# ---- block 1 ----
$ cat src/rtl/game_pkg.sv
// ---------------------------------------------------------------------------
// game_pkg
// Shared playfield geometry and bullet FSM state encoding for the game blocks.
//   COLS    : number of playfield columns
//   ROWS    : number of playfield rows
//   PARK_Y  : row value that means "no bullet on screen"
//   X_W/Y_W : widths of column and row coordinates
//   clamp_col() keeps a column index inside the playfield
// ---------------------------------------------------------------------------
package game_pkg;

  localparam int COLS = 20;
  localparam int ROWS = 16;
  localparam int X_W  = 5;
  localparam int Y_W  = 4;

  localparam logic [Y_W-1:0] PARK_Y = 4'd0;

  typedef enum logic [1:0] {
    B_IDLE,
    B_FLYING,
    B_COOLDOWN
  } bullet_state_e;

  // Saturate a column index at the right-hand edge of the playfield.
  function automatic logic [X_W-1:0] clamp_col(input logic [X_W-1:0] x, input int cols);
    if (int'(x) > cols - 1) begin
      clamp_col = X_W'(cols - 1);
    end else begin
      clamp_col = x;
    end
  endfunction

endpackage

$ cat src/rtl/fire_sync_edge.sv
// ---------------------------------------------------------------------------
// fire_sync_edge
// Brings an asynchronous push-button level into the clock domain through two
// flops and emits a one-cycle pulse on its rising edge.
// Ports:
//   i_clk_25MHz : system clock
//   i_reset_n   : synchronous reset, active low
//   i_async     : raw button level
//   o_rise      : one-cycle pulse, high on the cycle after ff2 first goes high
// ---------------------------------------------------------------------------
module fire_sync_edge (
  input  logic i_clk_25MHz,
  input  logic i_reset_n,
  input  logic i_async,
  output logic o_rise
);

  logic ff1_q;
  logic ff2_q;
  logic prev_q;
  logic vld1_q;
  logic vld2_q;
  logic armed_q;

  // Synchroniser chain plus the delayed copy used for edge detection.
  // vld1/vld2 track when ff2 starts carrying a real sample after reset; the
  // detector only arms once it has seen the button released, so a button
  // held down through reset release never produces a pulse.
  always_ff @(posedge i_clk_25MHz) begin
    if (!i_reset_n) begin
      ff1_q   <= 1'b0;
      ff2_q   <= 1'b0;
      prev_q  <= 1'b0;
      vld1_q  <= 1'b0;
      vld2_q  <= 1'b0;
      armed_q <= 1'b0;
    end else begin
      ff1_q   <= i_async;
      ff2_q   <= ff1_q;
      prev_q  <= ff2_q;
      vld1_q  <= 1'b1;
      vld2_q  <= vld1_q;
      armed_q <= armed_q | (vld2_q & ~ff2_q);
    end
  end

  assign o_rise = ff2_q & ~prev_q & armed_q;

endmodule

$ cat src/rtl/bullet_ctrl.sv
// ---------------------------------------------------------------------------
// bullet_ctrl
// Player-side bullet generator. A fire press launches one bullet from the
// player column; it climbs one row per step period and is retired on a hit
// from the invaders block or when it leaves the top row. After retirement a
// cooldown of COOLDOWN step periods must pass before another launch.
// Ports:
//   i_clk_25MHz     : system clock
//   i_reset_n       : synchronous reset, active low
//   i_fire          : fire button, asynchronous level
//   i_player_x      : current player column
//   i_hit           : registered hit pulse from the invaders block
//   o_bullet_x      : bullet column
//   o_bullet_y      : bullet row, 0 = no bullet
//   o_bullet_active : high while a bullet is flying
//   o_hits          : saturating hit counter
// ---------------------------------------------------------------------------
module bullet_ctrl
  import game_pkg::*;
#(
  parameter int SPEED    = 50000,
  parameter int COLS     = game_pkg::COLS,
  parameter int START_Y  = 14,
  parameter int COOLDOWN = 8
) (
  input  logic           i_clk_25MHz,
  input  logic           i_reset_n,
  input  logic           i_fire,
  input  logic [X_W-1:0] i_player_x,
  input  logic           i_hit,
  output logic [X_W-1:0] o_bullet_x,
  output logic [Y_W-1:0] o_bullet_y,
  output logic           o_bullet_active,
  output logic [7:0]     o_hits
);

  localparam int STEP_W = (SPEED > 1) ? $clog2(SPEED) : 1;
  localparam int CD_W   = (COOLDOWN > 0) ? $clog2(COOLDOWN + 1) : 1;

  localparam logic [STEP_W-1:0] STEP_LAST = STEP_W'(SPEED - 1);
  localparam logic [CD_W-1:0]   CD_LAST   = CD_W'(COOLDOWN - 1);
  localparam logic [Y_W-1:0]    LAUNCH_Y  = Y_W'(START_Y);
  localparam logic [Y_W-1:0]    TOP_Y     = Y_W'(1);

  bullet_state_e     state_q, state_d;
  logic [X_W-1:0]    x_q, x_d;
  logic [Y_W-1:0]    y_q, y_d;
  logic              active_q;
  logic [STEP_W-1:0] step_q, step_d;
  logic [CD_W-1:0]   cd_q, cd_d;
  logic [7:0]        hits_q, hits_d;

  logic fire_rise;
  logic step_tick;

  fire_sync_edge u_fire_sync (
    .i_clk_25MHz (i_clk_25MHz),
    .i_reset_n   (i_reset_n),
    .i_async     (i_fire),
    .o_rise      (fire_rise)
  );

  assign step_tick = (step_q == STEP_LAST);

  // Next-state logic. The step counter free-runs in FLYING and COOLDOWN and
  // is cleared whenever a phase starts, so both the first bullet step and the
  // cooldown length are measured from the launch/retire edge. A hit takes
  // priority over a coincident step, so the bullet never shows the row above
  // the invader it struck.
  always_comb begin
    state_d = state_q;
    x_d     = x_q;
    y_d     = y_q;
    step_d  = step_tick ? '0 : step_q + 1'b1;
    cd_d    = cd_q;
    hits_d  = hits_q;

    case (state_q)
      B_IDLE: begin
        step_d = '0;
        cd_d   = '0;
        if (fire_rise) begin
          state_d = B_FLYING;
          x_d     = clamp_col(i_player_x, COLS);
          y_d     = LAUNCH_Y;
        end
      end

      B_FLYING: begin
        if (i_hit) begin
          hits_d  = (hits_q == 8'hFF) ? hits_q : hits_q + 8'd1;
          y_d     = PARK_Y;
          state_d = B_COOLDOWN;
          step_d  = '0;
          cd_d    = '0;
        end else if (step_tick) begin
          if (y_q == TOP_Y) begin
            y_d     = PARK_Y;
            state_d = B_COOLDOWN;
            cd_d    = '0;
          end else begin
            y_d = y_q - 1'b1;
          end
        end
      end

      B_COOLDOWN: begin
        if (step_tick) begin
          if (cd_q == CD_LAST) begin
            state_d = B_IDLE;
            cd_d    = '0;
          end else begin
            cd_d = cd_q + 1'b1;
          end
        end
      end

      default: begin
        state_d = B_IDLE;
        y_d     = PARK_Y;
        step_d  = '0;
        cd_d    = '0;
      end
    endcase
  end

  // State and output registers. The active flag is derived from the next
  // state so it changes on the same edge as the state itself.
  always_ff @(posedge i_clk_25MHz) begin
    if (!i_reset_n) begin
      state_q  <= B_IDLE;
      x_q      <= '0;
      y_q      <= PARK_Y;
      active_q <= 1'b0;
      step_q   <= '0;
      cd_q     <= '0;
      hits_q   <= '0;
    end else begin
      state_q  <= state_d;
      x_q      <= x_d;
      y_q      <= y_d;
      active_q <= (state_d == B_FLYING);
      step_q   <= step_d;
      cd_q     <= cd_d;
      hits_q   <= hits_d;
    end
  end

  assign o_bullet_x      = x_q;
  assign o_bullet_y      = y_q;
  assign o_bullet_active = active_q;
  assign o_hits          = hits_q;

endmodule

$ cat config.mk
export PLATFORM = sky130hd
export DESIGN_NAME = bullet_ctrl
export DESIGN_NICKNAME = d
export VERILOG_FILES = /design/src/rtl/game_pkg.sv /design/src/rtl/fire_sync_edge.sv /design/src/rtl/bullet_ctrl.sv
export SDC_FILE = /design/constraint.sdc
export NUM_CORES = 1
export LEC_CHECK = 0
export CORE_UTILIZATION = 55
export DETAILED_ROUTE_END_ITERATION = 6
export PLACE_DENSITY = 0.85
export SYNTH_ARGS = -nofsm -noshare
export SYNTH_HDL_FRONTEND = slang
export SYNTH_SLANG_ARGS = --single-unit
$ cat constraint.sdc
create_clock -name i_clk_25MHz -period 2.1 [get_ports i_clk_25MHz]
set_input_delay 0.315 -clock i_clk_25MHz [delete_from_list [all_inputs] [get_ports i_clk_25MHz]]
set_output_delay 0.315 -clock i_clk_25MHz [all_outputs]
set_load 0.01 [all_outputs]
Block 1, a small window of the routed layout:
Region (13, 25) to (53, 65) microns. Cells in grey, sequential cells in the stronger grey; small squares are vias.
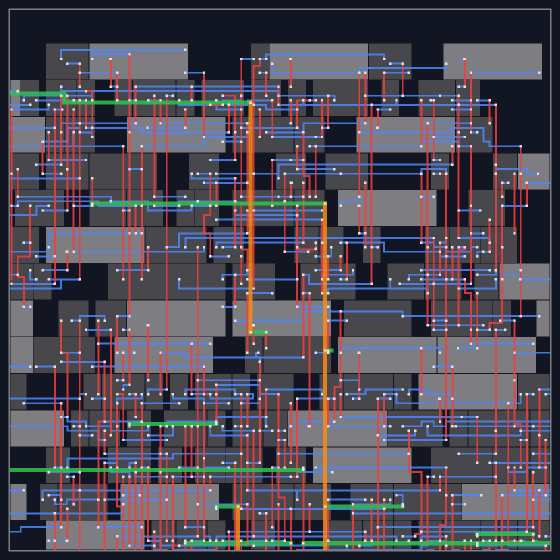
Key: M1 = blue; M4 = orange; M3 = green; M2 = red
Most frequent: dfxtp_1 (20), nor2_1 (16), nand2_1 (10). 132 logic cells have their middle in the window. Netlist names of flops here include step_q (11), cd_q (4), o_bullet_y (2). Sequential cells in the window: 20.

==> reports/summary.txt <==
logic share of the area: 0.460
CTS H-Tree Depth: 2
Boundary Pins: 27
NonClk Buf Share: 0.122
vias in the first global route: 1,746
Diodes inserted: 0
switch share: 0.214
Seq/total area: 0.352
Core Util at FP: 0.588
Num CTS Buffers: 5
Syn Area/Cell: 9.10 sq um
flop count: 46
Slew Viols, Final: 0
Req. time, crit path: 2.28 ns
PostCTS Resize Cnt: 0
final worst slack: 0.251 ns
flip-flop count of the largest register after layout: 16
Tcrit/Tclk final: 0.881
VDD IR-drop max: 0.275 mV
Floorplan Nets: 260
Clk pwr share: 0.336
overall power: 1.47 mW
Setup crit end: o_hits[4]$_SDFFE_PN0P_
clock root buffer: clkbuf_8
worst r2r path cells: 6
hold_buf cts: 0
Least-Margin Pin Slew: 0.592 ns
met3 usage: 0.0556
reg2reg end: o_hits[4]$_SDFFE_PN0P_
hold slack final: 0.441 ns
wire length on met2: 2030 microns
Hold EP: u_fire_sync.ff2_q$_SDFF_PN0_
first-pass iteration count of the detailed router: 4
area added between synthesis and finish: 18.9%
Hold Crit Start: u_fire_sync.ff1_q$_SDFF_PN0_
Tap Count: 48
metal3 WL: 260 microns
top cells by count, synth: 46 x dfxtp_1, 25 x nor2_1, 21 x nand2_1, 14 x a21oi_1, 10 x inv_1
mux frac, synth: 0.0273
Sink Count: 46
status: finished clean
Hold Path Depth: 1
gr busiest metal: met2
crit-path max FO: 6
Block 1, met2 routing:
(4 px per micron) Cells faint in the background.
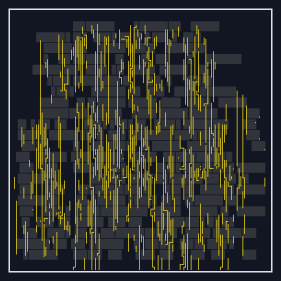
252 nets have wire on it. The wires run mostly vertical. The layer carries 2,030 microns of wire.
DR vias: 1,849
met2 Usage GRT: 0.383
total routed wirelength: 4470 microns


# ---- block 2 ----
<file path="src/rtl/grf_wb_pkg.sv">
// Shared types and constants for the GRF write-back queue.
package grf_wb_pkg;

    localparam int WB_DEPTH = 4;
    localparam logic [4:0] REG_ZERO = 5'd0;

    typedef struct packed {
        logic [31:0] pc;
        logic [4:0]  addr;
        logic [31:0] data;
    } wb_entry_t;

endpackage

</file>
<file path="src/rtl/grf_wb_fifo.sv">
// Dual-push, single-pop circular queue of write-back entries.
// Entries are presented oldest-first: index 0 is the head.
module grf_wb_fifo
    import grf_wb_pkg::*;
#(
    parameter int DEPTH = WB_DEPTH
) (
    input  logic                      clk,
    input  logic                      reset,
    input  logic                      push_a_i,
    input  wb_entry_t                 entry_a_i,
    input  logic                      push_b_i,
    input  wb_entry_t                 entry_b_i,
    input  logic                      pop_i,
    output logic [$clog2(DEPTH):0]    count_o,
    output wb_entry_t [DEPTH-1:0]     entries_o,
    output logic [DEPTH-1:0]          valid_o
);

    localparam int PTR_W = $clog2(DEPTH);
    localparam int CNT_W = PTR_W + 1;

    wb_entry_t        mem_q [DEPTH];
    logic [PTR_W-1:0] head_q, head_d;
    logic [PTR_W-1:0] tail_q, tail_d;
    logic [CNT_W-1:0] count_q, count_d;
    logic [PTR_W-1:0] tailPlusOne;
    logic             wr0En, wr1En;
    wb_entry_t        wr0Entry;
    logic [PTR_W-1:0] readIdx;

    // When only source B pushes, it takes the tail slot itself.
    always_comb begin
        wr0En       = push_a_i || push_b_i;
        wr1En       = push_a_i && push_b_i;
        wr0Entry    = push_a_i ? entry_a_i : entry_b_i;
        tailPlusOne = tail_q + PTR_W'(1);
        head_d      = pop_i ? head_q + PTR_W'(1) : head_q;
        tail_d      = tail_q + PTR_W'(push_a_i) + PTR_W'(push_b_i);
        count_d     = count_q + CNT_W'(push_a_i) + CNT_W'(push_b_i) - CNT_W'(pop_i);
    end

    always_ff @(posedge clk) begin
        if (!reset) begin
            head_q  <= '0;
            tail_q  <= '0;
            count_q <= '0;
        end else begin
            head_q  <= head_d;
            tail_q  <= tail_d;
            count_q <= count_d;
        end
    end

    always_ff @(posedge clk) begin
        if (reset) begin
            if (wr0En) mem_q[tail_q] <= wr0Entry;
            if (wr1En) mem_q[tailPlusOne] <= entry_b_i;
        end
    end

    always_comb begin
        readIdx   = '0;
        entries_o = '0;
        valid_o   = '0;
        for (int k = 0; k < DEPTH; k++) begin
            readIdx      = head_q + PTR_W'(k);
            entries_o[k] = mem_q[readIdx];
            valid_o[k]   = CNT_W'(k) < count_q;
        end
    end

    assign count_o = count_q;

endmodule

</file>
<file path="src/rtl/grf_writeback.sv">
// GRF write-back arbiter: merges pipeline and MDU writes, retires one per cycle, offers bypass.
// Define GRF_WB_TRACE_EN to print a line per retired register write.
module grf_writeback
    import grf_wb_pkg::*;
#(
    parameter int DEPTH = WB_DEPTH
) (
    input  logic        clk,
    input  logic        reset,
    input  logic        p_valid,
    input  logic [4:0]  p_addr,
    input  logic [31:0] p_data,
    input  logic [31:0] p_pc,
    output logic        p_stall,
    input  logic        m_valid,
    input  logic [4:0]  m_addr,
    input  logic [31:0] m_data,
    input  logic [31:0] m_pc,
    output logic        m_ready,
    output logic        gw_we,
    output logic [4:0]  gw_addr,
    output logic [31:0] gw_data,
    output logic [31:0] gw_pc,
    input  logic [4:0]  rs_addr,
    input  logic [4:0]  rt_addr,
    output logic        rs_hit,
    output logic        rt_hit,
    output logic [31:0] rs_data,
    output logic [31:0] rt_data
);

    localparam int CNT_W = $clog2(DEPTH) + 1;

    logic [CNT_W-1:0]      count;
    logic [CNT_W-1:0]      free;
    logic                  pPush, mPush;
    wb_entry_t             pEntry, mEntry, headEntry;
    wb_entry_t [DEPTH-1:0] entries;
    logic [DEPTH-1:0]      valid;

    // Free space ignores this cycle's pop, so stall/ready are one entry conservative.
    assign free    = CNT_W'(DEPTH) - count;
    assign p_stall = free < CNT_W'(2);
    assign m_ready = (free >= CNT_W'(2)) || ((free >= CNT_W'(1)) && !p_valid);

    assign pPush  = p_valid && (p_addr != REG_ZERO);
    assign mPush  = m_valid && m_ready && (m_addr != REG_ZERO);
    assign pEntry = '{pc: p_pc, addr: p_addr, data: p_data};
    assign mEntry = '{pc: m_pc, addr: m_addr, data: m_data};

    grf_wb_fifo #(.DEPTH(DEPTH)) fifo (
        .clk       (clk),
        .reset     (reset),
        .push_a_i  (pPush),
        .entry_a_i (pEntry),
        .push_b_i  (mPush),
        .entry_b_i (mEntry),
        .pop_i     (gw_we),
        .count_o   (count),
        .entries_o (entries),
        .valid_o   (valid)
    );

    assign headEntry = entries[0];
    assign gw_we     = valid[0];
    assign gw_addr   = gw_we ? headEntry.addr : '0;
    assign gw_data   = gw_we ? headEntry.data : '0;
    assign gw_pc     = gw_we ? headEntry.pc   : '0;

    // Scanning oldest to newest lets the newest match overwrite older ones.
    always_comb begin
        rs_hit  = 1'b0;
        rt_hit  = 1'b0;
        rs_data = '0;
        rt_data = '0;
        for (int k = 0; k < DEPTH; k++) begin
            if (valid[k] && (rs_addr != REG_ZERO) && (entries[k].addr == rs_addr)) begin
                rs_hit  = 1'b1;
                rs_data = entries[k].data;
            end
            if (valid[k] && (rt_addr != REG_ZERO) && (entries[k].addr == rt_addr)) begin
                rt_hit  = 1'b1;
                rt_data = entries[k].data;
            end
        end
    end

`ifdef GRF_WB_TRACE_EN
    always @(posedge clk) begin
        if (reset && gw_we)
            $display("@%08h: $%2d <= %08h", gw_pc, gw_addr, gw_data);
    end
`else
`endif

endmodule

</file>
<file path="config.mk">
export PLATFORM = sky130hd
export DESIGN_NAME = grf_writeback
export DESIGN_NICKNAME = d
export VERILOG_FILES = /design/src/rtl/grf_wb_pkg.sv /design/src/rtl/grf_wb_fifo.sv /design/src/rtl/grf_writeback.sv
export SDC_FILE = /design/constraint.sdc
export NUM_CORES = 1
export LEC_CHECK = 0
export CORE_UTILIZATION = 30
export DETAILED_ROUTE_END_ITERATION = 12
export SYNTH_ARGS = -nofsm -noshare
export SYNTH_HDL_FRONTEND = slang
export SYNTH_SLANG_ARGS = --single-unit
</file>
<file path="constraint.sdc">
create_clock -name clk -period 5.15 [get_ports clk]
set_input_delay 1.03 -clock clk [delete_from_list [all_inputs] [get_ports clk]]
set_output_delay 1.03 -clock clk [all_outputs]
set_load 0.02 [all_outputs]
</file>
==> reports/summary.txt <==
area share of the leading cell type in the synthesized netlist: 0.426
Post-Layout Cell Count: 2,786
status: finished clean
Floorplan Nets: 1,793
Final Cell Area: 0.0251 sq mm
GRT Residual Overflow: 0
Sink Count: 285
Max clock buf depth: 3
asr flop ratio synth: 0
Diodes inserted: 1
Biggest register: fifo.mem_q
WL met1: 28,000 microns
Reg clk slew, reported paths: 0.05 ns
Setup CP Type: input pin to output pin
pwr dens: 520 mW/mm^2
largest family of logic cells by area: multiplexers
leakage power: 8.31 nW
Die Ht: 257 microns
critical path depth in cells: 10
Flop area: 0.00848 sq mm
Yosys top cell by instances: mux2_2
clock buffer count: 41
DP HPWL: 43,100 microns
cell total in the yosys stat output: 1,632
met3 usage: 0.0500
Tap Count: 855
Chip Area, Yosys: 0.0195 sq mm
Rel. slew slack: 0.339
xor/xnor share: 0.0211
Syn Area/Cell: 11.9 sq um
post-synthesis instance area: 0.0195 sq mm
Boundary Pins: 290
Max Cap Viol: 0
Least-Margin Pin Slew: 0.988 ns
Seq/total area: 0.338
met1 Resource Use GR: 0.251
mux frac, synth: 0.320
Block 2, track usage over the die:
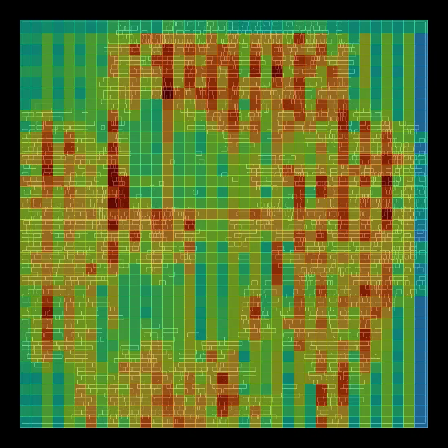
total global-route track usage: 0.197
fin util: 0.391

Block 2, met2 routing:
(1 px per micron) Cells faint in the background.
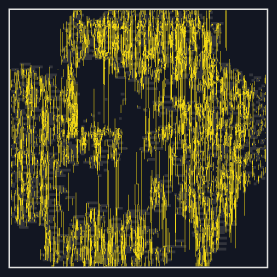
The layer carries 31.6 mm of wire. 1,818 nets have wire on it. The wires run mostly vertical.
met2 Usage GRT: 0.327
total routed wirelength: 66,300 microns
DR vias: 15,100


# ---- block 3 ----
Block 3, where the registers sit:
(4 px per micron)
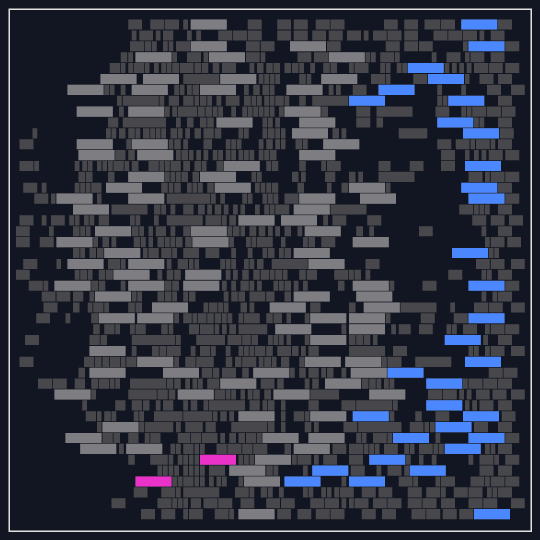
`src/rtl/isa_pkg.sv`:
```
// Shared ISA constants for the fetch stage: instruction field positions,
// fetch FSM states and the datapath select encodings driven by the FSM.
package isa_pkg;

  localparam int OPCODE_MSB = 31;
  localparam int OPCODE_LSB = 26;
  localparam int RS_MSB     = 25;
  localparam int RS_LSB     = 21;
  localparam int RT_MSB     = 20;
  localparam int RT_LSB     = 16;
  localparam int SHAMT_MSB  = 15;
  localparam int SHAMT_LSB  = 11;
  localparam int FUNC_MSB   = 10;
  localparam int FUNC_LSB   = 6;
  localparam int IMM_MSB    = 15;
  localparam int IMM_LSB    = 0;
  localparam int TARGET_MSB = 25;
  localparam int TARGET_LSB = 0;

  localparam logic [31:0] PC_STEP_DEF  = 32'd4;
  localparam logic [31:0] RESET_PC_DEF = 32'h0000_0000;

  typedef enum logic [1:0] {
    FETCH = 2'd0,
    HOLD  = 2'd1,
    DROP  = 2'd2
  } fetch_state_e;

  // Next-value selects for the pc and fetch_addr registers.
  typedef enum logic [1:0] {
    PC_KEEP  = 2'd0,
    PC_SEQ   = 2'd1,
    PC_REDIR = 2'd2
  } pc_sel_e;

  typedef enum logic [1:0] {
    FA_KEEP  = 2'd0,
    FA_PC    = 2'd1,
    FA_REDIR = 2'd2
  } fa_sel_e;

endpackage

```
`src/rtl/ifetch_stage_if.sv`:
```
// Instruction-memory request/ready handshake between the fetch stage
// (master) and instruction memory (slave).
interface ifetch_stage_if;
  logic        imem_req;
  logic [31:0] imem_addr;
  logic        imem_ready;
  logic [31:0] imem_rdata;

  modport master (
    output imem_req,
    output imem_addr,
    input  imem_ready,
    input  imem_rdata
  );

  modport slave (
    input  imem_req,
    input  imem_addr,
    output imem_ready,
    output imem_rdata
  );
endinterface

```
`src/rtl/ifetch_stage_fsm.sv`:
```
// Fetch control FSM: FETCH issues a request, HOLD presents the instruction,
// DROP finishes a handshake whose data was invalidated by a redirect.
module ifetch_fsm
  import isa_pkg::*;
(
  input  logic    clk,
  input  logic    rst_n,
  input  logic    imem_ready,
  input  logic    stall,
  input  logic    redirect,
  output logic    req,
  output logic    capture,
  output logic    clr_valid,
  output pc_sel_e pc_sel,
  output fa_sel_e fa_sel
);

  fetch_state_e state_q, state_d;

  always_ff @(posedge clk or negedge rst_n) begin
    if (!rst_n) state_q <= FETCH;
    else        state_q <= state_d;
  end

  always_comb begin
    state_d   = state_q;
    req       = 1'b0;
    capture   = 1'b0;
    clr_valid = 1'b0;
    pc_sel    = PC_KEEP;
    fa_sel    = FA_KEEP;
    case (state_q)
      FETCH: begin
        req = 1'b1;
        if (imem_ready && redirect) begin
          pc_sel = PC_REDIR;
          fa_sel = FA_REDIR;
        end else if (imem_ready) begin
          capture = 1'b1;
          pc_sel  = PC_SEQ;
          state_d = HOLD;
        end else if (redirect) begin
          // Address already on the bus must stay put until memory answers.
          pc_sel  = PC_REDIR;
          state_d = DROP;
        end
      end
      HOLD: begin
        if (redirect) begin
          clr_valid = 1'b1;
          fa_sel    = FA_REDIR;
          state_d   = FETCH;
        end else if (!stall) begin
          clr_valid = 1'b1;
          fa_sel    = FA_PC;
          state_d   = FETCH;
        end
      end
      DROP: begin
        req = 1'b1;
        if (redirect) pc_sel = PC_REDIR;
        if (imem_ready) begin
          // A redirect on the same edge is newer than the saved pc.
          fa_sel  = redirect ? FA_REDIR : FA_PC;
          state_d = FETCH;
        end
      end
      default: state_d = FETCH;
    endcase
  end

endmodule

```
`src/rtl/ifetch_stage.sv`:
```
// Instruction fetch stage: PC, in-flight fetch address and instruction
// register, with decoded fields presented to decode as plain IR slices.
module ifetch_stage
  import isa_pkg::*;
#(
  parameter logic [31:0] RESET_PC = RESET_PC_DEF,
  parameter logic [31:0] PC_STEP  = PC_STEP_DEF
)(
  input  logic                  clk,
  input  logic                  rst_n,
  ifetch_stage_if.master        imem,
  input  logic                  stall,
  input  logic                  redirect,
  input  logic [31:0]           redirect_pc,
  output logic                  out_valid,
  output logic [31:0]           pc_out,
  output logic [31:0]           instr,
  output logic [5:0]            opcode,
  output logic [4:0]            rs,
  output logic [4:0]            rt,
  output logic [4:0]            shamt,
  output logic [4:0]            func,
  output logic [15:0]           imm16,
  output logic [25:0]           target26
);

  logic        req;
  logic        capture;
  logic        clr_valid;
  pc_sel_e     pc_sel;
  fa_sel_e     fa_sel;
  logic [31:0] pc;
  logic [31:0] fetch_addr;
  logic [31:0] ir;

  ifetch_fsm u_fsm (
    .clk        (clk),
    .rst_n      (rst_n),
    .imem_ready (imem.imem_ready),
    .stall      (stall),
    .redirect   (redirect),
    .req        (req),
    .capture    (capture),
    .clr_valid  (clr_valid),
    .pc_sel     (pc_sel),
    .fa_sel     (fa_sel)
  );

  // Request is state-derived; reset gating drops it the moment rst_n falls.
  assign imem.imem_req  = req & rst_n;
  assign imem.imem_addr = fetch_addr;

  always_ff @(posedge clk or negedge rst_n) begin
    if (!rst_n) begin
      pc         <= RESET_PC;
      fetch_addr <= RESET_PC;
    end else begin
      case (pc_sel)
        PC_SEQ:   pc <= fetch_addr + PC_STEP;
        PC_REDIR: pc <= redirect_pc;
        default:  pc <= pc;
      endcase
      case (fa_sel)
        FA_PC:    fetch_addr <= pc;
        FA_REDIR: fetch_addr <= redirect_pc;
        default:  fetch_addr <= fetch_addr;
      endcase
    end
  end

  always_ff @(posedge clk or negedge rst_n) begin
    if (!rst_n) begin
      ir        <= '0;
      pc_out    <= '0;
      out_valid <= 1'b0;
    end else begin
      if (capture) begin
        ir        <= imem.imem_rdata;
        pc_out    <= fetch_addr;
        out_valid <= 1'b1;
      end else if (clr_valid) begin
        out_valid <= 1'b0;
      end
    end
  end

  assign instr    = ir;
  assign opcode   = ir[OPCODE_MSB:OPCODE_LSB];
  assign rs       = ir[RS_MSB:RS_LSB];
  assign rt       = ir[RT_MSB:RT_LSB];
  assign shamt    = ir[SHAMT_MSB:SHAMT_LSB];
  assign func     = ir[FUNC_MSB:FUNC_LSB];
  assign imm16    = ir[IMM_MSB:IMM_LSB];
  assign target26 = ir[TARGET_MSB:TARGET_LSB];

endmodule
```
`src/flat_wrapper.sv`:
```
// flat-port wrapper written by rule: the top's interface ports become plain ports
module ifetch_stage_flat import isa_pkg::*;
#(
  parameter logic [31:0] RESET_PC = RESET_PC_DEF,
  parameter logic [31:0] PC_STEP  = PC_STEP_DEF
)
  (clk, rst_n, stall, redirect, redirect_pc, out_valid, pc_out, instr, opcode, rs, rt, shamt, func, imm16, target26, imem_imem_req, imem_imem_addr, imem_imem_ready, imem_imem_rdata);
  ifetch_stage_if imem_i ();
  input  logic clk;
  input  logic rst_n;
  input  logic stall;
  input  logic redirect;
  input  logic [31:0] redirect_pc;
  output logic out_valid;
  output logic [31:0] pc_out;
  output logic [31:0] instr;
  output logic [5:0] opcode;
  output logic [4:0] rs;
  output logic [4:0] rt;
  output logic [4:0] shamt;
  output logic [4:0] func;
  output logic [15:0] imm16;
  output logic [25:0] target26;
  output wire logic [$bits(imem_i.imem_req)-1:0] imem_imem_req;
  output wire logic [$bits(imem_i.imem_addr)-1:0] imem_imem_addr;
  input wire logic [$bits(imem_i.imem_ready)-1:0] imem_imem_ready;
  input wire logic [$bits(imem_i.imem_rdata)-1:0] imem_imem_rdata;
  assign imem_imem_req = imem_i.imem_req;
  assign imem_imem_addr = imem_i.imem_addr;
  assign imem_i.imem_ready = imem_imem_ready;
  assign imem_i.imem_rdata = imem_imem_rdata;
  ifetch_stage #(.RESET_PC(RESET_PC), .PC_STEP(PC_STEP)) u_core (.clk(clk), .rst_n(rst_n), .imem(imem_i), .stall(stall), .redirect(redirect), .redirect_pc(redirect_pc), .out_valid(out_valid), .pc_out(pc_out), .instr(instr), .opcode(opcode), .rs(rs), .rt(rt), .shamt(shamt), .func(func), .imm16(imm16), .target26(target26));
endmodule
```
`config.mk`:
```
export PLATFORM = sky130hd
export DESIGN_NAME = ifetch_stage_flat
export DESIGN_NICKNAME = d
export VERILOG_FILES = /design/src/rtl/isa_pkg.sv /design/src/rtl/ifetch_stage_if.sv /design/src/rtl/ifetch_stage_fsm.sv /design/src/rtl/ifetch_stage.sv /design/src/flat_wrapper.sv
export SDC_FILE = /design/constraint.sdc
export NUM_CORES = 1
export LEC_CHECK = 0
export ABC_AREA = 1
export CORE_UTILIZATION = 42
export DETAILED_ROUTE_END_ITERATION = 6
export GPL_ROUTABILITY_DRIVEN = 0
export PLACE_DENSITY = 0.78
export SLEW_MARGIN = 20
export SYNTH_ARGS = -nofsm -noshare
export SYNTH_HDL_FRONTEND = slang
export SYNTH_HIERARCHICAL = 1
export SYNTH_SLANG_ARGS = --single-unit
```
`constraint.sdc`:
```
create_clock -name clk -period 2.2 [get_ports clk]
set_clock_uncertainty 0.2 [all_clocks]
set_input_delay 0.22 -clock clk [delete_from_list [all_inputs] [get_ports clk]]
set_output_delay 0.22 -clock clk [all_outputs]
set_load 0.01 [all_outputs]
```
==> reports/summary.txt <==
status: finished clean
slowest CP cell: dfrtp_1
post-synthesis compound-gate area fraction: 0.125
Post-Layout Cell Count: 1,306
Worst path max stage delay: 0.41 ns
Max Cap Viol: 0
clock root buffer: clkbuf_16
reg2reg start: u_core/u_fsm/state_q[1]$_DFFE_PN0P_
Final nets: 1,148
Seq/total area: 0.335
Die W: 130 microns
Hold EP: u_core/instr[22]$_DFFE_PN0P_
Yosys top cell by instances: nand2_1
Routed Antenna Nets: 0
Floorplan Nets: 974
Post-CTS Setup Inserts: 0
Top cells excl fill/tap: 317 x nand2_1, 233 x clkdlybuf4s50_1, 131 x dfrtp_1
Notes on 'where the registers sit' of block 3 above:
Key: u_core/instr = blue [sequential cells 32, where a column on the right]; u_core/u_fsm/state_q = magenta [sequential cells 2]
Another 97 sequential cells are not coloured.
Flop area: 0.00328 sq mm
fin util: 0.613


# ---- block 4 ----
Block 4, met2 routing:
(2 px per micron) Cells faint in the background.
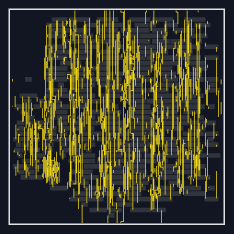
==> config.mk <==
export PLATFORM = sky130hd
export DESIGN_NAME = fifo_flops_core
export DESIGN_NICKNAME = d
export VERILOG_FILES = /design/src/rtl/fifo_flops_core.sv
export SDC_FILE = /design/constraint.sdc
export NUM_CORES = 1
export LEC_CHECK = 0
export ABC_CLOCK_PERIOD_IN_PS = 3200
export CORE_UTILIZATION = 50
export CTS_BUF_LIST = sky130_fd_sc_hd__clkbuf_4 sky130_fd_sc_hd__clkbuf_8 sky130_fd_sc_hd__clkbuf_16
export CTS_CLUSTER_SIZE = 24
export DETAILED_ROUTE_END_ITERATION = 8
export PLACE_DENSITY = 0.77
export SETUP_SLACK_MARGIN = 0.15
export SYNTH_ARGS = -nofsm -noshare
export SYNTH_HDL_FRONTEND = slang
export SYNTH_SLANG_ARGS = --single-unit
==> constraint.sdc <==
create_clock -name clk -period 3.2 [get_ports clk]
set_input_delay 0.48 -clock clk [delete_from_list [all_inputs] [get_ports clk]]
set_output_delay 0.48 -clock clk [all_outputs]
set_load 0.1 [all_outputs]
==> src/rtl/fifo_flops_core.sv <==
`default_nettype none
// ============================================================================
//  Module   : fifo_flops_core
//  Purpose  : Synchronous first-word-fall-through FIFO built from flip-flops.
//             Buffers words between a producer (push) and a consumer (pop)
//             and reports occupancy through full / pndng.
//  Params   : depth - number of storage entries (>= 2, any integer)
//             bits  - data word width
//  Ports    : clk   - clock, all state changes on the rising edge
//             rst   - asynchronous active-low reset (synchronous release)
//             Din   - write data, sampled on a rising edge with push=1
//             push  - write request (one attempt per edge while high)
//             pop   - read request (consumer samples Dout in that cycle)
//             Dout  - oldest stored word, zero when empty
//             full  - occupancy == depth
//             pndng - occupancy >= 1
//  Options  : FIFO_FLOPS_OVERWRITE_EN - when defined, a push into a full FIFO
//             without pop overwrites the oldest entry; otherwise it is dropped.
//  Revision : 1.0 - initial release
// ============================================================================
module fifo_flops_core #(
    parameter int unsigned depth = 8,
    parameter int unsigned bits  = 16
) (
    input  logic            clk,
    input  logic            rst,
    input  logic [bits-1:0] Din,
    input  logic            push,
    input  logic            pop,
    output logic [bits-1:0] Dout,
    output logic            full,
    output logic            pndng
);

    localparam int unsigned c_PTR_W = (depth > 1) ? $clog2(depth) : 1;
    localparam int unsigned c_CNT_W = $clog2(depth + 1);
    localparam logic [c_PTR_W-1:0] c_PTR_LAST = c_PTR_W'(depth - 1);
    localparam logic [c_CNT_W-1:0] c_CNT_FULL = c_CNT_W'(depth);

    logic [bits-1:0]    r_mem [depth];
    logic [c_PTR_W-1:0] r_wr_ptr;
    logic [c_PTR_W-1:0] r_rd_ptr;
    logic [c_CNT_W-1:0] r_count;

    logic w_empty;
    logic w_full;
    logic w_wr_en;
    logic w_rd_en;

    // Pointers wrap explicitly so non-power-of-two depths work.
    function automatic logic [c_PTR_W-1:0] f_ptr_inc(input logic [c_PTR_W-1:0] ptr);
        return (ptr == c_PTR_LAST) ? '0 : ptr + c_PTR_W'(1);
    endfunction

    assign w_empty = (r_count == '0);
    assign w_full  = (r_count == c_CNT_FULL);

`ifdef FIFO_FLOPS_OVERWRITE_EN
    // A push into a full FIFO always writes; without a pop it forces the
    // read pointer forward so the oldest word is discarded.
    assign w_wr_en = push;
    assign w_rd_en = (pop && !w_empty) || (push && w_full);
`else
    // A push into a full FIFO only lands when a pop frees a slot that edge.
    assign w_wr_en = push && (!w_full || pop);
    assign w_rd_en = pop && !w_empty;
`endif

    // Storage is intentionally not reset; Dout masks it while empty.
    always_ff @(posedge clk) begin
        if (w_wr_en) begin
            r_mem[r_wr_ptr] <= Din;
        end
    end

    always_ff @(posedge clk or negedge rst) begin
        if (!rst) begin
            r_wr_ptr <= '0;
            r_rd_ptr <= '0;
            r_count  <= '0;
        end else begin
            if (w_wr_en) begin
                r_wr_ptr <= f_ptr_inc(r_wr_ptr);
            end
            if (w_rd_en) begin
                r_rd_ptr <= f_ptr_inc(r_rd_ptr);
            end
            // Simultaneous write and read (including overwrite) keep the count.
            if (w_wr_en && !w_rd_en) begin
                r_count <= r_count + c_CNT_W'(1);
            end else if (w_rd_en && !w_wr_en) begin
                r_count <= r_count - c_CNT_W'(1);
            end
        end
    end

    // Flags and data decode purely from registered state: no path from
    // push/pop, and everything clears the moment rst asserts.
    assign full  = w_full;
    assign pndng = !w_empty;
    assign Dout  = w_empty ? '0 : r_mem[r_rd_ptr];

endmodule
`default_nettype wire

==> reports/summary.txt <==
Port Buf Inserts: 37
Worst setup SP type: flip-flop
Multi-In Gates: 101
DP HPWL: 5570 microns
Yosys top cell by instances: edfxtp_1
Setup CP Type: flip-flop to output pin
1st-iter DRT viols: 195
Rel. slew slack: 0.616
mux frac, synth: 0.143
final worst slack: 0.285 ns
status: finished clean
wire length on met2: 5400 microns
Rows: 37
top cells by count, synth: 128 x edfxtp_1, 32 x mux4_2, 16 x a22o_1, 10 x dfrtp_1, 7 x ha_1
share of post-route cells with drive strength above 1: 0.333
Tap Count: 136
vias in the first global route: 2,855
clock root buffer: clkbuf_8
Post-DP Area: 0.00624 sq mm
Max clock buf depth: 2
insertion delay to the later sink of the worst-skew pair: 0.52 ns
Fin. Hold Viols: 0
initial antenna violation count: 0
nonclk buf count: 50
Top cells excl fill/tap: 128 x edfxtp_1, 32 x mux4_2, 19 x clkdlybuf4s50_1
Setup crit end: Dout[14]
Slew Viols, Final: 0
DR WL/cell: 22.0 microns
Least-Margin Pin Slew: 0.570 ns
Place WS: 0.145 ns
first-pass GRT wire length: 15,800 microns
PostCTS Resize Cnt: 0
CTS H-Tree Depth: 4
Notes on 'met2 routing' of block 4 above:
The longest straight run is 56.4 microns. The layer carries 5,400 microns of wire. The layer holds 53% of the routed length.
met2 Usage GRT: 0.338
total routed wirelength: 10,100 microns


# ---- block 5 ----
Block 5, where the registers sit:
(4 px per micron)
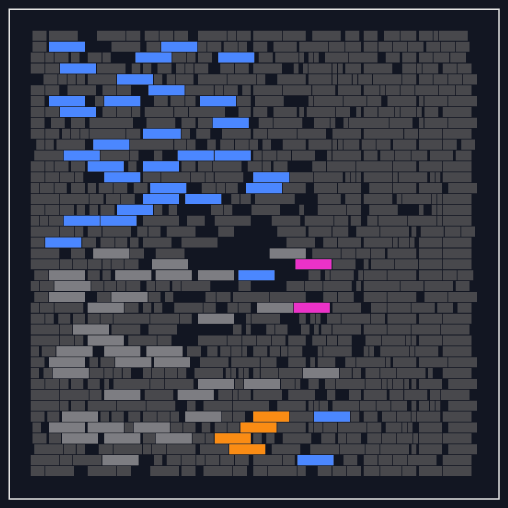
Block 5, gate-type map:
(4 px per micron)
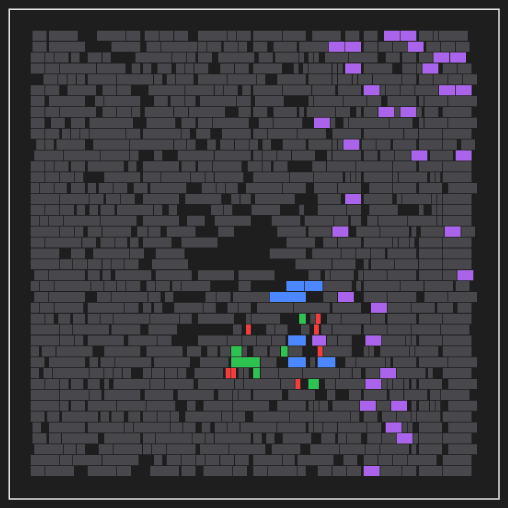
Block 5, a small window of the routed layout:
Region (41, 65) to (81, 105) microns. Cells in grey, sequential cells in the stronger grey; small squares are vias.
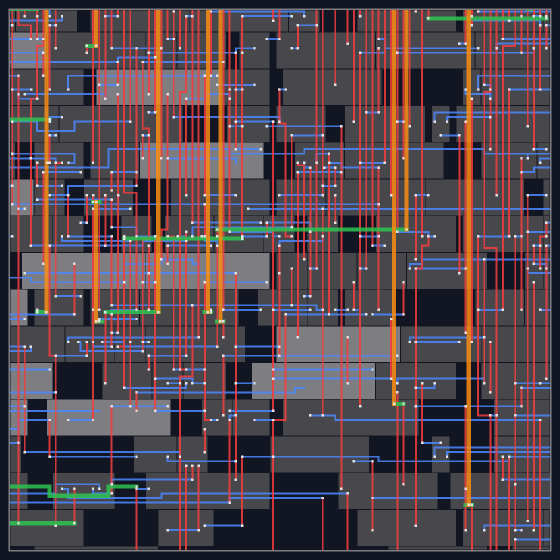
File: src/rtl/mem_interconnect_pkg.sv
// Shared types and constants for the two-master memory interconnect.
package mem_interconnect_pkg;

    typedef enum logic [1:0] {
        ST_IDLE   = 2'd0,
        ST_ACCESS = 2'd1,
        ST_WAIT   = 2'd2,
        ST_RESP   = 2'd3
    } state_t;

    typedef enum logic {
        MST_I = 1'b0,
        MST_D = 1'b1
    } master_t;

    localparam int LAT_MIN = 1;
    localparam int LAT_MAX = 4;
    localparam int CNT_W   = 2;

    localparam logic [31:0] TEXT_BASE = 32'h0000_0000;
    localparam logic [31:0] TEXT_END  = 32'h0000_0FFF;
    localparam logic [31:0] DMEM_BASE = 32'h0000_1000;
    localparam logic [31:0] DMEM_END  = 32'h0000_1FFF;

endpackage

File: src/rtl/mem_interconnect_region_decoder.sv
// Combinational address decode: one-hot region hit plus access error flag.
module region_decoder
    import mem_interconnect_pkg::*;
#(
    parameter int                WIDTH = 32,
    parameter int                NREG  = 2,
    parameter logic [WIDTH-1:0]  REG_BASE [NREG] = '{TEXT_BASE, DMEM_BASE},
    parameter logic [WIDTH-1:0]  REG_END  [NREG] = '{TEXT_END, DMEM_END},
    parameter logic [NREG-1:0]   REG_RO = 2'b01
) (
    input  logic [WIDTH-1:0] addr,
    input  logic             we,
    output logic [NREG-1:0]  hit,
    output logic             err
);

    // Descending scan so the lowest-index overlapping region wins.
    always_comb begin
        hit = '0;
        for (int k = NREG - 1; k >= 0; k--) begin
            if (addr >= REG_BASE[k] && addr <= REG_END[k]) begin
                hit    = '0;
                hit[k] = 1'b1;
            end
        end
        err = (hit == '0) || (addr[1:0] != 2'b00) || (we && ((hit & REG_RO) != '0));
    end

endmodule

File: src/rtl/mem_interconnect.sv
// Arbitrates instruction and data masters onto region-selected slaves,
// one transaction at a time with a fixed grant-to-response latency.
module mem_interconnect
    import mem_interconnect_pkg::*;
#(
    parameter int                WIDTH = 32,
    parameter int                NREG  = 2,
    parameter logic [WIDTH-1:0]  REG_BASE [NREG] = '{TEXT_BASE, DMEM_BASE},
    parameter logic [WIDTH-1:0]  REG_END  [NREG] = '{TEXT_END, DMEM_END},
    parameter logic [NREG-1:0]   REG_RO = 2'b01,
    parameter int                LAT   = 1
) (
    input  logic                  clk,
    input  logic                  rst_n,
    input  logic                  i_req,
    input  logic [WIDTH-1:0]      i_addr,
    output logic                  i_gnt,
    output logic                  i_rvalid,
    output logic [WIDTH-1:0]      i_rdata,
    output logic                  i_err,
    input  logic                  d_req,
    input  logic                  d_we,
    input  logic [WIDTH-1:0]      d_addr,
    input  logic [WIDTH-1:0]      d_wdata,
    input  logic [3:0]            d_be,
    output logic                  d_gnt,
    output logic                  d_rvalid,
    output logic [WIDTH-1:0]      d_rdata,
    output logic                  d_err,
    output logic [NREG-1:0]       s_sel,
    output logic                  s_we,
    output logic [WIDTH-3:0]      s_addr,
    output logic [WIDTH-1:0]      s_wdata,
    output logic [3:0]            s_be,
    input  logic [NREG*WIDTH-1:0] s_rdata
);

    state_t           state, state_nxt;
    logic [CNT_W-1:0] cnt;
    master_t          last_mst, owner;
    logic             cur_we;
    logic [WIDTH-1:0] cur_addr, cur_wdata;
    logic [3:0]       cur_be;
    logic             grant_i, grant_d;
    logic [NREG-1:0]  hit;
    logic             dec_err;
    logic [WIDTH-1:0] rd_sel, resp_data;

    region_decoder #(
        .WIDTH    (WIDTH),
        .NREG     (NREG),
        .REG_BASE (REG_BASE),
        .REG_END  (REG_END),
        .REG_RO   (REG_RO)
    ) u_dec (
        .addr (cur_addr),
        .we   (cur_we),
        .hit  (hit),
        .err  (dec_err)
    );

    // Gated by rst_n so no grant is visible while reset is held.
    always_comb begin
        grant_i = 1'b0;
        grant_d = 1'b0;
        if (state == ST_IDLE && rst_n) begin
            if (i_req && d_req) begin
                if (last_mst == MST_I) grant_d = 1'b1;
                else                   grant_i = 1'b1;
            end else if (i_req) begin
                grant_i = 1'b1;
            end else if (d_req) begin
                grant_d = 1'b1;
            end
        end
    end

    always_comb begin
        rd_sel = '0;
        for (int k = 0; k < NREG; k++) begin
            if (hit[k]) rd_sel = s_rdata[k*WIDTH +: WIDTH];
        end
    end

    always_ff @(posedge clk or negedge rst_n) begin
        if (!rst_n) begin
            state     <= ST_IDLE;
            cnt       <= '0;
            last_mst  <= MST_I;
            owner     <= MST_I;
            cur_we    <= 1'b0;
            cur_addr  <= '0;
            cur_wdata <= '0;
            cur_be    <= '0;
        end else begin
            state <= state_nxt;
            if (grant_i || grant_d) begin
                last_mst  <= grant_d ? MST_D : MST_I;
                owner     <= grant_d ? MST_D : MST_I;
                cur_we    <= grant_d && d_we;
                cur_addr  <= grant_d ? d_addr : i_addr;
                cur_wdata <= grant_d ? d_wdata : '0;
                cur_be    <= grant_d ? d_be : 4'hF;
            end
            if (state == ST_ACCESS && LAT > 1) begin
                cnt <= CNT_W'(LAT - 2);
            end else if (state == ST_WAIT && cnt != '0) begin
                cnt <= cnt - CNT_W'(1);
            end
        end
    end

    always_comb begin
        state_nxt = state;
        s_sel     = '0;
        s_we      = 1'b0;
        s_addr    = '0;
        s_wdata   = '0;
        s_be      = '0;
        i_rvalid  = 1'b0;
        i_rdata   = '0;
        i_err     = 1'b0;
        d_rvalid  = 1'b0;
        d_rdata   = '0;
        d_err     = 1'b0;
        resp_data = (dec_err || cur_we) ? '0 : rd_sel;
        unique case (state)
            ST_IDLE: begin
                if (grant_i || grant_d) state_nxt = ST_ACCESS;
            end
            ST_ACCESS, ST_WAIT: begin
                s_sel   = dec_err ? '0 : hit;
                s_we    = (state == ST_ACCESS) && cur_we && !dec_err;
                s_addr  = cur_addr[WIDTH-1:2];
                s_wdata = cur_wdata;
                s_be    = cur_be;
                if (state == ST_ACCESS) state_nxt = (LAT > 1) ? ST_WAIT : ST_RESP;
                else if (cnt == '0)     state_nxt = ST_RESP;
            end
            ST_RESP: begin
                state_nxt = ST_IDLE;
                if (owner == MST_I) begin
                    i_rvalid = 1'b1;
                    i_rdata  = resp_data;
                    i_err    = dec_err;
                end else begin
                    d_rvalid = 1'b1;
                    d_rdata  = resp_data;
                    d_err    = dec_err;
                end
            end
            default: state_nxt = ST_IDLE;
        endcase
    end

    assign i_gnt = grant_i;
    assign d_gnt = grant_d;

endmodule
File: config.mk
export PLATFORM = sky130hd
export DESIGN_NAME = mem_interconnect
export DESIGN_NICKNAME = d
export VERILOG_FILES = /design/src/rtl/mem_interconnect_pkg.sv /design/src/rtl/mem_interconnect_region_decoder.sv /design/src/rtl/mem_interconnect.sv
export SDC_FILE = /design/constraint.sdc
export NUM_CORES = 1
export LEC_CHECK = 0
export CAP_MARGIN = 20
export CORE_MARGIN = 5
export CORE_UTILIZATION = 37
export DETAILED_ROUTE_END_ITERATION = 8
export PLACE_DENSITY = 0.83
export SLEW_MARGIN = 5
export SYNTH_ARGS = -nofsm -noshare
export SYNTH_HDL_FRONTEND = slang
export SYNTH_SLANG_ARGS = --single-unit
export TNS_END_PERCENT = 1
File: constraint.sdc
create_clock -name clk -period 2.3 [get_ports clk]
set_input_delay 0.46 -clock clk [delete_from_list [all_inputs] [get_ports clk]]
set_output_delay 0.46 -clock clk [all_outputs]
set_load 0.1 [all_outputs]
==> reports/summary.txt <==
first-pass iteration count of the detailed router: 5
status: complete, but fails checks
nonclk buf count: 350
Filler cells: 547
pwr dens: 1420 mW/mm^2
met3 usage: 0.106
flop count: 74
core area: 0.0125 sq mm
total routed wirelength: 23,300 microns
final setup violation count: 70
top cells by count, synth: 97 x and2_1, 74 x dfrtp_1, 69 x nand2_1, 57 x nor3_1, 33 x a22o_1
Post-DP Area: 0.0102 sq mm
Max clock buf depth: 2
post-synthesis compound-gate area fraction: 0.154
Final Cell Area: 0.0108 sq mm
Reg power frac: 0.147
wire length on met2: 12,300 microns
fa+ha+maj area frac: 0.0162
Crit path buffers/inverters: 3
Commonest flop: dfrtp_1
area added between synthesis and finish: 133%
final worst slack: -0.234 ns
RSZ-0062 raised after global routing: yes
failing checks: setup timing
About 'where the registers sit' of block 5:
Key: cur_addr = blue [sequential cells 32]; cnt = magenta [sequential cells 2]; cur_be = orange [sequential cells 4, where bottom middle]
Another 36 sequential cells are not coloured.
Flop area: 0.00185 sq mm
Seq/total area: 0.171
fin util: 0.870
Power Sequential: 2.26 mW

About 'gate-type map' of block 5:
Key: mux cells = purple [cells 33, where a column on the right]; inv cells = red [cells 7]; aoi and oai cells = green [cells 6]; fa/ha/maj cells = blue [cells 6]
Post-Layout Cell Count: 991
Commonest Layout Cell: clkdlybuf4s50_1
logic share of the area: 0.309

About 'a small window of the routed layout' of block 5:
Key: M4 = orange; M3 = green; M1 = blue; M2 = red
Sequential cells in the window: 7. Netlist names of flops here include cur_addr (7). 94 logic cells have their middle in the window. Most frequent: buf_12 (22), clkdlybuf4s50_1 (13), and2_1 (12).


# ---- block 6 ----
Block 6, where the registers sit:
(3 px per micron)
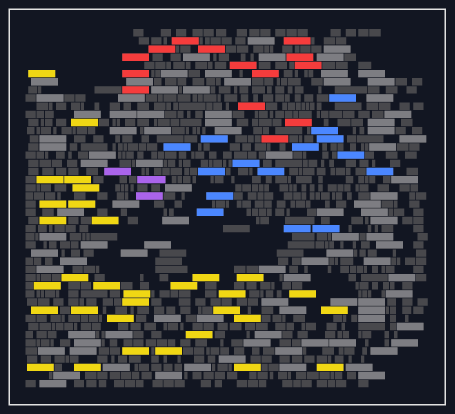
Block 6, a small window of the routed layout:
Region (52, 72) to (92, 112) microns. Cells in grey, sequential cells in the stronger grey; small squares are vias.
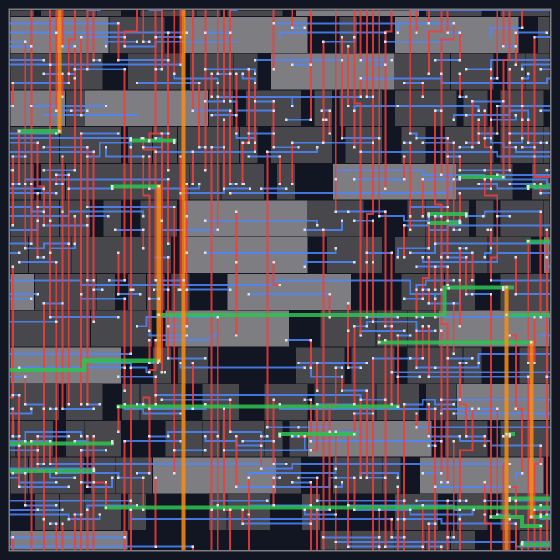
--- src/rtl/sram_copy_engine.sv ---
// sram_copy_engine: copies or fills a word region through one registered-read SRAM port, with a running XOR checksum
module sram_copy_engine #(
  parameter int DATAWIDTH = 32,
  parameter int ADDRWIDTH = 14
) (
  input  logic                   clk,
  input  logic                   rst_n,
  input  logic                   start,
  input  logic                   mode,
  input  logic [ADDRWIDTH-1:0]   src_addr,
  input  logic [ADDRWIDTH-1:0]   dst_addr,
  input  logic [ADDRWIDTH:0]     len,
  input  logic [DATAWIDTH-1:0]   fill_data,
  input  logic                   abort,
  output logic                   busy,
  output logic                   done,
  output logic                   aborted,
  output logic [ADDRWIDTH:0]     words_done,
  output logic [DATAWIDTH-1:0]   checksum,
  output logic [ADDRWIDTH-1:0]   mem_addr,
  output logic                   mem_we,
  output logic [DATAWIDTH/8-1:0] mem_be,
  output logic [DATAWIDTH-1:0]   mem_d,
  input  logic [DATAWIDTH-1:0]   mem_q
);
  typedef enum logic [2:0] {IDLE, RD, WR, FILL, FIN} state_t;
  state_t                 state_q, state_d;
  logic [ADDRWIDTH:0]     i_q, i_d, len_q, len_d, wd_q, wd_d;
  logic [ADDRWIDTH-1:0]   src_q, src_d, dst_q, dst_d, addr_q, addr_d;
  logic [DATAWIDTH-1:0]   fill_q, fill_d, cs_q, cs_d, wdata;
  logic                   pend_q, pend_d, ab_q, ab_d, busy_q, busy_d, done_q, done_d, we_q, we_d, last;
  // Next state; every output register is derived from the next state so outputs line up with the state they describe
  always_comb begin
    state_d = state_q;
    i_d     = i_q;
    len_d   = len_q;
    wd_d    = wd_q;
    src_d   = src_q;
    dst_d   = dst_q;
    fill_d  = fill_q;
    cs_d    = cs_q;
    pend_d  = pend_q;
    ab_d    = ab_q;
    wdata   = state_q == WR ? mem_q : fill_q;
    last    = (i_q + (ADDRWIDTH+1)'(1) == len_q) || abort || pend_q;
    if (state_q == IDLE && start) begin
      src_d   = src_addr;
      dst_d   = dst_addr;
      len_d   = len;
      fill_d  = fill_data;
      i_d     = '0;
      wd_d    = '0;
      cs_d    = '0;
      ab_d    = 1'b0;
      pend_d  = 1'b0;
      state_d = len == '0 ? FIN : mode ? FILL : RD;
    end else if (state_q == RD) begin
      pend_d  = pend_q | abort;
      state_d = WR;
    end else if (state_q == WR || state_q == FILL) begin
      i_d     = i_q + (ADDRWIDTH+1)'(1);
      wd_d    = wd_q + (ADDRWIDTH+1)'(1);
      cs_d    = cs_q ^ wdata;
      ab_d    = abort | pend_q;
      state_d = last ? FIN : state_q == WR ? RD : FILL;
    end else if (state_q == FIN) begin
      state_d = IDLE;
    end
    busy_d = state_d inside {RD, WR, FILL};
    done_d = state_d == FIN;
    we_d   = state_d inside {WR, FILL};
    addr_d = state_d == RD ? src_d + i_d[ADDRWIDTH-1:0] : we_d ? dst_d + i_d[ADDRWIDTH-1:0] : addr_q;
  end
  // State and registered outputs
  always_ff @(posedge clk or negedge rst_n) begin
    if (!rst_n) begin
      state_q <= IDLE;
      i_q     <= '0;
      len_q   <= '0;
      wd_q    <= '0;
      src_q   <= '0;
      dst_q   <= '0;
      fill_q  <= '0;
      cs_q    <= '0;
      pend_q  <= 1'b0;
      ab_q    <= 1'b0;
      busy_q  <= 1'b0;
      done_q  <= 1'b0;
      we_q    <= 1'b0;
      addr_q  <= '0;
    end else begin
      state_q <= state_d;
      i_q     <= i_d;
      len_q   <= len_d;
      wd_q    <= wd_d;
      src_q   <= src_d;
      dst_q   <= dst_d;
      fill_q  <= fill_d;
      cs_q    <= cs_d;
      pend_q  <= pend_d;
      ab_q    <= ab_d;
      busy_q  <= busy_d;
      done_q  <= done_d;
      we_q    <= we_d;
      addr_q  <= addr_d;
    end
  end
  assign busy       = busy_q;
  assign done       = done_q;
  assign aborted    = ab_q;
  assign words_done = wd_q;
  assign checksum   = cs_q;
  assign mem_addr   = addr_q;
  assign mem_we     = we_q;
  assign mem_be     = {(DATAWIDTH/8){we_q}};
  assign mem_d      = state_q == WR ? mem_q : state_q == FILL ? fill_q : '0;
endmodule
--- config.mk ---
export PLATFORM = sky130hd
export DESIGN_NAME = sram_copy_engine
export DESIGN_NICKNAME = d
export VERILOG_FILES = /design/src/rtl/sram_copy_engine.sv
export SDC_FILE = /design/constraint.sdc
export NUM_CORES = 1
export LEC_CHECK = 0
export CORE_ASPECT_RATIO = 0.9
export CORE_MARGIN = 5
export CORE_UTILIZATION = 49
export CTS_BUF_LIST = sky130_fd_sc_hd__clkbuf_16
export DETAILED_ROUTE_END_ITERATION = 7
export PLACE_DENSITY = 0.91
export SYNTH_ARGS = -nofsm -noshare
export SYNTH_HDL_FRONTEND = slang
export SYNTH_SLANG_ARGS = --single-unit
--- constraint.sdc ---
create_clock -name clk -period 6.4 [get_ports clk]
set_clock_uncertainty 0.15 [all_clocks]
set_input_delay 1.92 -clock clk [delete_from_list [all_inputs] [get_ports clk]]
set_output_delay 1.92 -clock clk [all_outputs]
set_load 0.1 [all_outputs]
==> reports/summary.txt <==
Max Cap Viol: 0
Max clock buf depth: 2
Max Freq: 169 MHz
Crit path buffers/inverters: 2
first-pass GRT wire length: 34,800 microns
status: finished clean
Setup CP Type: input pin to flip-flop
Multi-In Gates: 520
Comb group: 207 uW
Syn. warnings: 0
Slew Viols, Final: 0
total routed wirelength: 21,200 microns
Critical Path Sink Type: flip-flop
leakage power: 5.11 nW
worst reg2reg setup slack: 0.84 ns
About 'where the registers sit' of block 6:
Key: state_q = purple [sequential cells 3]; mem_addr = red [sequential cells 14, where top middle]; fill_q = yellow [sequential cells 32]; i_q = blue [sequential cells 15]
Power Sequential: 1.02 mW
Flop area: 0.00398 sq mm
Seq/total area: 0.367

About 'a small window of the routed layout' of block 6:
Key: M3 = green; M1 = blue; M2 = red; M4 = orange
Netlist names of flops here include i_q (5), len_q (4), mem_addr (3). Most frequent: dfrtp_1 (17), mux2_2 (12). 129 logic cells have their middle in the window. Sequential cells in the window: 17.


# ---- block 7 ----
Block 7, a small window of the routed layout:
Region (60, 92) to (100, 132) microns. Cells in grey, sequential cells in the stronger grey; small squares are vias.
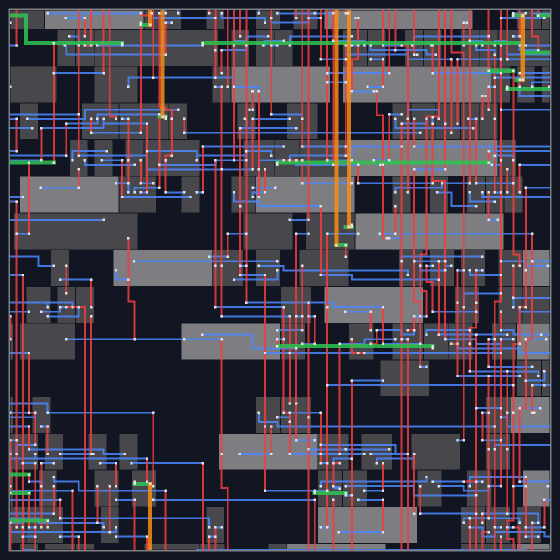
Block 7, met2 routing:
(1.5 px per micron) Cells faint in the background.
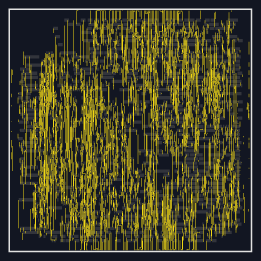
Block 7, gate-type map:
(3 px per micron)
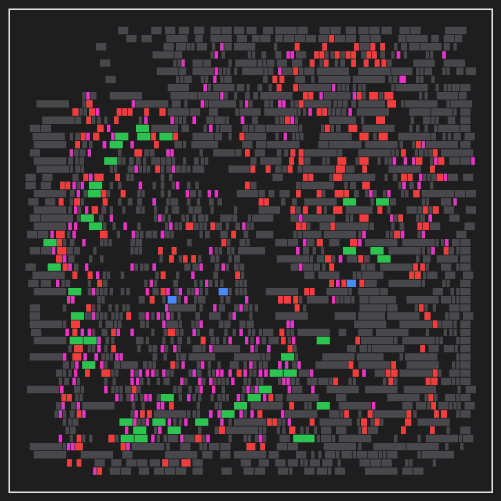
--- src/rtl/lsu_pkg.sv ---
// Shared encodings for the load/store unit: RV32I funct3 values, memory size
// codes, the controller state type and the access-size helper.
package lsu_pkg;

   localparam logic [2:0] F3_B  = 3'b000;
   localparam logic [2:0] F3_H  = 3'b001;
   localparam logic [2:0] F3_W  = 3'b010;
   localparam logic [2:0] F3_BU = 3'b100;
   localparam logic [2:0] F3_HU = 3'b101;

   localparam logic [2:0] MEM_SZ_B = 3'b000;
   localparam logic [2:0] MEM_SZ_H = 3'b001;
   localparam logic [2:0] MEM_SZ_W = 3'b010;

   typedef enum logic {
      IDLE  = 1'b0,
      SPLIT = 1'b1
   } lsu_state_e;

   // Access size in bytes; 0 marks an encoding with no legal size.
   function automatic logic [2:0] size_of(input logic [2:0] funct3);
      case (funct3[1:0])
         2'b00:   return 3'd1;
         2'b01:   return 3'd2;
         2'b10:   return 3'd4;
         default: return 3'd0;
      endcase
   endfunction

endpackage

--- src/rtl/load_extend.sv ---
// RV32I load-result extension: sign/zero-extends byte and halfword loads,
// passes words through untouched.
module load_extend
   import lsu_pkg::*;
(
   input  logic [2:0]  funct3,
   input  logic [31:0] raw,
   output logic [31:0] ext
);

   always_comb begin
      ext = raw;
      case (funct3)
         F3_B:    ext = {{24{raw[7]}}, raw[7:0]};
         F3_H:    ext = {{16{raw[15]}}, raw[15:0]};
         F3_BU:   ext = {24'h0, raw[7:0]};
         F3_HU:   ext = {16'h0, raw[15:0]};
         default: ext = raw;
      endcase
   end

endmodule

--- src/rtl/load_store_unit.sv ---
// Data-memory initiator for RV32I loads/stores: checks legality and range,
// splits misaligned accesses into byte beats and returns one registered response.
module load_store_unit
   import lsu_pkg::*;
#(
   parameter int MEM_BYTES = 4096,
   parameter bit SPLIT_EN  = 1'b1
) (
   input  logic        clk,
   input  logic        rst,
   input  logic        req_valid,
   input  logic        req_write,
   input  logic [2:0]  req_funct3,
   input  logic [31:0] req_addr,
   input  logic [31:0] req_wdata,
   output logic        req_ready,
   output logic        resp_valid,
   output logic [31:0] resp_rdata,
   output logic        resp_fault,
   output logic        mem_read,
   output logic        mem_write,
   output logic [2:0]  mem_funct3,
   output logic [31:0] mem_addr,
   output logic [31:0] mem_wdata,
   input  logic [31:0] mem_rdata
);

   lsu_state_e  state_q, state_d;
   logic [31:0] base_q, base_d;
   logic [31:0] wdata_q, wdata_d;
   logic [31:0] asm_q, asm_d;
   logic [2:0]  f3_q, f3_d;
   logic        write_q, write_d;
   logic [1:0]  cnt_q, cnt_d;
   logic [1:0]  last_q, last_d;
   logic        resp_valid_q, resp_valid_d;
   logic        resp_fault_q, resp_fault_d;
   logic [31:0] resp_rdata_q, resp_rdata_d;

   logic [2:0]  size;
   logic [32:0] end_addr;
   logic        legal, aligned, in_range, fault, accept;
   logic [31:0] asm_next, ext_raw, ext_data;
   logic [2:0]  ext_f3;

   assign req_ready  = (state_q == IDLE);
   assign resp_valid = resp_valid_q;
   assign resp_rdata = resp_rdata_q;
   assign resp_fault = resp_fault_q;

   always_comb begin
      size     = size_of(req_funct3);
      legal    = req_write ? (req_funct3 == F3_B || req_funct3 == F3_H || req_funct3 == F3_W)
                           : (req_funct3 == F3_B || req_funct3 == F3_H || req_funct3 == F3_W ||
                              req_funct3 == F3_BU || req_funct3 == F3_HU);
      aligned  = (size == 3'd1) ||
                 (size == 3'd2 && !req_addr[0]) ||
                 (size == 3'd4 && req_addr[1:0] == 2'b00);
      // 33-bit end address so a wrap past 0xFFFFFFFF still lands out of range
      end_addr = {1'b0, req_addr} + {30'h0, size} - 33'd1;
      in_range = end_addr < 33'(MEM_BYTES);
      fault    = !legal || !in_range || (!aligned && !SPLIT_EN);
      accept   = req_valid && req_ready && !rst;
   end

   // Assembly register with the current beat's byte merged in, so the final
   // beat can be extended and registered in the same cycle it is read.
   always_comb begin
      asm_next = asm_q;
      asm_next[{cnt_q, 3'b000} +: 8] = mem_rdata[7:0];
      ext_f3  = (state_q == SPLIT) ? f3_q : req_funct3;
      ext_raw = (state_q == SPLIT) ? asm_next : mem_rdata;
   end

   load_extend u_load_extend (
      .funct3 (ext_f3),
      .raw    (ext_raw),
      .ext    (ext_data)
   );

   always_comb begin
      state_d      = state_q;
      base_d       = base_q;
      wdata_d      = wdata_q;
      asm_d        = asm_q;
      f3_d         = f3_q;
      write_d      = write_q;
      cnt_d        = cnt_q;
      last_d       = last_q;
      resp_valid_d = 1'b0;
      resp_fault_d = resp_fault_q;
      resp_rdata_d = resp_rdata_q;
      mem_read     = 1'b0;
      mem_write    = 1'b0;
      mem_funct3   = 3'b000;
      mem_addr     = 32'h0;
      mem_wdata    = 32'h0;

      case (state_q)
         IDLE: begin
            if (accept) begin
               if (fault) begin
                  resp_valid_d = 1'b1;
                  resp_fault_d = 1'b1;
                  resp_rdata_d = 32'h0;
               end else if (aligned) begin
                  mem_read     = !req_write;
                  mem_write    = req_write;
                  mem_funct3   = {1'b0, req_funct3[1:0]};
                  mem_addr     = req_addr;
                  mem_wdata    = req_wdata;
                  resp_valid_d = 1'b1;
                  resp_fault_d = 1'b0;
                  resp_rdata_d = req_write ? 32'h0 : ext_data;
               end else begin
                  mem_read   = !req_write;
                  mem_write  = req_write;
                  mem_funct3 = MEM_SZ_B;
                  mem_addr   = req_addr;
                  mem_wdata  = {24'h0, req_wdata[7:0]};
                  base_d     = req_addr;
                  wdata_d    = req_wdata;
                  f3_d       = req_funct3;
                  write_d    = req_write;
                  asm_d      = {24'h0, mem_rdata[7:0]};
                  cnt_d      = 2'd1;
                  last_d     = 2'(size - 3'd1);
                  state_d    = SPLIT;
               end
            end
         end
         SPLIT: begin
            // Reset aborts the split before the beat reaches memory.
            if (!rst) begin
               mem_read   = !write_q;
               mem_write  = write_q;
               mem_funct3 = MEM_SZ_B;
               mem_addr   = base_q + {30'h0, cnt_q};
               mem_wdata  = {24'h0, wdata_q[{cnt_q, 3'b000} +: 8]};
               asm_d      = asm_next;
               if (cnt_q == last_q) begin
                  state_d      = IDLE;
                  resp_valid_d = 1'b1;
                  resp_fault_d = 1'b0;
                  resp_rdata_d = write_q ? 32'h0 : ext_data;
               end else begin
                  cnt_d = cnt_q + 2'd1;
               end
            end
         end
         default: state_d = IDLE;
      endcase
   end

   always_ff @(posedge clk) begin
      if (rst) begin
         state_q      <= IDLE;
         write_q      <= 1'b0;
         cnt_q        <= 2'd0;
         last_q       <= 2'd0;
         resp_valid_q <= 1'b0;
         resp_fault_q <= 1'b0;
         resp_rdata_q <= 32'h0;
      end else begin
         state_q      <= state_d;
         write_q      <= write_d;
         cnt_q        <= cnt_d;
         last_q       <= last_d;
         resp_valid_q <= resp_valid_d;
         resp_fault_q <= resp_fault_d;
         resp_rdata_q <= resp_rdata_d;
      end
   end

   always_ff @(posedge clk) begin
      base_q  <= base_d;
      wdata_q <= wdata_d;
      asm_q   <= asm_d;
      f3_q    <= f3_d;
   end

endmodule
--- config.mk ---
export PLATFORM = sky130hd
export DESIGN_NAME = load_store_unit
export DESIGN_NICKNAME = d
export VERILOG_FILES = /design/src/rtl/lsu_pkg.sv /design/src/rtl/load_extend.sv /design/src/rtl/load_store_unit.sv
export SDC_FILE = /design/constraint.sdc
export NUM_CORES = 1
export LEC_CHECK = 0
export ABC_AREA = 1
export CORE_MARGIN = 5
export CORE_UTILIZATION = 45
export CTS_CLUSTER_SIZE = 14
export DETAILED_ROUTE_END_ITERATION = 10
export GPL_ROUTABILITY_DRIVEN = 1
export PLACE_DENSITY = 0.71
export SLEW_MARGIN = 0
export SYNTH_ARGS = -nofsm -noshare
export SYNTH_HDL_FRONTEND = slang
export SYNTH_SLANG_ARGS = --single-unit
--- constraint.sdc ---
create_clock -name clk -period 16.9 [get_ports clk]
set_clock_uncertainty 0.05 [all_clocks]
set_input_delay 1.69 -clock clk [delete_from_list [all_inputs] [get_ports clk]]
set_output_delay 1.69 -clock clk [all_outputs]
set_load 0.01 [all_outputs]
==> reports/summary.txt <==
Tcrit/Tclk final: 0.453
Rows: 55
CTS H-Tree Depth: 4
Setup CP Type: input pin to output pin
tool warning count: 30
Post-DP Area: 0.0124 sq mm
reg2reg end: resp_rdata[25]$_SDFFE_PP0P_
Yosys top cell by instances: nand2_1
core area: 0.0225 sq mm
share of post-route cells with drive strength above 1: 0.0433
Max Cap Viol: 0
GRT Residual Overflow: 0
Net Switching: 268 uW
simple-gate portion of the synthesized area: 0.337
Power Sequential: 368 uW
status: finished clean
Synth flops: 139
DR WL/cell: 17.2 microns
worst reg2reg setup slack: 12.73 ns
Seq/total area: 0.290
metal3 WL: 1930 microns
Commonest flop: edfxtp_1
PostCTS Resize Cnt: 0
DP HPWL: 25,900 microns
Leading cell kind: logic gates
RePlAce Congestion: 0.945
wire length on met2: 16,000 microns
Post-CTS Setup Inserts: 0
total global-route track usage: 0.258
crit-path cells: clkdlybuf4s50_1 > inv_1 > nand2_1 > ha_1 > inv_1 > ha_1 > nand2_1 > nor3_1 > nand2_1 > nand3_1 > nand3b_1 > nand3_1 > nand3_1 > nor3b_1 > nand3b_1 > nor2_1 > nand2_2 > buf_4 > o21ai_0 > clkdlybuf4s50_1
area share of the leading cell type in the synthesized netlist: 0.292
Crit path buffers/inverters: 5
clock root buffer: clkbuf_16
Reg power frac: 0.405
## Picture notes: 'a small window of the routed layout' of block 7
Key: M4 = orange; M3 = green; M1 = blue; M2 = red
Most frequent: nand2_1 (21), nand3_1 (17), inv_1 (12). 117 logic cells have their middle in the window. Netlist names of flops here include resp_rdata (8), asm_q (4). Sequential cells in the window: 13.

## Picture notes: 'met2 routing' of block 7
1,474 nets have wire on it. The layer carries 16,000 microns of wire. The layer holds 47% of the routed length. The wires run mostly vertical. The longest straight run is 54.7 microns.
DR vias: 10,600
total routed wirelength: 33,900 microns

## Picture notes: 'gate-type map' of block 7
Key: aoi and oai cells = red [cells 231, where all over the die]; xor and xnor cells = blue [cells 3]; fa/ha/maj cells = green [cells 40]; inv cells = magenta [cells 230]
Post-Layout Cell Count: 1,969
Commonest Layout Cell: nand2_1


# ---- block 8 ----
--- src/rtl/syst_deskew.sv ---
// Output-side collector for the systolic array: undoes the per-lane staircase skew
// and buffers re-aligned packed words in a FIFO drained over a valid/ready handshake.

module syst_deskew_lane #(
    parameter int W      = 8,
    parameter int STAGES = 1
) (
    input  logic         clk_i,
    input  logic         rst_i,
    input  logic [W-1:0] din,
    input  logic         vin,
    output logic [W-1:0] dout,
    output logic         vout
);
    logic [STAGES-1:0][W-1:0] dat_pipe;
    logic [STAGES-1:0]        vld_pipe;

    always_ff @(posedge clk_i) begin
        if (rst_i) begin
            dat_pipe <= '0;
            vld_pipe <= '0;
        end else begin
            dat_pipe[0] <= din;
            vld_pipe[0] <= vin;
            for (int s = 1; s < STAGES; s++) begin
                dat_pipe[s] <= dat_pipe[s-1];
                vld_pipe[s] <= vld_pipe[s-1];
            end
        end
    end

    assign dout = dat_pipe[STAGES-1];
    assign vout = vld_pipe[STAGES-1];
endmodule

module syst_deskew #(
    parameter int N_LANES = 4,
    parameter int W       = 8,
    parameter int DEPTH   = 8
) (
    input  logic                    clk_i,
    input  logic                    rst_i,
    input  logic [N_LANES*W-1:0]    data_i,
    input  logic [N_LANES-1:0]      valid_i,
    output logic [N_LANES*W-1:0]    data_o,
    output logic                    valid_o,
    input  logic                    ready_i,
    output logic [$clog2(DEPTH):0]  count_o,
    output logic                    overflow_o,
    output logic                    align_err_o,
    input  logic                    clr_flags_i
);
    localparam int AW = $clog2(DEPTH);
    localparam int CW = AW + 1;

    logic [N_LANES-1:0][W-1:0] ad;
    logic [N_LANES-1:0]        av;

    // Lane k waits N_LANES-1-k cycles so every lane lines up with the last one.
    genvar k;
    generate
        for (k = 0; k < N_LANES - 1; k++) begin : g_lane
            syst_deskew_lane #(.W(W), .STAGES(N_LANES - 1 - k)) u_lane (
                .clk_i (clk_i),
                .rst_i (rst_i),
                .din   (data_i[k*W +: W]),
                .vin   (valid_i[k]),
                .dout  (ad[k]),
                .vout  (av[k])
            );
        end
    endgenerate

    assign ad[N_LANES-1] = data_i[(N_LANES-1)*W +: W];
    assign av[N_LANES-1] = valid_i[N_LANES-1];

    logic [N_LANES*W-1:0] mem [DEPTH];
    logic [AW-1:0]        wr_ptr, rd_ptr;
    logic [CW-1:0]        count;
    logic                 push_req, partial, full, pop, push, ovf_set;

    assign push_req = &av;
    assign partial  = (|av) && !push_req;
    assign full     = (count == CW'(DEPTH));
    assign pop      = (count != '0) && ready_i;
    // A full FIFO still takes the word when the head leaves in the same cycle.
    assign push     = push_req && (!full || pop);
    assign ovf_set  = push_req && full && !pop;

    always_ff @(posedge clk_i) begin
        if (push) mem[wr_ptr] <= ad;
    end

    always_ff @(posedge clk_i) begin
        if (rst_i) begin
            wr_ptr      <= '0;
            rd_ptr      <= '0;
            count       <= '0;
            overflow_o  <= 1'b0;
            align_err_o <= 1'b0;
        end else begin
            if (push) wr_ptr <= wr_ptr + AW'(1);
            if (pop)  rd_ptr <= rd_ptr + AW'(1);
            case ({push, pop})
                2'b10:   count <= count + CW'(1);
                2'b01:   count <= count - CW'(1);
                default: count <= count;
            endcase
            if (ovf_set)          overflow_o <= 1'b1;
            else if (clr_flags_i) overflow_o <= 1'b0;
            if (partial)          align_err_o <= 1'b1;
            else if (clr_flags_i) align_err_o <= 1'b0;
        end
    end

    assign count_o = count;
    assign valid_o = (count != '0);
    assign data_o  = valid_o ? mem[rd_ptr] : '0;
endmodule
--- config.mk ---
export PLATFORM = sky130hd
export DESIGN_NAME = syst_deskew
export DESIGN_NICKNAME = d
export VERILOG_FILES = /design/src/rtl/syst_deskew.sv
export SDC_FILE = /design/constraint.sdc
export NUM_CORES = 1
export LEC_CHECK = 0
export CAP_MARGIN = 20
export CORE_ASPECT_RATIO = 1.25
export CORE_MARGIN = 1
export CORE_UTILIZATION = 45
export CTS_CLUSTER_SIZE = 20
export DETAILED_ROUTE_END_ITERATION = 7
export PLACE_DENSITY = 0.69
export SLEW_MARGIN = 20
export SYNTH_ARGS = -nofsm -noshare
export SYNTH_HDL_FRONTEND = slang
export SYNTH_SLANG_ARGS = --single-unit
export TNS_END_PERCENT = 100
--- constraint.sdc ---
create_clock -name clk_i -period 12 [get_ports clk_i]
set_input_delay 1.8 -clock clk_i [delete_from_list [all_inputs] [get_ports clk_i]]
set_output_delay 1.8 -clock clk_i [all_outputs]
set_load 0.005 [all_outputs]
==> reports/summary.txt <==
critical path depth in cells: 5
Crit path buffers/inverters: 2
cell type with the largest total area: edfxtp_1
RePlAce Congestion: 0.710
Setup crit end: data_o[9]
flop count: 325
Net Switching: 596 uW
CTS H-Tree Depth: 1
Cells after Synth: 620
Routed Antenna Nets: 0
status: finished clean
clock group total power: 893 uW
Boundary Pins: 79
Hold Path Depth: 1
Leading cell kind: registers
Place WS: 7.21 ns
Critical Path Sink Type: output pin
Syn. warnings: 0
worst r2r path cells: 5
Vias per Instance: 5.29
area share of the leading cell type in the synthesized netlist: 0.644
Post-Layout Cell Count: 1,076
Worst path max stage delay: 0.76 ns
Top cells excl fill/tap: 256 x edfxtp_1, 77 x clkdlybuf4s50_1, 66 x dfxtp_1
reg2reg end: mem[6][26]$_DFFE_PP_
Flop area: 0.00907 sq mm
die area: 0.0272 sq mm
largest net degree at the start of global routing: 70
vias in the first global route: 6,055
final critical-path required period: 5.16 ns
Setup CP Type: flip-flop to output pin
tool warning count: 26
Hold EP: g_lane[0].u_lane.dout[3]$_SDFF_PP0_
top cells by count, synth: 256 x edfxtp_1, 69 x dfxtp_1, 64 x mux4_2, 56 x nor2b_1, 50 x nor2_1
RSZ-0062 raised after global routing: no
area added between synthesis and finish: 18.5%
Seq/total area: 0.642
switch share: 0.234
Block 8, met2 routing:
(1.5 px per micron) Cells faint in the background.
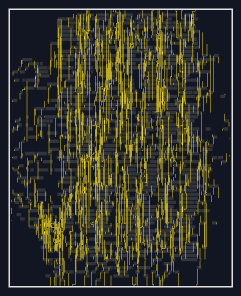
The longest straight run is 72.2 microns. The layer holds 52% of the routed length. The layer carries 10,800 microns of wire.
total routed wirelength: 21,000 microns
met2 Usage GRT: 0.285
DR vias: 5,691

Block 8, track usage over the die:
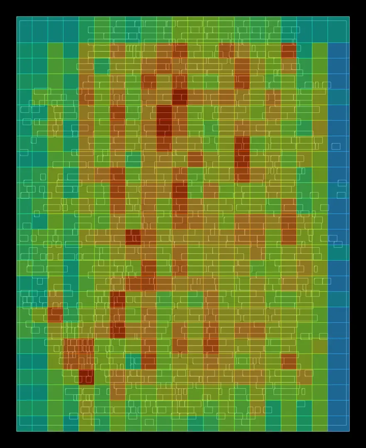
DR WL/cell: 19.5 microns
gr busiest metal: met2
met1 Resource Use GR: 0.198
met3 usage: 0.0258
fin util: 0.543


# ---- block 9 ----
Block 9, gate-type map:
(2 px per micron)
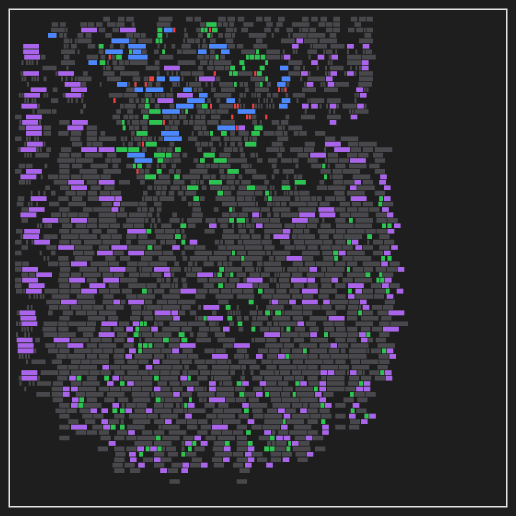
Block 9, where the registers sit:
(2 px per micron)
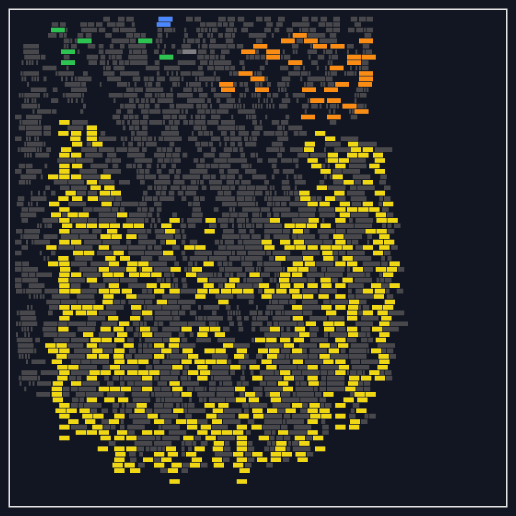
Block 9, track usage over the die:
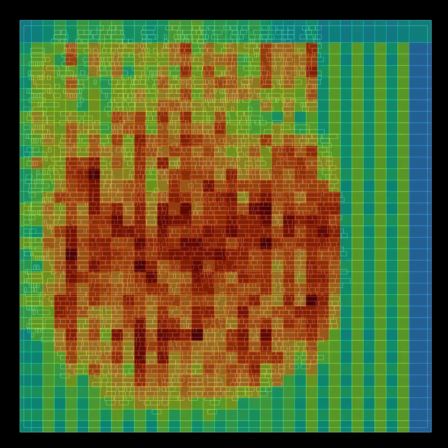
## src/rtl/latch_ram_pkg.sv

```systemverilog
// latch_ram_pkg: shared size encodings, controller states and access-size decode for the latch RAM
package latch_ram_pkg;
   localparam logic [1:0] SIZE_8  = 2'b00;
   localparam logic [1:0] SIZE_16 = 2'b01;
   localparam logic [1:0] SIZE_32 = 2'b10;
   localparam logic [1:0] NO_TXN  = 2'b11;

   typedef enum logic [1:0] {INIT, IDLE, BEAT, DONE} state_t;

   function automatic logic [2:0] nbytes_of(input logic [1:0] code);
      return code == SIZE_8 ? 3'd1 : code == SIZE_16 ? 3'd2 : 3'd4;
   endfunction
endpackage

```

## src/rtl/latch_ram_ctrl_if.sv

```systemverilog
// latch_ram_ctrl_if: TinyQV peripheral data-port bundle between the core and the latch RAM
interface latch_ram_ctrl_if #(
   parameter int ADDR_BITS = 6
);
   logic [ADDR_BITS-1:0] addr_in;
   logic [31:0]          data_in;
   logic [1:0]           data_write_n;
   logic [1:0]           data_read_n;
   logic [31:0]          data_out;
   logic                 data_ready;
   logic                 busy;

   modport master (output addr_in, data_in, data_write_n, data_read_n, input data_out, data_ready, busy);
   modport slave (input addr_in, data_in, data_write_n, data_read_n, output data_out, data_ready, busy);
endinterface

```

## src/rtl/latch_byte_bank.sv

```systemverilog
// latch_byte_bank: one latch cell per RAM byte, fed by shared per-lane write buses, with per-lane read muxes
module latch_byte_bank #(
   parameter int RAM_BYTES  = 64,
   parameter int ADDR_BITS  = 6,
   parameter int LANE_BYTES = 1
) (
   input  logic                    clk,
   input  logic [ADDR_BITS-1:0]    base_i,
   input  logic [3:0]              we_i,
   input  logic [31:0]             wdata_i,
   output logic [8*LANE_BYTES-1:0] rdata_o
);
   logic [7:0] mem [RAM_BYTES];

   for (genvar i = 0; i < RAM_BYTES; i++) begin : g_cell
      logic [ADDR_BITS-1:0] lane;
      assign lane = ADDR_BITS'(i) - base_i;
      latch_reg_n #(.WIDTH(8)) u_cell (
         .clk    (clk),
         .wen_i  (lane < ADDR_BITS'(LANE_BYTES) && we_i[lane[1:0]]),
         .data_i (wdata_i[{lane[1:0], 3'b000} +: 8]),
         .data_o (mem[i])
      );
   end

   for (genvar l = 0; l < LANE_BYTES; l++) begin : g_rd
      assign rdata_o[8*l +: 8] = mem[base_i + ADDR_BITS'(l)];
   end
endmodule

```

## src/rtl/latch_reg_n.sv

```systemverilog
// latch_reg_n: level-sensitive storage cell, transparent while clk is low and the write enable is high
module latch_reg_n #(
   parameter int WIDTH = 8
) (
   input  logic             clk,
   input  logic             wen_i,
   input  logic [WIDTH-1:0] data_i,
   output logic [WIDTH-1:0] data_o
);
   // Open only in the low phase so the value settled just before the rising edge is the one kept
   always_latch begin
      if (wen_i && !clk) data_o <= data_i;
   end
endmodule

```

## src/rtl/latch_ram_ctrl.sv

```systemverilog
// latch_ram_ctrl: multi-lane latch scratch RAM on the TinyQV data bus; define LATCH_RAM_ZERO_INIT_EN to zero the RAM after reset
module latch_ram_ctrl
   import latch_ram_pkg::*;
#(
   parameter int RAM_BYTES  = 64,
   parameter int ADDR_BITS  = 6,
   parameter int LANE_BYTES = 1
) (
   input logic             clk,
   input logic             rst,
   latch_ram_ctrl_if.slave bus
);
   localparam int LB = LANE_BYTES == 4 ? 2 : LANE_BYTES == 2 ? 1 : 0;
`ifdef LATCH_RAM_ZERO_INIT_EN
   localparam int INIT_LAST = RAM_BYTES / LANE_BYTES - 1;
`endif

   state_t                  state_q;
   logic [ADDR_BITS-1:0]    k_q, off, base;
   logic [31:0]             data_out_q, data_out_d, wdata;
   logic                    ready_q, exec, last, is_read, init_we, lane_on;
   logic [1:0]              txn_n, bi;
   logic [2:0]              nbytes, beats;
   logic [3:0]              we;
   logic [8*LANE_BYTES-1:0] rdata;

   assign txn_n   = bus.data_read_n & bus.data_write_n;
   assign is_read = bus.data_read_n != NO_TXN;
   assign nbytes  = nbytes_of(txn_n);
   assign beats   = (nbytes + 3'(LANE_BYTES - 1)) >> LB;
   assign exec    = !rst && txn_n != NO_TXN && (state_q == IDLE || state_q == BEAT);
   assign last    = k_q == ADDR_BITS'(beats - 3'd1);
   assign off     = k_q << LB;
`ifdef LATCH_RAM_ZERO_INIT_EN
   assign init_we = !rst && state_q == INIT;
`else
   assign init_we = 1'b0;
`endif
   assign base    = init_we ? off : bus.addr_in + off;

   // Lane enables, write-bus data and read capture for the beat running this cycle
   always_comb begin
      we         = '0;
      wdata      = '0;
      bi         = '0;
      lane_on    = 1'b0;
      data_out_d = data_out_q;
      for (int j = 0; j < 4; j++)
         if (exec && is_read && state_q == IDLE && j >= int'(nbytes)) data_out_d[8*j +: 8] = 8'h00;
      for (int l = 0; l < LANE_BYTES; l++) begin
         bi                = 2'(off + ADDR_BITS'(l));
         lane_on           = exec && int'(off) + l < int'(nbytes);
         we[l]             = init_we || (lane_on && !is_read);
         wdata[8*l +: 8]   = init_we ? 8'h00 : bus.data_in[{bi, 3'b000} +: 8];
         if (lane_on && is_read) data_out_d[{bi, 3'b000} +: 8] = rdata[8*l +: 8];
      end
   end

   latch_byte_bank #(
      .RAM_BYTES  (RAM_BYTES),
      .ADDR_BITS  (ADDR_BITS),
      .LANE_BYTES (LANE_BYTES)
   ) u_bank (
      .clk     (clk),
      .base_i  (base),
      .we_i    (we),
      .wdata_i (wdata),
      .rdata_o (rdata)
   );

   // Controller state, beat counter and registered read data / completion pulse
   always_ff @(posedge clk) begin
      if (rst) begin
`ifdef LATCH_RAM_ZERO_INIT_EN
         state_q <= INIT;
`else
         state_q <= IDLE;
`endif
         k_q        <= '0;
         data_out_q <= '0;
         ready_q    <= 1'b0;
      end else begin
         data_out_q <= data_out_d;
         ready_q    <= exec && last;
         case (state_q)
`ifdef LATCH_RAM_ZERO_INIT_EN
            INIT: begin
               k_q <= k_q + ADDR_BITS'(1);
               if (k_q == ADDR_BITS'(INIT_LAST)) begin
                  k_q     <= '0;
                  state_q <= IDLE;
               end
            end
`endif
            IDLE, BEAT: begin
               if (txn_n == NO_TXN || last) k_q <= '0;
               else k_q <= k_q + ADDR_BITS'(1);
               state_q <= txn_n == NO_TXN ? IDLE : last ? DONE : BEAT;
            end
            default: if (txn_n == NO_TXN) state_q <= IDLE;
         endcase
      end
   end

   assign bus.data_out   = data_out_q;
   assign bus.data_ready = ready_q;
   assign bus.busy       = state_q != IDLE || (exec && !last);
endmodule

```

## src/flat_wrapper.sv

```systemverilog
// flat-port wrapper written by rule: the top's interface ports become plain ports
module latch_ram_ctrl_flat import latch_ram_pkg::*;
#(
   parameter int RAM_BYTES  = 64,
   parameter int ADDR_BITS  = 6,
   parameter int LANE_BYTES = 1
)
  (clk, rst, bus_addr_in, bus_data_in, bus_data_write_n, bus_data_read_n, bus_data_out, bus_data_ready, bus_busy);
  latch_ram_ctrl_if #(.ADDR_BITS(ADDR_BITS)) bus_i ();
  input logic clk;
  input logic rst;
  input wire logic [$bits(bus_i.addr_in)-1:0] bus_addr_in;
  input wire logic [$bits(bus_i.data_in)-1:0] bus_data_in;
  input wire logic [$bits(bus_i.data_write_n)-1:0] bus_data_write_n;
  input wire logic [$bits(bus_i.data_read_n)-1:0] bus_data_read_n;
  output wire logic [$bits(bus_i.data_out)-1:0] bus_data_out;
  output wire logic [$bits(bus_i.data_ready)-1:0] bus_data_ready;
  output wire logic [$bits(bus_i.busy)-1:0] bus_busy;
  assign bus_i.addr_in = bus_addr_in;
  assign bus_i.data_in = bus_data_in;
  assign bus_i.data_write_n = bus_data_write_n;
  assign bus_i.data_read_n = bus_data_read_n;
  assign bus_data_out = bus_i.data_out;
  assign bus_data_ready = bus_i.data_ready;
  assign bus_busy = bus_i.busy;
  latch_ram_ctrl #(.RAM_BYTES(RAM_BYTES), .ADDR_BITS(ADDR_BITS), .LANE_BYTES(LANE_BYTES)) u_core (.clk(clk), .rst(rst), .bus(bus_i));
endmodule
```

## config.mk

```make
export PLATFORM = sky130hd
export DESIGN_NAME = latch_ram_ctrl_flat
export DESIGN_NICKNAME = d
export VERILOG_FILES = /design/src/rtl/latch_ram_pkg.sv /design/src/rtl/latch_ram_ctrl_if.sv /design/src/rtl/latch_byte_bank.sv /design/src/rtl/latch_reg_n.sv /design/src/rtl/latch_ram_ctrl.sv /design/src/flat_wrapper.sv
export SDC_FILE = /design/constraint.sdc
export NUM_CORES = 1
export LEC_CHECK = 0
export ABC_CLOCK_PERIOD_IN_PS = 6100
export CAP_MARGIN = 20
export CORE_MARGIN = 2
export CORE_UTILIZATION = 30
export DETAILED_ROUTE_END_ITERATION = 10
export PLACE_DENSITY = 0.5
export RECOVER_POWER = 50
export REMOVE_ABC_BUFFERS = 1
export SKIP_CTS_REPAIR_TIMING = 1
export SLEW_MARGIN = 20
export SYNTH_ARGS = -nofsm -noshare
export SYNTH_HDL_FRONTEND = slang
export SYNTH_HIERARCHICAL = 1
export SYNTH_SLANG_ARGS = --single-unit
```

## constraint.sdc

```tcl
create_clock -name clk -period 6.1 [get_ports clk]
set_input_delay 1.22 -clock clk [delete_from_list [all_inputs] [get_ports clk]]
set_output_delay 1.22 -clock clk [all_outputs]
set_load 0.005 [all_outputs]
```

==> reports/summary.txt <==
Multi-In Gates: 1,063
Cells after Synth: 1,628
GRT Residual Overflow: 0
Port Buf Inserts: 77
status: complete, but fails checks
core area: 0.0589 sq mm
die area: 0.0615 sq mm
insertion delay to the later sink of the worst-skew pair: 0.94 ns
final setup violation count: 36
nonclk buf count: 294
Top cells excl fill/tap: 512 x dlxtp_1, 222 x clkbuf_16, 166 x mux2i_1
top cells by area, synth: dlxtp_1 43%, mux4_2 13%, mux2i_1 9.3%
final worst slack: -0.186 ns
cell type with the largest total area: dlxtp_1
post-synthesis compound-gate area fraction: 0.0704
area occupied by multi-input gates: 0.0104 sq mm
Chip Area, Yosys: 0.0179 sq mm
largest family of logic cells by area: multiplexers
first-pass iteration count of the detailed router: 6
met2 Usage GRT: 0.380
power share of the combinational group: 0.673
Req. time, crit path: 3.56 ns
failing checks: setup timing
About 'gate-type map' of block 9:
Key: aoi and oai cells = green [cells 177]; mux cells = purple [cells 276, where all over the die]; inv cells = red [cells 23, where top middle]; fa/ha/maj cells = blue [cells 33]
logic share of the area: 0.367
Post-Layout Cell Count: 2,930
Commonest Layout Cell: dlxtp_1

About 'where the registers sit' of block 9:
Key: u_core/bus.data_out = orange [sequential cells 32]; u_core/state_q = blue [sequential cells 2]; u_core/k_q = green [sequential cells 6, where top left]; u_core/u_bank/g_cell.u_cell/data_o = yellow [sequential cells 512]
Another 1 sequential cells are not coloured.
Seq/total area: 0.301
Power Sequential: 857 uW
fin util: 0.480
Flop area: 0.00851 sq mm

About 'track usage over the die' of block 9:
met1 Resource Use GR: 0.301
met3 usage: 0.0638
DR WL/cell: 26.5 microns
gr busiest metal: met2
total global-route track usage: 0.248


# ---- block 10 ----
Block 10, where the registers sit:
(4 px per micron)
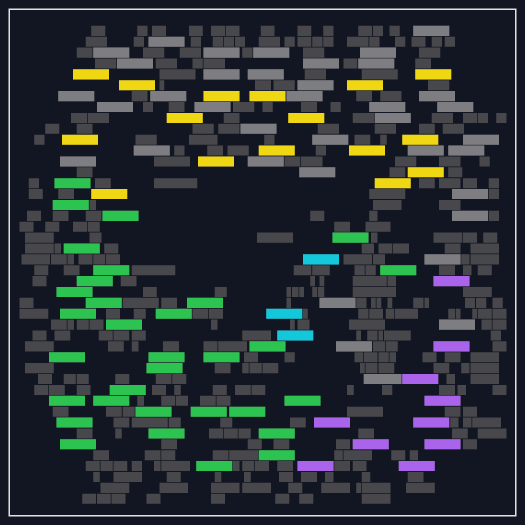
--- src/rtl/data_mem_responder_pkg.sv ---
// Shared types and constants for the word-to-halfword SRAM responder.
package data_mem_responder_pkg;
  localparam int WORD_W              = 32;
  localparam int HALF_W              = 16;
  localparam int TIMER_W             = 3;
  localparam int DEFAULT_WAIT_STATES = 0;

  typedef enum logic [2:0] {
    ST_IDLE,
    ST_LO_SETUP,
    ST_LO_ACT,
    ST_HI_SETUP,
    ST_HI_ACT,
    ST_RESP
  } state_e;
endpackage

--- src/rtl/data_mem_responder_mem_phase_timer.sv ---
// Loadable down-counter that measures the length of one SRAM active phase.
module mem_phase_timer
  import data_mem_responder_pkg::*;
(
  input  logic               clk,
  input  logic               reset_n,
  input  logic               load,
  input  logic [TIMER_W-1:0] load_val,
  output logic               done
);
  logic [TIMER_W-1:0] cnt_q, cnt_d;

  always_comb begin
    cnt_d = cnt_q;
    if (load)
      cnt_d = load_val;
    else if (cnt_q != '0)
      cnt_d = cnt_q - 1'b1;
  end

  always_ff @(posedge clk or negedge reset_n) begin
    if (!reset_n) cnt_q <= '0;
    else          cnt_q <= cnt_d;
  end

  assign done = (cnt_q == '0);
endmodule

--- src/rtl/data_mem_responder.sv ---
// Splits a 32-bit load/store request into two 16-bit async-SRAM accesses (low half first).
module data_mem_responder
  import data_mem_responder_pkg::*;
#(
  parameter int ADDR_W      = 12,
  parameter int WAIT_STATES = DEFAULT_WAIT_STATES
) (
  input  logic              clk,
  input  logic              reset_n,
  input  logic              req_cs,
  input  logic              req_write,
  input  logic [ADDR_W-1:0] req_addr,
  input  logic [WORD_W-1:0] req_wdata,
  output logic              req_ready,
  output logic              rsp_valid,
  output logic              rsp_err,
  output logic [WORD_W-1:0] rsp_rdata,
  output logic [ADDR_W-2:0] sram_addr,
  output logic [HALF_W-1:0] sram_wdata,
  input  logic [HALF_W-1:0] sram_rdata,
  output logic              sram_drive,
  output logic              sram_cs_n,
  output logic              sram_we_n,
  output logic              sram_oe_n
);
  localparam logic [TIMER_W-1:0] WS_LOAD = TIMER_W'(WAIT_STATES);

  state_e              state_q, state_d;
  logic                write_q, write_d;
  logic                err_q, err_d;
  logic [ADDR_W-3:0]   waddr_q, waddr_d;
  logic [WORD_W-1:0]   wdata_q, wdata_d;
  logic [HALF_W-1:0]   lo_q, lo_d;
  logic [WORD_W-1:0]   rdata_q, rdata_d;
  logic                timer_load, timer_done;
  logic                in_lo, in_hi, in_phase, in_act;

  mem_phase_timer u_timer (
    .clk      (clk),
    .reset_n  (reset_n),
    .load     (timer_load),
    .load_val (WS_LOAD),
    .done     (timer_done)
  );

  always_comb begin
    state_d    = state_q;
    write_d    = write_q;
    err_d      = err_q;
    waddr_d    = waddr_q;
    wdata_d    = wdata_q;
    lo_d       = lo_q;
    rdata_d    = rdata_q;
    timer_load = 1'b0;
    case (state_q)
      ST_IDLE: begin
        if (req_cs) begin
          write_d = req_write;
          waddr_d = req_addr[ADDR_W-1:2];
          wdata_d = req_wdata;
          err_d   = |req_addr[1:0];
          state_d = (|req_addr[1:0]) ? ST_RESP : ST_LO_SETUP;
        end
      end
      ST_LO_SETUP: begin
        timer_load = 1'b1;
        state_d    = ST_LO_ACT;
      end
      ST_LO_ACT: begin
        if (timer_done) begin
          if (!write_q) lo_d = sram_rdata;
          state_d = ST_HI_SETUP;
        end
      end
      ST_HI_SETUP: begin
        timer_load = 1'b1;
        state_d    = ST_HI_ACT;
      end
      ST_HI_ACT: begin
        // The low half is staged so rsp_rdata only changes once the whole word is in.
        if (timer_done) begin
          if (!write_q) rdata_d = {sram_rdata, lo_q};
          state_d = ST_RESP;
        end
      end
      ST_RESP: state_d = ST_IDLE;
      default: state_d = ST_IDLE;
    endcase
  end

  always_ff @(posedge clk or negedge reset_n) begin
    if (!reset_n) begin
      state_q <= ST_IDLE;
      write_q <= 1'b0;
      err_q   <= 1'b0;
      waddr_q <= '0;
      wdata_q <= '0;
      lo_q    <= '0;
      rdata_q <= '0;
    end else begin
      state_q <= state_d;
      write_q <= write_d;
      err_q   <= err_d;
      waddr_q <= waddr_d;
      wdata_q <= wdata_d;
      lo_q    <= lo_d;
      rdata_q <= rdata_d;
    end
  end

  // Pin outputs decode straight from the state flop so an async reset releases them at once.
  assign in_lo    = (state_q == ST_LO_SETUP) || (state_q == ST_LO_ACT);
  assign in_hi    = (state_q == ST_HI_SETUP) || (state_q == ST_HI_ACT);
  assign in_phase = in_lo || in_hi;
  assign in_act   = (state_q == ST_LO_ACT) || (state_q == ST_HI_ACT);

  assign sram_addr  = in_phase ? {waddr_q, in_hi} : '0;
  assign sram_wdata = in_hi ? wdata_q[WORD_W-1:HALF_W] : (in_lo ? wdata_q[HALF_W-1:0] : '0);
  assign sram_cs_n  = !in_phase;
  assign sram_we_n  = !(in_act && write_q);
  assign sram_oe_n  = !(in_act && !write_q);
  assign sram_drive = in_phase && write_q;

  assign req_ready = (state_q == ST_IDLE);
  assign rsp_valid = (state_q == ST_RESP);
  assign rsp_err   = (state_q == ST_RESP) && err_q;
  assign rsp_rdata = rdata_q;
endmodule
--- config.mk ---
export PLATFORM = sky130hd
export DESIGN_NAME = data_mem_responder
export DESIGN_NICKNAME = d
export VERILOG_FILES = /design/src/rtl/data_mem_responder_pkg.sv /design/src/rtl/data_mem_responder_mem_phase_timer.sv /design/src/rtl/data_mem_responder.sv
export SDC_FILE = /design/constraint.sdc
export NUM_CORES = 1
export LEC_CHECK = 0
export CAP_MARGIN = 20
export CORE_MARGIN = 2
export CORE_UTILIZATION = 30
export CTS_CLUSTER_SIZE = 16
export DETAILED_ROUTE_END_ITERATION = 8
export MAX_ROUTING_LAYER = met4
export PLACE_DENSITY_LB_ADDON = 0.2
export SKIP_LAST_GASP = 1
export SLEW_MARGIN = 10
export SYNTH_ARGS = -nofsm -noshare
export SYNTH_HDL_FRONTEND = slang
export SYNTH_SLANG_ARGS = --single-unit
--- constraint.sdc ---
create_clock -name clk -period 2.85 [get_ports clk]
set_clock_uncertainty 0.05 [all_clocks]
set_input_delay 0.57 -clock clk [delete_from_list [all_inputs] [get_ports clk]]
set_output_delay 0.57 -clock clk [all_outputs]
set_load 0.1 [all_outputs]
==> reports/summary.txt <==
top cells by area, synth: dfrtp_1 55%, mux2_4 10%, mux2_2 9.5%
placed insts: 613
top cells by count, synth: 98 x dfrtp_1, 38 x mux2_2, 30 x mux2_4, 23 x mux2_1
Slew Viols, Final: 0
Reg clk slew, reported paths: 0.06 ns
core area: 0.0146 sq mm
final worst slack: 0.0992 ns
Yosys top cell by instances: dfrtp_1
crit path DAT: 2.13 ns
area added between synthesis and finish: 45.2%
Post-DP Area: 0.00617 sq mm
critical path depth in cells: 5
ClkCell Share: 0.0513
die area: 0.0159 sq mm
cell total in the yosys stat output: 314
RSZ-0062 raised after global routing: yes
status: finished clean
initial antenna violation count: 0
final critical-path required period: 2.75 ns
metal3 WL: 439 microns
Rows: 44
clock buffer count: 10
hold slack final: 0.181 ns
## Picture notes: 'where the registers sit' of block 10
Key: wdata_q = green [sequential cells 32]; waddr_q = purple [sequential cells 10, where bottom right]; u_timer.cnt_q = cyan [sequential cells 3]; lo_q = yellow [sequential cells 16]
Flop area: 0.00245 sq mm
fin util: 0.446
Seq/total area: 0.377


# ---- block 11 ----
Block 11, track usage over the die:
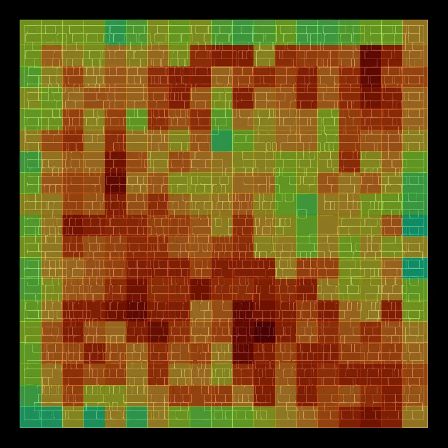
Block 11, where the registers sit:
(4 px per micron)
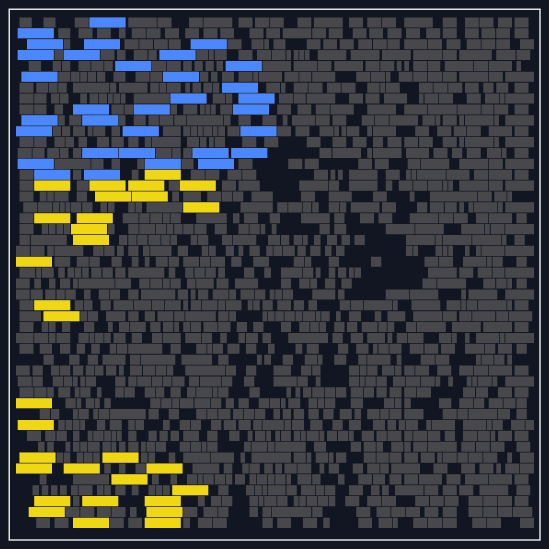
`src/rtl/fwd_hazard_unit.sv`:
```
// Operand forwarding and hazard detection beside the ID stage.
// Forwards MEM/WB results to NRP read ports, detects load-use and not-yet-available
// MEM results, tracks in-flight long-latency writers in a busy scoreboard, and
// drives the IF/ID stall, ID/EX flush and a saturating stall-cycle counter.
module fwd_hazard_unit #(
  parameter int unsigned XLEN = 32,
  parameter int unsigned NREG = 32,
  parameter int unsigned NRP  = 2,
  parameter int unsigned CNTW = 32,
  localparam int unsigned AW  = $clog2(NREG)
) (
  input  logic                clk,
  input  logic                rstn,
  input  logic [NRP*AW-1:0]   id_ra,
  input  logic [NRP-1:0]      id_re,
  input  logic [NRP*XLEN-1:0] rf_rd,
  input  logic [AW-1:0]       id_wa,
  input  logic                id_we,
  input  logic                id_long,
  input  logic [AW-1:0]       ex_wa,
  input  logic                ex_we,
  input  logic                ex_is_load,
  input  logic [AW-1:0]       mem_wa,
  input  logic                mem_we,
  input  logic [1:0]          mem_wd_sel,
  input  logic [XLEN-1:0]     alu_res_mem,
  input  logic [AW-1:0]       wb_wa,
  input  logic                wb_we,
  input  logic [XLEN-1:0]     rf_wd,
  input  logic                lat_done,
  input  logic [AW-1:0]       lat_wa,
  output logic [NRP*XLEN-1:0] rd_out,
  output logic                stall_if,
  output logic                stall_id,
  output logic                flush_ex,
  output logic [NREG-1:0]     busy_vec,
  output logic [CNTW-1:0]     perf_stall_cnt
);

  logic [NREG-1:0] busy_q, busy_d;
  logic [NREG-1:0] bypass_vec;
  logic [NREG-1:0] busy_eff;
  logic [CNTW-1:0] cnt_q, cnt_d;
  logic [NRP-1:0]  port_haz;
  logic            waw_haz;
  logic            stall;
  logic            issue_long;

  // A completing long op whose data is on the WB path this cycle releases its register early.
  always_comb begin
    bypass_vec = '0;
    if (lat_done && wb_we && (lat_wa == wb_wa)) begin
      bypass_vec[lat_wa] = 1'b1;
    end
  end

  assign busy_eff = busy_q & ~bypass_vec;

  for (genvar g = 0; g < NRP; g++) begin : g_port
    logic [AW-1:0] ra;
    logic          ra_nz;
    logic          mem_match;
    logic          mem_fwd;
    logic          mem_nalu;
    logic          wb_fwd;
    logic          ex_load_hit;
    logic          sb_hit;

    assign ra          = id_ra[g*AW +: AW];
    assign ra_nz       = (ra != '0);
    assign mem_match   = ra_nz && mem_we && (ra == mem_wa);
    assign mem_fwd     = mem_match && (mem_wd_sel == 2'b00);
    // Load data or PC-relative result is not produced until WB; cannot forward from MEM.
    assign mem_nalu    = mem_match && (mem_wd_sel != 2'b00);
    assign wb_fwd      = ra_nz && wb_we && (ra == wb_wa);
    assign ex_load_hit = ra_nz && ex_we && ex_is_load && (ra == ex_wa);
    assign sb_hit      = busy_eff[ra];

    // MEM has priority over WB; r0 always reads the register file.
    assign rd_out[g*XLEN +: XLEN] = mem_fwd ? alu_res_mem :
                                    wb_fwd  ? rf_wd       :
                                              rf_rd[g*XLEN +: XLEN];

    // Disabled ports still forward data but never stall.
    assign port_haz[g] = id_re[g] && (ex_load_hit || mem_nalu || sb_hit);
  end

  // Writing a register an older long op still owns would reorder the writes.
  assign waw_haz = id_we && (id_wa != '0) && busy_eff[id_wa];

  assign stall    = (|port_haz) || waw_haz;
  assign stall_if = stall;
  assign stall_id = stall;
  assign flush_ex = stall;

  assign issue_long = id_long && id_we && (id_wa != '0) && !stall;

  // Scoreboard next state: clear first so a same-index issue (younger op) wins.
  always_comb begin
    busy_d = busy_q;
    if (lat_done) begin
      busy_d[lat_wa] = 1'b0;
    end
    if (issue_long) begin
      busy_d[id_wa] = 1'b1;
    end
    busy_d[0] = 1'b0;
  end

  // Scoreboard register.
  always_ff @(posedge clk or negedge rstn) begin
    if (!rstn) begin
      busy_q <= '0;
    end else begin
      busy_q <= busy_d;
    end
  end

  // Saturating stall-cycle counter next state.
  always_comb begin
    cnt_d = cnt_q;
    if (stall && (cnt_q != {CNTW{1'b1}})) begin
      cnt_d = cnt_q + CNTW'(1);
    end
  end

  // Stall-cycle counter register.
  always_ff @(posedge clk or negedge rstn) begin
    if (!rstn) begin
      cnt_q <= '0;
    end else begin
      cnt_q <= cnt_d;
    end
  end

  assign busy_vec       = busy_q;
  assign perf_stall_cnt = cnt_q;

endmodule

```
`config.mk`:
```
export PLATFORM = sky130hd
export DESIGN_NAME = fwd_hazard_unit
export DESIGN_NICKNAME = d
export VERILOG_FILES = /design/src/rtl/fwd_hazard_unit.sv
export SDC_FILE = /design/constraint.sdc
export NUM_CORES = 1
export LEC_CHECK = 0
export CORE_UTILIZATION = 38
export CTS_CLUSTER_DIAMETER = 80
export CTS_CLUSTER_SIZE = 24
export DETAILED_ROUTE_END_ITERATION = 8
export PLACE_DENSITY_LB_ADDON = 0.2
export SLEW_MARGIN = 15
export SYNTH_ARGS = -nofsm -noshare
export SYNTH_HDL_FRONTEND = slang
export SYNTH_SLANG_ARGS = --single-unit
```
`constraint.sdc`:
```
create_clock -name clk -period 4 [get_ports clk]
set_input_delay 0.8 -clock clk [delete_from_list [all_inputs] [get_ports clk]]
set_output_delay 0.8 -clock clk [all_outputs]
set_load 0.05 [all_outputs]
```
==> reports/summary.txt <==
mux frac, synth: 0.109
xor/xnor share: 0.0853
largest net degree at the start of global routing: 36
failing checks: setup timing
first-pass GRT wire length: 50,700 microns
final worst slack: -0.217 ns
area occupied by multi-input gates: 0.00533 sq mm
crit path DAT: 3.42 ns
Top Layer Used: met4
tool warning count: 29
final setup violation count: 3
metal3 WL: 3150 microns
Fin. Hold Viols: 0
Post-Layout Cell Count: 1,527
fa+ha+maj area frac: 0.00194
Setup crit end: stall_id
status: complete, but fails checks
placed insts: 1,481
## Picture notes: 'track usage over the die' of block 11
met3 usage: 0.0900
fin util: 0.776
DR WL/cell: 22.0 microns
met2 Usage GRT: 0.631

## Picture notes: 'where the registers sit' of block 11
Key: busy_vec = yellow [sequential cells 31, where a column on the left]; perf_stall_cnt = blue [sequential cells 32]
Flop area: 0.00158 sq mm
Seq/total area: 0.123
Power Sequential: 852 uW


# ---- block 12 ----
==> src/rtl/frame_border_pad.sv <==
// rtl/frame_border_pad.sv - raster generator centring a FWFT-fed image inside a constant border.
// Optional macro FRAME_PAD_TEST_PATTERN_EN adds pattern_en_i and eight vertical colour bars.
module frame_border_pad #(
    parameter int                    DATA_WIDTH   = 24,
    parameter int                    CNT_BITS     = 12,
    parameter int                    H_ACTIVE     = 1920,
    parameter int                    H_FP         = 88,
    parameter int                    H_SYNC       = 44,
    parameter int                    H_BP         = 148,
    parameter int                    V_ACTIVE     = 1080,
    parameter int                    V_FP         = 4,
    parameter int                    V_SYNC       = 5,
    parameter int                    V_BP         = 36,
    parameter logic [DATA_WIDTH-1:0] BORDER_COLOR = 24'h000000
) (
    input  logic                  clk_i,
    input  logic                  rst_i,
    input  logic [10:0]           img_width_i,
    input  logic [10:0]           img_height_i,
    input  logic [DATA_WIDTH-1:0] pix_data_i,
    input  logic                  pix_valid_i,
`ifdef FRAME_PAD_TEST_PATTERN_EN
    input  logic                  pattern_en_i,
`endif
    output logic                  pix_rd_o,
    output logic                  vs_o,
    output logic                  hs_o,
    output logic                  de_o,
    output logic [DATA_WIDTH-1:0] data_o,
    output logic                  frame_start_o,
    output logic                  underflow_o
);

    localparam int CW = CNT_BITS + 1;

    localparam logic [CW-1:0] H_ACT    = CW'(H_ACTIVE);
    localparam logic [CW-1:0] H_SYNC_S = CW'(H_ACTIVE + H_FP);
    localparam logic [CW-1:0] H_SYNC_E = CW'(H_ACTIVE + H_FP + H_SYNC);
    localparam logic [CW-1:0] H_LAST   = CW'(H_ACTIVE + H_FP + H_SYNC + H_BP - 1);
    localparam logic [CW-1:0] V_ACT    = CW'(V_ACTIVE);
    localparam logic [CW-1:0] V_SYNC_S = CW'(V_ACTIVE + V_FP);
    localparam logic [CW-1:0] V_SYNC_E = CW'(V_ACTIVE + V_FP + V_SYNC);
    localparam logic [CW-1:0] V_LAST   = CW'(V_ACTIVE + V_FP + V_SYNC + V_BP - 1);

    logic [CNT_BITS-1:0]   hcnt_q, hcnt_d, vcnt_q, vcnt_d;
    logic [CW-1:0]         w_q, w_d, h_q, h_d;
    logic [CW-1:0]         off_x_q, off_x_d, off_y_q, off_y_d;
    logic                  vs_q, vs_d, hs_q, hs_d, de_q, de_d;
    logic                  frame_start_q, frame_start_d, underflow_q, underflow_d;
    logic [DATA_WIDTH-1:0] data_q, data_d;

    logic [CW-1:0] hx, vy, img_w, img_h;
    logic          origin, act, win, pat_on, pix_rd;

`ifdef FRAME_PAD_TEST_PATTERN_EN
    localparam int BW = CW + 3;
    logic [CW-1:0]         rel_x;
    logic [2:0]            bar_idx;
    logic [DATA_WIDTH-1:0] bar_color;

    // floor(rel_x*8/w) found by counting thresholds, avoiding a divider
    always_comb begin
        rel_x   = hx - off_x_d;
        bar_idx = 3'd0;
        for (int k = 1; k < 8; k++) begin
            if ({rel_x, 3'b000} >= ({3'b000, w_d} * BW'(k)))
                bar_idx = bar_idx + 3'd1;
        end
        case (bar_idx)
            3'd0:    bar_color = DATA_WIDTH'(24'hFFFFFF);
            3'd1:    bar_color = DATA_WIDTH'(24'hFFFF00);
            3'd2:    bar_color = DATA_WIDTH'(24'h00FFFF);
            3'd3:    bar_color = DATA_WIDTH'(24'h00FF00);
            3'd4:    bar_color = DATA_WIDTH'(24'hFF00FF);
            3'd5:    bar_color = DATA_WIDTH'(24'hFF0000);
            3'd6:    bar_color = DATA_WIDTH'(24'h0000FF);
            default: bar_color = DATA_WIDTH'(24'h000000);
        endcase
    end

    assign pat_on = pattern_en_i;
`else
    assign pat_on = 1'b0;
`endif

    always_comb begin
        hx     = {1'b0, hcnt_q};
        vy     = {1'b0, vcnt_q};
        origin = (hcnt_q == '0) && (vcnt_q == '0);

        img_w = CW'(img_width_i);
        img_h = CW'(img_height_i);
        if (img_w > H_ACT) img_w = H_ACT;
        if (img_h > V_ACT) img_h = V_ACT;

        // The origin pixel already belongs to the new frame, so it sees the freshly latched size.
        w_d     = origin ? img_w : w_q;
        h_d     = origin ? img_h : h_q;
        off_x_d = origin ? ((H_ACT - img_w) >> 1) : off_x_q;
        off_y_d = origin ? ((V_ACT - img_h) >> 1) : off_y_q;

        act = (hx < H_ACT) && (vy < V_ACT);
        win = act && (hx >= off_x_d) && (hx < off_x_d + w_d)
                  && (vy >= off_y_d) && (vy < off_y_d + h_d);

        pix_rd = win && pix_valid_i && !pat_on && !rst_i;

        hcnt_d = (hx == H_LAST) ? '0 : hcnt_q + 1'b1;
        if (hx == H_LAST)
            vcnt_d = (vy == V_LAST) ? '0 : vcnt_q + 1'b1;
        else
            vcnt_d = vcnt_q;

        vs_d          = (vy >= V_SYNC_S) && (vy < V_SYNC_E);
        hs_d          = (hx >= H_SYNC_S) && (hx < H_SYNC_E);
        de_d          = act;
        frame_start_d = origin;
        underflow_d   = underflow_q || (win && !pix_valid_i && !pat_on);

        data_d = BORDER_COLOR;
        if (pix_rd)
            data_d = pix_data_i;
`ifdef FRAME_PAD_TEST_PATTERN_EN
        if (pat_on && win)
            data_d = bar_color;
`endif
    end

    always_ff @(posedge clk_i) begin
        if (rst_i) begin
            hcnt_q        <= '0;
            vcnt_q        <= '0;
            w_q           <= '0;
            h_q           <= '0;
            off_x_q       <= '0;
            off_y_q       <= '0;
            vs_q          <= 1'b0;
            hs_q          <= 1'b0;
            de_q          <= 1'b0;
            frame_start_q <= 1'b0;
            underflow_q   <= 1'b0;
            data_q        <= '0;
        end else begin
            hcnt_q        <= hcnt_d;
            vcnt_q        <= vcnt_d;
            w_q           <= w_d;
            h_q           <= h_d;
            off_x_q       <= off_x_d;
            off_y_q       <= off_y_d;
            vs_q          <= vs_d;
            hs_q          <= hs_d;
            de_q          <= de_d;
            frame_start_q <= frame_start_d;
            underflow_q   <= underflow_d;
            data_q        <= data_d;
        end
    end

    assign pix_rd_o      = pix_rd;
    assign vs_o          = vs_q;
    assign hs_o          = hs_q;
    assign de_o          = de_q;
    assign data_o        = data_q;
    assign frame_start_o = frame_start_q;
    assign underflow_o   = underflow_q;

endmodule

==> config.mk <==
export PLATFORM = sky130hd
export DESIGN_NAME = frame_border_pad
export DESIGN_NICKNAME = d
export VERILOG_FILES = /design/src/rtl/frame_border_pad.sv
export SDC_FILE = /design/constraint.sdc
export NUM_CORES = 1
export LEC_CHECK = 0
export CAP_MARGIN = 40
export CORE_MARGIN = 1.5
export CORE_UTILIZATION = 62
export CTS_CLUSTER_DIAMETER = 200
export CTS_CLUSTER_SIZE = 30
export DETAILED_ROUTE_END_ITERATION = 16
export PLACE_DENSITY = 0.87
export SLEW_MARGIN = 5
export SYNTH_ARGS = -nofsm -noshare
export SYNTH_HDL_FRONTEND = slang
export SYNTH_SLANG_ARGS = --single-unit
export TNS_END_PERCENT = 30
==> constraint.sdc <==
create_clock -name clk_i -period 24.4 [get_ports clk_i]
set_clock_uncertainty 0.05 [all_clocks]
set_input_delay 4.88 -clock clk_i [delete_from_list [all_inputs] [get_ports clk_i]]
set_output_delay 4.88 -clock clk_i [all_outputs]
set_load 0.005 [all_outputs]
Block 12, met2 routing:
(2 px per micron) Cells faint in the background.
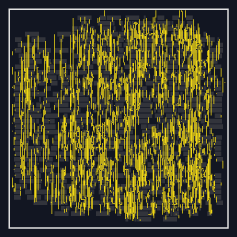
873 nets have wire on it. The layer holds 43% of the routed length. The layer carries 6,980 microns of wire. The longest straight run is 43.5 microns.
DR vias: 6,155
met2 Usage GRT: 0.441
total routed wirelength: 16,100 microns

==> reports/summary.txt <==
xor/xnor share: 0.0722
Top power group: sequential cells
Port Buf Inserts: 78
hold_buf cts: 0
Die Ht: 109 microns
PostCTS Resize Cnt: 0
logic share of the area: 0.554
Rel. slew slack: 0.405
first-pass iteration count of the detailed router: 5
Setup crit end: pix_rd_o
Critical Path Sink Type: output pin
area occupied by multi-input gates: 0.00439 sq mm
Boundary Pins: 79
overall power: 446 uW
Max Freq: 60.9 MHz
Post-CTS Setup Inserts: 0
initial antenna violation count: 0
Diodes inserted: 0
Final nets: 1,025
Sink Count: 105
largest family of logic cells by area: simple AND/OR/NAND/NOR gates
status: finished clean
total global-route track usage: 0.286
Floorplan Nets: 969
final worst slack: 7.99 ns
Routed Antenna Nets: 0
Block 12, a small window of the routed layout:
Region (34, 56) to (74, 96) microns. Cells in grey, sequential cells in the stronger grey; small squares are vias.
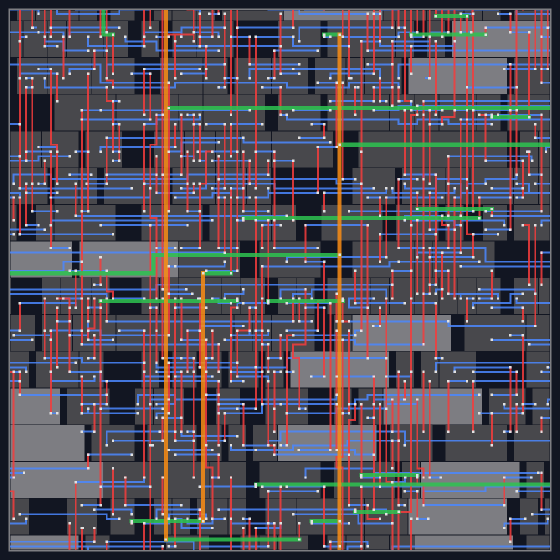
Key: M4 = orange; M1 = blue; M3 = green; M2 = red
Sequential cells in the window: 13. Netlist names of flops here include hcnt_q (11). 157 logic cells have their middle in the window. Most frequent: nor2_1 (22), ha_1 (22).


# ---- block 13 ----
Block 13, gate-type map:
(4 px per micron)
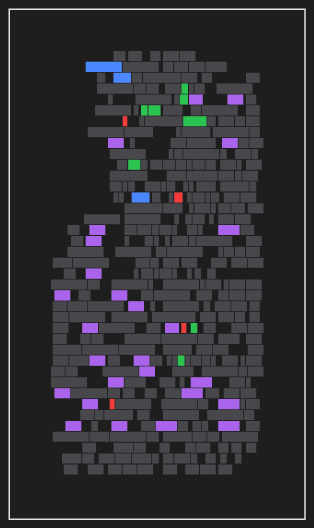
Block 13, met2 routing:
(3 px per micron) Cells faint in the background.
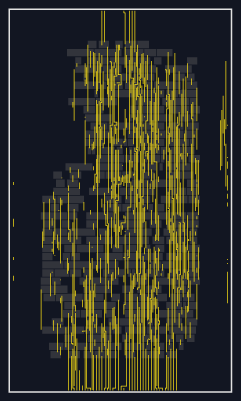
### src/rtl/oam_dma_ctrl.sv
// oam_dma_ctrl: OAM DMA sequencer and external-bus arbiter between the CPU core and the OAM DMA engine
module oam_dma_ctrl #(
  parameter int          XFER_LEN = 160,
  parameter logic [15:0] DMA_REG  = 16'hff46
) (
  input  logic        clk,
  input  logic        nreset,
  input  logic        t1,
  input  logic [15:0] cpu_adr,
  input  logic        cpu_rd,
  input  logic        cpu_wr,
  input  logic [7:0]  cpu_dout,
  output logic [7:0]  cpu_din,
  output logic [15:0] bus_adr,
  output logic        bus_rd,
  output logic        bus_wr,
  output logic [7:0]  bus_dout,
  input  logic [7:0]  bus_din,
  output logic [7:0]  oam_adr,
  output logic [7:0]  oam_wdata,
  output logic        oam_we,
  output logic        dma_active,
  output logic [7:0]  dma_reg
);
  typedef enum logic [1:0] {IDLE, START, XFER} state_t;
  state_t state, state_nx;
  logic [7:0] idx, src_hi;
  logic [1:0] tc;
  logic restart, seen, reg_wr, t4, last, lo;
  assign reg_wr = cpu_wr && cpu_adr == DMA_REG;
  // tc counts T-cycles since the last t1, so tc==3 marks T4 once a t1 has been seen
  assign t4 = tc == 2'd3;
  assign last = idx == 8'(XFER_LEN - 1);
  assign lo = cpu_adr < 16'hff00;
  // state register
  always_ff @(posedge clk or negedge nreset)
    if (!nreset) state <= IDLE;
    else state <= state_nx;
  // next state: a register write always wins, START leaves at the T4 after its first t1
  always_comb begin
    state_nx = state;
    if (reg_wr) state_nx = START;
    else if (state == START && seen && t4) state_nx = XFER;
    else if (state == XFER && t4 && last) state_nx = IDLE;
  end
  // bus arbitration and fencing, combinational from state/idx/CPU inputs
  always_comb begin
    dma_active = state == XFER || (state == START && restart);
    bus_adr = dma_active ? {src_hi, idx} : cpu_adr;
    bus_rd = dma_active ? state == XFER : cpu_rd && lo;
    bus_wr = !dma_active && cpu_wr && lo;
    bus_dout = cpu_dout;
    cpu_din = (dma_active && lo) ? 8'hff : bus_din;
  end
  // phase tracking, register capture, byte index and OAM write strobe
  always_ff @(posedge clk or negedge nreset)
    if (!nreset) begin
      tc <= 2'd0;
      idx <= 8'd0;
      src_hi <= 8'd0;
      restart <= 1'b0;
      seen <= 1'b0;
      dma_reg <= 8'd0;
      oam_we <= 1'b0;
      oam_adr <= 8'd0;
      oam_wdata <= 8'd0;
    end else begin
      tc <= t1 ? 2'd1 : tc + 2'd1;
      oam_we <= state == XFER && tc == 2'd2;
      if (state == XFER && tc == 2'd2) begin
        oam_adr <= idx;
        oam_wdata <= bus_din;
      end
      if (reg_wr) begin
        dma_reg <= cpu_dout;
        src_hi <= (cpu_dout >= 8'hfe) ? (cpu_dout & 8'hdf) : cpu_dout;
        idx <= 8'd0;
        seen <= 1'b0;
        restart <= state == XFER || (state == START && restart);
      end else begin
        if (state == START && t1) seen <= 1'b1;
        if (state == XFER && t4) begin
          idx <= idx + 8'd1;
          if (last) restart <= 1'b0;
        end
      end
    end
endmodule

### config.mk
export PLATFORM = sky130hd
export DESIGN_NAME = oam_dma_ctrl
export DESIGN_NICKNAME = d
export VERILOG_FILES = /design/src/rtl/oam_dma_ctrl.sv
export SDC_FILE = /design/constraint.sdc
export NUM_CORES = 1
export LEC_CHECK = 0
export CAP_MARGIN = 0
export CORE_ASPECT_RATIO = 2
export CORE_MARGIN = 10
export CORE_UTILIZATION = 37
export DETAILED_ROUTE_END_ITERATION = 6
export GPL_TIMING_DRIVEN = 0
export PLACE_DENSITY = 0.73
export SYNTH_ARGS = -nofsm -noshare
export SYNTH_HDL_FRONTEND = slang
export SYNTH_SLANG_ARGS = --single-unit
### constraint.sdc
create_clock -name clk -period 1.4 [get_ports clk]
set_clock_uncertainty 0.05 [all_clocks]
set_input_delay 0.21 -clock clk [delete_from_list [all_inputs] [get_ports clk]]
set_output_delay 0.21 -clock clk [all_outputs]
set_load 0.02 [all_outputs]
==> reports/summary.txt <==
status: complete, but fails checks
failing checks: setup timing
area added between synthesis and finish: 84.2%
gr busiest metal: met2
crit path launch: state[1]$_DFFE_PN0P_
Synth flops: 40
reg2reg start: state[0]$_DFFE_PN0P_
Critical Path Sink Type: output pin
Syn. warnings: 0
reg2reg end: state[1]$_DFFE_PN0P_
ClkCell Share: 0.0439
share of post-route cells with drive strength above 1: 0.519
Seq/total area: 0.257
Post-synth EDFFs: 0
Floorplan Nets: 250
power share of the combinational group: 0.454
worst r2r path cells: 6
fa+ha+maj area frac: 0.0177
Tap Count: 61
Max Cap Viol: 0
final setup violation count: 44
Multi-In Gates: 145
Routed Antenna Nets: 0
top cells by count, synth: 54 x nand2_1, 40 x dfrtp_1, 18 x mux2_2, 15 x buf_4, 13 x nor2_1
final worst slack: -0.526 ns
Core Util at FP: 0.375
simple-gate portion of the synthesized area: 0.225
Die W: 73.6 microns
cell total in the yosys stat output: 210
Top cells excl fill/tap: 36 x dfrtp_1, 33 x buf_6, 33 x nand2_1
nonclk buf count: 144
Rows: 39
About 'gate-type map' of block 13:
Key: inv cells = red [cells 4, where middle]; aoi and oai cells = green [cells 8]; mux cells = purple [cells 26]; fa/ha/maj cells = blue [cells 3]
logic share of the area: 0.317
Commonest Layout Cell: dfrtp_1
Post-Layout Cell Count: 402

About 'met2 routing' of block 13:
The layer holds 58% of the routed length. The layer carries 4,310 microns of wire. The longest straight run is 89.8 microns.
met2 Usage GRT: 0.308
total routed wirelength: 7490 microns
DR vias: 1,985


# ---- block 14 ----
[src/rtl/discrete_filter_pkg.sv]
// Shared types and helpers for the discrete audio filter stages
// (RC high-pass, RC low-pass and related blocks).
package discrete_filter_pkg;

   typedef enum logic [1:0] {IDLE, SUM, MUL, DONE} state_t;

   localparam longint ONE_Q16 = 65536;

   typedef logic signed [15:0] sample_t;

   // Clamp a wide signed result to the 16-bit audio range.
   function automatic sample_t saturate16(input logic signed [34:0] v);
      sample_t r;
      if (v > 35'sd32767)
         r = 16'h7fff;
      else if (v < -35'sd32768)
         r = 16'h8000;
      else
         r = v[15:0];
      return r;
   endfunction

endpackage

[src/rtl/resistor_capacitor_high_pass_filter_if.sv]
// Sample-stream bus of the RC high-pass stage: strobe and sample in,
// filtered sample and status out.
interface resistor_capacitor_high_pass_filter_if;
   import discrete_filter_pkg::*;

   logic    i_audio_clk_en;
   sample_t i_in;
   sample_t o_out;
   logic    o_out_valid;
   logic    o_busy;
   logic    o_overrun;

   modport master (
      output i_audio_clk_en, i_in,
      input  o_out, o_out_valid, o_busy, o_overrun
   );

   modport slave (
      input  i_audio_clk_en, i_in,
      output o_out, o_out_valid, o_busy, o_overrun
   );
endinterface

[src/rtl/serial_multiplier_17x18.sv]
// LSB-first shift-add multiplier: 18-bit signed x 17-bit unsigned -> 35-bit
// signed, one multiplier bit per clock, 17 clocks after start.
module serial_multiplier_17x18 (
   input  logic               clk,
   input  logic               reset,
   input  logic               i_start,
   input  logic signed [17:0] i_mcand,
   input  logic        [16:0] i_mplier,
   output logic signed [34:0] o_product,
   output logic               o_done
);

   logic signed [17:0] r_mcand;
   logic        [16:0] r_mplier;
   logic signed [34:0] r_acc;
   logic        [4:0]  r_k;
   logic               r_run;
   logic signed [34:0] w_addend;

   // Sign-extend first so the shifted partial product keeps its sign.
   assign w_addend = {{17{r_mcand[17]}}, r_mcand} <<< r_k;

   always_ff @(posedge clk or posedge reset) begin
      if (reset) begin
         r_mcand  <= '0;
         r_mplier <= '0;
         r_acc    <= '0;
         r_k      <= '0;
         r_run    <= 1'b0;
      end else if (i_start) begin
         r_mcand  <= i_mcand;
         r_mplier <= i_mplier;
         r_acc    <= '0;
         r_k      <= '0;
         r_run    <= 1'b1;
      end else if (r_run) begin
         if (r_mplier[r_k])
            r_acc <= r_acc + w_addend;
         if (r_k == 5'd16)
            r_run <= 1'b0;
         else
            r_k <= r_k + 5'd1;
      end
   end

   assign o_product = r_acc;
   assign o_done    = r_run && (r_k == 5'd16);

endmodule

[src/rtl/resistor_capacitor_high_pass_filter.sv]
// Discrete RC high-pass: y[n] = alpha*(y[n-1] + x[n] - x[n-1]), alpha in Q16,
// computed with a serial multiplier; result 19 clocks after the strobe.
module resistor_capacitor_high_pass_filter
   import discrete_filter_pkg::*;
#(
   parameter int SAMPLE_RATE  = 48000,
   parameter int R            = 47000,
   parameter int C_35_SHIFTED = 1615
) (
   input logic clk,
   input logic reset,
   resistor_capacitor_high_pass_filter_if.slave bus
);

   localparam longint DELTA_T_32 = 64'sh1_0000_0000 / longint'(SAMPLE_RATE);
   localparam longint RC_32      = (longint'(R) * longint'(C_35_SHIFTED)) >>> 3;
   localparam longint ALPHA_L    = (RC_32 * ONE_Q16) / (RC_32 + DELTA_T_32);
   localparam logic [16:0] ALPHA_Q16 = ALPHA_L[16:0];

   state_t             r_state, w_state_nxt;
   sample_t            r_x_cur, r_x_prev, r_pend_smp, r_out;
   logic               r_pending, r_out_valid, r_overrun;
   logic               w_capture, w_mul_start, w_mul_done;
   logic signed [17:0] w_d;
   logic signed [34:0] w_prod, w_scaled;

   // |out| + |x_cur - x_prev| stays below 2^17, so 18 bits never wrap.
   assign w_d = {{2{r_out[15]}}, r_out} + {{2{r_x_cur[15]}}, r_x_cur}
              - {{2{r_x_prev[15]}}, r_x_prev};
   assign w_scaled  = w_prod >>> 16;
   assign w_capture = (r_state == IDLE) && (bus.i_audio_clk_en || r_pending);

   serial_multiplier_17x18 u_mul (
      .clk      (clk),
      .reset    (reset),
      .i_start  (w_mul_start),
      .i_mcand  (w_d),
      .i_mplier (ALPHA_Q16),
      .o_product(w_prod),
      .o_done   (w_mul_done)
   );

   always_ff @(posedge clk or posedge reset) begin
      if (reset)
         r_state <= IDLE;
      else
         r_state <= w_state_nxt;
   end

   always_comb begin
      w_state_nxt = r_state;
      w_mul_start = 1'b0;
      case (r_state)
         IDLE: if (w_capture) w_state_nxt = SUM;
         SUM: begin
            w_mul_start = 1'b1;
            w_state_nxt = MUL;
         end
         MUL:  if (w_mul_done) w_state_nxt = DONE;
         DONE: w_state_nxt = IDLE;
         default: w_state_nxt = IDLE;
      endcase
   end

   always_ff @(posedge clk or posedge reset) begin
      if (reset) begin
         r_x_cur     <= '0;
         r_x_prev    <= '0;
         r_pend_smp  <= '0;
         r_pending   <= 1'b0;
         r_out       <= '0;
         r_out_valid <= 1'b0;
         r_overrun   <= 1'b0;
      end else begin
         r_out_valid <= 1'b0;
         r_overrun   <= 1'b0;
         if (w_capture) begin
            r_x_cur <= r_pending ? r_pend_smp : bus.i_in;
            // A strobe landing while the pending sample is taken replaces it.
            if (r_pending) begin
               if (bus.i_audio_clk_en)
                  r_pend_smp <= bus.i_in;
               else
                  r_pending <= 1'b0;
            end
         end else if (bus.i_audio_clk_en && (r_state != IDLE)) begin
            r_pend_smp <= bus.i_in;
            r_pending  <= 1'b1;
            r_overrun  <= r_pending;
         end
         if (r_state == DONE) begin
            r_out       <= saturate16(w_scaled);
            r_x_prev    <= r_x_cur;
            r_out_valid <= 1'b1;
         end
      end
   end

   assign bus.o_out       = r_out;
   assign bus.o_out_valid = r_out_valid;
   assign bus.o_busy      = (r_state != IDLE);
   assign bus.o_overrun   = r_overrun;

endmodule

[src/flat_wrapper.sv]
// flat-port wrapper written by rule: the top's interface ports become plain ports
module resistor_capacitor_high_pass_filter_flat import discrete_filter_pkg::*;
#(
   parameter int SAMPLE_RATE  = 48000,
   parameter int R            = 47000,
   parameter int C_35_SHIFTED = 1615
)
  (clk, reset, bus_i_audio_clk_en, bus_i_in, bus_o_out, bus_o_out_valid, bus_o_busy, bus_o_overrun);
  resistor_capacitor_high_pass_filter_if bus_i ();
  input logic clk;
  input logic reset;
  input wire logic [$bits(bus_i.i_audio_clk_en)-1:0] bus_i_audio_clk_en;
  input wire logic [$bits(bus_i.i_in)-1:0] bus_i_in;
  output wire logic [$bits(bus_i.o_out)-1:0] bus_o_out;
  output wire logic [$bits(bus_i.o_out_valid)-1:0] bus_o_out_valid;
  output wire logic [$bits(bus_i.o_busy)-1:0] bus_o_busy;
  output wire logic [$bits(bus_i.o_overrun)-1:0] bus_o_overrun;
  assign bus_i.i_audio_clk_en = bus_i_audio_clk_en;
  assign bus_i.i_in = bus_i_in;
  assign bus_o_out = bus_i.o_out;
  assign bus_o_out_valid = bus_i.o_out_valid;
  assign bus_o_busy = bus_i.o_busy;
  assign bus_o_overrun = bus_i.o_overrun;
  resistor_capacitor_high_pass_filter #(.SAMPLE_RATE(SAMPLE_RATE), .R(R), .C_35_SHIFTED(C_35_SHIFTED)) u_core (.clk(clk), .reset(reset), .bus(bus_i));
endmodule
[config.mk]
export PLATFORM = sky130hd
export DESIGN_NAME = resistor_capacitor_high_pass_filter_flat
export DESIGN_NICKNAME = d
export VERILOG_FILES = /design/src/rtl/discrete_filter_pkg.sv /design/src/rtl/resistor_capacitor_high_pass_filter_if.sv /design/src/rtl/serial_multiplier_17x18.sv /design/src/rtl/resistor_capacitor_high_pass_filter.sv /design/src/flat_wrapper.sv
export SDC_FILE = /design/constraint.sdc
export NUM_CORES = 1
export LEC_CHECK = 0
export ABC_CLOCK_PERIOD_IN_PS = 7700
export CORE_ASPECT_RATIO = 1.5
export CORE_UTILIZATION = 30
export DETAILED_ROUTE_END_ITERATION = 10
export HOLD_SLACK_MARGIN = 0.12
export SYNTH_ARGS = -nofsm -noshare
export SYNTH_HDL_FRONTEND = slang
export SYNTH_HIERARCHICAL = 1
export SYNTH_SLANG_ARGS = --single-unit
[constraint.sdc]
create_clock -name clk -period 7.7 [get_ports clk]
set_input_delay 1.155 -clock clk [delete_from_list [all_inputs] [get_ports clk]]
set_output_delay 1.155 -clock clk [all_outputs]
set_load 0.01 [all_outputs]
==> reports/summary.txt <==
status: finished clean
post-synthesis compound-gate area fraction: 0.149
total routed wirelength: 26,000 microns
TritonCTS clock tree: yes
metal3 WL: 864 microns
tool warning count: 30
Die Ht: 229 microns
HP Class: flip-flop to flip-flop
final critical-path required period: 4.83 ns
final worst slack: 2.87 ns
Syn. warnings: 6
Req. time, crit path: 7.99 ns
Flop area: 0.00363 sq mm
Slew Viols, Final: 0
Final Cell Area: 0.0117 sq mm
die area: 0.0352 sq mm
cell total in the yosys stat output: 1,127
largest net degree at the start of global routing: 84
Sink Count: 145
Multi-In Gates: 849
hold slack final: 0.498 ns
insertion delay to the later sink of the worst-skew pair: 0.45 ns
Num CTS Buffers: 17
inverters: 86
Port Buf Inserts: 37
Block 14, track usage over the die:
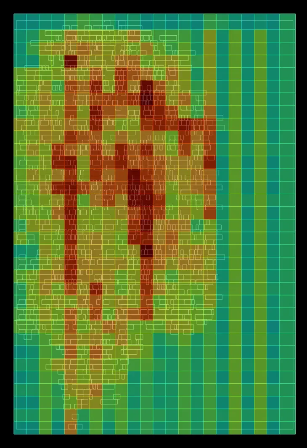
met1 Resource Use GR: 0.164
fin util: 0.348
met2 Usage GRT: 0.279
met3 usage: 0.0318

Block 14, gate-type map:
(2 px per micron)
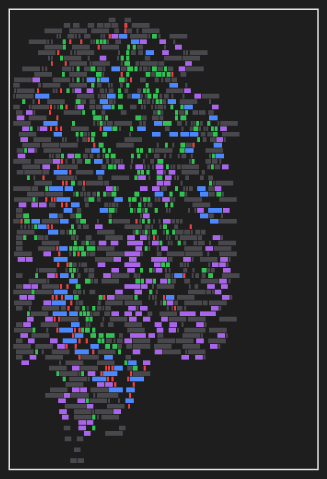
Key: fa/ha/maj cells = blue [cells 75]; mux cells = purple [cells 151]; aoi and oai cells = green [cells 217]; inv cells = red [cells 86]
Post-Layout Cell Count: 1,577
logic share of the area: 0.528


# ---- block 15 ----
<file path="config.mk">
export PLATFORM = sky130hd
export DESIGN_NAME = tone_period_detector
export DESIGN_NICKNAME = d
export VERILOG_FILES = /design/src/rtl/tone_period_detector.sv
export SDC_FILE = /design/constraint.sdc
export NUM_CORES = 1
export LEC_CHECK = 0
export CORE_ASPECT_RATIO = 0.8
export CORE_MARGIN = 2
export CORE_UTILIZATION = 41
export CTS_BUF_LIST = sky130_fd_sc_hd__clkbuf_8 sky130_fd_sc_hd__clkbuf_16
export CTS_CLUSTER_DIAMETER = 60
export CTS_CLUSTER_SIZE = 25
export DETAILED_ROUTE_END_ITERATION = 10
export HOLD_SLACK_MARGIN = 0.02
export SETUP_SLACK_MARGIN = 0.02
export SLEW_MARGIN = 10
export SYNTH_ARGS = -nofsm -noshare
export SYNTH_HDL_FRONTEND = slang
export SYNTH_SLANG_ARGS = --single-unit
</file>
<file path="constraint.sdc">
create_clock -name clk -period 6.6 [get_ports clk]
set_input_delay 0.99 -clock clk [delete_from_list [all_inputs] [get_ports clk]]
set_output_delay 0.99 -clock clk [all_outputs]
set_load 0.01 [all_outputs]
</file>
<file path="src/rtl/tone_period_detector.sv">
// Square-wave period detector: measures cycles between input toggles and publishes a locked period.
// Optional deglitch stage between synchronizer and edge detector is enabled by defining GLITCH_FILTER_EN.
module tone_period_detector #(
  parameter int WIDTH          = 24,
  parameter int SYNC_STAGES    = 2,
  parameter int TIMEOUT_CYCLES = 16777215,
  parameter int STABLE_COUNT   = 4,
  parameter int TOLERANCE      = 2,
  parameter int MIN_PERIOD     = 16
) (
  input  logic             clk,
  input  logic             rst,
  input  logic             enable,
  input  logic             square_wave_in,
  output logic [WIDTH-1:0] tone_period,
  output logic             tone_valid,
  output logic             silent,
  output logic             period_update,
  output logic [1:0]       state_dbg
);

  // Output qualification: tone_period is meaningful only while tone_valid is high; period_update
  // is a single-cycle strobe with no back-pressure, raised in the cycle tone_period takes a new value.

  typedef enum logic [1:0] {
    IDLE      = 2'd0,
    ARMED     = 2'd1,
    MEASURING = 2'd2,
    LOCKED    = 2'd3
  } state_t;

  localparam int                 MATCH_W   = $clog2(STABLE_COUNT + 1);
  localparam logic [WIDTH-1:0]   TIMEOUT_V = WIDTH'(TIMEOUT_CYCLES);
  localparam logic [WIDTH-1:0]   ONE_C     = WIDTH'(1);
  localparam logic [WIDTH:0]     ONE_M     = (WIDTH + 1)'(1);
  localparam logic [WIDTH:0]     TOL_V     = (WIDTH + 1)'(TOLERANCE);
  localparam logic [MATCH_W-1:0] STABLE_V  = MATCH_W'(STABLE_COUNT);
  localparam logic [MATCH_W-1:0] MATCH_ONE = MATCH_W'(1);

  logic [SYNC_STAGES-1:0] sync_q;
  logic                   level_sync;
  logic                   level;
  logic                   level_d_q;
  logic                   edge_q;

  state_t                 state_q, state_d;
  logic [WIDTH-1:0]       counter_q, counter_d;
  logic [WIDTH-1:0]       cand_q, cand_d;
  logic [MATCH_W-1:0]     match_q, match_d;
  logic [MATCH_W-1:0]     match_inc;
  logic [WIDTH-1:0]       period_d;
  logic                   valid_d;
  logic                   go_idle;

  logic [WIDTH:0]         meas;
  logic [WIDTH:0]         diff_cand, diff_period;
  logic [WIDTH:0]         abs_cand, abs_period;
  logic                   near_cand, near_period;

  always_ff @(posedge clk or negedge rst) begin
    if (!rst) begin
      sync_q <= '0;
    end else begin
      sync_q <= {sync_q[SYNC_STAGES-2:0], square_wave_in};
    end
  end

  assign level_sync = sync_q[SYNC_STAGES-1];

`ifdef GLITCH_FILTER_EN
  localparam int              GW          = $clog2(MIN_PERIOD + 1);
  localparam logic [GW-1:0]   GLITCH_LAST = GW'(MIN_PERIOD - 1);

  logic [GW-1:0] glitch_cnt_q;
  logic          filt_q;

  // The filtered level flips only after the synchronized level has disagreed for MIN_PERIOD cycles in a row.
  always_ff @(posedge clk or negedge rst) begin
    if (!rst) begin
      glitch_cnt_q <= '0;
      filt_q       <= 1'b0;
    end else if (level_sync == filt_q) begin
      glitch_cnt_q <= '0;
    end else if (glitch_cnt_q == GLITCH_LAST) begin
      glitch_cnt_q <= '0;
      filt_q       <= level_sync;
    end else begin
      glitch_cnt_q <= glitch_cnt_q + GW'(1);
    end
  end

  assign level = filt_q;
`else
  assign level = level_sync;
`endif

  always_ff @(posedge clk or negedge rst) begin
    if (!rst) begin
      level_d_q <= 1'b0;
      edge_q    <= 1'b0;
    end else begin
      level_d_q <= level;
      edge_q    <= level ^ level_d_q;
    end
  end

  // One bit of headroom keeps the differences from wrapping before the absolute value is taken.
  assign meas        = {1'b0, counter_q} + ONE_M;
  assign diff_cand   = meas - {1'b0, cand_q};
  assign diff_period = meas - {1'b0, tone_period};
  assign abs_cand    = diff_cand[WIDTH]   ? ('0 - diff_cand)   : diff_cand;
  assign abs_period  = diff_period[WIDTH] ? ('0 - diff_period) : diff_period;
  assign near_cand   = (abs_cand <= TOL_V);
  assign near_period = (abs_period <= TOL_V);
  assign match_inc   = match_q + MATCH_ONE;

  always_comb begin
    state_d   = state_q;
    counter_d = counter_q;
    cand_d    = cand_q;
    match_d   = match_q;
    period_d  = tone_period;
    valid_d   = tone_valid;
    go_idle   = 1'b0;

    if (counter_q != TIMEOUT_V) begin
      counter_d = counter_q + ONE_C;
    end

    if (!enable) begin
      go_idle   = 1'b1;
      counter_d = '0;
    end else if (edge_q) begin
      counter_d = '0;
      case (state_q)
        IDLE: begin
          state_d = ARMED;
        end
        ARMED: begin
          cand_d  = meas[WIDTH-1:0];
          match_d = MATCH_ONE;
          state_d = MEASURING;
        end
        MEASURING: begin
          if (near_cand) begin
            match_d = match_inc;
            if (match_inc == STABLE_V) begin
              state_d  = LOCKED;
              period_d = cand_q;
              valid_d  = 1'b1;
            end
          end else begin
            cand_d  = meas[WIDTH-1:0];
            match_d = MATCH_ONE;
          end
        end
        LOCKED: begin
          // A drifting tone keeps publishing the old period until a fresh lock replaces it.
          if (!near_period) begin
            cand_d  = meas[WIDTH-1:0];
            match_d = MATCH_ONE;
            state_d = MEASURING;
          end
        end
        default: begin
          state_d = IDLE;
        end
      endcase
    end else if ((state_q != IDLE) && (counter_d == TIMEOUT_V)) begin
      go_idle = 1'b1;
    end

    if (go_idle) begin
      state_d  = IDLE;
      cand_d   = '0;
      match_d  = '0;
      period_d = '0;
      valid_d  = 1'b0;
    end
  end

  always_ff @(posedge clk or negedge rst) begin
    if (!rst) begin
      state_q       <= IDLE;
      counter_q     <= '0;
      cand_q        <= '0;
      match_q       <= '0;
      tone_period   <= '0;
      tone_valid    <= 1'b0;
      silent        <= 1'b1;
      period_update <= 1'b0;
    end else begin
      state_q       <= state_d;
      counter_q     <= counter_d;
      cand_q        <= cand_d;
      match_q       <= match_d;
      tone_period   <= period_d;
      tone_valid    <= valid_d;
      silent        <= (state_d == IDLE);
      period_update <= (period_d != tone_period);
    end
  end

  assign state_dbg = state_q;

endmodule

</file>
Block 15, a small window of the routed layout:
Region (65, 76) to (105, 116) microns. Cells in grey, sequential cells in the stronger grey; small squares are vias.
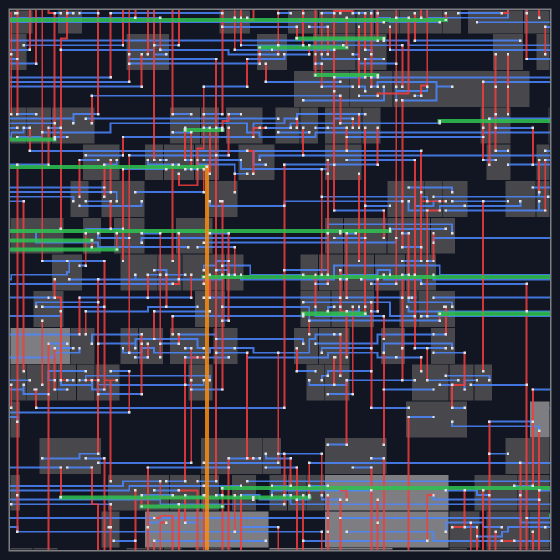
Key: M2 = red; M3 = green; M1 = blue; M4 = orange
Sequential cells in the window: 3. Most frequent: nor2_1 (14), nand2_1 (11), a21oi_1 (9). 113 logic cells have their middle in the window. Netlist names of flops here include counter_q (3).

Block 15, track usage over the die:
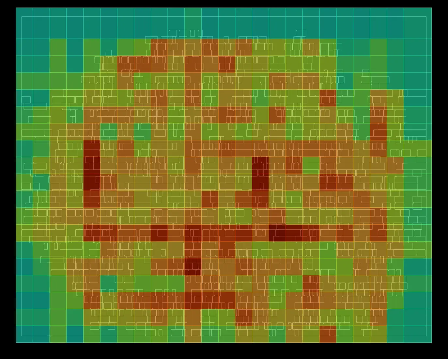
DR WL/cell: 21.0 microns
met3 usage: 0.0648
met2 Usage GRT: 0.350
fin util: 0.462
total global-route track usage: 0.262

Block 15, gate-type map:
(3 px per micron)
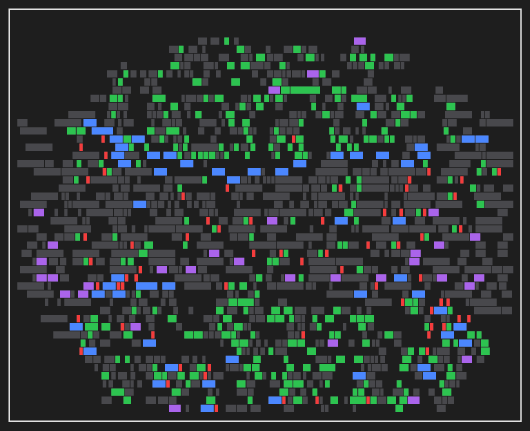
Key: aoi and oai cells = green [cells 265]; mux cells = purple [cells 32]; fa/ha/maj cells = blue [cells 53]; inv cells = red [cells 67]
Post-Layout Cell Count: 1,436
logic share of the area: 0.646

==> reports/summary.txt <==
Top power group: combinational logic
hold_buf cts: 0
Commonest Layout Cell: nor2_1
switch share: 0.392
Multi-In Gates: 939
Boundary Pins: 33
status: finished clean
clock buffer count: 10
Tcrit/Tclk final: 0.942
Top cells excl fill/tap: 110 x nor2_1, 83 x dfrtp_1, 79 x nand2_1
Max clock buf depth: 2
top cells by count, synth: 111 x nor2_1, 83 x dfrtp_1, 79 x nand2_1, 66 x inv_1, 62 x a21oi_1
Vias per Instance: 6.33
largest family of logic cells by area: AND-OR/OR-AND gates
Rows: 48
Commonest flop: dfrtp_1
HP Class: flip-flop to flip-flop
xor/xnor share: 0.0725
Cell variety after synth: 94
NonClk Buf Share: 0.0529
first-pass iteration count of the detailed router: 5
tool warning count: 27
inverters: 67
GRT Residual Overflow: 0
Final nets: 1,213
Max Cap Viol: 0
wire length on met2: 11,900 microns
registers with the most flip-flops: cand_q: 24 flops, counter_q: 24 flops, tone_period: 24 flops
crit path DAT: 6.43 ns
power share of the combinational group: 0.403
reg2reg end: cand_q[0]$_DFFE_PN0P_
Tap Count: 275
mux frac, synth: 0.0361
Top Family by Delay on Critical Path: simple AND/OR/NAND/NOR gates
share of post-route cells with drive strength above 1: 0.0749
metal3 WL: 2810 microns
hold slack final: 0.362 ns
reg2reg start: counter_q[0]$_DFF_PN0_

# ---- block 16 ----
File: config.mk
export PLATFORM = sky130hd
export DESIGN_NAME = uart_rx_fifo
export DESIGN_NICKNAME = d
export VERILOG_FILES = /design/src/rtl/uart_rx_fifo.sv
export SDC_FILE = /design/constraint.sdc
export NUM_CORES = 1
export LEC_CHECK = 0
export ABC_CLOCK_PERIOD_IN_PS = 6600
export CORE_MARGIN = 2
export CORE_UTILIZATION = 45
export CTS_CLUSTER_SIZE = 10
export DETAILED_ROUTE_END_ITERATION = 7
export PLACE_DENSITY_LB_ADDON = 0.1
export SETUP_SLACK_MARGIN = 0.4
export SYNTH_ARGS = -nofsm -noshare
export SYNTH_HDL_FRONTEND = slang
export SYNTH_SLANG_ARGS = --single-unit
export TNS_END_PERCENT = 50
File: constraint.sdc
create_clock -name clk -period 6.6 [get_ports clk]
set_clock_uncertainty 0.1 [all_clocks]
set_input_delay 1.32 -clock clk [delete_from_list [all_inputs] [get_ports clk]]
set_output_delay 1.32 -clock clk [all_outputs]
set_load 0.05 [all_outputs]
File: src/rtl/uart_rx_fifo.sv
// uart_rx_fifo: 8N1 UART receiver feeding a show-ahead byte FIFO.
// The serial line is synchronized, oversampled 16x with a 3-sample majority
// vote at sub-counts 7/8/9, and deframed LSB-first. Sticky frame_err and
// overrun flags report line and FIFO errors until err_clr.
// Optional build macro UART_RX_PARITY_EN: 8E1 framing with a PARITY state
// and a sticky parity_err output; frames with bad parity are discarded.
module uart_rx_fifo #(
  parameter int CLK_HZ     = 100000000,
  parameter int BAUD       = 115200,
  parameter int DEPTH_LOG2 = 4
) (
  input  logic                  clk,
  input  logic                  rst,
  input  logic                  serial_in,
  input  logic                  rd_en,
  output logic [7:0]            rd_data,
  output logic                  rd_valid,
  output logic [DEPTH_LOG2:0]   count,
  output logic                  frame_err,
  output logic                  overrun,
  input  logic                  err_clr
`ifdef UART_RX_PARITY_EN
  ,
  output logic                  parity_err
`endif
);

  localparam int DIV   = CLK_HZ / (BAUD * 16);
  localparam int TW    = (DIV > 2) ? $clog2(DIV) : 1;
  localparam int DEPTH = 1 << DEPTH_LOG2;
  localparam int CW    = DEPTH_LOG2 + 1;

`ifdef UART_RX_PARITY_EN
  typedef enum logic [2:0] {IDLE, START, DATA, PARITY, STOP} state_t;
`else
  typedef enum logic [1:0] {IDLE, START, DATA, STOP} state_t;
`endif

  state_t state, state_next;

  // Input synchronizer and edge history
  logic s_meta, s_in, s_prev;

  // Oversampling timebase
  logic [TW-1:0] tick_cnt;
  logic          tick;
  logic [3:0]    sub_cnt;
  logic          dec;      // sub-count-9 tick: bit decision point
  logic          end_bit;  // sub-count-15 tick: last tick of a bit period
  logic [1:0]    samp;     // samples captured at sub-counts 7 and 8
  logic          majority;

  // Character assembly
  logic [2:0] bit_idx;
  logic [7:0] shift_reg;

  // FSM strobes into the datapath
  logic go_start, shift_en, push_req, frame_set;
`ifdef UART_RX_PARITY_EN
  logic par_set, par_bad;
`endif

  // FIFO storage and control
  logic [7:0]            mem [DEPTH];
  logic [DEPTH_LOG2-1:0] wr_ptr, rd_ptr;
  logic                  full, do_pop, do_push, drop;

  assign tick     = (tick_cnt == TW'(DIV - 1));
  assign dec      = tick && (sub_cnt == 4'd9);
  assign end_bit  = tick && (sub_cnt == 4'd15);
  // Third sample is the live value on the sub-count-9 tick.
  assign majority = (samp[0] & samp[1]) | (samp[0] & s_in) | (samp[1] & s_in);

  // Two-flop synchronizer plus one stage of history for falling-edge detect
  always_ff @(posedge clk) begin
    // NOTE: sequential state always uses non-blocking assignments so every
    // flop samples the pre-edge value of its neighbours, like real hardware.
    if (rst) begin
      s_meta <= 1'b1;
      s_in   <= 1'b1;
      s_prev <= 1'b1;
    end else begin
      s_meta <= serial_in;
      s_in   <= s_meta;
      s_prev <= s_in;
    end
  end

  // FSM state register
  always_ff @(posedge clk) begin
    if (rst) state <= IDLE;
    else     state <= state_next;
  end

  // FSM next-state logic and datapath strobes
  always_comb begin
    // NOTE: every output gets a default before the case so no path leaves a
    // signal unassigned, which would otherwise infer a latch.
    state_next = state;
    go_start   = 1'b0;
    shift_en   = 1'b0;
    push_req   = 1'b0;
    frame_set  = 1'b0;
`ifdef UART_RX_PARITY_EN
    par_set    = 1'b0;
`endif
    unique case (state)
      IDLE: begin
        if (!s_in && s_prev) begin
          state_next = START;
          go_start   = 1'b1;
        end
      end
      START: begin
        if (dec && majority) state_next = IDLE;   // glitch, not a start bit
        else if (end_bit)    state_next = DATA;
      end
      DATA: begin
        shift_en = dec;
        if (end_bit && bit_idx == 3'd7) begin
`ifdef UART_RX_PARITY_EN
          state_next = PARITY;
`else
          state_next = STOP;
`endif
        end
      end
`ifdef UART_RX_PARITY_EN
      PARITY: begin
        par_set = dec && ((^shift_reg) ^ majority);
        if (end_bit) state_next = STOP;
      end
`endif
      STOP: begin
        // Decide mid stop bit and return to IDLE at once for fast resync.
        if (dec) begin
          state_next = IDLE;
          if (majority) begin
`ifdef UART_RX_PARITY_EN
            push_req = !par_bad;
`else
            push_req = 1'b1;
`endif
          end else begin
            frame_set = 1'b1;
          end
        end
      end
      default: state_next = IDLE;
    endcase
  end

  // Tick generator, sub-counter, majority samples and character shifter
  always_ff @(posedge clk) begin
    if (rst) begin
      tick_cnt  <= '0;
      sub_cnt   <= '0;
      samp      <= 2'b11;
      bit_idx   <= '0;
      shift_reg <= '0;
    end else begin
      if (go_start) begin
        tick_cnt <= '0;      // align sampling phase to the detected edge
        sub_cnt  <= '0;
      end else if (tick) begin
        tick_cnt <= '0;
        sub_cnt  <= sub_cnt + 4'd1;
      end else begin
        tick_cnt <= tick_cnt + TW'(1);
      end
      if (tick && sub_cnt == 4'd7) samp[0] <= s_in;
      if (tick && sub_cnt == 4'd8) samp[1] <= s_in;
      if (shift_en) shift_reg[bit_idx] <= majority;
      if (state == START)              bit_idx <= '0;
      else if (state == DATA && end_bit) bit_idx <= bit_idx + 3'd1;
    end
  end

`ifdef UART_RX_PARITY_EN
  // Per-frame parity verdict, consumed at the stop-bit decision
  always_ff @(posedge clk) begin
    if (rst || go_start) par_bad <= 1'b0;
    else if (par_set)    par_bad <= 1'b1;
  end
`endif

  assign do_pop  = rd_en && rd_valid;
  assign full    = (count == CW'(DEPTH));
  assign do_push = push_req && (!full || do_pop);
  assign drop    = push_req && full && !do_pop;

  // FIFO storage write port
  always_ff @(posedge clk) begin
    // NOTE: the storage array has no reset; contents are only visible through
    // count/rd_valid, so stale entries are never observed.
    if (do_push) mem[wr_ptr] <= shift_reg;
  end

  // FIFO pointers and occupancy
  always_ff @(posedge clk) begin
    if (rst) begin
      wr_ptr <= '0;
      rd_ptr <= '0;
      count  <= '0;
    end else begin
      if (do_push) wr_ptr <= wr_ptr + 1'b1;
      if (do_pop)  rd_ptr <= rd_ptr + 1'b1;
      case ({do_push, do_pop})
        2'b10:   count <= count + CW'(1);
        2'b01:   count <= count - CW'(1);
        default: count <= count;
      endcase
    end
  end

  assign rd_valid = (count != '0);
  assign rd_data  = rd_valid ? mem[rd_ptr] : 8'h00;

  // Sticky error flags; a new error wins over a simultaneous clear
  always_ff @(posedge clk) begin
    if (rst) begin
      frame_err  <= 1'b0;
      overrun    <= 1'b0;
`ifdef UART_RX_PARITY_EN
      parity_err <= 1'b0;
`endif
    end else begin
      if (frame_set)    frame_err <= 1'b1;
      else if (err_clr) frame_err <= 1'b0;
      if (drop)         overrun   <= 1'b1;
      else if (err_clr) overrun   <= 1'b0;
`ifdef UART_RX_PARITY_EN
      if (par_set)      parity_err <= 1'b1;
      else if (err_clr) parity_err <= 1'b0;
`endif
    end
  end

endmodule

==> reports/summary.txt <==
Commonest flop: edfxtp_1
Hold Path Depth: 1
Clk pwr share: 0.405
Max clock buf depth: 2
VDD IR-drop max: 0.216 mV
Yosys top cell by instances: edfxtp_1
Final Cell Area: 0.00831 sq mm
Cell variety after synth: 52
Core Util at FP: 0.458
Diodes inserted: 0
met2 Usage GRT: 0.303
tool warning count: 32
nonclk buf count: 27
WL met1: 6750 microns
worst r2r path cells: 6
Top Family by Delay on Critical Path: buffers and inverters
Net Switching: 648 uW
RePlAce Congestion: 0.791
Filler cells: 1,345
Synth flops: 175
status: finished clean
Rel. slew slack: 0.180
Block 16, a small window of the routed layout:
Region (45, 72) to (85, 112) microns. Cells in grey, sequential cells in the stronger grey; small squares are vias.
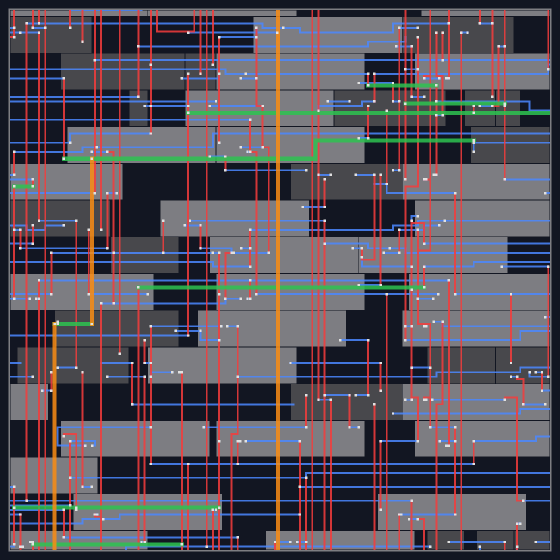
Key: M4 = orange; M1 = blue; M3 = green; M2 = red
Sequential cells in the window: 27. Most frequent: edfxtp_1 (27), mux4_2 (7). 46 logic cells have their middle in the window. Netlist names of flops here include mem (27).

Block 16, gate-type map:
(4 px per micron)
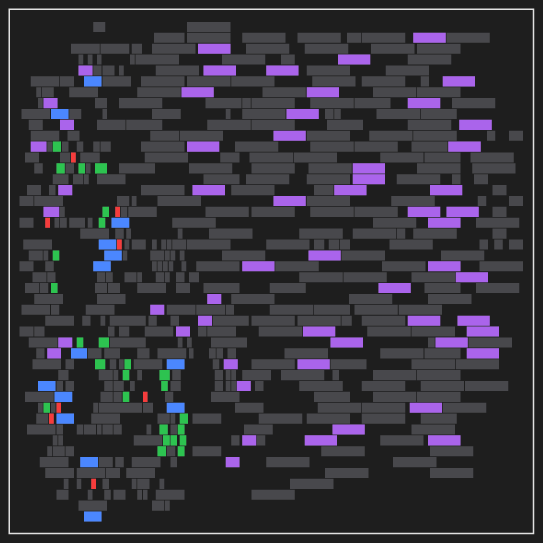
Key: aoi and oai cells = green [cells 25]; fa/ha/maj cells = blue [cells 14]; mux cells = purple [cells 56, where all over the die]; inv cells = red [cells 8]
Post-Layout Cell Count: 714
Commonest Layout Cell: edfxtp_1
logic share of the area: 0.280

Block 16, where the registers sit:
(4 px per micron)
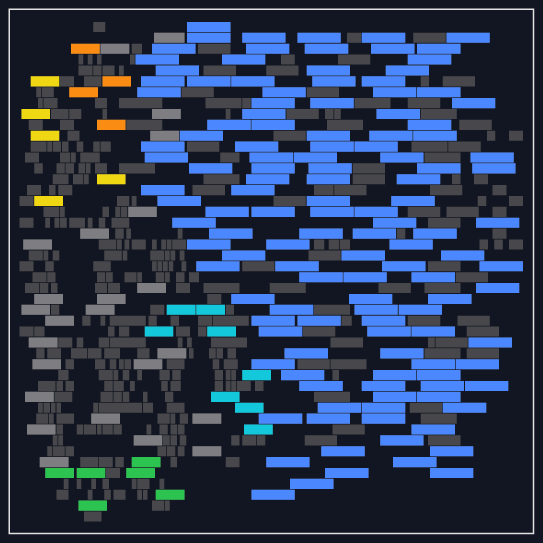
Key: mem = blue [sequential cells 128]; tick_cnt = green [sequential cells 6, where bottom left]; count = yellow [sequential cells 5, where top left]; shift_reg = cyan [sequential cells 8]; rd_ptr = orange [sequential cells 4, where top left]
Another 24 sequential cells are not coloured.
fin util: 0.527
Seq/total area: 0.576
Power Sequential: 1.23 mW
Flop area: 0.00479 sq mm


# ---- block 17 ----
Block 17, where the registers sit:
(1.5 px per micron)
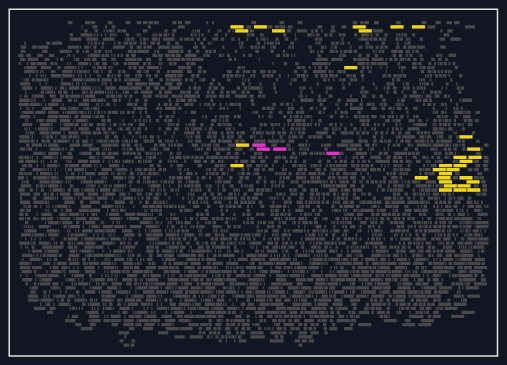
Block 17, track usage over the die:
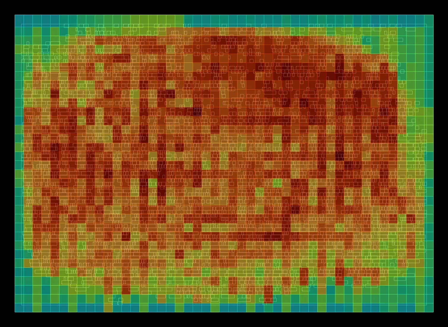
$ cat src/rtl/alu_pkg.sv
// Shared opcode, flag-index and shifter-select definitions for the datapath ALU.
package alu_pkg;

  localparam logic [3:0] OP_ADD = 4'h0;
  localparam logic [3:0] OP_SUB = 4'h1;
  localparam logic [3:0] OP_AND = 4'h2;
  localparam logic [3:0] OP_ORR = 4'h3;
  localparam logic [3:0] OP_EOR = 4'h4;
  localparam logic [3:0] OP_BIC = 4'h5;
  localparam logic [3:0] OP_LSL = 4'h6;
  localparam logic [3:0] OP_LSR = 4'h7;
  localparam logic [3:0] OP_ASR = 4'h8;
  localparam logic [3:0] OP_ROR = 4'h9;
  localparam logic [3:0] OP_ADC = 4'hA;
  localparam logic [3:0] OP_SBC = 4'hB;
  localparam logic [3:0] OP_MUL = 4'hC;
  localparam logic [3:0] OP_RSB = 4'hD;
  localparam logic [3:0] OP_MOV = 4'hE;
  localparam logic [3:0] OP_MVN = 4'hF;

  localparam int FLG_N = 3;
  localparam int FLG_Z = 2;
  localparam int FLG_C = 1;
  localparam int FLG_V = 0;

  typedef enum logic [1:0] {
    SH_LSL = 2'd0,
    SH_LSR = 2'd1,
    SH_ASR = 2'd2,
    SH_ROR = 2'd3
  } shift_op_e;

endpackage

$ cat src/rtl/alu_shifter.sv
// Combinational 32-bit barrel shifter (LSL/LSR/ASR/ROR) with last-bit-out carry.
module alu_shifter
  import alu_pkg::*;
(
  input  logic [31:0] sh_in,
  input  logic [4:0]  sh_amt,
  input  shift_op_e   sh_op,
  output logic [31:0] sh_rslt,
  output logic        sh_carry,
  output logic        sh_zero
);

  logic [32:0]        lsl_ext;
  logic [32:0]        lsr_ext;
  logic signed [32:0] asr_ext;
  logic [31:0]        ror_val;

  // Shifting through a 33-bit extension leaves the last bit shifted out in the spare bit.
  always_comb begin
    lsl_ext  = {1'b0, sh_in} << sh_amt;
    lsr_ext  = {sh_in, 1'b0} >> sh_amt;
    asr_ext  = $signed({sh_in, 1'b0}) >>> sh_amt;
    ror_val  = (sh_in >> sh_amt) | (sh_in << (6'd32 - {1'b0, sh_amt}));
    sh_rslt  = lsl_ext[31:0];
    sh_carry = lsl_ext[32];
    case (sh_op)
      SH_LSR: begin
        sh_rslt  = lsr_ext[32:1];
        sh_carry = lsr_ext[0];
      end
      SH_ASR: begin
        sh_rslt  = asr_ext[32:1];
        sh_carry = asr_ext[0];
      end
      SH_ROR: begin
        sh_rslt  = ror_val;
        sh_carry = ror_val[31];
      end
      default: ;
    endcase
  end

  assign sh_zero = (sh_amt == 5'd0);

endmodule

$ cat src/rtl/alu_microprocessor.sv
// Registered 32-bit ALU: 16 operations, ARM-style NZCV flags, stored carry feeds ADC/SBC.
module alu_microprocessor
  import alu_pkg::*;
#(
  parameter int WIDTH = 32
) (
  input  logic             alu_clk,
  input  logic             alu_rst_n,
  input  logic [3:0]       alu_ctrl,
  input  logic [WIDTH-1:0] in_1,
  input  logic [WIDTH-1:0] in_2,
  output logic [WIDTH-1:0] alu_rslt,
  output logic [3:0]       alu_checks
);

  logic             c_q;
  logic             v_q;
  logic [WIDTH-1:0] add_x;
  logic [WIDTH-1:0] add_y;
  logic             add_cin;
  logic [WIDTH:0]   add_sum;
  logic             add_v;
  shift_op_e        sh_op;
  logic [WIDTH-1:0] sh_rslt;
  logic             sh_carry;
  logic             sh_zero;
  logic [WIDTH-1:0] rslt_d;
  logic             c_d;
  logic             v_d;

  assign c_q = alu_checks[FLG_C];
  assign v_q = alu_checks[FLG_V];

  // Every subtract form becomes x + ~y + cin, so the adder carry-out is already NOT-borrow.
  always_comb begin
    add_x   = in_1;
    add_y   = in_2;
    add_cin = 1'b0;
    case (alu_ctrl)
      OP_SUB: begin
        add_y   = ~in_2;
        add_cin = 1'b1;
      end
      OP_ADC: add_cin = c_q;
      OP_SBC: begin
        add_y   = ~in_2;
        add_cin = c_q;
      end
      OP_RSB: begin
        add_x   = in_2;
        add_y   = ~in_1;
        add_cin = 1'b1;
      end
      default: ;
    endcase
    add_sum = {1'b0, add_x} + {1'b0, add_y} + {{WIDTH{1'b0}}, add_cin};
    add_v   = (add_x[WIDTH-1] == add_y[WIDTH-1]) && (add_sum[WIDTH-1] != add_x[WIDTH-1]);
  end

  always_comb begin
    case (alu_ctrl)
      OP_LSR:  sh_op = SH_LSR;
      OP_ASR:  sh_op = SH_ASR;
      OP_ROR:  sh_op = SH_ROR;
      default: sh_op = SH_LSL;
    endcase
  end

  alu_shifter u_shifter (
    .sh_in    (in_1),
    .sh_amt   (in_2[4:0]),
    .sh_op    (sh_op),
    .sh_rslt  (sh_rslt),
    .sh_carry (sh_carry),
    .sh_zero  (sh_zero)
  );

  always_comb begin
    rslt_d = add_sum[WIDTH-1:0];
    c_d    = c_q;
    v_d    = v_q;
    case (alu_ctrl)
      OP_ADD, OP_SUB, OP_ADC, OP_SBC, OP_RSB: begin
        c_d = add_sum[WIDTH];
        v_d = add_v;
      end
      OP_AND: rslt_d = in_1 & in_2;
      OP_ORR: rslt_d = in_1 | in_2;
      OP_EOR: rslt_d = in_1 ^ in_2;
      OP_BIC: rslt_d = in_1 & ~in_2;
      OP_LSL, OP_LSR, OP_ASR, OP_ROR: begin
        if (sh_zero) begin
          rslt_d = in_1;
        end else begin
          rslt_d = sh_rslt;
          c_d    = sh_carry;
        end
      end
      OP_MUL: rslt_d = in_1 * in_2;
      OP_MOV: rslt_d = in_2;
      OP_MVN: rslt_d = ~in_2;
      default: ;
    endcase
  end

  always_ff @(posedge alu_clk or negedge alu_rst_n) begin
    if (!alu_rst_n) begin
      alu_rslt   <= '0;
      alu_checks <= 4'b0000;
    end else begin
      alu_rslt   <= rslt_d;
      alu_checks <= {rslt_d[WIDTH-1], (rslt_d == '0), c_d, v_d};
    end
  end

endmodule

$ cat config.mk
export PLATFORM = sky130hd
export DESIGN_NAME = alu_microprocessor
export DESIGN_NICKNAME = d
export VERILOG_FILES = /design/src/rtl/alu_pkg.sv /design/src/rtl/alu_shifter.sv /design/src/rtl/alu_microprocessor.sv
export SDC_FILE = /design/constraint.sdc
export NUM_CORES = 2
export LEC_CHECK = 0
export CAP_MARGIN = 10
export CORE_ASPECT_RATIO = 0.7
export CORE_MARGIN = 5
export CORE_UTILIZATION = 40
export CTS_CLUSTER_SIZE = 20
export DETAILED_ROUTE_END_ITERATION = 8
export GPL_TIMING_DRIVEN = 1
export REMOVE_ABC_BUFFERS = 1
export SETUP_SLACK_MARGIN = 0.15
export SLEW_MARGIN = 20
export SYNTH_ARGS = -nofsm -noshare
export SYNTH_HDL_FRONTEND = slang
export SYNTH_SLANG_ARGS = --single-unit
$ cat constraint.sdc
create_clock -name alu_clk -period 4.61 [get_ports alu_clk]
set_clock_uncertainty 0.2 [all_clocks]
set_input_delay 0.461 -clock alu_clk [delete_from_list [all_inputs] [get_ports alu_clk]]
set_output_delay 0.461 -clock alu_clk [all_outputs]
set_load 0.05 [all_outputs]
==> reports/summary.txt <==
Num CTS Buffers: 5
Critical Path Sink Type: flip-flop
Multi-In Gates: 2,818
GRT Residual Overflow: 0
status: complete, but fails checks
inverters: 470
cell total in the yosys stat output: 3,599
final setup violation count: 28
Reg clk slew, reported paths: 0.07 ns
Rows: 80
Rel. slew slack: 0.333
failing checks: setup timing
NonClk Buf Share: 0.226
final critical-path required period: 7.86 ns
Core Util at FP: 0.405
Crit path buffers/inverters: 7
Max Cap Viol: 0
final worst slack: -3.25 ns
## Picture notes: 'where the registers sit' of block 17
Key: alu_checks = magenta [sequential cells 4, where middle]; alu_rslt = yellow [sequential cells 31]
Seq/total area: 0.0229
Flop area: 876 sq um
fin util: 0.560

## Picture notes: 'track usage over the die' of block 17
gr busiest metal: met1
met2 Usage GRT: 0.516


# ---- block 18 ----
--- config.mk ---
export PLATFORM = sky130hd
export DESIGN_NAME = four_to_two
export DESIGN_NICKNAME = d
export VERILOG_FILES = /design/src/rtl/four_to_two.sv
export SDC_FILE = /design/constraint.sdc
export NUM_CORES = 1
export LEC_CHECK = 0
export CAP_MARGIN = 25
export CORE_MARGIN = 8
export CORE_UTILIZATION = 52
export CTS_CLUSTER_DIAMETER = 40
export CTS_CLUSTER_SIZE = 10
export DETAILED_ROUTE_END_ITERATION = 12
export PLACE_DENSITY = 0.87
export REMOVE_ABC_BUFFERS = 1
export SLEW_MARGIN = 40
export SYNTH_ARGS = -nofsm -noshare
export SYNTH_HDL_FRONTEND = slang
export SYNTH_SLANG_ARGS = --single-unit
--- constraint.sdc ---
create_clock -name clk -period 4.1 [get_ports clk]
set_clock_uncertainty 0.05 [all_clocks]
set_input_delay 0.82 -clock clk [delete_from_list [all_inputs] [get_ports clk]]
set_output_delay 0.82 -clock clk [all_outputs]
set_load 0.01 [all_outputs]
--- src/rtl/four_to_two.sv ---
// Registered radix-2 span-2 butterfly stage (two independent groups of four).
// Define FOURTOTWO_SAT_EN to saturate results instead of wrapping modulo 2^W.
module four_to_two #(
  parameter int W = 8
) (
  input  logic                clk,
  input  logic                rst,
  input  logic                in_valid,
  input  logic signed [W-1:0] in1,
  input  logic signed [W-1:0] in2,
  input  logic signed [W-1:0] in3,
  input  logic signed [W-1:0] in4,
  input  logic signed [W-1:0] in5,
  input  logic signed [W-1:0] in6,
  input  logic signed [W-1:0] in7,
  input  logic signed [W-1:0] in8,
  output logic                out_valid,
  output logic signed [W-1:0] out1,
  output logic signed [W-1:0] out2,
  output logic signed [W-1:0] out3,
  output logic signed [W-1:0] out4,
  output logic signed [W-1:0] out5,
  output logic signed [W-1:0] out6,
  output logic signed [W-1:0] out7,
  output logic signed [W-1:0] out8
);

  function automatic logic [W-1:0] bfly(input logic [W-1:0] a, input logic [W-1:0] b,
                                        input logic sub);
`ifdef FOURTOTWO_SAT_EN
    logic [W:0] x;
    x = sub ? ({a[W-1], a} - {b[W-1], b}) : ({a[W-1], a} + {b[W-1], b});
    // Top two bits disagree only when the exact result left the W-bit range.
    if (x[W] != x[W-1]) return x[W] ? {1'b1, {(W-1){1'b0}}} : {1'b0, {(W-1){1'b1}}};
    return x[W-1:0];
`else
    return sub ? (a - b) : (a + b);
`endif
  endfunction

  logic [W-1:0] out_d [8];
  logic [W-1:0] out_q [8];
  logic         valid_q;

  always_comb begin
    out_d[0] = bfly(in1, in3, 1'b0);
    out_d[1] = bfly(in2, in4, 1'b0);
    out_d[2] = bfly(in1, in3, 1'b1);
    out_d[3] = bfly(in2, in4, 1'b1);
    out_d[4] = bfly(in5, in7, 1'b0);
    out_d[5] = bfly(in6, in8, 1'b0);
    out_d[6] = bfly(in5, in7, 1'b1);
    out_d[7] = bfly(in6, in8, 1'b1);
  end

  always_ff @(posedge clk) begin
    if (rst) begin
      valid_q <= 1'b0;
      for (int unsigned i = 0; i < 8; i++) out_q[i] <= '0;
    end else begin
      valid_q <= in_valid;
      if (in_valid) out_q <= out_d;
    end
  end

  assign out_valid = valid_q;
  assign out1 = out_q[0];
  assign out2 = out_q[1];
  assign out3 = out_q[2];
  assign out4 = out_q[3];
  assign out5 = out_q[4];
  assign out6 = out_q[5];
  assign out7 = out_q[6];
  assign out8 = out_q[7];

endmodule

Block 18, gate-type map:
(4 px per micron)
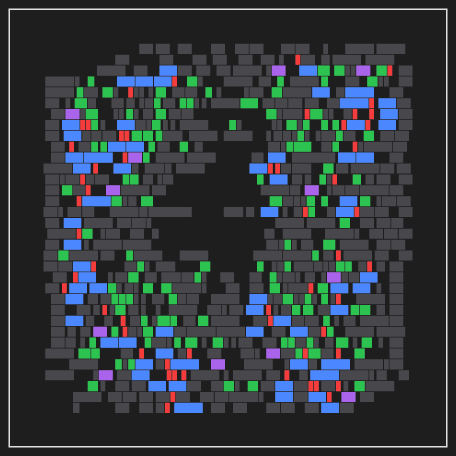
Key: fa/ha/maj cells = blue [cells 64, where all over the die]; aoi and oai cells = green [cells 120]; inv cells = red [cells 55, where all over the die]; mux cells = purple [cells 12]
Post-Layout Cell Count: 776
logic share of the area: 0.487

Block 18, track usage over the die:
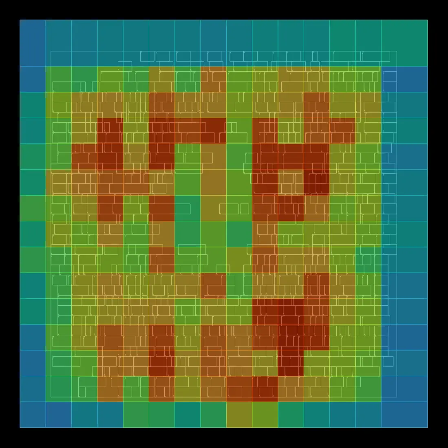
DR WL/cell: 15.2 microns
fin util: 0.705

==> reports/summary.txt <==
Leading cell kind: logic gates
first-pass GRT wire length: 19,700 microns
reg2reg start: out2[5]$_SDFFE_PP0P_
Sink Count: 61
final setup violation count: 0
Tcrit/Tclk final: 0.639
hold slack final: 0.416 ns
crit-path max FO: 2
1st-iter DRT viols: 150
leakage power: 2.52 nW
HP Class: flip-flop to flip-flop
Final nets: 794
NonClk Buf Share: 0.220
drt drc: 0
Max clock buf depth: 2
Clk pwr share: 0.302
Chip Area, Yosys: 0.00450 sq mm
status: finished clean
ClkCell Share: 0.0342
Top power group: sequential cells
pwr dens: 318 mW/mm^2
area added between synthesis and finish: 34.1%
wire length on met2: 5730 microns

# ---- block 19 ----
Block 19, where the registers sit:
(6 px per micron)
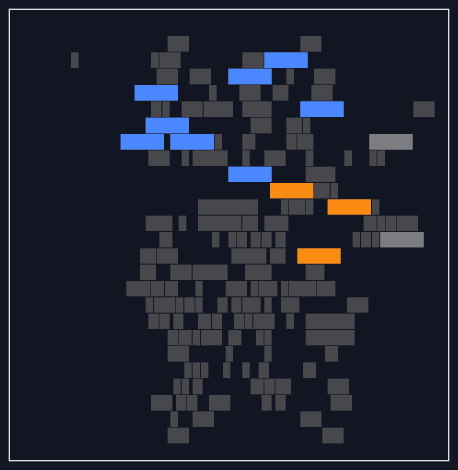
<file path="config.mk">
export PLATFORM = sky130hd
export DESIGN_NAME = rr_arbiter8
export DESIGN_NICKNAME = d
export VERILOG_FILES = /design/src/rtl/arb_pkg.sv /design/src/rtl/rr_pick8.sv /design/src/rtl/rr_arbiter8.sv
export SDC_FILE = /design/constraint.sdc
export NUM_CORES = 1
export LEC_CHECK = 0
export CAP_MARGIN = 20
export CORE_AREA = 2 2 71 73
export CTS_BUF_LIST = sky130_fd_sc_hd__clkbuf_8 sky130_fd_sc_hd__clkbuf_16
export DETAILED_ROUTE_END_ITERATION = 6
export DIE_AREA = 0 0 73 75
export PLACE_DENSITY_LB_ADDON = 0.2
export SLEW_MARGIN = 20
export SYNTH_ARGS = -nofsm -noshare
export SYNTH_HDL_FRONTEND = slang
export SYNTH_SLANG_ARGS = --single-unit
</file>
<file path="constraint.sdc">
create_clock -name clk -period 4.8 [get_ports clk]
set_input_delay 0.72 -clock clk [delete_from_list [all_inputs] [get_ports clk]]
set_output_delay 0.72 -clock clk [all_outputs]
set_load 0.02 [all_outputs]
</file>
<file path="src/rtl/arb_pkg.sv">
// arb_pkg: shared types and constants for the eight-input round-robin arbiter.
//   arb_state_t : FSM state encoding (ARB_IDLE, ARB_GRANT)
//   ARB_N       : number of requesters
//   ARB_PTR_RST : pointer reset value; requester 0 gets first priority
package arb_pkg;

    localparam int unsigned ARB_N       = 8;
    localparam logic [2:0]  ARB_PTR_RST = 3'd7;

    typedef enum logic {
        ARB_IDLE  = 1'b0,
        ARB_GRANT = 1'b1
    } arb_state_t;

endpackage

</file>
<file path="src/rtl/rr_pick8.sv">
// rr_pick8: combinational round-robin pick over eight request lines.
// The search starts at ptr+1 and wraps modulo 8. It rotates the requests,
// finds the first set bit and rotates the index back.
//   din      : request lines, bit i is requester i
//   ptr      : index of the last granted requester
//   pick     : one-hot winner, all-zero when din is zero
//   pick_idx : index of the winner (don't-care when din is zero)
module rr_pick8
    import arb_pkg::*;
(
    input  logic [ARB_N-1:0] din,
    input  logic [2:0]       ptr,
    output logic [ARB_N-1:0] pick,
    output logic [2:0]       pick_idx
);

    logic [2:0]         base;
    logic [2*ARB_N-1:0] dbl;
    logic [ARB_N-1:0]   rot;
    logic [2:0]         k;
    logic               found;

    always_comb begin
        base  = ptr + 3'd1;
        dbl   = {din, din};
        // rot[j] is the request of requester (base + j) mod 8
        rot   = dbl[base +: ARB_N];
        k     = '0;
        found = 1'b0;
        // Descending scan so the lowest set rotated position wins
        for (int unsigned i = ARB_N; i > 0; i--) begin
            if (rot[i-1]) begin
                k     = 3'(i - 1);
                found = 1'b1;
            end
        end
        pick_idx = base + k;
        pick     = found ? (8'd1 << pick_idx) : '0;
    end

endmodule

</file>
<file path="src/rtl/rr_arbiter8.sv">
// rr_arbiter8: eight-input round-robin arbiter with a registered, strictly
// one-hot grant. A grant is held until the owner asserts done or drops its
// request. One idle cycle always separates consecutive grants.
// Optional feature macro: RR_ARB_TIMEOUT_EN. When it is defined, a grant
// held for MAX_HOLD cycles is revoked and timeout pulses for one cycle.
//   MAX_HOLD  : maximum grant hold in cycles (2..256), timeout build only
//   clk       : clock, rising edge
//   rst_n     : synchronous active-low reset
//   din       : request lines
//   done      : owner releases its grant
//   dout      : registered one-hot grant, zero when idle
//   gnt_valid : registered, high whenever dout is non-zero
//   timeout   : one-cycle pulse on forced revocation (0 without the macro)
module rr_arbiter8
    import arb_pkg::*;
#(
    parameter int unsigned MAX_HOLD = 16
) (
    input  logic             clk,
    input  logic             rst_n,
    input  logic [ARB_N-1:0] din,
    input  logic             done,
    output logic [ARB_N-1:0] dout,
    output logic             gnt_valid,
    output logic             timeout
);

    if (MAX_HOLD < 2 || MAX_HOLD > 256) begin : g_bad_max_hold
        $error("rr_arbiter8: MAX_HOLD out of range 2..256");
    end

    arb_state_t       state;
    logic [2:0]       ptr;
    logic [ARB_N-1:0] pick;
    logic [2:0]       pick_idx;
    logic             release_req;

    rr_pick8 u_pick (
        .din      (din),
        .ptr      (ptr),
        .pick     (pick),
        .pick_idx (pick_idx)
    );

    // In GRANT the pointer always names the current owner
    assign release_req = done || !din[ptr];

`ifdef RR_ARB_TIMEOUT_EN
    localparam int unsigned   CNT_W     = $clog2(MAX_HOLD);
    localparam logic [CNT_W-1:0] HOLD_LAST = CNT_W'(MAX_HOLD - 1);

    logic [CNT_W-1:0] hold_cnt;
    logic             timeout_r;

    assign timeout = timeout_r;

    always_ff @(posedge clk) begin
        if (!rst_n) begin
            state     <= ARB_IDLE;
            dout      <= '0;
            gnt_valid <= 1'b0;
            ptr       <= ARB_PTR_RST;
            hold_cnt  <= '0;
            timeout_r <= 1'b0;
        end else begin
            timeout_r <= 1'b0;
            case (state)
                ARB_IDLE: begin
                    if (|din) begin
                        state     <= ARB_GRANT;
                        dout      <= pick;
                        gnt_valid <= 1'b1;
                        ptr       <= pick_idx;
                        hold_cnt  <= '0;
                    end
                end
                ARB_GRANT: begin
                    if (release_req) begin
                        state     <= ARB_IDLE;
                        dout      <= '0;
                        gnt_valid <= 1'b0;
                    end else if (hold_cnt == HOLD_LAST) begin
                        // ptr keeps the revoked owner so it ranks last next round
                        state     <= ARB_IDLE;
                        dout      <= '0;
                        gnt_valid <= 1'b0;
                        timeout_r <= 1'b1;
                    end else begin
                        hold_cnt  <= hold_cnt + 1'b1;
                    end
                end
                default: begin
                    state     <= ARB_IDLE;
                    dout      <= '0;
                    gnt_valid <= 1'b0;
                end
            endcase
        end
    end
`else
    assign timeout = 1'b0;

    always_ff @(posedge clk) begin
        if (!rst_n) begin
            state     <= ARB_IDLE;
            dout      <= '0;
            gnt_valid <= 1'b0;
            ptr       <= ARB_PTR_RST;
        end else begin
            case (state)
                ARB_IDLE: begin
                    if (|din) begin
                        state     <= ARB_GRANT;
                        dout      <= pick;
                        gnt_valid <= 1'b1;
                        ptr       <= pick_idx;
                    end
                end
                ARB_GRANT: begin
                    if (release_req) begin
                        state     <= ARB_IDLE;
                        dout      <= '0;
                        gnt_valid <= 1'b0;
                    end
                end
                default: begin
                    state     <= ARB_IDLE;
                    dout      <= '0;
                    gnt_valid <= 1'b0;
                end
            endcase
        end
    end
`endif

endmodule

</file>
==> reports/summary.txt <==
status: finished clean
reg2reg start: ptr[0]$_SDFFE_PN1P_
gr busiest metal: met2
mux frac, synth: 0.0847
Reg power frac: 0.171
Syn Area/Cell: 8.07 sq um
Final nets: 169
Net Switching: 509 uW
area share of the leading cell type in the synthesized netlist: 0.232
area occupied by multi-input gates: 761 sq um
Req. time, crit path: 4.93 ns
cell total in the yosys stat output: 139
final worst slack: 1.01 ns
Die W: 73 microns
inverters: 9
GRT Residual Overflow: 0
Hold Crit Start: dout[7]$_SDFFE_PN0P_
wire length on met2: 1510 microns
logic share of the area: 0.560
total routed wirelength: 2980 microns
fa+ha+maj area frac: 0.0502
simple-gate portion of the synthesized area: 0.213
Chip Area, Yosys: 0.00112 sq mm
Port Buf Inserts: 19
drt drc: 0
clock group total power: 95.0 uW
Post-DP Area: 0.00131 sq mm
Worst setup SP type: flip-flop
VDD IR-drop max: 0.191 mV
core area: 0.00466 sq mm
Num CTS Buffers: 3
initial antenna violation count: 0
vias in the first global route: 997
DR vias: 1,088
tool warning count: 26
largest family of logic cells by area: AND-OR/OR-AND gates
Routed Antenna Nets: 0
share of post-route cells with drive strength above 1: 0.0844
Worst path max stage delay: 0.71 ns
Max Cap Viol: 0
## Picture notes: 'where the registers sit' of block 19
Key: dout = blue [sequential cells 8, where top middle]; ptr = orange [sequential cells 3]
Flop area: 260 sq um
fin util: 0.291
Power Sequential: 174 uW
Seq/total area: 0.192


# ---- block 20 ----
Block 20, where the registers sit:
(6 px per micron)
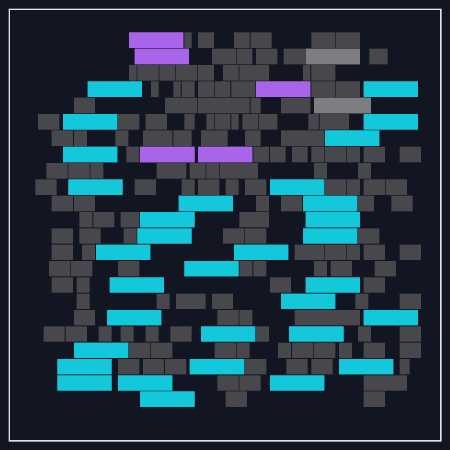
--- config.mk ---
export PLATFORM = sky130hd
export DESIGN_NAME = dbg_reg_readout_flat
export DESIGN_NICKNAME = d
export VERILOG_FILES = /design/src/rtl/dbg_reg_readout_if.sv /design/src/rtl/dbg_reg_readout.sv /design/src/flat_wrapper.sv
export SDC_FILE = /design/constraint.sdc
export NUM_CORES = 1
export LEC_CHECK = 0
export ABC_AREA = 0
export CORE_MARGIN = 3
export CORE_UTILIZATION = 40
export CTS_CLUSTER_SIZE = 28
export DETAILED_ROUTE_END_ITERATION = 7
export GPL_ROUTABILITY_DRIVEN = 0
export PLACE_DENSITY_LB_ADDON = 0.15
export SETUP_SLACK_MARGIN = 0.1
export SLEW_MARGIN = 25
export SYNTH_ARGS = -nofsm -noshare
export SYNTH_HDL_FRONTEND = slang
export SYNTH_SLANG_ARGS = --single-unit
--- constraint.sdc ---
create_clock -name clk -period 1.3 [get_ports clk]
set_input_delay 0.26 -clock clk [delete_from_list [all_inputs] [get_ports clk]]
set_output_delay 0.26 -clock clk [all_outputs]
set_load 0.005 [all_outputs]
--- src/rtl/dbg_reg_readout_if.sv ---
// Serial debug-readback port: capture request/word in, valid/ready bit stream out.
interface dbg_reg_readout_if #(
  parameter int unsigned N = 32
);
  logic         req;
  logic [N-1:0] data_in;
  logic         ser_out;
  logic         ser_valid;
  logic         ser_ready;
  logic         busy;
  logic         done;

  modport master (
    output req, data_in, ser_ready,
    input  ser_out, ser_valid, busy, done
  );

  modport slave (
    input  req, data_in, ser_ready,
    output ser_out, ser_valid, busy, done
  );
endinterface

--- src/rtl/dbg_reg_readout.sv ---
// Captures an N-bit register value and shifts it out MSB first over valid/ready.
// Optional DBG_READOUT_PARITY_EN appends an even-parity beat after bit 0.
module dbg_reg_readout #(
  parameter int unsigned N = 32
) (
  input logic               clk,
  input logic               reset_n,
  dbg_reg_readout_if.slave  bus
);
  localparam int unsigned CntW = $clog2(N);

`ifdef DBG_READOUT_PARITY_EN
  typedef enum logic [1:0] {StIdle, StShift, StPar} state_e;
`else
  typedef enum logic {StIdle, StShift} state_e;
`endif

  state_e          state_q, state_d;
  logic [N-1:0]    shift_q;
  logic [CntW-1:0] cnt_q;
  logic            done_q;
  logic            capture;
  logic            last_beat;
  logic            advance;

  // State register
  always_ff @(posedge clk or negedge reset_n) begin
    if (!reset_n) state_q <= StIdle;
    else          state_q <= state_d;
  end

  // Next-state logic; in SHIFT/PAR ser_valid is always 1, so ser_ready alone marks a handshake
  always_comb begin
    state_d   = state_q;
    capture   = 1'b0;
    last_beat = 1'b0;
    unique case (state_q)
      StIdle: begin
        if (bus.req) begin
          state_d = StShift;
          capture = 1'b1;
        end
      end
      StShift: begin
        if (bus.ser_ready && (cnt_q == '0)) begin
`ifdef DBG_READOUT_PARITY_EN
          state_d   = StPar;
`else
          state_d   = StIdle;
          last_beat = 1'b1;
`endif
        end
      end
`ifdef DBG_READOUT_PARITY_EN
      StPar: begin
        if (bus.ser_ready) begin
          state_d   = StIdle;
          last_beat = 1'b1;
        end
      end
`endif
      default: state_d = StIdle;
    endcase
  end

  assign advance = (state_q == StShift) && bus.ser_ready;

  // Shift register and beat counter; counter saturates at 0 rather than wrapping
  always_ff @(posedge clk or negedge reset_n) begin
    if (!reset_n) begin
      shift_q <= '0;
      cnt_q   <= '0;
    end else if (capture) begin
      shift_q <= bus.data_in;
      cnt_q   <= CntW'(N - 1);
    end else if (advance) begin
      shift_q <= {shift_q[N-2:0], 1'b0};
      if (cnt_q != '0) cnt_q <= cnt_q - CntW'(1);
    end
  end

  always_ff @(posedge clk or negedge reset_n) begin
    if (!reset_n) done_q <= 1'b0;
    else          done_q <= last_beat;
  end

`ifdef DBG_READOUT_PARITY_EN
  // Parity comes from a capture-time copy since the shift register is drained by then
  logic parity_q;
  always_ff @(posedge clk or negedge reset_n) begin
    if (!reset_n)     parity_q <= 1'b0;
    else if (capture) parity_q <= ^bus.data_in;
  end
`endif

  // Outputs decode only flop state; no path from req or ser_ready
  always_comb begin
    bus.busy      = (state_q != StIdle);
    bus.ser_valid = (state_q != StIdle);
    bus.done      = done_q;
`ifdef DBG_READOUT_PARITY_EN
    bus.ser_out   = (state_q == StPar) ? parity_q : shift_q[N-1];
`else
    bus.ser_out   = shift_q[N-1];
`endif
  end

endmodule

--- src/flat_wrapper.sv ---
// flat-port wrapper written by rule: the top's interface ports become plain ports
module dbg_reg_readout_flat 
#(
  parameter int unsigned N = 32
)
  (clk, reset_n, bus_req, bus_data_in, bus_ser_ready, bus_ser_out, bus_ser_valid, bus_busy, bus_done);
  dbg_reg_readout_if #(.N(N)) bus_i ();
  input logic clk;
  input logic reset_n;
  input wire logic [$bits(bus_i.req)-1:0] bus_req;
  input wire logic [$bits(bus_i.data_in)-1:0] bus_data_in;
  input wire logic [$bits(bus_i.ser_ready)-1:0] bus_ser_ready;
  output wire logic [$bits(bus_i.ser_out)-1:0] bus_ser_out;
  output wire logic [$bits(bus_i.ser_valid)-1:0] bus_ser_valid;
  output wire logic [$bits(bus_i.busy)-1:0] bus_busy;
  output wire logic [$bits(bus_i.done)-1:0] bus_done;
  assign bus_i.req = bus_req;
  assign bus_i.data_in = bus_data_in;
  assign bus_i.ser_ready = bus_ser_ready;
  assign bus_ser_out = bus_i.ser_out;
  assign bus_ser_valid = bus_i.ser_valid;
  assign bus_busy = bus_i.busy;
  assign bus_done = bus_i.done;
  dbg_reg_readout #(.N(N)) u_core (.clk(clk), .reset_n(reset_n), .bus(bus_i));
endmodule
==> reports/summary.txt <==
failing checks: setup timing
status: complete, but fails checks
crit-path max FO: 5
Setup CP Type: input pin to flip-flop
Post-synth EDFFs: 0
leakage power: 1.23 nW
Comb group: 1.55 mW
hold_buf cts: 1
overall power: 4.58 mW
Synth flops: 39
Syn. warnings: 0
metal3 WL: 210 microns
DP HPWL: 2540 microns
clock root buffer: clkbuf_8
Flop area: 977 sq um
setup TNS: -1.72 ns
Rows: 23
cell type with the largest total area: dfrtp_1
NonClk Buf Share: 0.237
slowest CP cell: clkdlybuf4s50_1
crit path launch: bus_ser_ready
reg2reg end: u_core.cnt_q[3]$_DFFE_PN0P_
PostCTS Resize Cnt: 13
share of post-route cells with drive strength above 1: 0.210
power share of the combinational group: 0.338
Critical Path Sink Type: flip-flop
placed insts: 229
area added between synthesis and finish: 43.3%
Tcrit/Tclk final: 1.06
Crit path buffers/inverters: 1
Max Freq: 724 MHz
final worst slack: -0.0815 ns
final setup violation count: 34
Notes on 'where the registers sit' of block 20 above:
Key: u_core.cnt_q = purple [sequential cells 5]; u_core.shift_q = cyan [sequential cells 32]
Another 2 sequential cells are not coloured.
Power Sequential: 2.01 mW
fin util: 0.605
Seq/total area: 0.395


# ---- block 21 ----
Block 21, a small window of the routed layout:
Region (26, 45) to (66, 85) microns. Cells in grey, sequential cells in the stronger grey; small squares are vias.
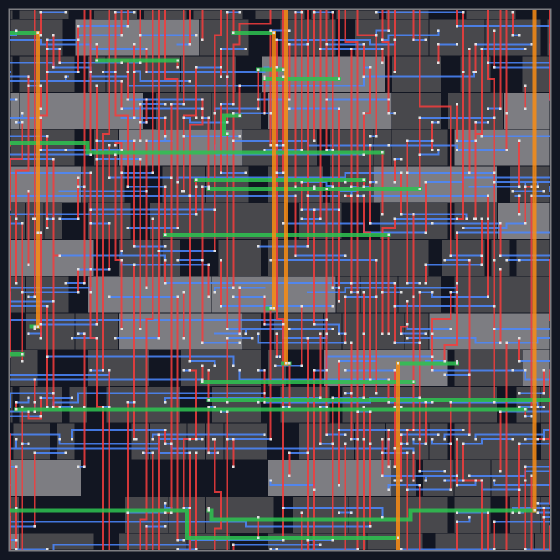
Block 21, track usage over the die:
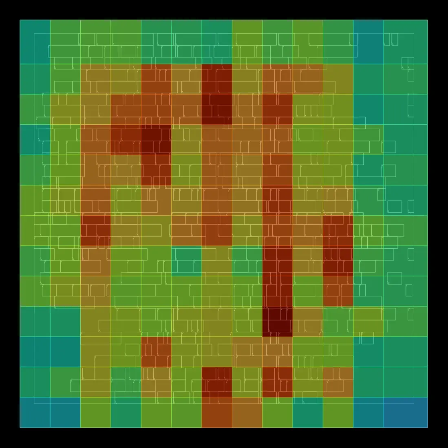
[src/rtl/page_table_walker.sv]
// Two-level (10/10/12) page table walker with one outstanding PTE read.
// Every output is a flop; the _d values are decoded from the PTE in the cycle it arrives.
module page_table_walker #(
  parameter logic [31:0] PT_BASE = 32'h0008_0000
) (
  input  logic        clk,
  input  logic        rst,
  input  logic        ptw_req_valid_i,
  output logic        ptw_req_ready_o,
  input  logic [31:0] ptw_vaddr_i,
  output logic        ptw_resp_valid_o,
  input  logic        ptw_resp_ready_i,
  output logic [31:0] ptw_pte_o,
  output logic        mem_req_valid_o,
  input  logic        mem_req_ready_i,
  output logic [31:0] mem_addr_o,
  input  logic        mem_resp_valid_i,
  output logic        mem_resp_ready_o,
  input  logic [31:0] mem_rdata_i
);

  typedef enum logic [2:0] {IDLE, L1_REQ, L1_WAIT, L2_REQ, L2_WAIT, RESP} state_e;

  state_e      state_q, state_d;
  logic [31:0] vaddr_q, vaddr_d;
  logic        req_ready_q, req_ready_d;
  logic        resp_valid_q, resp_valid_d;
  logic [31:0] pte_q, pte_d;
  logic        mem_req_valid_q, mem_req_valid_d;
  logic [31:0] mem_addr_q, mem_addr_d;
  logic        mem_resp_ready_q, mem_resp_ready_d;

  logic        pte_v, pte_rw, l1_pointer, l1_leaf_ok, l2_leaf_ok;
  logic [31:0] l1_leaf_pte, l2_leaf_pte, l2_addr;
  logic        unused_bits;

  assign pte_v       = mem_rdata_i[2];
  assign pte_rw      = |mem_rdata_i[1:0];
  assign l1_pointer  = pte_v & ~pte_rw;
  // A superpage must be 4 MiB aligned: its low PPN bits are replaced by vaddr[21:12].
  assign l1_leaf_ok  = pte_v & pte_rw & (mem_rdata_i[21:12] == 10'd0);
  assign l2_leaf_ok  = pte_v & pte_rw;
  assign l1_leaf_pte = {mem_rdata_i[31:22], vaddr_q[21:12], 9'd0, 1'b1, mem_rdata_i[1:0]};
  assign l2_leaf_pte = {mem_rdata_i[31:12], 9'd0, 1'b1, mem_rdata_i[1:0]};
  assign l2_addr     = {mem_rdata_i[31:12], 12'd0} + {20'd0, vaddr_q[21:12], 2'b00};
  assign unused_bits = ^{mem_rdata_i[11:3], vaddr_q[11:0], vaddr_q[31:22]};

  always_ff @(posedge clk or negedge rst) begin
    if (!rst) begin
      state_q          <= IDLE;
      vaddr_q          <= 32'd0;
      req_ready_q      <= 1'b1;
      resp_valid_q     <= 1'b0;
      pte_q            <= 32'd0;
      mem_req_valid_q  <= 1'b0;
      mem_addr_q       <= 32'd0;
      mem_resp_ready_q <= 1'b0;
    end else begin
      state_q          <= state_d;
      vaddr_q          <= vaddr_d;
      req_ready_q      <= req_ready_d;
      resp_valid_q     <= resp_valid_d;
      pte_q            <= pte_d;
      mem_req_valid_q  <= mem_req_valid_d;
      mem_addr_q       <= mem_addr_d;
      mem_resp_ready_q <= mem_resp_ready_d;
    end
  end

  always_comb begin
    state_d = state_q;
    case (state_q)
      IDLE:    if (ptw_req_valid_i) state_d = L1_REQ;
      L1_REQ:  if (mem_req_ready_i) state_d = L1_WAIT;
      L1_WAIT: if (mem_resp_valid_i) state_d = l1_pointer ? L2_REQ : RESP;
      L2_REQ:  if (mem_req_ready_i) state_d = L2_WAIT;
      L2_WAIT: if (mem_resp_valid_i) state_d = RESP;
      RESP:    if (ptw_resp_ready_i) state_d = IDLE;
      default: state_d = IDLE;
    endcase
  end

  always_comb begin
    vaddr_d          = vaddr_q;
    req_ready_d      = req_ready_q;
    resp_valid_d     = resp_valid_q;
    pte_d            = pte_q;
    mem_req_valid_d  = mem_req_valid_q;
    mem_addr_d       = mem_addr_q;
    mem_resp_ready_d = mem_resp_ready_q;
    case (state_q)
      IDLE: begin
        if (ptw_req_valid_i) begin
          vaddr_d         = ptw_vaddr_i;
          req_ready_d     = 1'b0;
          mem_req_valid_d = 1'b1;
          mem_addr_d      = PT_BASE + {20'd0, ptw_vaddr_i[31:22], 2'b00};
        end
      end
      L1_REQ, L2_REQ: begin
        if (mem_req_ready_i) begin
          mem_req_valid_d  = 1'b0;
          mem_resp_ready_d = 1'b1;
        end
      end
      L1_WAIT: begin
        if (mem_resp_valid_i) begin
          mem_resp_ready_d = 1'b0;
          if (l1_pointer) begin
            mem_req_valid_d = 1'b1;
            mem_addr_d      = l2_addr;
          end else begin
            resp_valid_d = 1'b1;
            pte_d        = l1_leaf_ok ? l1_leaf_pte : 32'd0;
          end
        end
      end
      L2_WAIT: begin
        if (mem_resp_valid_i) begin
          mem_resp_ready_d = 1'b0;
          resp_valid_d     = 1'b1;
          pte_d            = l2_leaf_ok ? l2_leaf_pte : 32'd0;
        end
      end
      RESP: begin
        if (ptw_resp_ready_i) begin
          resp_valid_d = 1'b0;
          req_ready_d  = 1'b1;
        end
      end
      default: ;
    endcase
  end

  assign ptw_req_ready_o  = req_ready_q;
  assign ptw_resp_valid_o = resp_valid_q;
  assign ptw_pte_o        = pte_q;
  assign mem_req_valid_o  = mem_req_valid_q;
  assign mem_addr_o       = mem_addr_q;
  assign mem_resp_ready_o = mem_resp_ready_q;

endmodule
[config.mk]
export PLATFORM = sky130hd
export DESIGN_NAME = page_table_walker
export DESIGN_NICKNAME = d
export VERILOG_FILES = /design/src/rtl/page_table_walker.sv
export SDC_FILE = /design/constraint.sdc
export NUM_CORES = 1
export LEC_CHECK = 0
export CAP_MARGIN = 20
export CORE_MARGIN = 3
export CORE_UTILIZATION = 43
export CTS_CLUSTER_SIZE = 30
export DETAILED_ROUTE_END_ITERATION = 16
export PLACE_DENSITY = 0.86
export SETUP_SLACK_MARGIN = 0.5
export SYNTH_ARGS = -nofsm -noshare
export SYNTH_HDL_FRONTEND = slang
export SYNTH_SLANG_ARGS = --single-unit
[constraint.sdc]
create_clock -name clk -period 2.4 [get_ports clk]
set_input_delay 0.72 -clock clk [delete_from_list [all_inputs] [get_ports clk]]
set_output_delay 0.72 -clock clk [all_outputs]
set_load 0.01 [all_outputs]
==> reports/summary.txt <==
Net Switching: 1.91 mW
clock skew: 0.00700 ns
wire length on met2: 4870 microns
final setup violation count: 0
Cell variety after synth: 38
Power Sequential: 1.98 mW
area occupied by multi-input gates: 0.00138 sq mm
Final Cell Area: 0.00490 sq mm
Diodes inserted: 2
Reg power frac: 0.364
Post-DP Area: 0.00449 sq mm
clock buffer count: 12
flip-flop count of the largest register after layout: 30
switch share: 0.350
insertion delay to the later sink of the worst-skew pair: 0.35 ns
Final nets: 483
Rows: 31
Cell Int Power: 3.55 mW
initial antenna violation count: 2
Num CTS Buffers: 9
clock group total power: 1.06 mW
top cells by count, synth: 69 x dfrtp_1, 25 x nand2_1, 22 x inv_1, 21 x mux2_2, 20 x mux2i_1
status: finished clean
final worst slack: 0.511 ns
crit path DAT: 2.13 ns
Fin. Hold Viols: 0
Tcrit/Tclk final: 0.787
core area: 0.00729 sq mm
Chip Area, Yosys: 0.00324 sq mm
leakage power: 2.29 nW
Routed Antenna Nets: 0
Max Freq: 529 MHz
asr flop ratio synth: 1.00
Vias per Instance: 5.22
top cells by area, synth: dfrtp_1 53%, mux2_2 7.3%, mux2i_1 6.2%
cell total in the yosys stat output: 281
NonClk Buf Share: 0.274
Cells after Synth: 281
Post-Layout Cell Count: 519
About 'a small window of the routed layout' of block 21:
Key: M3 = green; M2 = red; M4 = orange; M1 = blue
Sequential cells in the window: 16. 108 logic cells have their middle in the window. Most frequent: dfrtp_1 (16), dlygate4sd2_1 (13), mux2_2 (11). Netlist names of flops here include ptw_pte_o (7), vaddr_q (6), mem_addr_o (3).

About 'track usage over the die' of block 21:
met2 Usage GRT: 0.371
fin util: 0.672
total global-route track usage: 0.226


# ---- block 22 ----
**src/rtl/fd20_to_fb16.sv**
```systemverilog
// Sequential 5-digit packed-BCD to 16-bit binary converter (reverse double-dabble).
// One right shift plus per-digit -3 correction per tact, 16 tacts per conversion.
module fd20_to_fb16 (
  input  logic        clk,
  input  logic        rst_n,
  input  logic [19:0] FDI,
  input  logic        st,
  output logic [15:0] FBO,
  output logic [4:0]  cb_tact,
  output logic        EN_conv,
  output logic        ok_conv,
  output logic        err
);

  typedef enum logic [0:0] {StIdle, StRun} state_e;

  state_e      state_q;
  logic [19:0] b_q;
  logic [15:0] r_q;

  logic [19:0] b_shift;
  logic [15:0] r_shift;
  logic [19:0] b_next;
  logic        digit_bad;
  logic        last_tact;

  always_comb begin
    b_shift = {1'b0, b_q[19:1]};
    r_shift = {b_q[0], r_q[15:1]};
    b_next  = b_shift;
    // Digits are corrected independently; a digit >= 8 after the shift held a 1 shifted in
    // from the digit above, worth 5 here instead of 8.
    for (int i = 0; i < 5; i++) begin
      if (b_shift[4*i +: 4] >= 4'd8) begin
        b_next[4*i +: 4] = b_shift[4*i +: 4] - 4'd3;
      end
    end
  end

  always_comb begin
    digit_bad = 1'b0;
    for (int i = 0; i < 5; i++) begin
      if (FDI[4*i +: 4] > 4'd9) begin
        digit_bad = 1'b1;
      end
    end
  end

  assign last_tact = (cb_tact == 5'd15);

  always_ff @(posedge clk) begin
    if (!rst_n) begin
      state_q <= StIdle;
      b_q     <= '0;
      r_q     <= '0;
      FBO     <= '0;
      cb_tact <= '0;
      EN_conv <= 1'b0;
      ok_conv <= 1'b0;
      err     <= 1'b0;
    end else begin
      ok_conv <= 1'b0;
      unique case (state_q)
        StIdle: begin
          if (st) begin
            if (digit_bad) begin
              FBO     <= 16'hFFFF;
              err     <= 1'b1;
              ok_conv <= 1'b1;
            end else begin
              b_q     <= FDI;
              r_q     <= '0;
              cb_tact <= '0;
              EN_conv <= 1'b1;
              state_q <= StRun;
            end
          end
        end
        StRun: begin
          b_q <= b_next;
          r_q <= r_shift;
          if (last_tact) begin
            // Anything left in B after 16 shifts means the value exceeds 16 bits.
            if (b_next != 20'd0) begin
              FBO <= 16'hFFFF;
              err <= 1'b1;
            end else begin
              FBO <= r_shift;
              err <= 1'b0;
            end
            ok_conv <= 1'b1;
            EN_conv <= 1'b0;
            cb_tact <= '0;
            state_q <= StIdle;
          end else begin
            cb_tact <= cb_tact + 5'd1;
          end
        end
      endcase
    end
  end

endmodule

```
**config.mk**
```make
export PLATFORM = sky130hd
export DESIGN_NAME = fd20_to_fb16
export DESIGN_NICKNAME = d
export VERILOG_FILES = /design/src/rtl/fd20_to_fb16.sv
export SDC_FILE = /design/constraint.sdc
export NUM_CORES = 1
export LEC_CHECK = 0
export CAP_MARGIN = 40
export CELL_PAD_IN_SITES_DETAIL_PLACEMENT = 0
export CELL_PAD_IN_SITES_GLOBAL_PLACEMENT = 1
export CORE_ASPECT_RATIO = 0.8
export CORE_UTILIZATION = 25
export CTS_CLUSTER_DIAMETER = 30
export CTS_CLUSTER_SIZE = 20
export DETAILED_ROUTE_END_ITERATION = 12
export PLACE_DENSITY_LB_ADDON = 0.1
export SLEW_MARGIN = 20
export SYNTH_ARGS = -nofsm -noshare
export SYNTH_HDL_FRONTEND = slang
export SYNTH_SLANG_ARGS = --single-unit
```
**constraint.sdc**
```tcl
create_clock -name clk -period 3.4 [get_ports clk]
set_clock_uncertainty 0.1 [all_clocks]
set_input_delay 0.68 -clock clk [delete_from_list [all_inputs] [get_ports clk]]
set_output_delay 0.68 -clock clk [all_outputs]
set_load 0.005 [all_outputs]
```
Block 22, track usage over the die:
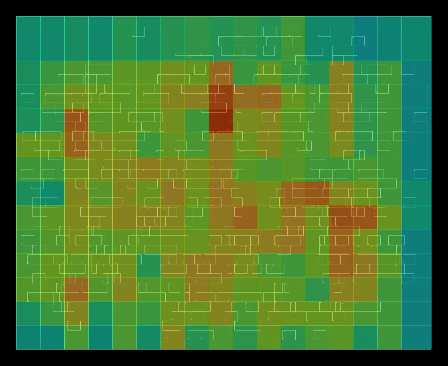
total global-route track usage: 0.149
met2 Usage GRT: 0.206
met1 Resource Use GR: 0.214

Block 22, a small window of the routed layout:
Region (39, 47) to (79, 87) microns. Cells in grey, sequential cells in the stronger grey; small squares are vias.
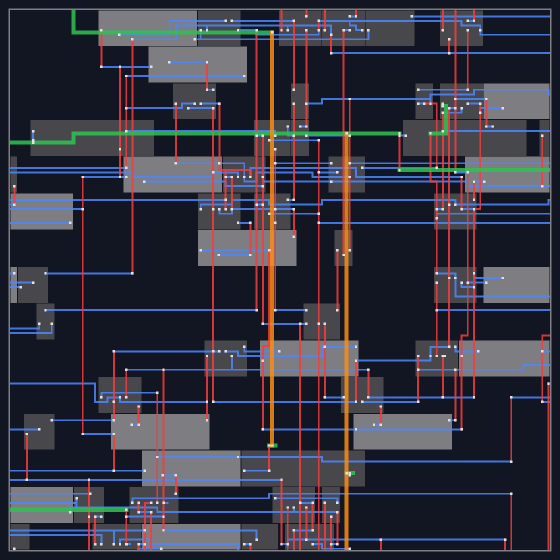
Key: M2 = red; M4 = orange; M3 = green; M1 = blue
Netlist names of flops here include r_q (11), b_q (3). Most frequent: dfxtp_1 (15), a22o_1 (10). 52 logic cells have their middle in the window. Sequential cells in the window: 15.

==> reports/summary.txt <==
tool warning count: 34
Port Buf Inserts: 46
initial antenna violation count: 0
final worst slack: 0.627 ns
PostCTS Resize Cnt: 0
met3 usage: 0.0490
status: finished clean
clock buffer count: 10
clock root buffer: clkbuf_16
DP HPWL: 5360 microns
ClkCell Share: 0.0800
nonclk buf count: 56
Clk pwr share: 0.486
Synth flops: 60
Post-DP Area: 0.00335 sq mm
Setup CP Type: flip-flop to flip-flop
Slew Viols, Final: 0
cell type with the largest total area: dfxtp_1
Critical Path Sink Type: flip-flop
Cell variety after synth: 45
Max clock buf depth: 2
1st-iter DRT viols: 81
Leading cell kind: logic gates
fa+ha+maj area frac: 0.0412
metal3 WL: 378 microns
pwr dens: 507 mW/mm^2
Block 22, where the registers sit:
(4 px per micron)
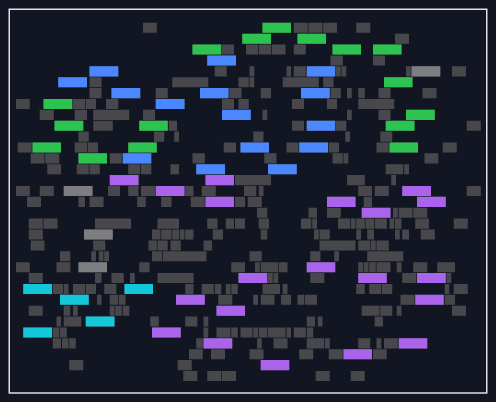
Key: b_q = purple [sequential cells 20]; FBO = green [sequential cells 16]; r_q = blue [sequential cells 15]; cb_tact = cyan [sequential cells 5, where bottom left]
Flop area: 0.00120 sq mm
Seq/total area: 0.330
fin util: 0.349
Power Sequential: 754 uW


# ---- block 23 ----
Block 23, a small window of the routed layout:
Region (30, 49) to (70, 89) microns. Cells in grey, sequential cells in the stronger grey; small squares are vias.
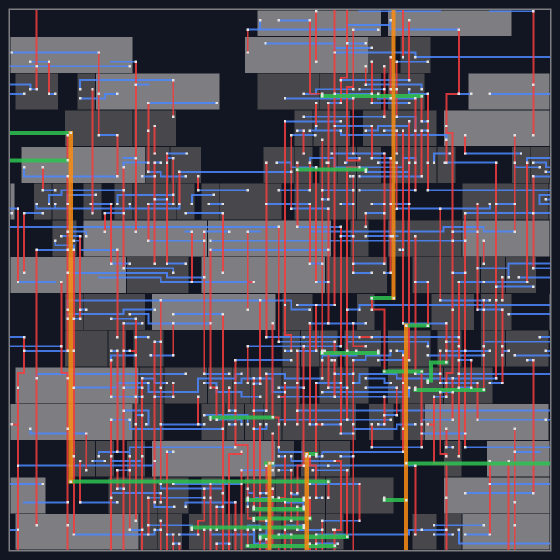
$ cat src/rtl/ldtu_ser_rx.sv
// ldtu_ser_rx: single-lane receiver for one LiTE-DTU serializer stream.
// Hunts for the synchronisation pattern in the serial stream to find the
// 32-bit word boundary, confirms it over LockCount aligned matches, then
// delivers aligned words with a one-cycle valid strobe. While sync_mode is
// high it also checks each locked word and drops lock after UnlockCount
// consecutive mismatches.
module ldtu_ser_rx #(
   parameter int Nbits_32    = 32,
   parameter int LockCount   = 8,
   parameter int UnlockCount = 4
) (
   input  logic                clock,
   input  logic                rst,
   input  logic                ser_in,
   input  logic                sync_mode,
   input  logic [Nbits_32-1:0] synch_pattern,
   input  logic                relock,
   output logic [Nbits_32-1:0] word_out,
   output logic                word_valid,
   output logic                word_is_synch,
   output logic                locked,
   output logic [1:0]          state,
   output logic [15:0]         err_cnt
);

   localparam int                CntW     = $clog2(Nbits_32);
   localparam logic [CntW-1:0]   LastBit  = CntW'(Nbits_32 - 1);
   localparam logic [CntW-1:0]   CntOne   = CntW'(1);
   localparam logic [7:0]        LockLim  = 8'(LockCount);
   localparam logic [7:0]        MissLim  = 8'(UnlockCount);

   typedef enum logic [1:0] {
      HUNT   = 2'd0,
      CHECK  = 2'd1,
      LOCKED = 2'd2
   } state_t;

   state_t              state_q, state_d;
   logic [Nbits_32-1:0] sr;
   logic [CntW-1:0]     bit_cnt_q, bit_cnt_d;
   logic [7:0]          match_q, match_d;
   logic [7:0]          miss_q, miss_d;
   logic [15:0]         err_cnt_q, err_cnt_d;
   logic [Nbits_32-1:0] word_out_q, word_out_d;
   logic                word_valid_d;
   logic                synch_q, synch_d;
   logic                locked_q;
   logic                pattern_hit;
   logic                boundary;

   assign pattern_hit = (sr == synch_pattern);
   assign boundary    = (bit_cnt_q == LastBit);

   // Serial shift register: one bit per clock, MSB of each word first.
   always_ff @(posedge clock or posedge rst) begin
      if (rst) begin
         sr <= '0;
      end else begin
         // NOTE: sequential state uses non-blocking assignments so every
         // flop samples the pre-edge values, independent of block order.
         sr <= {sr[Nbits_32-2:0], ser_in};
      end
   end

   // Next-state and next-output logic for the alignment FSM.
   always_comb begin
      // NOTE: every variable gets a default before any branch; a path that
      // left one unassigned would infer a latch.
      state_d      = state_q;
      bit_cnt_d    = bit_cnt_q;
      match_d      = match_q;
      miss_d       = miss_q;
      err_cnt_d    = err_cnt_q;
      word_out_d   = word_out_q;
      word_valid_d = 1'b0;
      synch_d      = synch_q;

      if (relock) begin
         // Abandon alignment; the pattern compare is ignored this cycle.
         state_d   = HUNT;
         bit_cnt_d = '0;
         match_d   = '0;
         miss_d    = '0;
      end else begin
         unique case (state_q)
            HUNT: begin
               bit_cnt_d = '0;
               if (pattern_hit) begin
                  state_d = CHECK;
                  match_d = 8'd1;
               end
            end

            CHECK: begin
               bit_cnt_d = bit_cnt_q + CntOne;
               if (boundary) begin
                  if (pattern_hit) begin
                     match_d = match_q + 8'd1;
                     if (match_q + 8'd1 == LockLim) begin
                        state_d = LOCKED;
                     end
                  end else begin
                     state_d = HUNT;
                     match_d = '0;
                  end
               end
            end

            LOCKED: begin
               bit_cnt_d = bit_cnt_q + CntOne;
               if (boundary) begin
                  word_out_d   = sr;
                  word_valid_d = 1'b1;
                  synch_d      = pattern_hit;
                  // With sync_mode low the stream carries data: no checking,
                  // and the miss counter is left alone.
                  if (sync_mode) begin
                     if (pattern_hit) begin
                        miss_d = '0;
                     end else begin
                        miss_d = miss_q + 8'd1;
                        if (err_cnt_q != 16'hFFFF) begin
                           err_cnt_d = err_cnt_q + 16'd1;
                        end
                        if (miss_q + 8'd1 == MissLim) begin
                           state_d = HUNT;
                           miss_d  = '0;
                           match_d = '0;
                        end
                     end
                  end
               end
            end

            default: begin
               state_d   = HUNT;
               bit_cnt_d = '0;
               match_d   = '0;
               miss_d    = '0;
            end
         endcase
      end
   end

   // State, counters and registered outputs.
   always_ff @(posedge clock or posedge rst) begin
      if (rst) begin
         state_q    <= HUNT;
         bit_cnt_q  <= '0;
         match_q    <= '0;
         miss_q     <= '0;
         err_cnt_q  <= '0;
         word_out_q <= '0;
         word_valid <= 1'b0;
         synch_q    <= 1'b0;
         locked_q   <= 1'b0;
      end else begin
         state_q    <= state_d;
         bit_cnt_q  <= bit_cnt_d;
         match_q    <= match_d;
         miss_q     <= miss_d;
         err_cnt_q  <= err_cnt_d;
         word_out_q <= word_out_d;
         word_valid <= word_valid_d;
         synch_q    <= synch_d;
         locked_q   <= (state_d == LOCKED);
      end
   end

   assign state         = state_q;
   assign locked        = locked_q;
   assign err_cnt       = err_cnt_q;
   assign word_out      = word_out_q;
   assign word_is_synch = synch_q;

endmodule
$ cat config.mk
export PLATFORM = sky130hd
export DESIGN_NAME = ldtu_ser_rx
export DESIGN_NICKNAME = d
export VERILOG_FILES = /design/src/rtl/ldtu_ser_rx.sv
export SDC_FILE = /design/constraint.sdc
export NUM_CORES = 1
export LEC_CHECK = 0
export ABC_AREA = 0
export ABC_CLOCK_PERIOD_IN_PS = 5200
export CORE_MARGIN = 2
export CORE_UTILIZATION = 52
export DETAILED_ROUTE_END_ITERATION = 6
export GPL_ROUTABILITY_DRIVEN = 0
export GPL_TIMING_DRIVEN = 0
export HOLD_SLACK_MARGIN = 0.03
export PLACE_DENSITY = 0.83
export SYNTH_ARGS = -nofsm -noshare
export SYNTH_HDL_FRONTEND = slang
export SYNTH_SLANG_ARGS = --single-unit
export TNS_END_PERCENT = 50
$ cat constraint.sdc
create_clock -name clock -period 5.2 [get_ports clock]
set_input_delay 1.3 -clock clock [delete_from_list [all_inputs] [get_ports clock]]
set_output_delay 1.3 -clock clock [all_outputs]
set_load 0.01 [all_outputs]
==> reports/summary.txt <==
crit-path cells: clkdlybuf4s50_1 > xnor2_1 > nand4_1 > nor4_4 > nand2_2 > a211o_1 > a311oi_2 > a211oi_2
Filler cells: 662
Vias per Instance: 5.44
Place WS: 1.50 ns
GRT Residual Overflow: 0
crit-path max FO: 8
Top power group: sequential cells
status: finished clean
Final nets: 529
crit path DAT: 3.58 ns
Least-Margin Pin Slew: 0.578 ns
post-synthesis instance area: 0.00472 sq mm
inverters: 15
first-pass iteration count of the detailed router: 4
Syn Area/Cell: 12.3 sq um
total global-route track usage: 0.213
Fin. Hold Viols: 0
Rel. slew slack: 0.615
hold slack final: 0.425 ns
Top cells excl fill/tap: 106 x dfrtp_1, 88 x clkdlybuf4s50_1, 36 x xnor2_1
Routed Antenna Nets: 0
critical path depth in cells: 8
VDD IR-drop max: 0.144 mV
Post-DP Area: 0.00576 sq mm
gr busiest metal: met2
Seq/total area: 0.446
top cells by count, synth: 106 x dfrtp_1, 36 x xnor2_1, 32 x mux2_2, 22 x nor2_1, 20 x nand2_1
setup TNS: 0 ns
insertion delay to the later sink of the worst-skew pair: 0.37 ns
Cell variety after synth: 48
Req. time, crit path: 5.45 ns
Notes on 'a small window of the routed layout' of block 23 above:
Key: M1 = blue; M2 = red; M4 = orange; M3 = green
122 logic cells have their middle in the window. Sequential cells in the window: 22. Netlist names of flops here include miss_q (6), bit_cnt_q (5), match_q (5). Most frequent: dfrtp_1 (22), nor2_1 (13), nand2_1 (12).


# ---- block 24 ----
Block 24, gate-type map:
(4 px per micron)
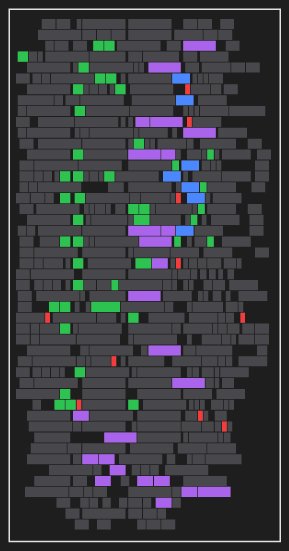
Block 24, where the registers sit:
(4 px per micron)
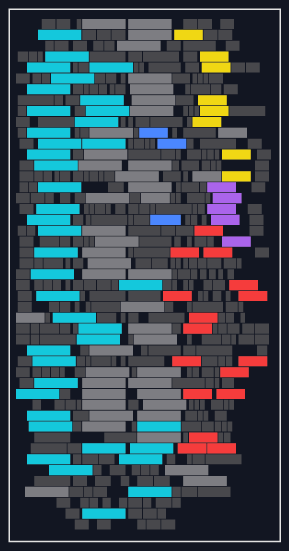
--- config.mk ---
export PLATFORM = sky130hd
export DESIGN_NAME = led_scan_ctrl
export DESIGN_NICKNAME = d
export VERILOG_FILES = /design/src/rtl/led_pkg.sv /design/src/rtl/led_slot_timer.sv /design/src/rtl/led_scan_ctrl.sv
export SDC_FILE = /design/constraint.sdc
export NUM_CORES = 1
export LEC_CHECK = 0
export CAP_MARGIN = 20
export CORE_ASPECT_RATIO = 2
export CORE_UTILIZATION = 59
export DETAILED_ROUTE_END_ITERATION = 6
export PLACE_DENSITY = 0.95
export SKIP_LAST_GASP = 1
export SLEW_MARGIN = 30
export SYNTH_ARGS = -nofsm -noshare
export SYNTH_HDL_FRONTEND = slang
export SYNTH_SLANG_ARGS = --single-unit
--- constraint.sdc ---
create_clock -name clk -period 6.4 [get_ports clk]
set_clock_uncertainty 0.05 [all_clocks]
set_input_delay 1.28 -clock clk [delete_from_list [all_inputs] [get_ports clk]]
set_output_delay 1.28 -clock clk [all_outputs]
set_load 0.01 [all_outputs]
--- src/rtl/led_pkg.sv ---
// Shared types and constants for the 7-segment scan controller.
// A digit code carries the decimal point at DP_BIT and the hex value below it.
package led_pkg;

    localparam int DIG_CODE_W = 5;
    localparam int DP_BIT     = 4;

    typedef logic [DP_BIT:0] dig_code_t;

    typedef enum logic {
        BLANK = 1'b0,
        SHOW  = 1'b1
    } scan_state_e;

    // Counter width that never collapses to zero bits for tiny parameters.
    function automatic int unsigned width_min1(input int unsigned v);
        return (v <= 1) ? 1 : $clog2(v);
    endfunction

endpackage

--- src/rtl/led_slot_timer.sv ---
// Slot and digit counters for the scan controller.
// Produces the slot-wrap and frame-wrap strobes used by the top level.
module led_slot_timer
    import led_pkg::*;
#(
    parameter int NUM_DIGITS = 8,
    parameter int SCAN_DIV   = 50000,
    parameter int CNT_W      = 16,
    parameter int IDX_W      = 3
) (
    input  logic             clk,
    input  logic             rst,
    output logic [CNT_W-1:0] cnt,
    output logic [IDX_W-1:0] idx,
    output logic             slot_wrap,
    output logic             frame_wrap
);

    localparam logic [CNT_W-1:0] CNT_LAST = CNT_W'(SCAN_DIV - 1);
    localparam logic [IDX_W-1:0] IDX_LAST = IDX_W'(NUM_DIGITS - 1);

    logic [CNT_W-1:0] cnt_r;
    logic [IDX_W-1:0] idx_r;
    logic             slot_wrap_s;
    logic             frame_wrap_s;

    assign slot_wrap_s  = (cnt_r == CNT_LAST);
    // idx wraps explicitly at NUM_DIGITS-1 so non-power-of-2 banks stay in range.
    assign frame_wrap_s = slot_wrap_s && (idx_r == IDX_LAST);

    // Slot counter and digit index registers.
    always_ff @(posedge clk) begin
        if (rst) begin
            cnt_r <= '0;
            idx_r <= '0;
        end else if (slot_wrap_s) begin
            cnt_r <= '0;
            if (frame_wrap_s) begin
                idx_r <= '0;
            end else begin
                idx_r <= idx_r + IDX_W'(1);
            end
        end else begin
            cnt_r <= cnt_r + CNT_W'(1);
        end
    end

    assign cnt        = cnt_r;
    assign idx        = idx_r;
    assign slot_wrap  = slot_wrap_s;
    assign frame_wrap = frame_wrap_s;

endmodule

--- src/rtl/led_scan_ctrl.sv ---
// Time-multiplexed common-anode 7-segment scan controller with a
// double-buffered frame interface; pins are registered one cycle after the counters.
module led_scan_ctrl
    import led_pkg::*;
#(
    parameter int NUM_DIGITS = 8,
    parameter int SCAN_DIV   = 50000,
    parameter int BLANK_CYC  = 500
) (
    input  logic                             clk,
    input  logic                             rst,
    input  logic [DIG_CODE_W*NUM_DIGITS-1:0] frame_data,
    input  logic                             frame_valid,
    output logic                             frame_ready,
    input  logic [NUM_DIGITS-1:0]            digit_en,
    output logic [DIG_CODE_W-1:0]            dig_ctrl,
    output logic                             dec_en,
    output logic [NUM_DIGITS-1:0]            dig_sel_n,
    output logic                             frame_done
);

    localparam int CNT_W = width_min1(SCAN_DIV);
    localparam int IDX_W = width_min1(NUM_DIGITS);
    localparam logic [CNT_W-1:0]      BLANK_LAST = CNT_W'((BLANK_CYC > 0) ? BLANK_CYC - 1 : 0);
    localparam logic [NUM_DIGITS-1:0] SEL_ONE    = {{(NUM_DIGITS-1){1'b0}}, 1'b1};

    logic [CNT_W-1:0]      cnt_s;
    logic [IDX_W-1:0]      idx_s;
    logic                  slot_wrap_s;
    logic                  frame_wrap_s;
    scan_state_e           state_r;
    scan_state_e           state_nx_s;
    dig_code_t             frame_codes_s [NUM_DIGITS];
    dig_code_t             active_r      [NUM_DIGITS];
    dig_code_t             shadow_r      [NUM_DIGITS];
    logic                  pending_r;
    logic                  accept_s;
    logic [NUM_DIGITS-1:0] sel_nx_s;
    logic                  dec_en_nx_s;
    dig_code_t             ctrl_nx_s;
    logic [NUM_DIGITS-1:0] sel_r;
    logic                  dec_en_r;
    dig_code_t             ctrl_r;
    logic                  done_r;

    led_slot_timer #(
        .NUM_DIGITS (NUM_DIGITS),
        .SCAN_DIV   (SCAN_DIV),
        .CNT_W      (CNT_W),
        .IDX_W      (IDX_W)
    ) u_timer (
        .clk        (clk),
        .rst        (rst),
        .cnt        (cnt_s),
        .idx        (idx_s),
        .slot_wrap  (slot_wrap_s),
        .frame_wrap (frame_wrap_s)
    );

    // Split the flat frame bus into per-digit codes.
    always_comb begin
        for (int i = 0; i < NUM_DIGITS; i++) begin
            frame_codes_s[i] = frame_data[i*DIG_CODE_W +: DIG_CODE_W];
        end
    end

    // Scan state register.
    always_ff @(posedge clk) begin
        if (rst) begin
            state_r <= BLANK;
        end else begin
            state_r <= state_nx_s;
        end
    end

    // Next-state logic; BLANK covers cnt < BLANK_CYC, so no blanking means SHOW only.
    always_comb begin
        state_nx_s = state_r;
        case (state_r)
            BLANK: begin
                if ((BLANK_CYC == 0) || (cnt_s == BLANK_LAST)) begin
                    state_nx_s = SHOW;
                end else begin
                    state_nx_s = BLANK;
                end
            end
            SHOW: begin
                if (slot_wrap_s && (BLANK_CYC != 0)) begin
                    state_nx_s = BLANK;
                end else begin
                    state_nx_s = SHOW;
                end
            end
            default: state_nx_s = BLANK;
        endcase
    end

    assign accept_s    = frame_valid && !pending_r;
    assign frame_ready = ~pending_r;

    // Frame buffers: an accept landing on the boundary bypasses the shadow copy.
    always_ff @(posedge clk) begin
        if (rst) begin
            for (int i = 0; i < NUM_DIGITS; i++) begin
                active_r[i] <= '0;
                shadow_r[i] <= '0;
            end
            pending_r <= 1'b0;
        end else if (frame_wrap_s && accept_s) begin
            for (int i = 0; i < NUM_DIGITS; i++) begin
                active_r[i] <= frame_codes_s[i];
            end
            pending_r <= 1'b0;
        end else if (frame_wrap_s && pending_r) begin
            for (int i = 0; i < NUM_DIGITS; i++) begin
                active_r[i] <= shadow_r[i];
            end
            pending_r <= 1'b0;
        end else if (accept_s) begin
            for (int i = 0; i < NUM_DIGITS; i++) begin
                shadow_r[i] <= frame_codes_s[i];
            end
            pending_r <= 1'b1;
        end else begin
            pending_r <= pending_r;
        end
    end

    // Pin values for the next cycle; a masked digit looks exactly like blanking.
    always_comb begin
        sel_nx_s    = '1;
        dec_en_nx_s = 1'b0;
        ctrl_nx_s   = active_r[idx_s];
        if ((state_r == SHOW) && digit_en[idx_s]) begin
            sel_nx_s    = ~(SEL_ONE << idx_s);
            dec_en_nx_s = 1'b1;
        end else begin
            sel_nx_s    = '1;
            dec_en_nx_s = 1'b0;
        end
    end

    // Output registers.
    always_ff @(posedge clk) begin
        if (rst) begin
            sel_r    <= '1;
            dec_en_r <= 1'b0;
            ctrl_r   <= '0;
            done_r   <= 1'b0;
        end else begin
            sel_r    <= sel_nx_s;
            dec_en_r <= dec_en_nx_s;
            ctrl_r   <= ctrl_nx_s;
            done_r   <= frame_wrap_s;
        end
    end

    assign dig_sel_n  = sel_r;
    assign dec_en     = dec_en_r;
    assign dig_ctrl   = ctrl_r;
    assign frame_done = done_r;

endmodule
==> reports/summary.txt <==
top cells by area, synth: edfxtp_1 48%, dfxtp_1 14%, mux4_2 5.4%
Synth flops: 116
Final Cell Area: 0.00636 sq mm
Place WS: 2.50 ns
RePlAce Congestion: 0.823
cell total in the yosys stat output: 404
DR vias: 3,450
TritonCTS clock tree: yes
Post-synth EDFFs: 80
Setup crit end: shadow_r[0][6]$_SDFFCE_PN0P_
met2 Usage GRT: 0.474
xor/xnor share: 0.0243
Syn Area/Cell: 12.5 sq um
Worst path max stage delay: 0.78 ns
Cell Int Power: 1.48 mW
first-pass GRT wire length: 18,100 microns
clock group total power: 895 uW
tool warning count: 31
metal3 WL: 529 microns
status: finished clean
Rows: 47
Fin. Hold Viols: 0
total routed wirelength: 11,400 microns
hold slack final: 0.427 ns
Cells after Synth: 404
Worst setup SP type: input pin
Crit path buffers/inverters: 2
asr flop ratio synth: 0
About 'gate-type map' of block 24:
Key: fa/ha/maj cells = blue [cells 7]; aoi and oai cells = green [cells 43]; inv cells = red [cells 10]; mux cells = purple [cells 25]
Post-Layout Cell Count: 580
logic share of the area: 0.284
Commonest Layout Cell: edfxtp_1

About 'where the registers sit' of block 24:
Key: dig_ctrl = purple [sequential cells 5]; shadow_r = cyan [sequential cells 40]; u_timer.idx = blue [sequential cells 3]; dig_sel_n = yellow [sequential cells 8, where top right]; u_timer.cnt = red [sequential cells 16]
Another 44 sequential cells are not coloured.
Flop area: 0.00312 sq mm
fin util: 0.767
Seq/total area: 0.491
Power Sequential: 852 uW


# ---- block 25 ----
Block 25, nets reached from selected ports:
(6 px per micron)
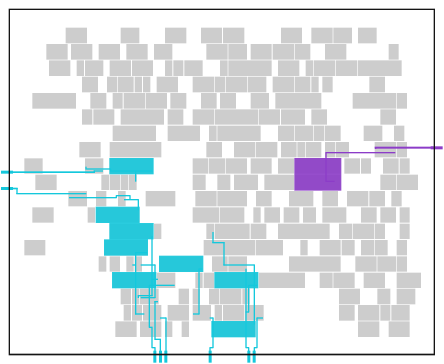
Block 25, where the registers sit:
(6 px per micron)
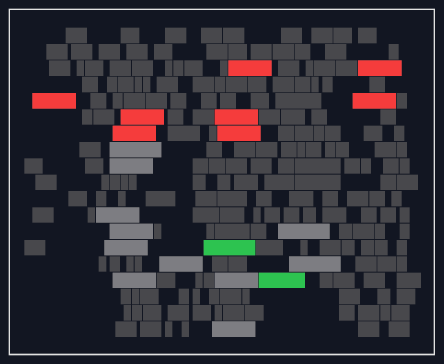
`src/rtl/tilemap_arbiter.sv`:
```
// Tilemap RAM arbiter: video fetch > buffered CPU write > CPU read, one RAM slot per cycle.
// Define TILEMAP_WBUF_EN to enable the CPU write FIFO; without it writes go straight to RAM.
module tilemap_arbiter #(
  parameter int ADDR_W     = 8,
  parameter int DATA_W     = 8,
  parameter int WBUF_DEPTH = 4
) (
  input  logic              clk,
  input  logic              rst,
  input  logic              vid_req,
  input  logic [ADDR_W-1:0] vid_addr,
  output logic [DATA_W-1:0] vid_data,
  output logic              vid_valid,
  input  logic              cpu_wr_req,
  input  logic [ADDR_W-1:0] cpu_wr_addr,
  input  logic [DATA_W-1:0] cpu_wr_data,
  output logic              cpu_wr_ack,
  input  logic              cpu_rd_req,
  input  logic [ADDR_W-1:0] cpu_rd_addr,
  output logic [DATA_W-1:0] cpu_rd_data,
  output logic              cpu_rd_valid,
  output logic [ADDR_W-1:0] ram_addr,
  output logic              ram_we,
  output logic [DATA_W-1:0] ram_wdata,
  input  logic [DATA_W-1:0] ram_rdata,
  output logic              wbuf_full
);

  typedef enum logic [1:0] {IDLE, VID, WR, RD} state_t;

  state_t            state, next_state;
  logic              vid_v_q, rd_v_q;
  logic              wr_pend, rd_pend, wbuf_empty;
  logic [ADDR_W-1:0] head_addr;
  logic [DATA_W-1:0] head_data;

`ifdef TILEMAP_WBUF_EN
  localparam int PW = $clog2(WBUF_DEPTH);
  localparam int CW = PW + 1;

  logic [ADDR_W-1:0] fifo_addr [WBUF_DEPTH];
  logic [DATA_W-1:0] fifo_data [WBUF_DEPTH];
  logic [PW-1:0]     wptr, rptr;
  logic [CW-1:0]     count;
  logic              push, pop;

  // ack is gated by the registered count only, so a pop never frees a slot for the same cycle
  assign wbuf_full  = (count == CW'(WBUF_DEPTH));
  assign wbuf_empty = (count == '0);
  assign cpu_wr_ack = cpu_wr_req && !wbuf_full && !rst;
  assign push       = cpu_wr_ack;
  assign pop        = (next_state == WR);
  assign wr_pend    = !wbuf_empty;
  assign head_addr  = fifo_addr[rptr];
  assign head_data  = fifo_data[rptr];

  always_ff @(posedge clk) begin
    if (push) begin
      fifo_addr[wptr] <= cpu_wr_addr;
      fifo_data[wptr] <= cpu_wr_data;
    end
  end

  always_ff @(posedge clk) begin
    if (rst) begin
      wptr  <= '0;
      rptr  <= '0;
      count <= '0;
    end else begin
      if (push) wptr <= wptr + 1'b1;
      if (pop)  rptr <= rptr + 1'b1;
      count <= count + CW'(push) - CW'(pop);
    end
  end
`else
  logic wr_ack_q;

  // ack lines up with ram_we; blocking re-grant in that cycle keeps the held request from writing twice
  assign cpu_wr_ack = wr_ack_q;
  assign wbuf_full  = (WBUF_DEPTH < 1);
  assign wbuf_empty = 1'b1;
  assign wr_pend    = cpu_wr_req && !wr_ack_q;
  assign head_addr  = cpu_wr_addr;
  assign head_data  = cpu_wr_data;

  always_ff @(posedge clk) begin
    if (rst) wr_ack_q <= 1'b0;
    else     wr_ack_q <= (next_state == WR);
  end
`endif

  // a read waits for the buffer to drain and for its own previous access to retire
  assign rd_pend = cpu_rd_req && !vid_req && wbuf_empty && !cpu_wr_ack &&
                   (state != RD) && !rd_v_q;

  always_comb begin
    next_state = IDLE;
    if (vid_req)      next_state = VID;
    else if (wr_pend) next_state = WR;
    else if (rd_pend) next_state = RD;
  end

  always_ff @(posedge clk) begin
    if (rst) state <= IDLE;
    else     state <= next_state;
  end

  always_ff @(posedge clk) begin
    if (rst) begin
      ram_addr  <= '0;
      ram_wdata <= '0;
    end else begin
      case (next_state)
        VID: ram_addr <= vid_addr;
        WR: begin
          ram_addr  <= head_addr;
          ram_wdata <= head_data;
        end
        RD: ram_addr <= cpu_rd_addr;
        default: ;
      endcase
    end
  end

  // state is the first pipe stage; RAM data returns one cycle later
  always_ff @(posedge clk) begin
    if (rst) begin
      vid_v_q <= 1'b0;
      rd_v_q  <= 1'b0;
    end else begin
      vid_v_q <= (state == VID);
      rd_v_q  <= (state == RD);
    end
  end

  assign ram_we       = (state == WR);
  assign vid_valid    = vid_v_q;
  assign vid_data     = vid_v_q ? ram_rdata : '0;
  assign cpu_rd_valid = rd_v_q;
  assign cpu_rd_data  = rd_v_q ? ram_rdata : '0;

endmodule
```
`config.mk`:
```
export PLATFORM = sky130hd
export DESIGN_NAME = tilemap_arbiter
export DESIGN_NICKNAME = d
export VERILOG_FILES = /design/src/rtl/tilemap_arbiter.sv
export SDC_FILE = /design/constraint.sdc
export NUM_CORES = 1
export LEC_CHECK = 0
export CORE_ASPECT_RATIO = 0.8
export CORE_MARGIN = 2
export CORE_UTILIZATION = 30
export CTS_CLUSTER_DIAMETER = 150
export DETAILED_ROUTE_END_ITERATION = 10
export PLACE_DENSITY = 0.72
export SLEW_MARGIN = 20
export SYNTH_ARGS = -nofsm -noshare
export SYNTH_HDL_FRONTEND = slang
export SYNTH_SLANG_ARGS = --single-unit
export TNS_END_PERCENT = 10
```
`constraint.sdc`:
```
create_clock -name clk -period 1.15 [get_ports clk]
set_input_delay 0.115 -clock clk [delete_from_list [all_inputs] [get_ports clk]]
set_output_delay 0.115 -clock clk [all_outputs]
set_load 0.01 [all_outputs]
```
==> reports/summary.txt <==
NonClk Buf Share: 0.423
final setup violation count: 11
metal3 WL: 314 microns
logic share of the area: 0.308
hold slack final: 0.405 ns
PostCTS Resize Cnt: 74
status: complete, but fails checks
Hold Crit Start: cpu_wr_data[3]
crit path DAT: 1.39 ns
Place WS: -0.424 ns
Die Ht: 57.3 microns
clock buffer count: 3
largest family of logic cells by area: simple AND/OR/NAND/NOR gates
power share of the combinational group: 0.271
largest net degree at the start of global routing: 15
final worst slack: -0.0914 ns
failing checks: setup timing
vias in the first global route: 1,185
simple-gate portion of the synthesized area: 0.343
Sink Count: 21
About 'nets reached from selected ports' of block 25:
Key: ram_wdata = cyan [bits 8, direction output, edge 6 bottom, 2 left, end cells 8, buffers 8, wire 192 microns]; cpu_rd_req = purple [bits 1, direction input, edge right, end cells 2, buffers 1, wire 27.2 microns]
Boundary Pins: 82
Port Buf Inserts: 80

About 'where the registers sit' of block 25:
Key: state = green [sequential cells 2]; ram_addr = red [sequential cells 8]
Another 11 sequential cells are not coloured.
fin util: 0.594
Power Sequential: 797 uW
Seq/total area: 0.215
Flop area: 437 sq um


# ---- block 26 ----
==> config.mk <==
export PLATFORM = sky130hd
export DESIGN_NAME = psc_packet_builder
export DESIGN_NICKNAME = d
export VERILOG_FILES = /design/src/rtl/psc_packet_builder.sv
export SDC_FILE = /design/constraint.sdc
export NUM_CORES = 1
export LEC_CHECK = 0
export CORE_AREA = 3 3 112 114
export DETAILED_ROUTE_END_ITERATION = 10
export DIE_AREA = 0 0 115 117
export PLACE_DENSITY = 0.77
export SETUP_SLACK_MARGIN = 0.3
export SYNTH_ARGS = -nofsm -noshare
export SYNTH_HDL_FRONTEND = slang
export SYNTH_SLANG_ARGS = --single-unit
==> constraint.sdc <==
create_clock -name clk -period 3.2 [get_ports clk]
set_input_delay 0.48 -clock clk [delete_from_list [all_inputs] [get_ports clk]]
set_output_delay 0.48 -clock clk [all_outputs]
set_load 0.05 [all_outputs]
==> src/rtl/psc_packet_builder.sv <==
// Streams fixed 10-byte packets (SOP, status, addr, data, CRC-8, EOP) over a
// valid/ready byte interface, substituting a one-deep pending trigger for the idle packet.
module psc_packet_builder #(
  parameter logic [15:0] IDLE_ADDR = 16'h0040,
  parameter logic [7:0]  SOP       = 8'h3C,
  parameter logic [7:0]  EOP       = 8'hBC
) (
  input  logic        clk,
  input  logic        reset,
  input  logic        enable,
  input  logic        trig_req,
  input  logic [15:0] trig_addr,
  input  logic [31:0] trig_data,
  input  logic [7:0]  status,
  input  logic        byte_ready,
  output logic        byte_valid,
  output logic [7:0]  byte_out,
  output logic        byte_k,
  output logic        trig_ack,
  output logic        overrun
);

  typedef enum logic [1:0] {
    HALT = 2'd0,
    LOAD = 2'd1,
    SEND = 2'd2
  } state_t;

  state_t      state;
  logic [3:0]  idx;
  logic        pending;
  logic [15:0] pend_addr;
  logic [31:0] pend_data;
  logic [7:0]  pkt_status;
  logic [15:0] pkt_addr;
  logic [31:0] pkt_data;
  logic [7:0]  crc;

  logic        xfer;
  logic        last_xfer;
  logic        enter_load;
  logic        trig_accept;
  logic        trig_drop;
  logic [3:0]  idx_nxt;
  logic [7:0]  crc_upd;
  logic [7:0]  next_byte;

  // CRC-8 poly 0x07, MSB-first, one whole byte per call.
  function automatic logic [7:0] crc8_byte(input logic [7:0] c_in, input logic [7:0] d);
    logic [7:0] c;
    c = c_in ^ d;
    for (int i = 0; i < 8; i++) begin
      c = c[7] ? ({c[6:0], 1'b0} ^ 8'h07) : {c[6:0], 1'b0};
    end
    return c;
  endfunction

  assign xfer        = byte_valid && byte_ready;
  assign last_xfer   = (state == SEND) && xfer && (idx == 4'd9);
  assign enter_load  = enable && ((state == HALT) || last_xfer);
  // A request arriving in LOAD may refill the slot that LOAD is emptying.
  assign trig_accept = trig_req && (!pending || (state == LOAD));
  assign trig_drop   = trig_req && pending && (state != LOAD);
  assign idx_nxt     = idx + 4'd1;
  assign crc_upd     = crc8_byte(crc, byte_out);

  always_comb begin
    next_byte = 8'h00;
    case (idx_nxt)
      4'd1:    next_byte = pkt_status;
      4'd2:    next_byte = pkt_addr[7:0];
      4'd3:    next_byte = pkt_addr[15:8];
      4'd4:    next_byte = pkt_data[31:24];
      4'd5:    next_byte = pkt_data[23:16];
      4'd6:    next_byte = pkt_data[15:8];
      4'd7:    next_byte = pkt_data[7:0];
      4'd8:    next_byte = crc_upd;
      4'd9:    next_byte = EOP;
      default: next_byte = 8'h00;
    endcase
  end

  // NOTE: all state updates use non-blocking assignments so every register
  // samples the pre-edge values, independent of statement order.
  always_ff @(posedge clk or negedge reset) begin
    if (!reset) begin
      state      <= HALT;
      idx        <= 4'd0;
      pending    <= 1'b0;
      pend_addr  <= 16'h0000;
      pend_data  <= 32'h0000_0000;
      pkt_status <= 8'h00;
      pkt_addr   <= 16'h0000;
      pkt_data   <= 32'h0000_0000;
      crc        <= 8'h00;
      byte_valid <= 1'b0;
      byte_out   <= 8'h00;
      byte_k     <= 1'b0;
      trig_ack   <= 1'b0;
      overrun    <= 1'b0;
    end else begin
      // Ack is registered on entry so it is high during the LOAD that consumes the trigger.
      trig_ack <= enter_load && (pending || trig_req);

      if (trig_drop) overrun <= 1'b1;

      if (trig_accept) begin
        pending   <= 1'b1;
        pend_addr <= trig_addr;
        pend_data <= trig_data;
      end else if (state == LOAD) begin
        pending <= 1'b0;
      end

      case (state)
        HALT: begin
          byte_valid <= 1'b0;
          if (enable) state <= LOAD;
        end
        LOAD: begin
          pkt_status <= status;
          if (pending) begin
            pkt_addr <= pend_addr;
            pkt_data <= pend_data;
          end else begin
            pkt_addr <= IDLE_ADDR;
            pkt_data <= 32'h0000_0000;
          end
          crc        <= 8'h00;
          idx        <= 4'd0;
          byte_out   <= SOP;
          byte_k     <= 1'b1;
          byte_valid <= 1'b1;
          state      <= SEND;
        end
        SEND: begin
          if (xfer) begin
            if (idx == 4'd9) begin
              idx        <= 4'd0;
              byte_valid <= 1'b0;
              byte_out   <= 8'h00;
              byte_k     <= 1'b0;
              state      <= enable ? LOAD : HALT;
            end else begin
              if ((idx >= 4'd1) && (idx <= 4'd7)) crc <= crc_upd;
              idx      <= idx_nxt;
              byte_out <= next_byte;
              byte_k   <= (idx_nxt == 4'd9);
            end
          end
        end
        default: begin
          state      <= HALT;
          byte_valid <= 1'b0;
        end
      endcase
    end
  end

endmodule
Block 26, gate-type map:
(4 px per micron)
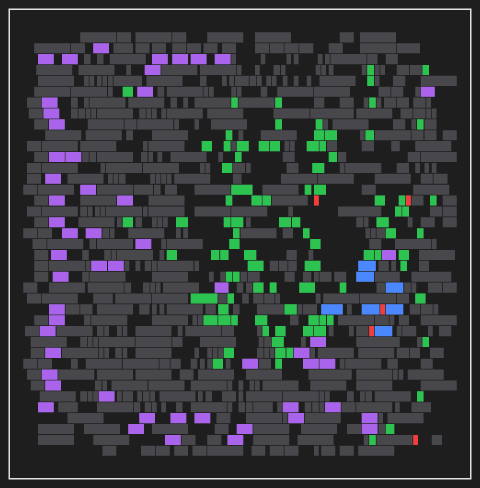
Key: fa/ha/maj cells = blue [cells 7]; mux cells = purple [cells 54]; aoi and oai cells = green [cells 91]; inv cells = red [cells 5]
Post-Layout Cell Count: 840
Commonest Layout Cell: nand2_1

Block 26, met2 routing:
(2 px per micron) Cells faint in the background.
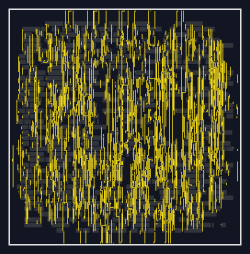
The wires run mostly vertical. The longest straight run is 53.0 microns. The layer holds 49% of the routed length. The layer carries 7,960 microns of wire. 649 nets have wire on it.
met2 Usage GRT: 0.411
total routed wirelength: 16,400 microns

==> reports/summary.txt <==
status: finished clean
placed insts: 809
Top Layer Used: met4
first-pass GRT wire length: 26,200 microns
Chip Area, Yosys: 0.00631 sq mm
vias in the first global route: 4,890
final critical-path required period: 2.48 ns
cell total in the yosys stat output: 625
area occupied by multi-input gates: 0.00283 sq mm
Final nets: 753
Power Sequential: 2.98 mW
clock group total power: 2.10 mW
Leading cell kind: registers
clock skew: 0.00858 ns
top cells by count, synth: 160 x nand2_1, 131 x dfrtp_1, 51 x mux2_2, 51 x nand3_1
Slew Viols, Final: 0
Worst path max stage delay: 0.62 ns
die area: 0.0135 sq mm
fa+ha+maj area frac: 0.0139
GRT Residual Overflow: 0
Comb group: 2.76 mW
largest family of logic cells by area: simple AND/OR/NAND/NOR gates
Req. time, crit path: 3.48 ns

# ---- block 27 ----
Block 27, a small window of the routed layout:
Region (49, 78) to (89, 118) microns. Cells in grey, sequential cells in the stronger grey; small squares are vias.
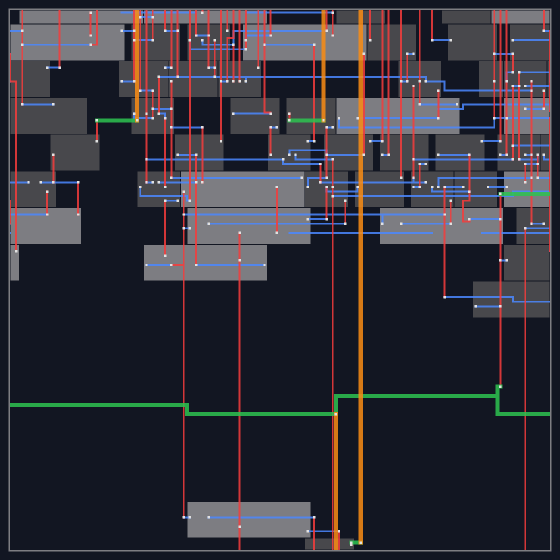
Block 27, track usage over the die:
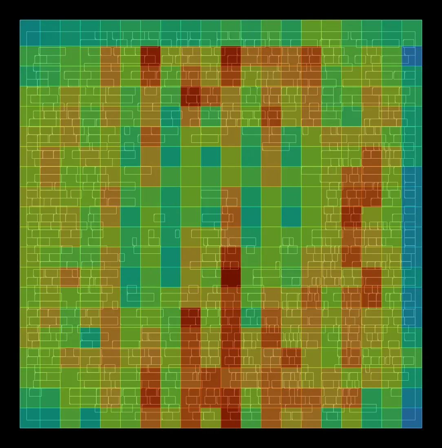
===== src/rtl/pipeline_mem_arbiter.sv =====
// Round-robin arbiter sharing one valid/ready memory bus between the
// instruction-fetch and data-access requesters of the pipeline.
module pipeline_mem_arbiter #(
  parameter int XLEN       = 32,
  parameter int ADDR_WIDTH = 32
) (
  input  logic                  clock,
  input  logic                  reset,
  input  logic                  i_req,
  input  logic [ADDR_WIDTH-1:0] i_addr,
  output logic [XLEN-1:0]       i_rdata,
  output logic                  i_done,
  input  logic                  d_req,
  input  logic                  d_write,
  input  logic [ADDR_WIDTH-1:0] d_addr,
  input  logic [XLEN-1:0]       d_wdata,
  input  logic [XLEN/8-1:0]     d_wmask,
  output logic [XLEN-1:0]       d_rdata,
  output logic                  d_done,
  output logic                  mem_valid,
  output logic                  mem_write,
  output logic [ADDR_WIDTH-1:0] mem_addr,
  output logic [XLEN-1:0]       mem_wdata,
  output logic [XLEN/8-1:0]     mem_wmask,
  input  logic                  mem_ready,
  input  logic [XLEN-1:0]       mem_rdata,
  output logic                  want_stall
);

  typedef enum logic [1:0] {
    IDLE  = 2'd0,
    FETCH = 2'd1,
    DATA  = 2'd2
  } state_t;

  localparam logic GRANT_FETCH = 1'b0;
  localparam logic GRANT_DATA  = 1'b1;

  state_t state_r;
  logic   last_grant_r;
  logic   i_pend_s;
  logic   d_pend_s;
  logic   grant_i_s;
  logic   grant_d_s;

  // A requester whose done pulse is showing is finished and must not be re-granted.
  always_comb begin
    i_pend_s  = i_req & ~i_done;
    d_pend_s  = d_req & ~d_done;
    grant_i_s = 1'b0;
    grant_d_s = 1'b0;
    if (i_pend_s && d_pend_s) begin
      grant_d_s = (last_grant_r == GRANT_FETCH);
      grant_i_s = (last_grant_r == GRANT_DATA);
    end else begin
      grant_d_s = d_pend_s;
      grant_i_s = i_pend_s;
    end
  end

  assign want_stall = (i_req & ~i_done) | (d_req & ~d_done);

  // Bus sequencing FSM with all bus fields, captured data and done pulses registered.
  always_ff @(posedge clock or posedge reset) begin
    if (reset) begin
      state_r      <= IDLE;
      last_grant_r <= GRANT_FETCH;
      mem_valid    <= 1'b0;
      mem_write    <= 1'b0;
      mem_addr     <= '0;
      mem_wdata    <= '0;
      mem_wmask    <= '0;
      i_done       <= 1'b0;
      d_done       <= 1'b0;
      i_rdata      <= '0;
      d_rdata      <= '0;
    end else begin
      i_done <= 1'b0;
      d_done <= 1'b0;
      case (state_r)
        IDLE: begin
          if (grant_d_s) begin
            state_r   <= DATA;
            mem_valid <= 1'b1;
            mem_write <= d_write;
            mem_addr  <= d_addr;
            mem_wdata <= d_wdata;
            mem_wmask <= d_write ? d_wmask : '0;
          end else if (grant_i_s) begin
            state_r   <= FETCH;
            mem_valid <= 1'b1;
            mem_write <= 1'b0;
            mem_addr  <= i_addr;
            mem_wdata <= '0;
            mem_wmask <= '0;
          end else begin
            state_r   <= IDLE;
            mem_valid <= 1'b0;
          end
        end
        FETCH: begin
          if (mem_ready) begin
            state_r      <= IDLE;
            mem_valid    <= 1'b0;
            i_rdata      <= mem_rdata;
            i_done       <= 1'b1;
            last_grant_r <= GRANT_FETCH;
          end else begin
            state_r <= FETCH;
          end
        end
        DATA: begin
          if (mem_ready) begin
            state_r      <= IDLE;
            mem_valid    <= 1'b0;
            d_done       <= 1'b1;
            last_grant_r <= GRANT_DATA;
            if (!mem_write) begin
              d_rdata <= mem_rdata;
            end else begin
              d_rdata <= d_rdata;
            end
          end else begin
            state_r <= DATA;
          end
        end
        default: begin
          state_r   <= IDLE;
          mem_valid <= 1'b0;
        end
      endcase
    end
  end

endmodule

===== config.mk =====
export PLATFORM = sky130hd
export DESIGN_NAME = pipeline_mem_arbiter
export DESIGN_NICKNAME = d
export VERILOG_FILES = /design/src/rtl/pipeline_mem_arbiter.sv
export SDC_FILE = /design/constraint.sdc
export NUM_CORES = 1
export LEC_CHECK = 0
export CAP_MARGIN = 0
export CORE_AREA = 2 2 136 138
export DETAILED_ROUTE_END_ITERATION = 7
export DIE_AREA = 0 0 138 140
export GPL_TIMING_DRIVEN = 0
export PLACE_DENSITY = 0.68
export SLEW_MARGIN = 20
export SYNTH_ARGS = -nofsm -noshare
export SYNTH_HDL_FRONTEND = slang
export SYNTH_SLANG_ARGS = --single-unit

===== constraint.sdc =====
create_clock -name clock -period 6.2 [get_ports clock]
set_clock_uncertainty 0.1 [all_clocks]
set_input_delay 0.62 -clock clock [delete_from_list [all_inputs] [get_ports clock]]
set_output_delay 0.62 -clock clock [all_outputs]
set_load 0.005 [all_outputs]

==> reports/summary.txt <==
Setup crit end: want_stall
total global-route track usage: 0.192
Cells after Synth: 483
Least-Margin Pin Slew: 0.444 ns
Top Family by Delay on Critical Path: buffers and inverters
drt drc: 0
Setup CP Type: input pin to output pin
top cells by count, synth: 139 x dfrtp_1, 64 x mux2_2, 39 x inv_1, 33 x and3b_1, 33 x o21ai_0
insertion delay to the later sink of the worst-skew pair: 0.41 ns
metal3 WL: 1570 microns
Final Cell Area: 0.00971 sq mm
Port Buf Inserts: 274
Commonest Layout Cell: clkdlybuf4s50_1
area share of the leading cell type in the synthesized netlist: 0.568
largest net degree at the start of global routing: 79
Post-CTS Setup Inserts: 0
overall power: 4.54 mW
leakage power: 4.24 nW
DR vias: 5,117
status: finished clean
pwr dens: 467 mW/mm^2
Post-synth EDFFs: 0
Notes on 'a small window of the routed layout' of block 27 above:
Key: M4 = orange; M2 = red; M3 = green; M1 = blue
Sequential cells in the window: 9. Most frequent: clkdlybuf4s50_1 (15), a22o_1 (10), dfrtp_1 (9). 40 logic cells have their middle in the window. Netlist names of flops here include mem_wdata (7).

Notes on 'track usage over the die' of block 27 above:
met3 usage: 0.0752
fin util: 0.546


# ---- block 28 ----
### src/rtl/gcd_engine.sv
// gcd_engine: handshaked GCD engine with subtractive Euclid or binary Stein steps, cycle counter and abort
module gcd_engine #(
  parameter int WIDTH = 8,
  parameter int CNT_W = 16
) (
  input  logic             clk,
  input  logic             rst,
  input  logic             in_valid,
  output logic             in_ready,
  input  logic [WIDTH-1:0] a_in,
  input  logic [WIDTH-1:0] b_in,
  input  logic             mode,
  input  logic             abort,
  output logic             busy,
  output logic             out_valid,
  input  logic             out_ready,
  output logic [WIDTH-1:0] result,
  output logic [CNT_W-1:0] cycles
);
  localparam int KW = $clog2(WIDTH) + 1;
  typedef enum logic [1:0] {IDLE, RUN, DONE} state_t;
  state_t state, state_n;
  logic [WIDTH-1:0] a_r, b_r, a_n, b_n, res_n;
  logic [KW-1:0] k_r, k_n;
  logic [CNT_W-1:0] cnt, cnt_inc;
  logic mode_r, term;
  assign in_ready  = state == IDLE;
  assign busy      = state == RUN;
  assign out_valid = state == DONE;
  assign cnt_inc   = &cnt ? cnt : cnt + CNT_W'(1);
  always_comb begin
    a_n = a_r;
    b_n = b_r;
    k_n = k_r;
    term = 1'b0;
    res_n = a_r;
    if (!mode_r) begin
      if (b_r == '0) term = 1'b1;
      else if (a_r < b_r) begin
        a_n = b_r;
        b_n = a_r;
      end else a_n = a_r - b_r;
    end else begin
      if (a_r == '0) begin
        term = 1'b1;
        res_n = b_r << k_r;
      end else if (b_r == '0) begin
        term = 1'b1;
        res_n = a_r << k_r;
      end else if (!a_r[0] && !b_r[0]) begin
        a_n = a_r >> 1;
        b_n = b_r >> 1;
        k_n = k_r + KW'(1);
      end else if (!a_r[0]) a_n = a_r >> 1;
      else if (!b_r[0]) b_n = b_r >> 1;
      else if (a_r >= b_r) a_n = (a_r - b_r) >> 1;
      else b_n = (b_r - a_r) >> 1;
    end
  end
  // abort outranks both termination and the consumer handshake
  always_comb begin
    state_n = state;
    case (state)
      IDLE:    state_n = in_valid ? RUN : IDLE;
      RUN:     state_n = abort ? IDLE : term ? DONE : RUN;
      DONE:    state_n = (abort || out_ready) ? IDLE : DONE;
      default: state_n = IDLE;
    endcase
  end
  always_ff @(posedge clk or posedge rst)
    if (rst) state <= IDLE;
    else state <= state_n;
  always_ff @(posedge clk or posedge rst) begin
    if (rst) begin
      a_r <= '0;
      b_r <= '0;
      k_r <= '0;
      mode_r <= 1'b0;
      cnt <= '0;
      result <= '0;
      cycles <= '0;
    end else if (state == IDLE && in_valid) begin
      a_r <= a_in;
      b_r <= b_in;
      mode_r <= mode;
      k_r <= '0;
      cnt <= '0;
    end else if (state == RUN && !abort) begin
      a_r <= a_n;
      b_r <= b_n;
      k_r <= k_n;
      cnt <= cnt_inc;
      if (term) begin
        result <= res_n;
        cycles <= cnt_inc;
      end
    end
  end
endmodule
### config.mk
export PLATFORM = sky130hd
export DESIGN_NAME = gcd_engine
export DESIGN_NICKNAME = d
export VERILOG_FILES = /design/src/rtl/gcd_engine.sv
export SDC_FILE = /design/constraint.sdc
export NUM_CORES = 1
export LEC_CHECK = 0
export CORE_UTILIZATION = 40
export CTS_BUF_LIST = sky130_fd_sc_hd__clkbuf_4
export DETAILED_ROUTE_END_ITERATION = 10
export MAX_ROUTING_LAYER = met4
export PLACE_DENSITY_LB_ADDON = 0.3
export SETUP_SLACK_MARGIN = 0.2
export SLEW_MARGIN = 30
export SYNTH_ARGS = -nofsm -noshare
export SYNTH_HDL_FRONTEND = slang
export SYNTH_SLANG_ARGS = --single-unit
### constraint.sdc
create_clock -name clk -period 7.4 [get_ports clk]
set_input_delay 1.48 -clock clk [delete_from_list [all_inputs] [get_ports clk]]
set_output_delay 1.48 -clock clk [all_outputs]
set_load 0.03 [all_outputs]
Block 28, gate-type map:
(4 px per micron)
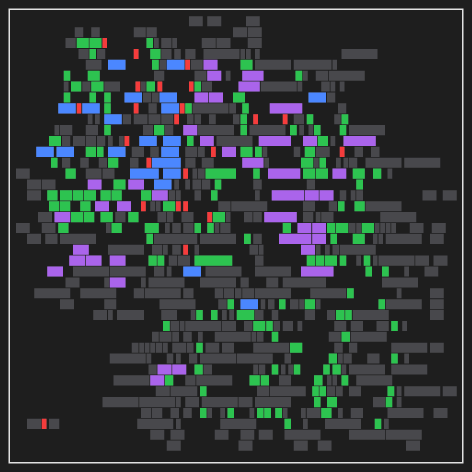
Key: inv cells = red [cells 23]; fa/ha/maj cells = blue [cells 21]; mux cells = purple [cells 41]; aoi and oai cells = green [cells 139, where all over the die]
logic share of the area: 0.554
Post-Layout Cell Count: 739
Commonest Layout Cell: dfrtp_1

Block 28, met2 routing:
(2 px per micron) Cells faint in the background.
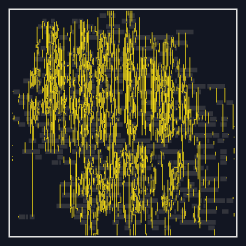
512 nets have wire on it. The wires run mostly vertical. The layer holds 45% of the routed length.
DR vias: 4,492
met2 Usage GRT: 0.347

==> reports/summary.txt <==
share of post-route cells with drive strength above 1: 0.0811
registers with the most flip-flops: cnt: 16 flops, cycles: 16 flops
Hold EP: result[5]$_DFFE_PP0P_
Worst setup SP type: input pin
Slew Viols, Final: 0
CTS H-Tree Depth: 3
Commonest flop: dfrtp_1
total global-route track usage: 0.234
Port Buf Inserts: 48
Top Family by Delay on Critical Path: simple AND/OR/NAND/NOR gates
Die W: 113 microns
Max Freq: 255 MHz
Multi-In Gates: 440
reg2reg end: a_r[7]$_DFFE_PP0P_
Comb group: 1.55 mW
Top power group: combinational logic
placed insts: 723
status: finished clean
worst r2r path cells: 9
GRT Residual Overflow: 0
PostCTS Resize Cnt: 0
Post-synth EDFFs: 0
Syn Area/Cell: 8.72 sq um
final worst slack: 3.47 ns
Die Ht: 113 microns
crit path DAT: 4.23 ns
pwr dens: 444 mW/mm^2
Max clock buf depth: 2
switch share: 0.505
drt drc: 0
cell type with the largest total area: dfrtp_1
Cell Int Power: 1.23 mW
Filler cells: 1,173


## Gallery

Met2 routing.
panel A
(1 px per micron) Cells faint in the background.
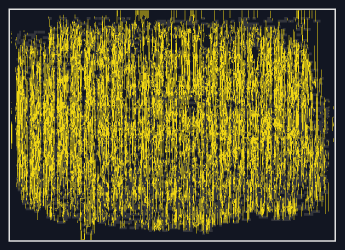
panel B
(2 px per micron) Cells faint in the background.
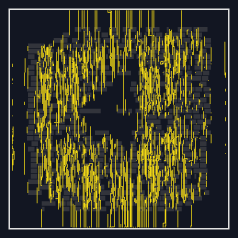
panel C
(2 px per micron) Cells faint in the background.
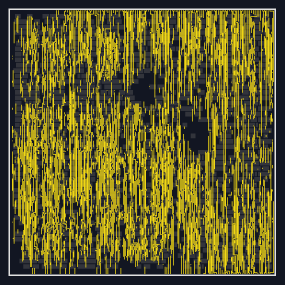
panel D
(2 px per micron) Cells faint in the background.
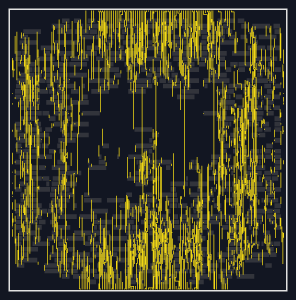
panel E
(2 px per micron) Cells faint in the background.
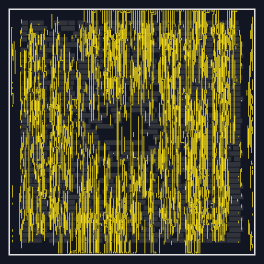
panel F
(3 px per micron) Cells faint in the background.
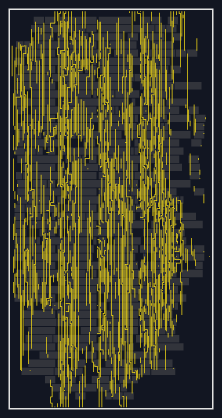
Panel D comes from block 27.
Panel F comes from block 24.
Panel E comes from block 5.
Panel C comes from block 11.
Panel A comes from block 17.
Panel B comes from block 18.

Key to panel C:
1,327 nets have wire on it. The layer holds 49% of the routed length. The layer carries 16,400 microns of wire. The wires run mostly vertical.


==> notes/layouts.md <==
Pictures saved along the way, in no particular order.

Where the registers sit.
image #1
(2 px per micron)
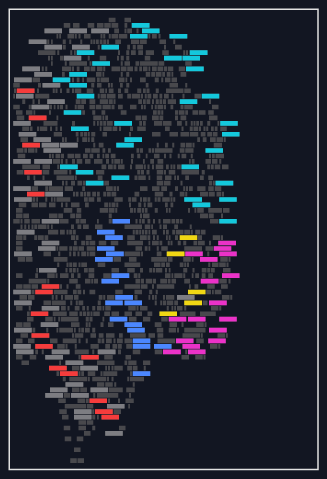
image #2
(4 px per micron)
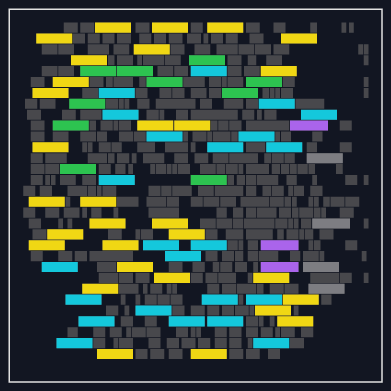
image #3
(4 px per micron)
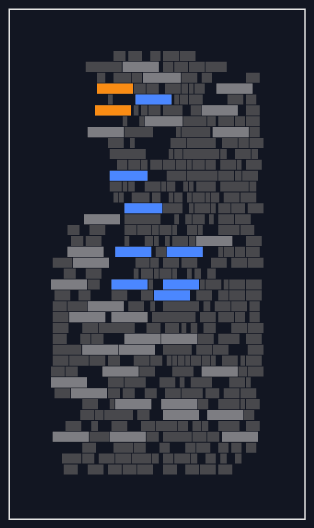
image #4
(3 px per micron)
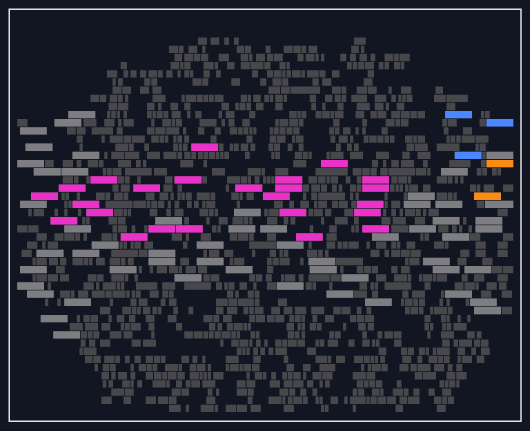
image #5
(2 px per micron)
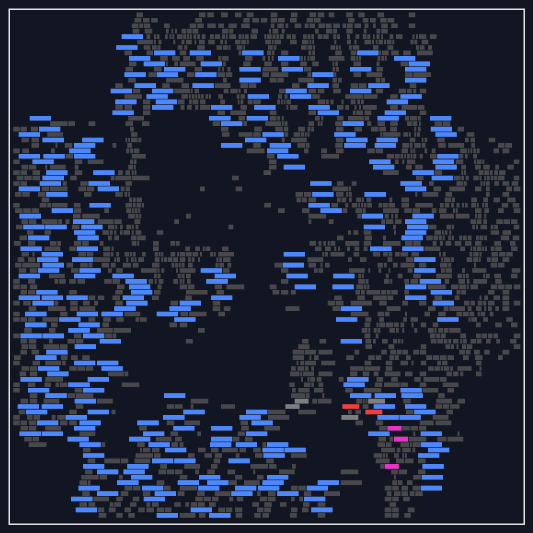
image #6
(3 px per micron)
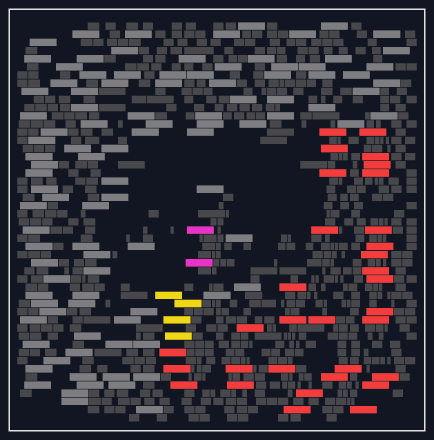
- largest die: image #5
For block 21, see image #2.
For block 27, see image #6.
For block 2, see image #5.
For block 15, see image #4.
For block 14, see image #1.
For block 13, see image #3.

Key to image #5:
Key: fifo.head_q = red [sequential cells 2]; fifo.count_o = magenta [sequential cells 3]; fifo.mem_q = blue [sequential cells 276, where all over the die]
Another 4 sequential cells are not coloured.

Power figures rest on the tool's default switching activity, not on a simulated workload.
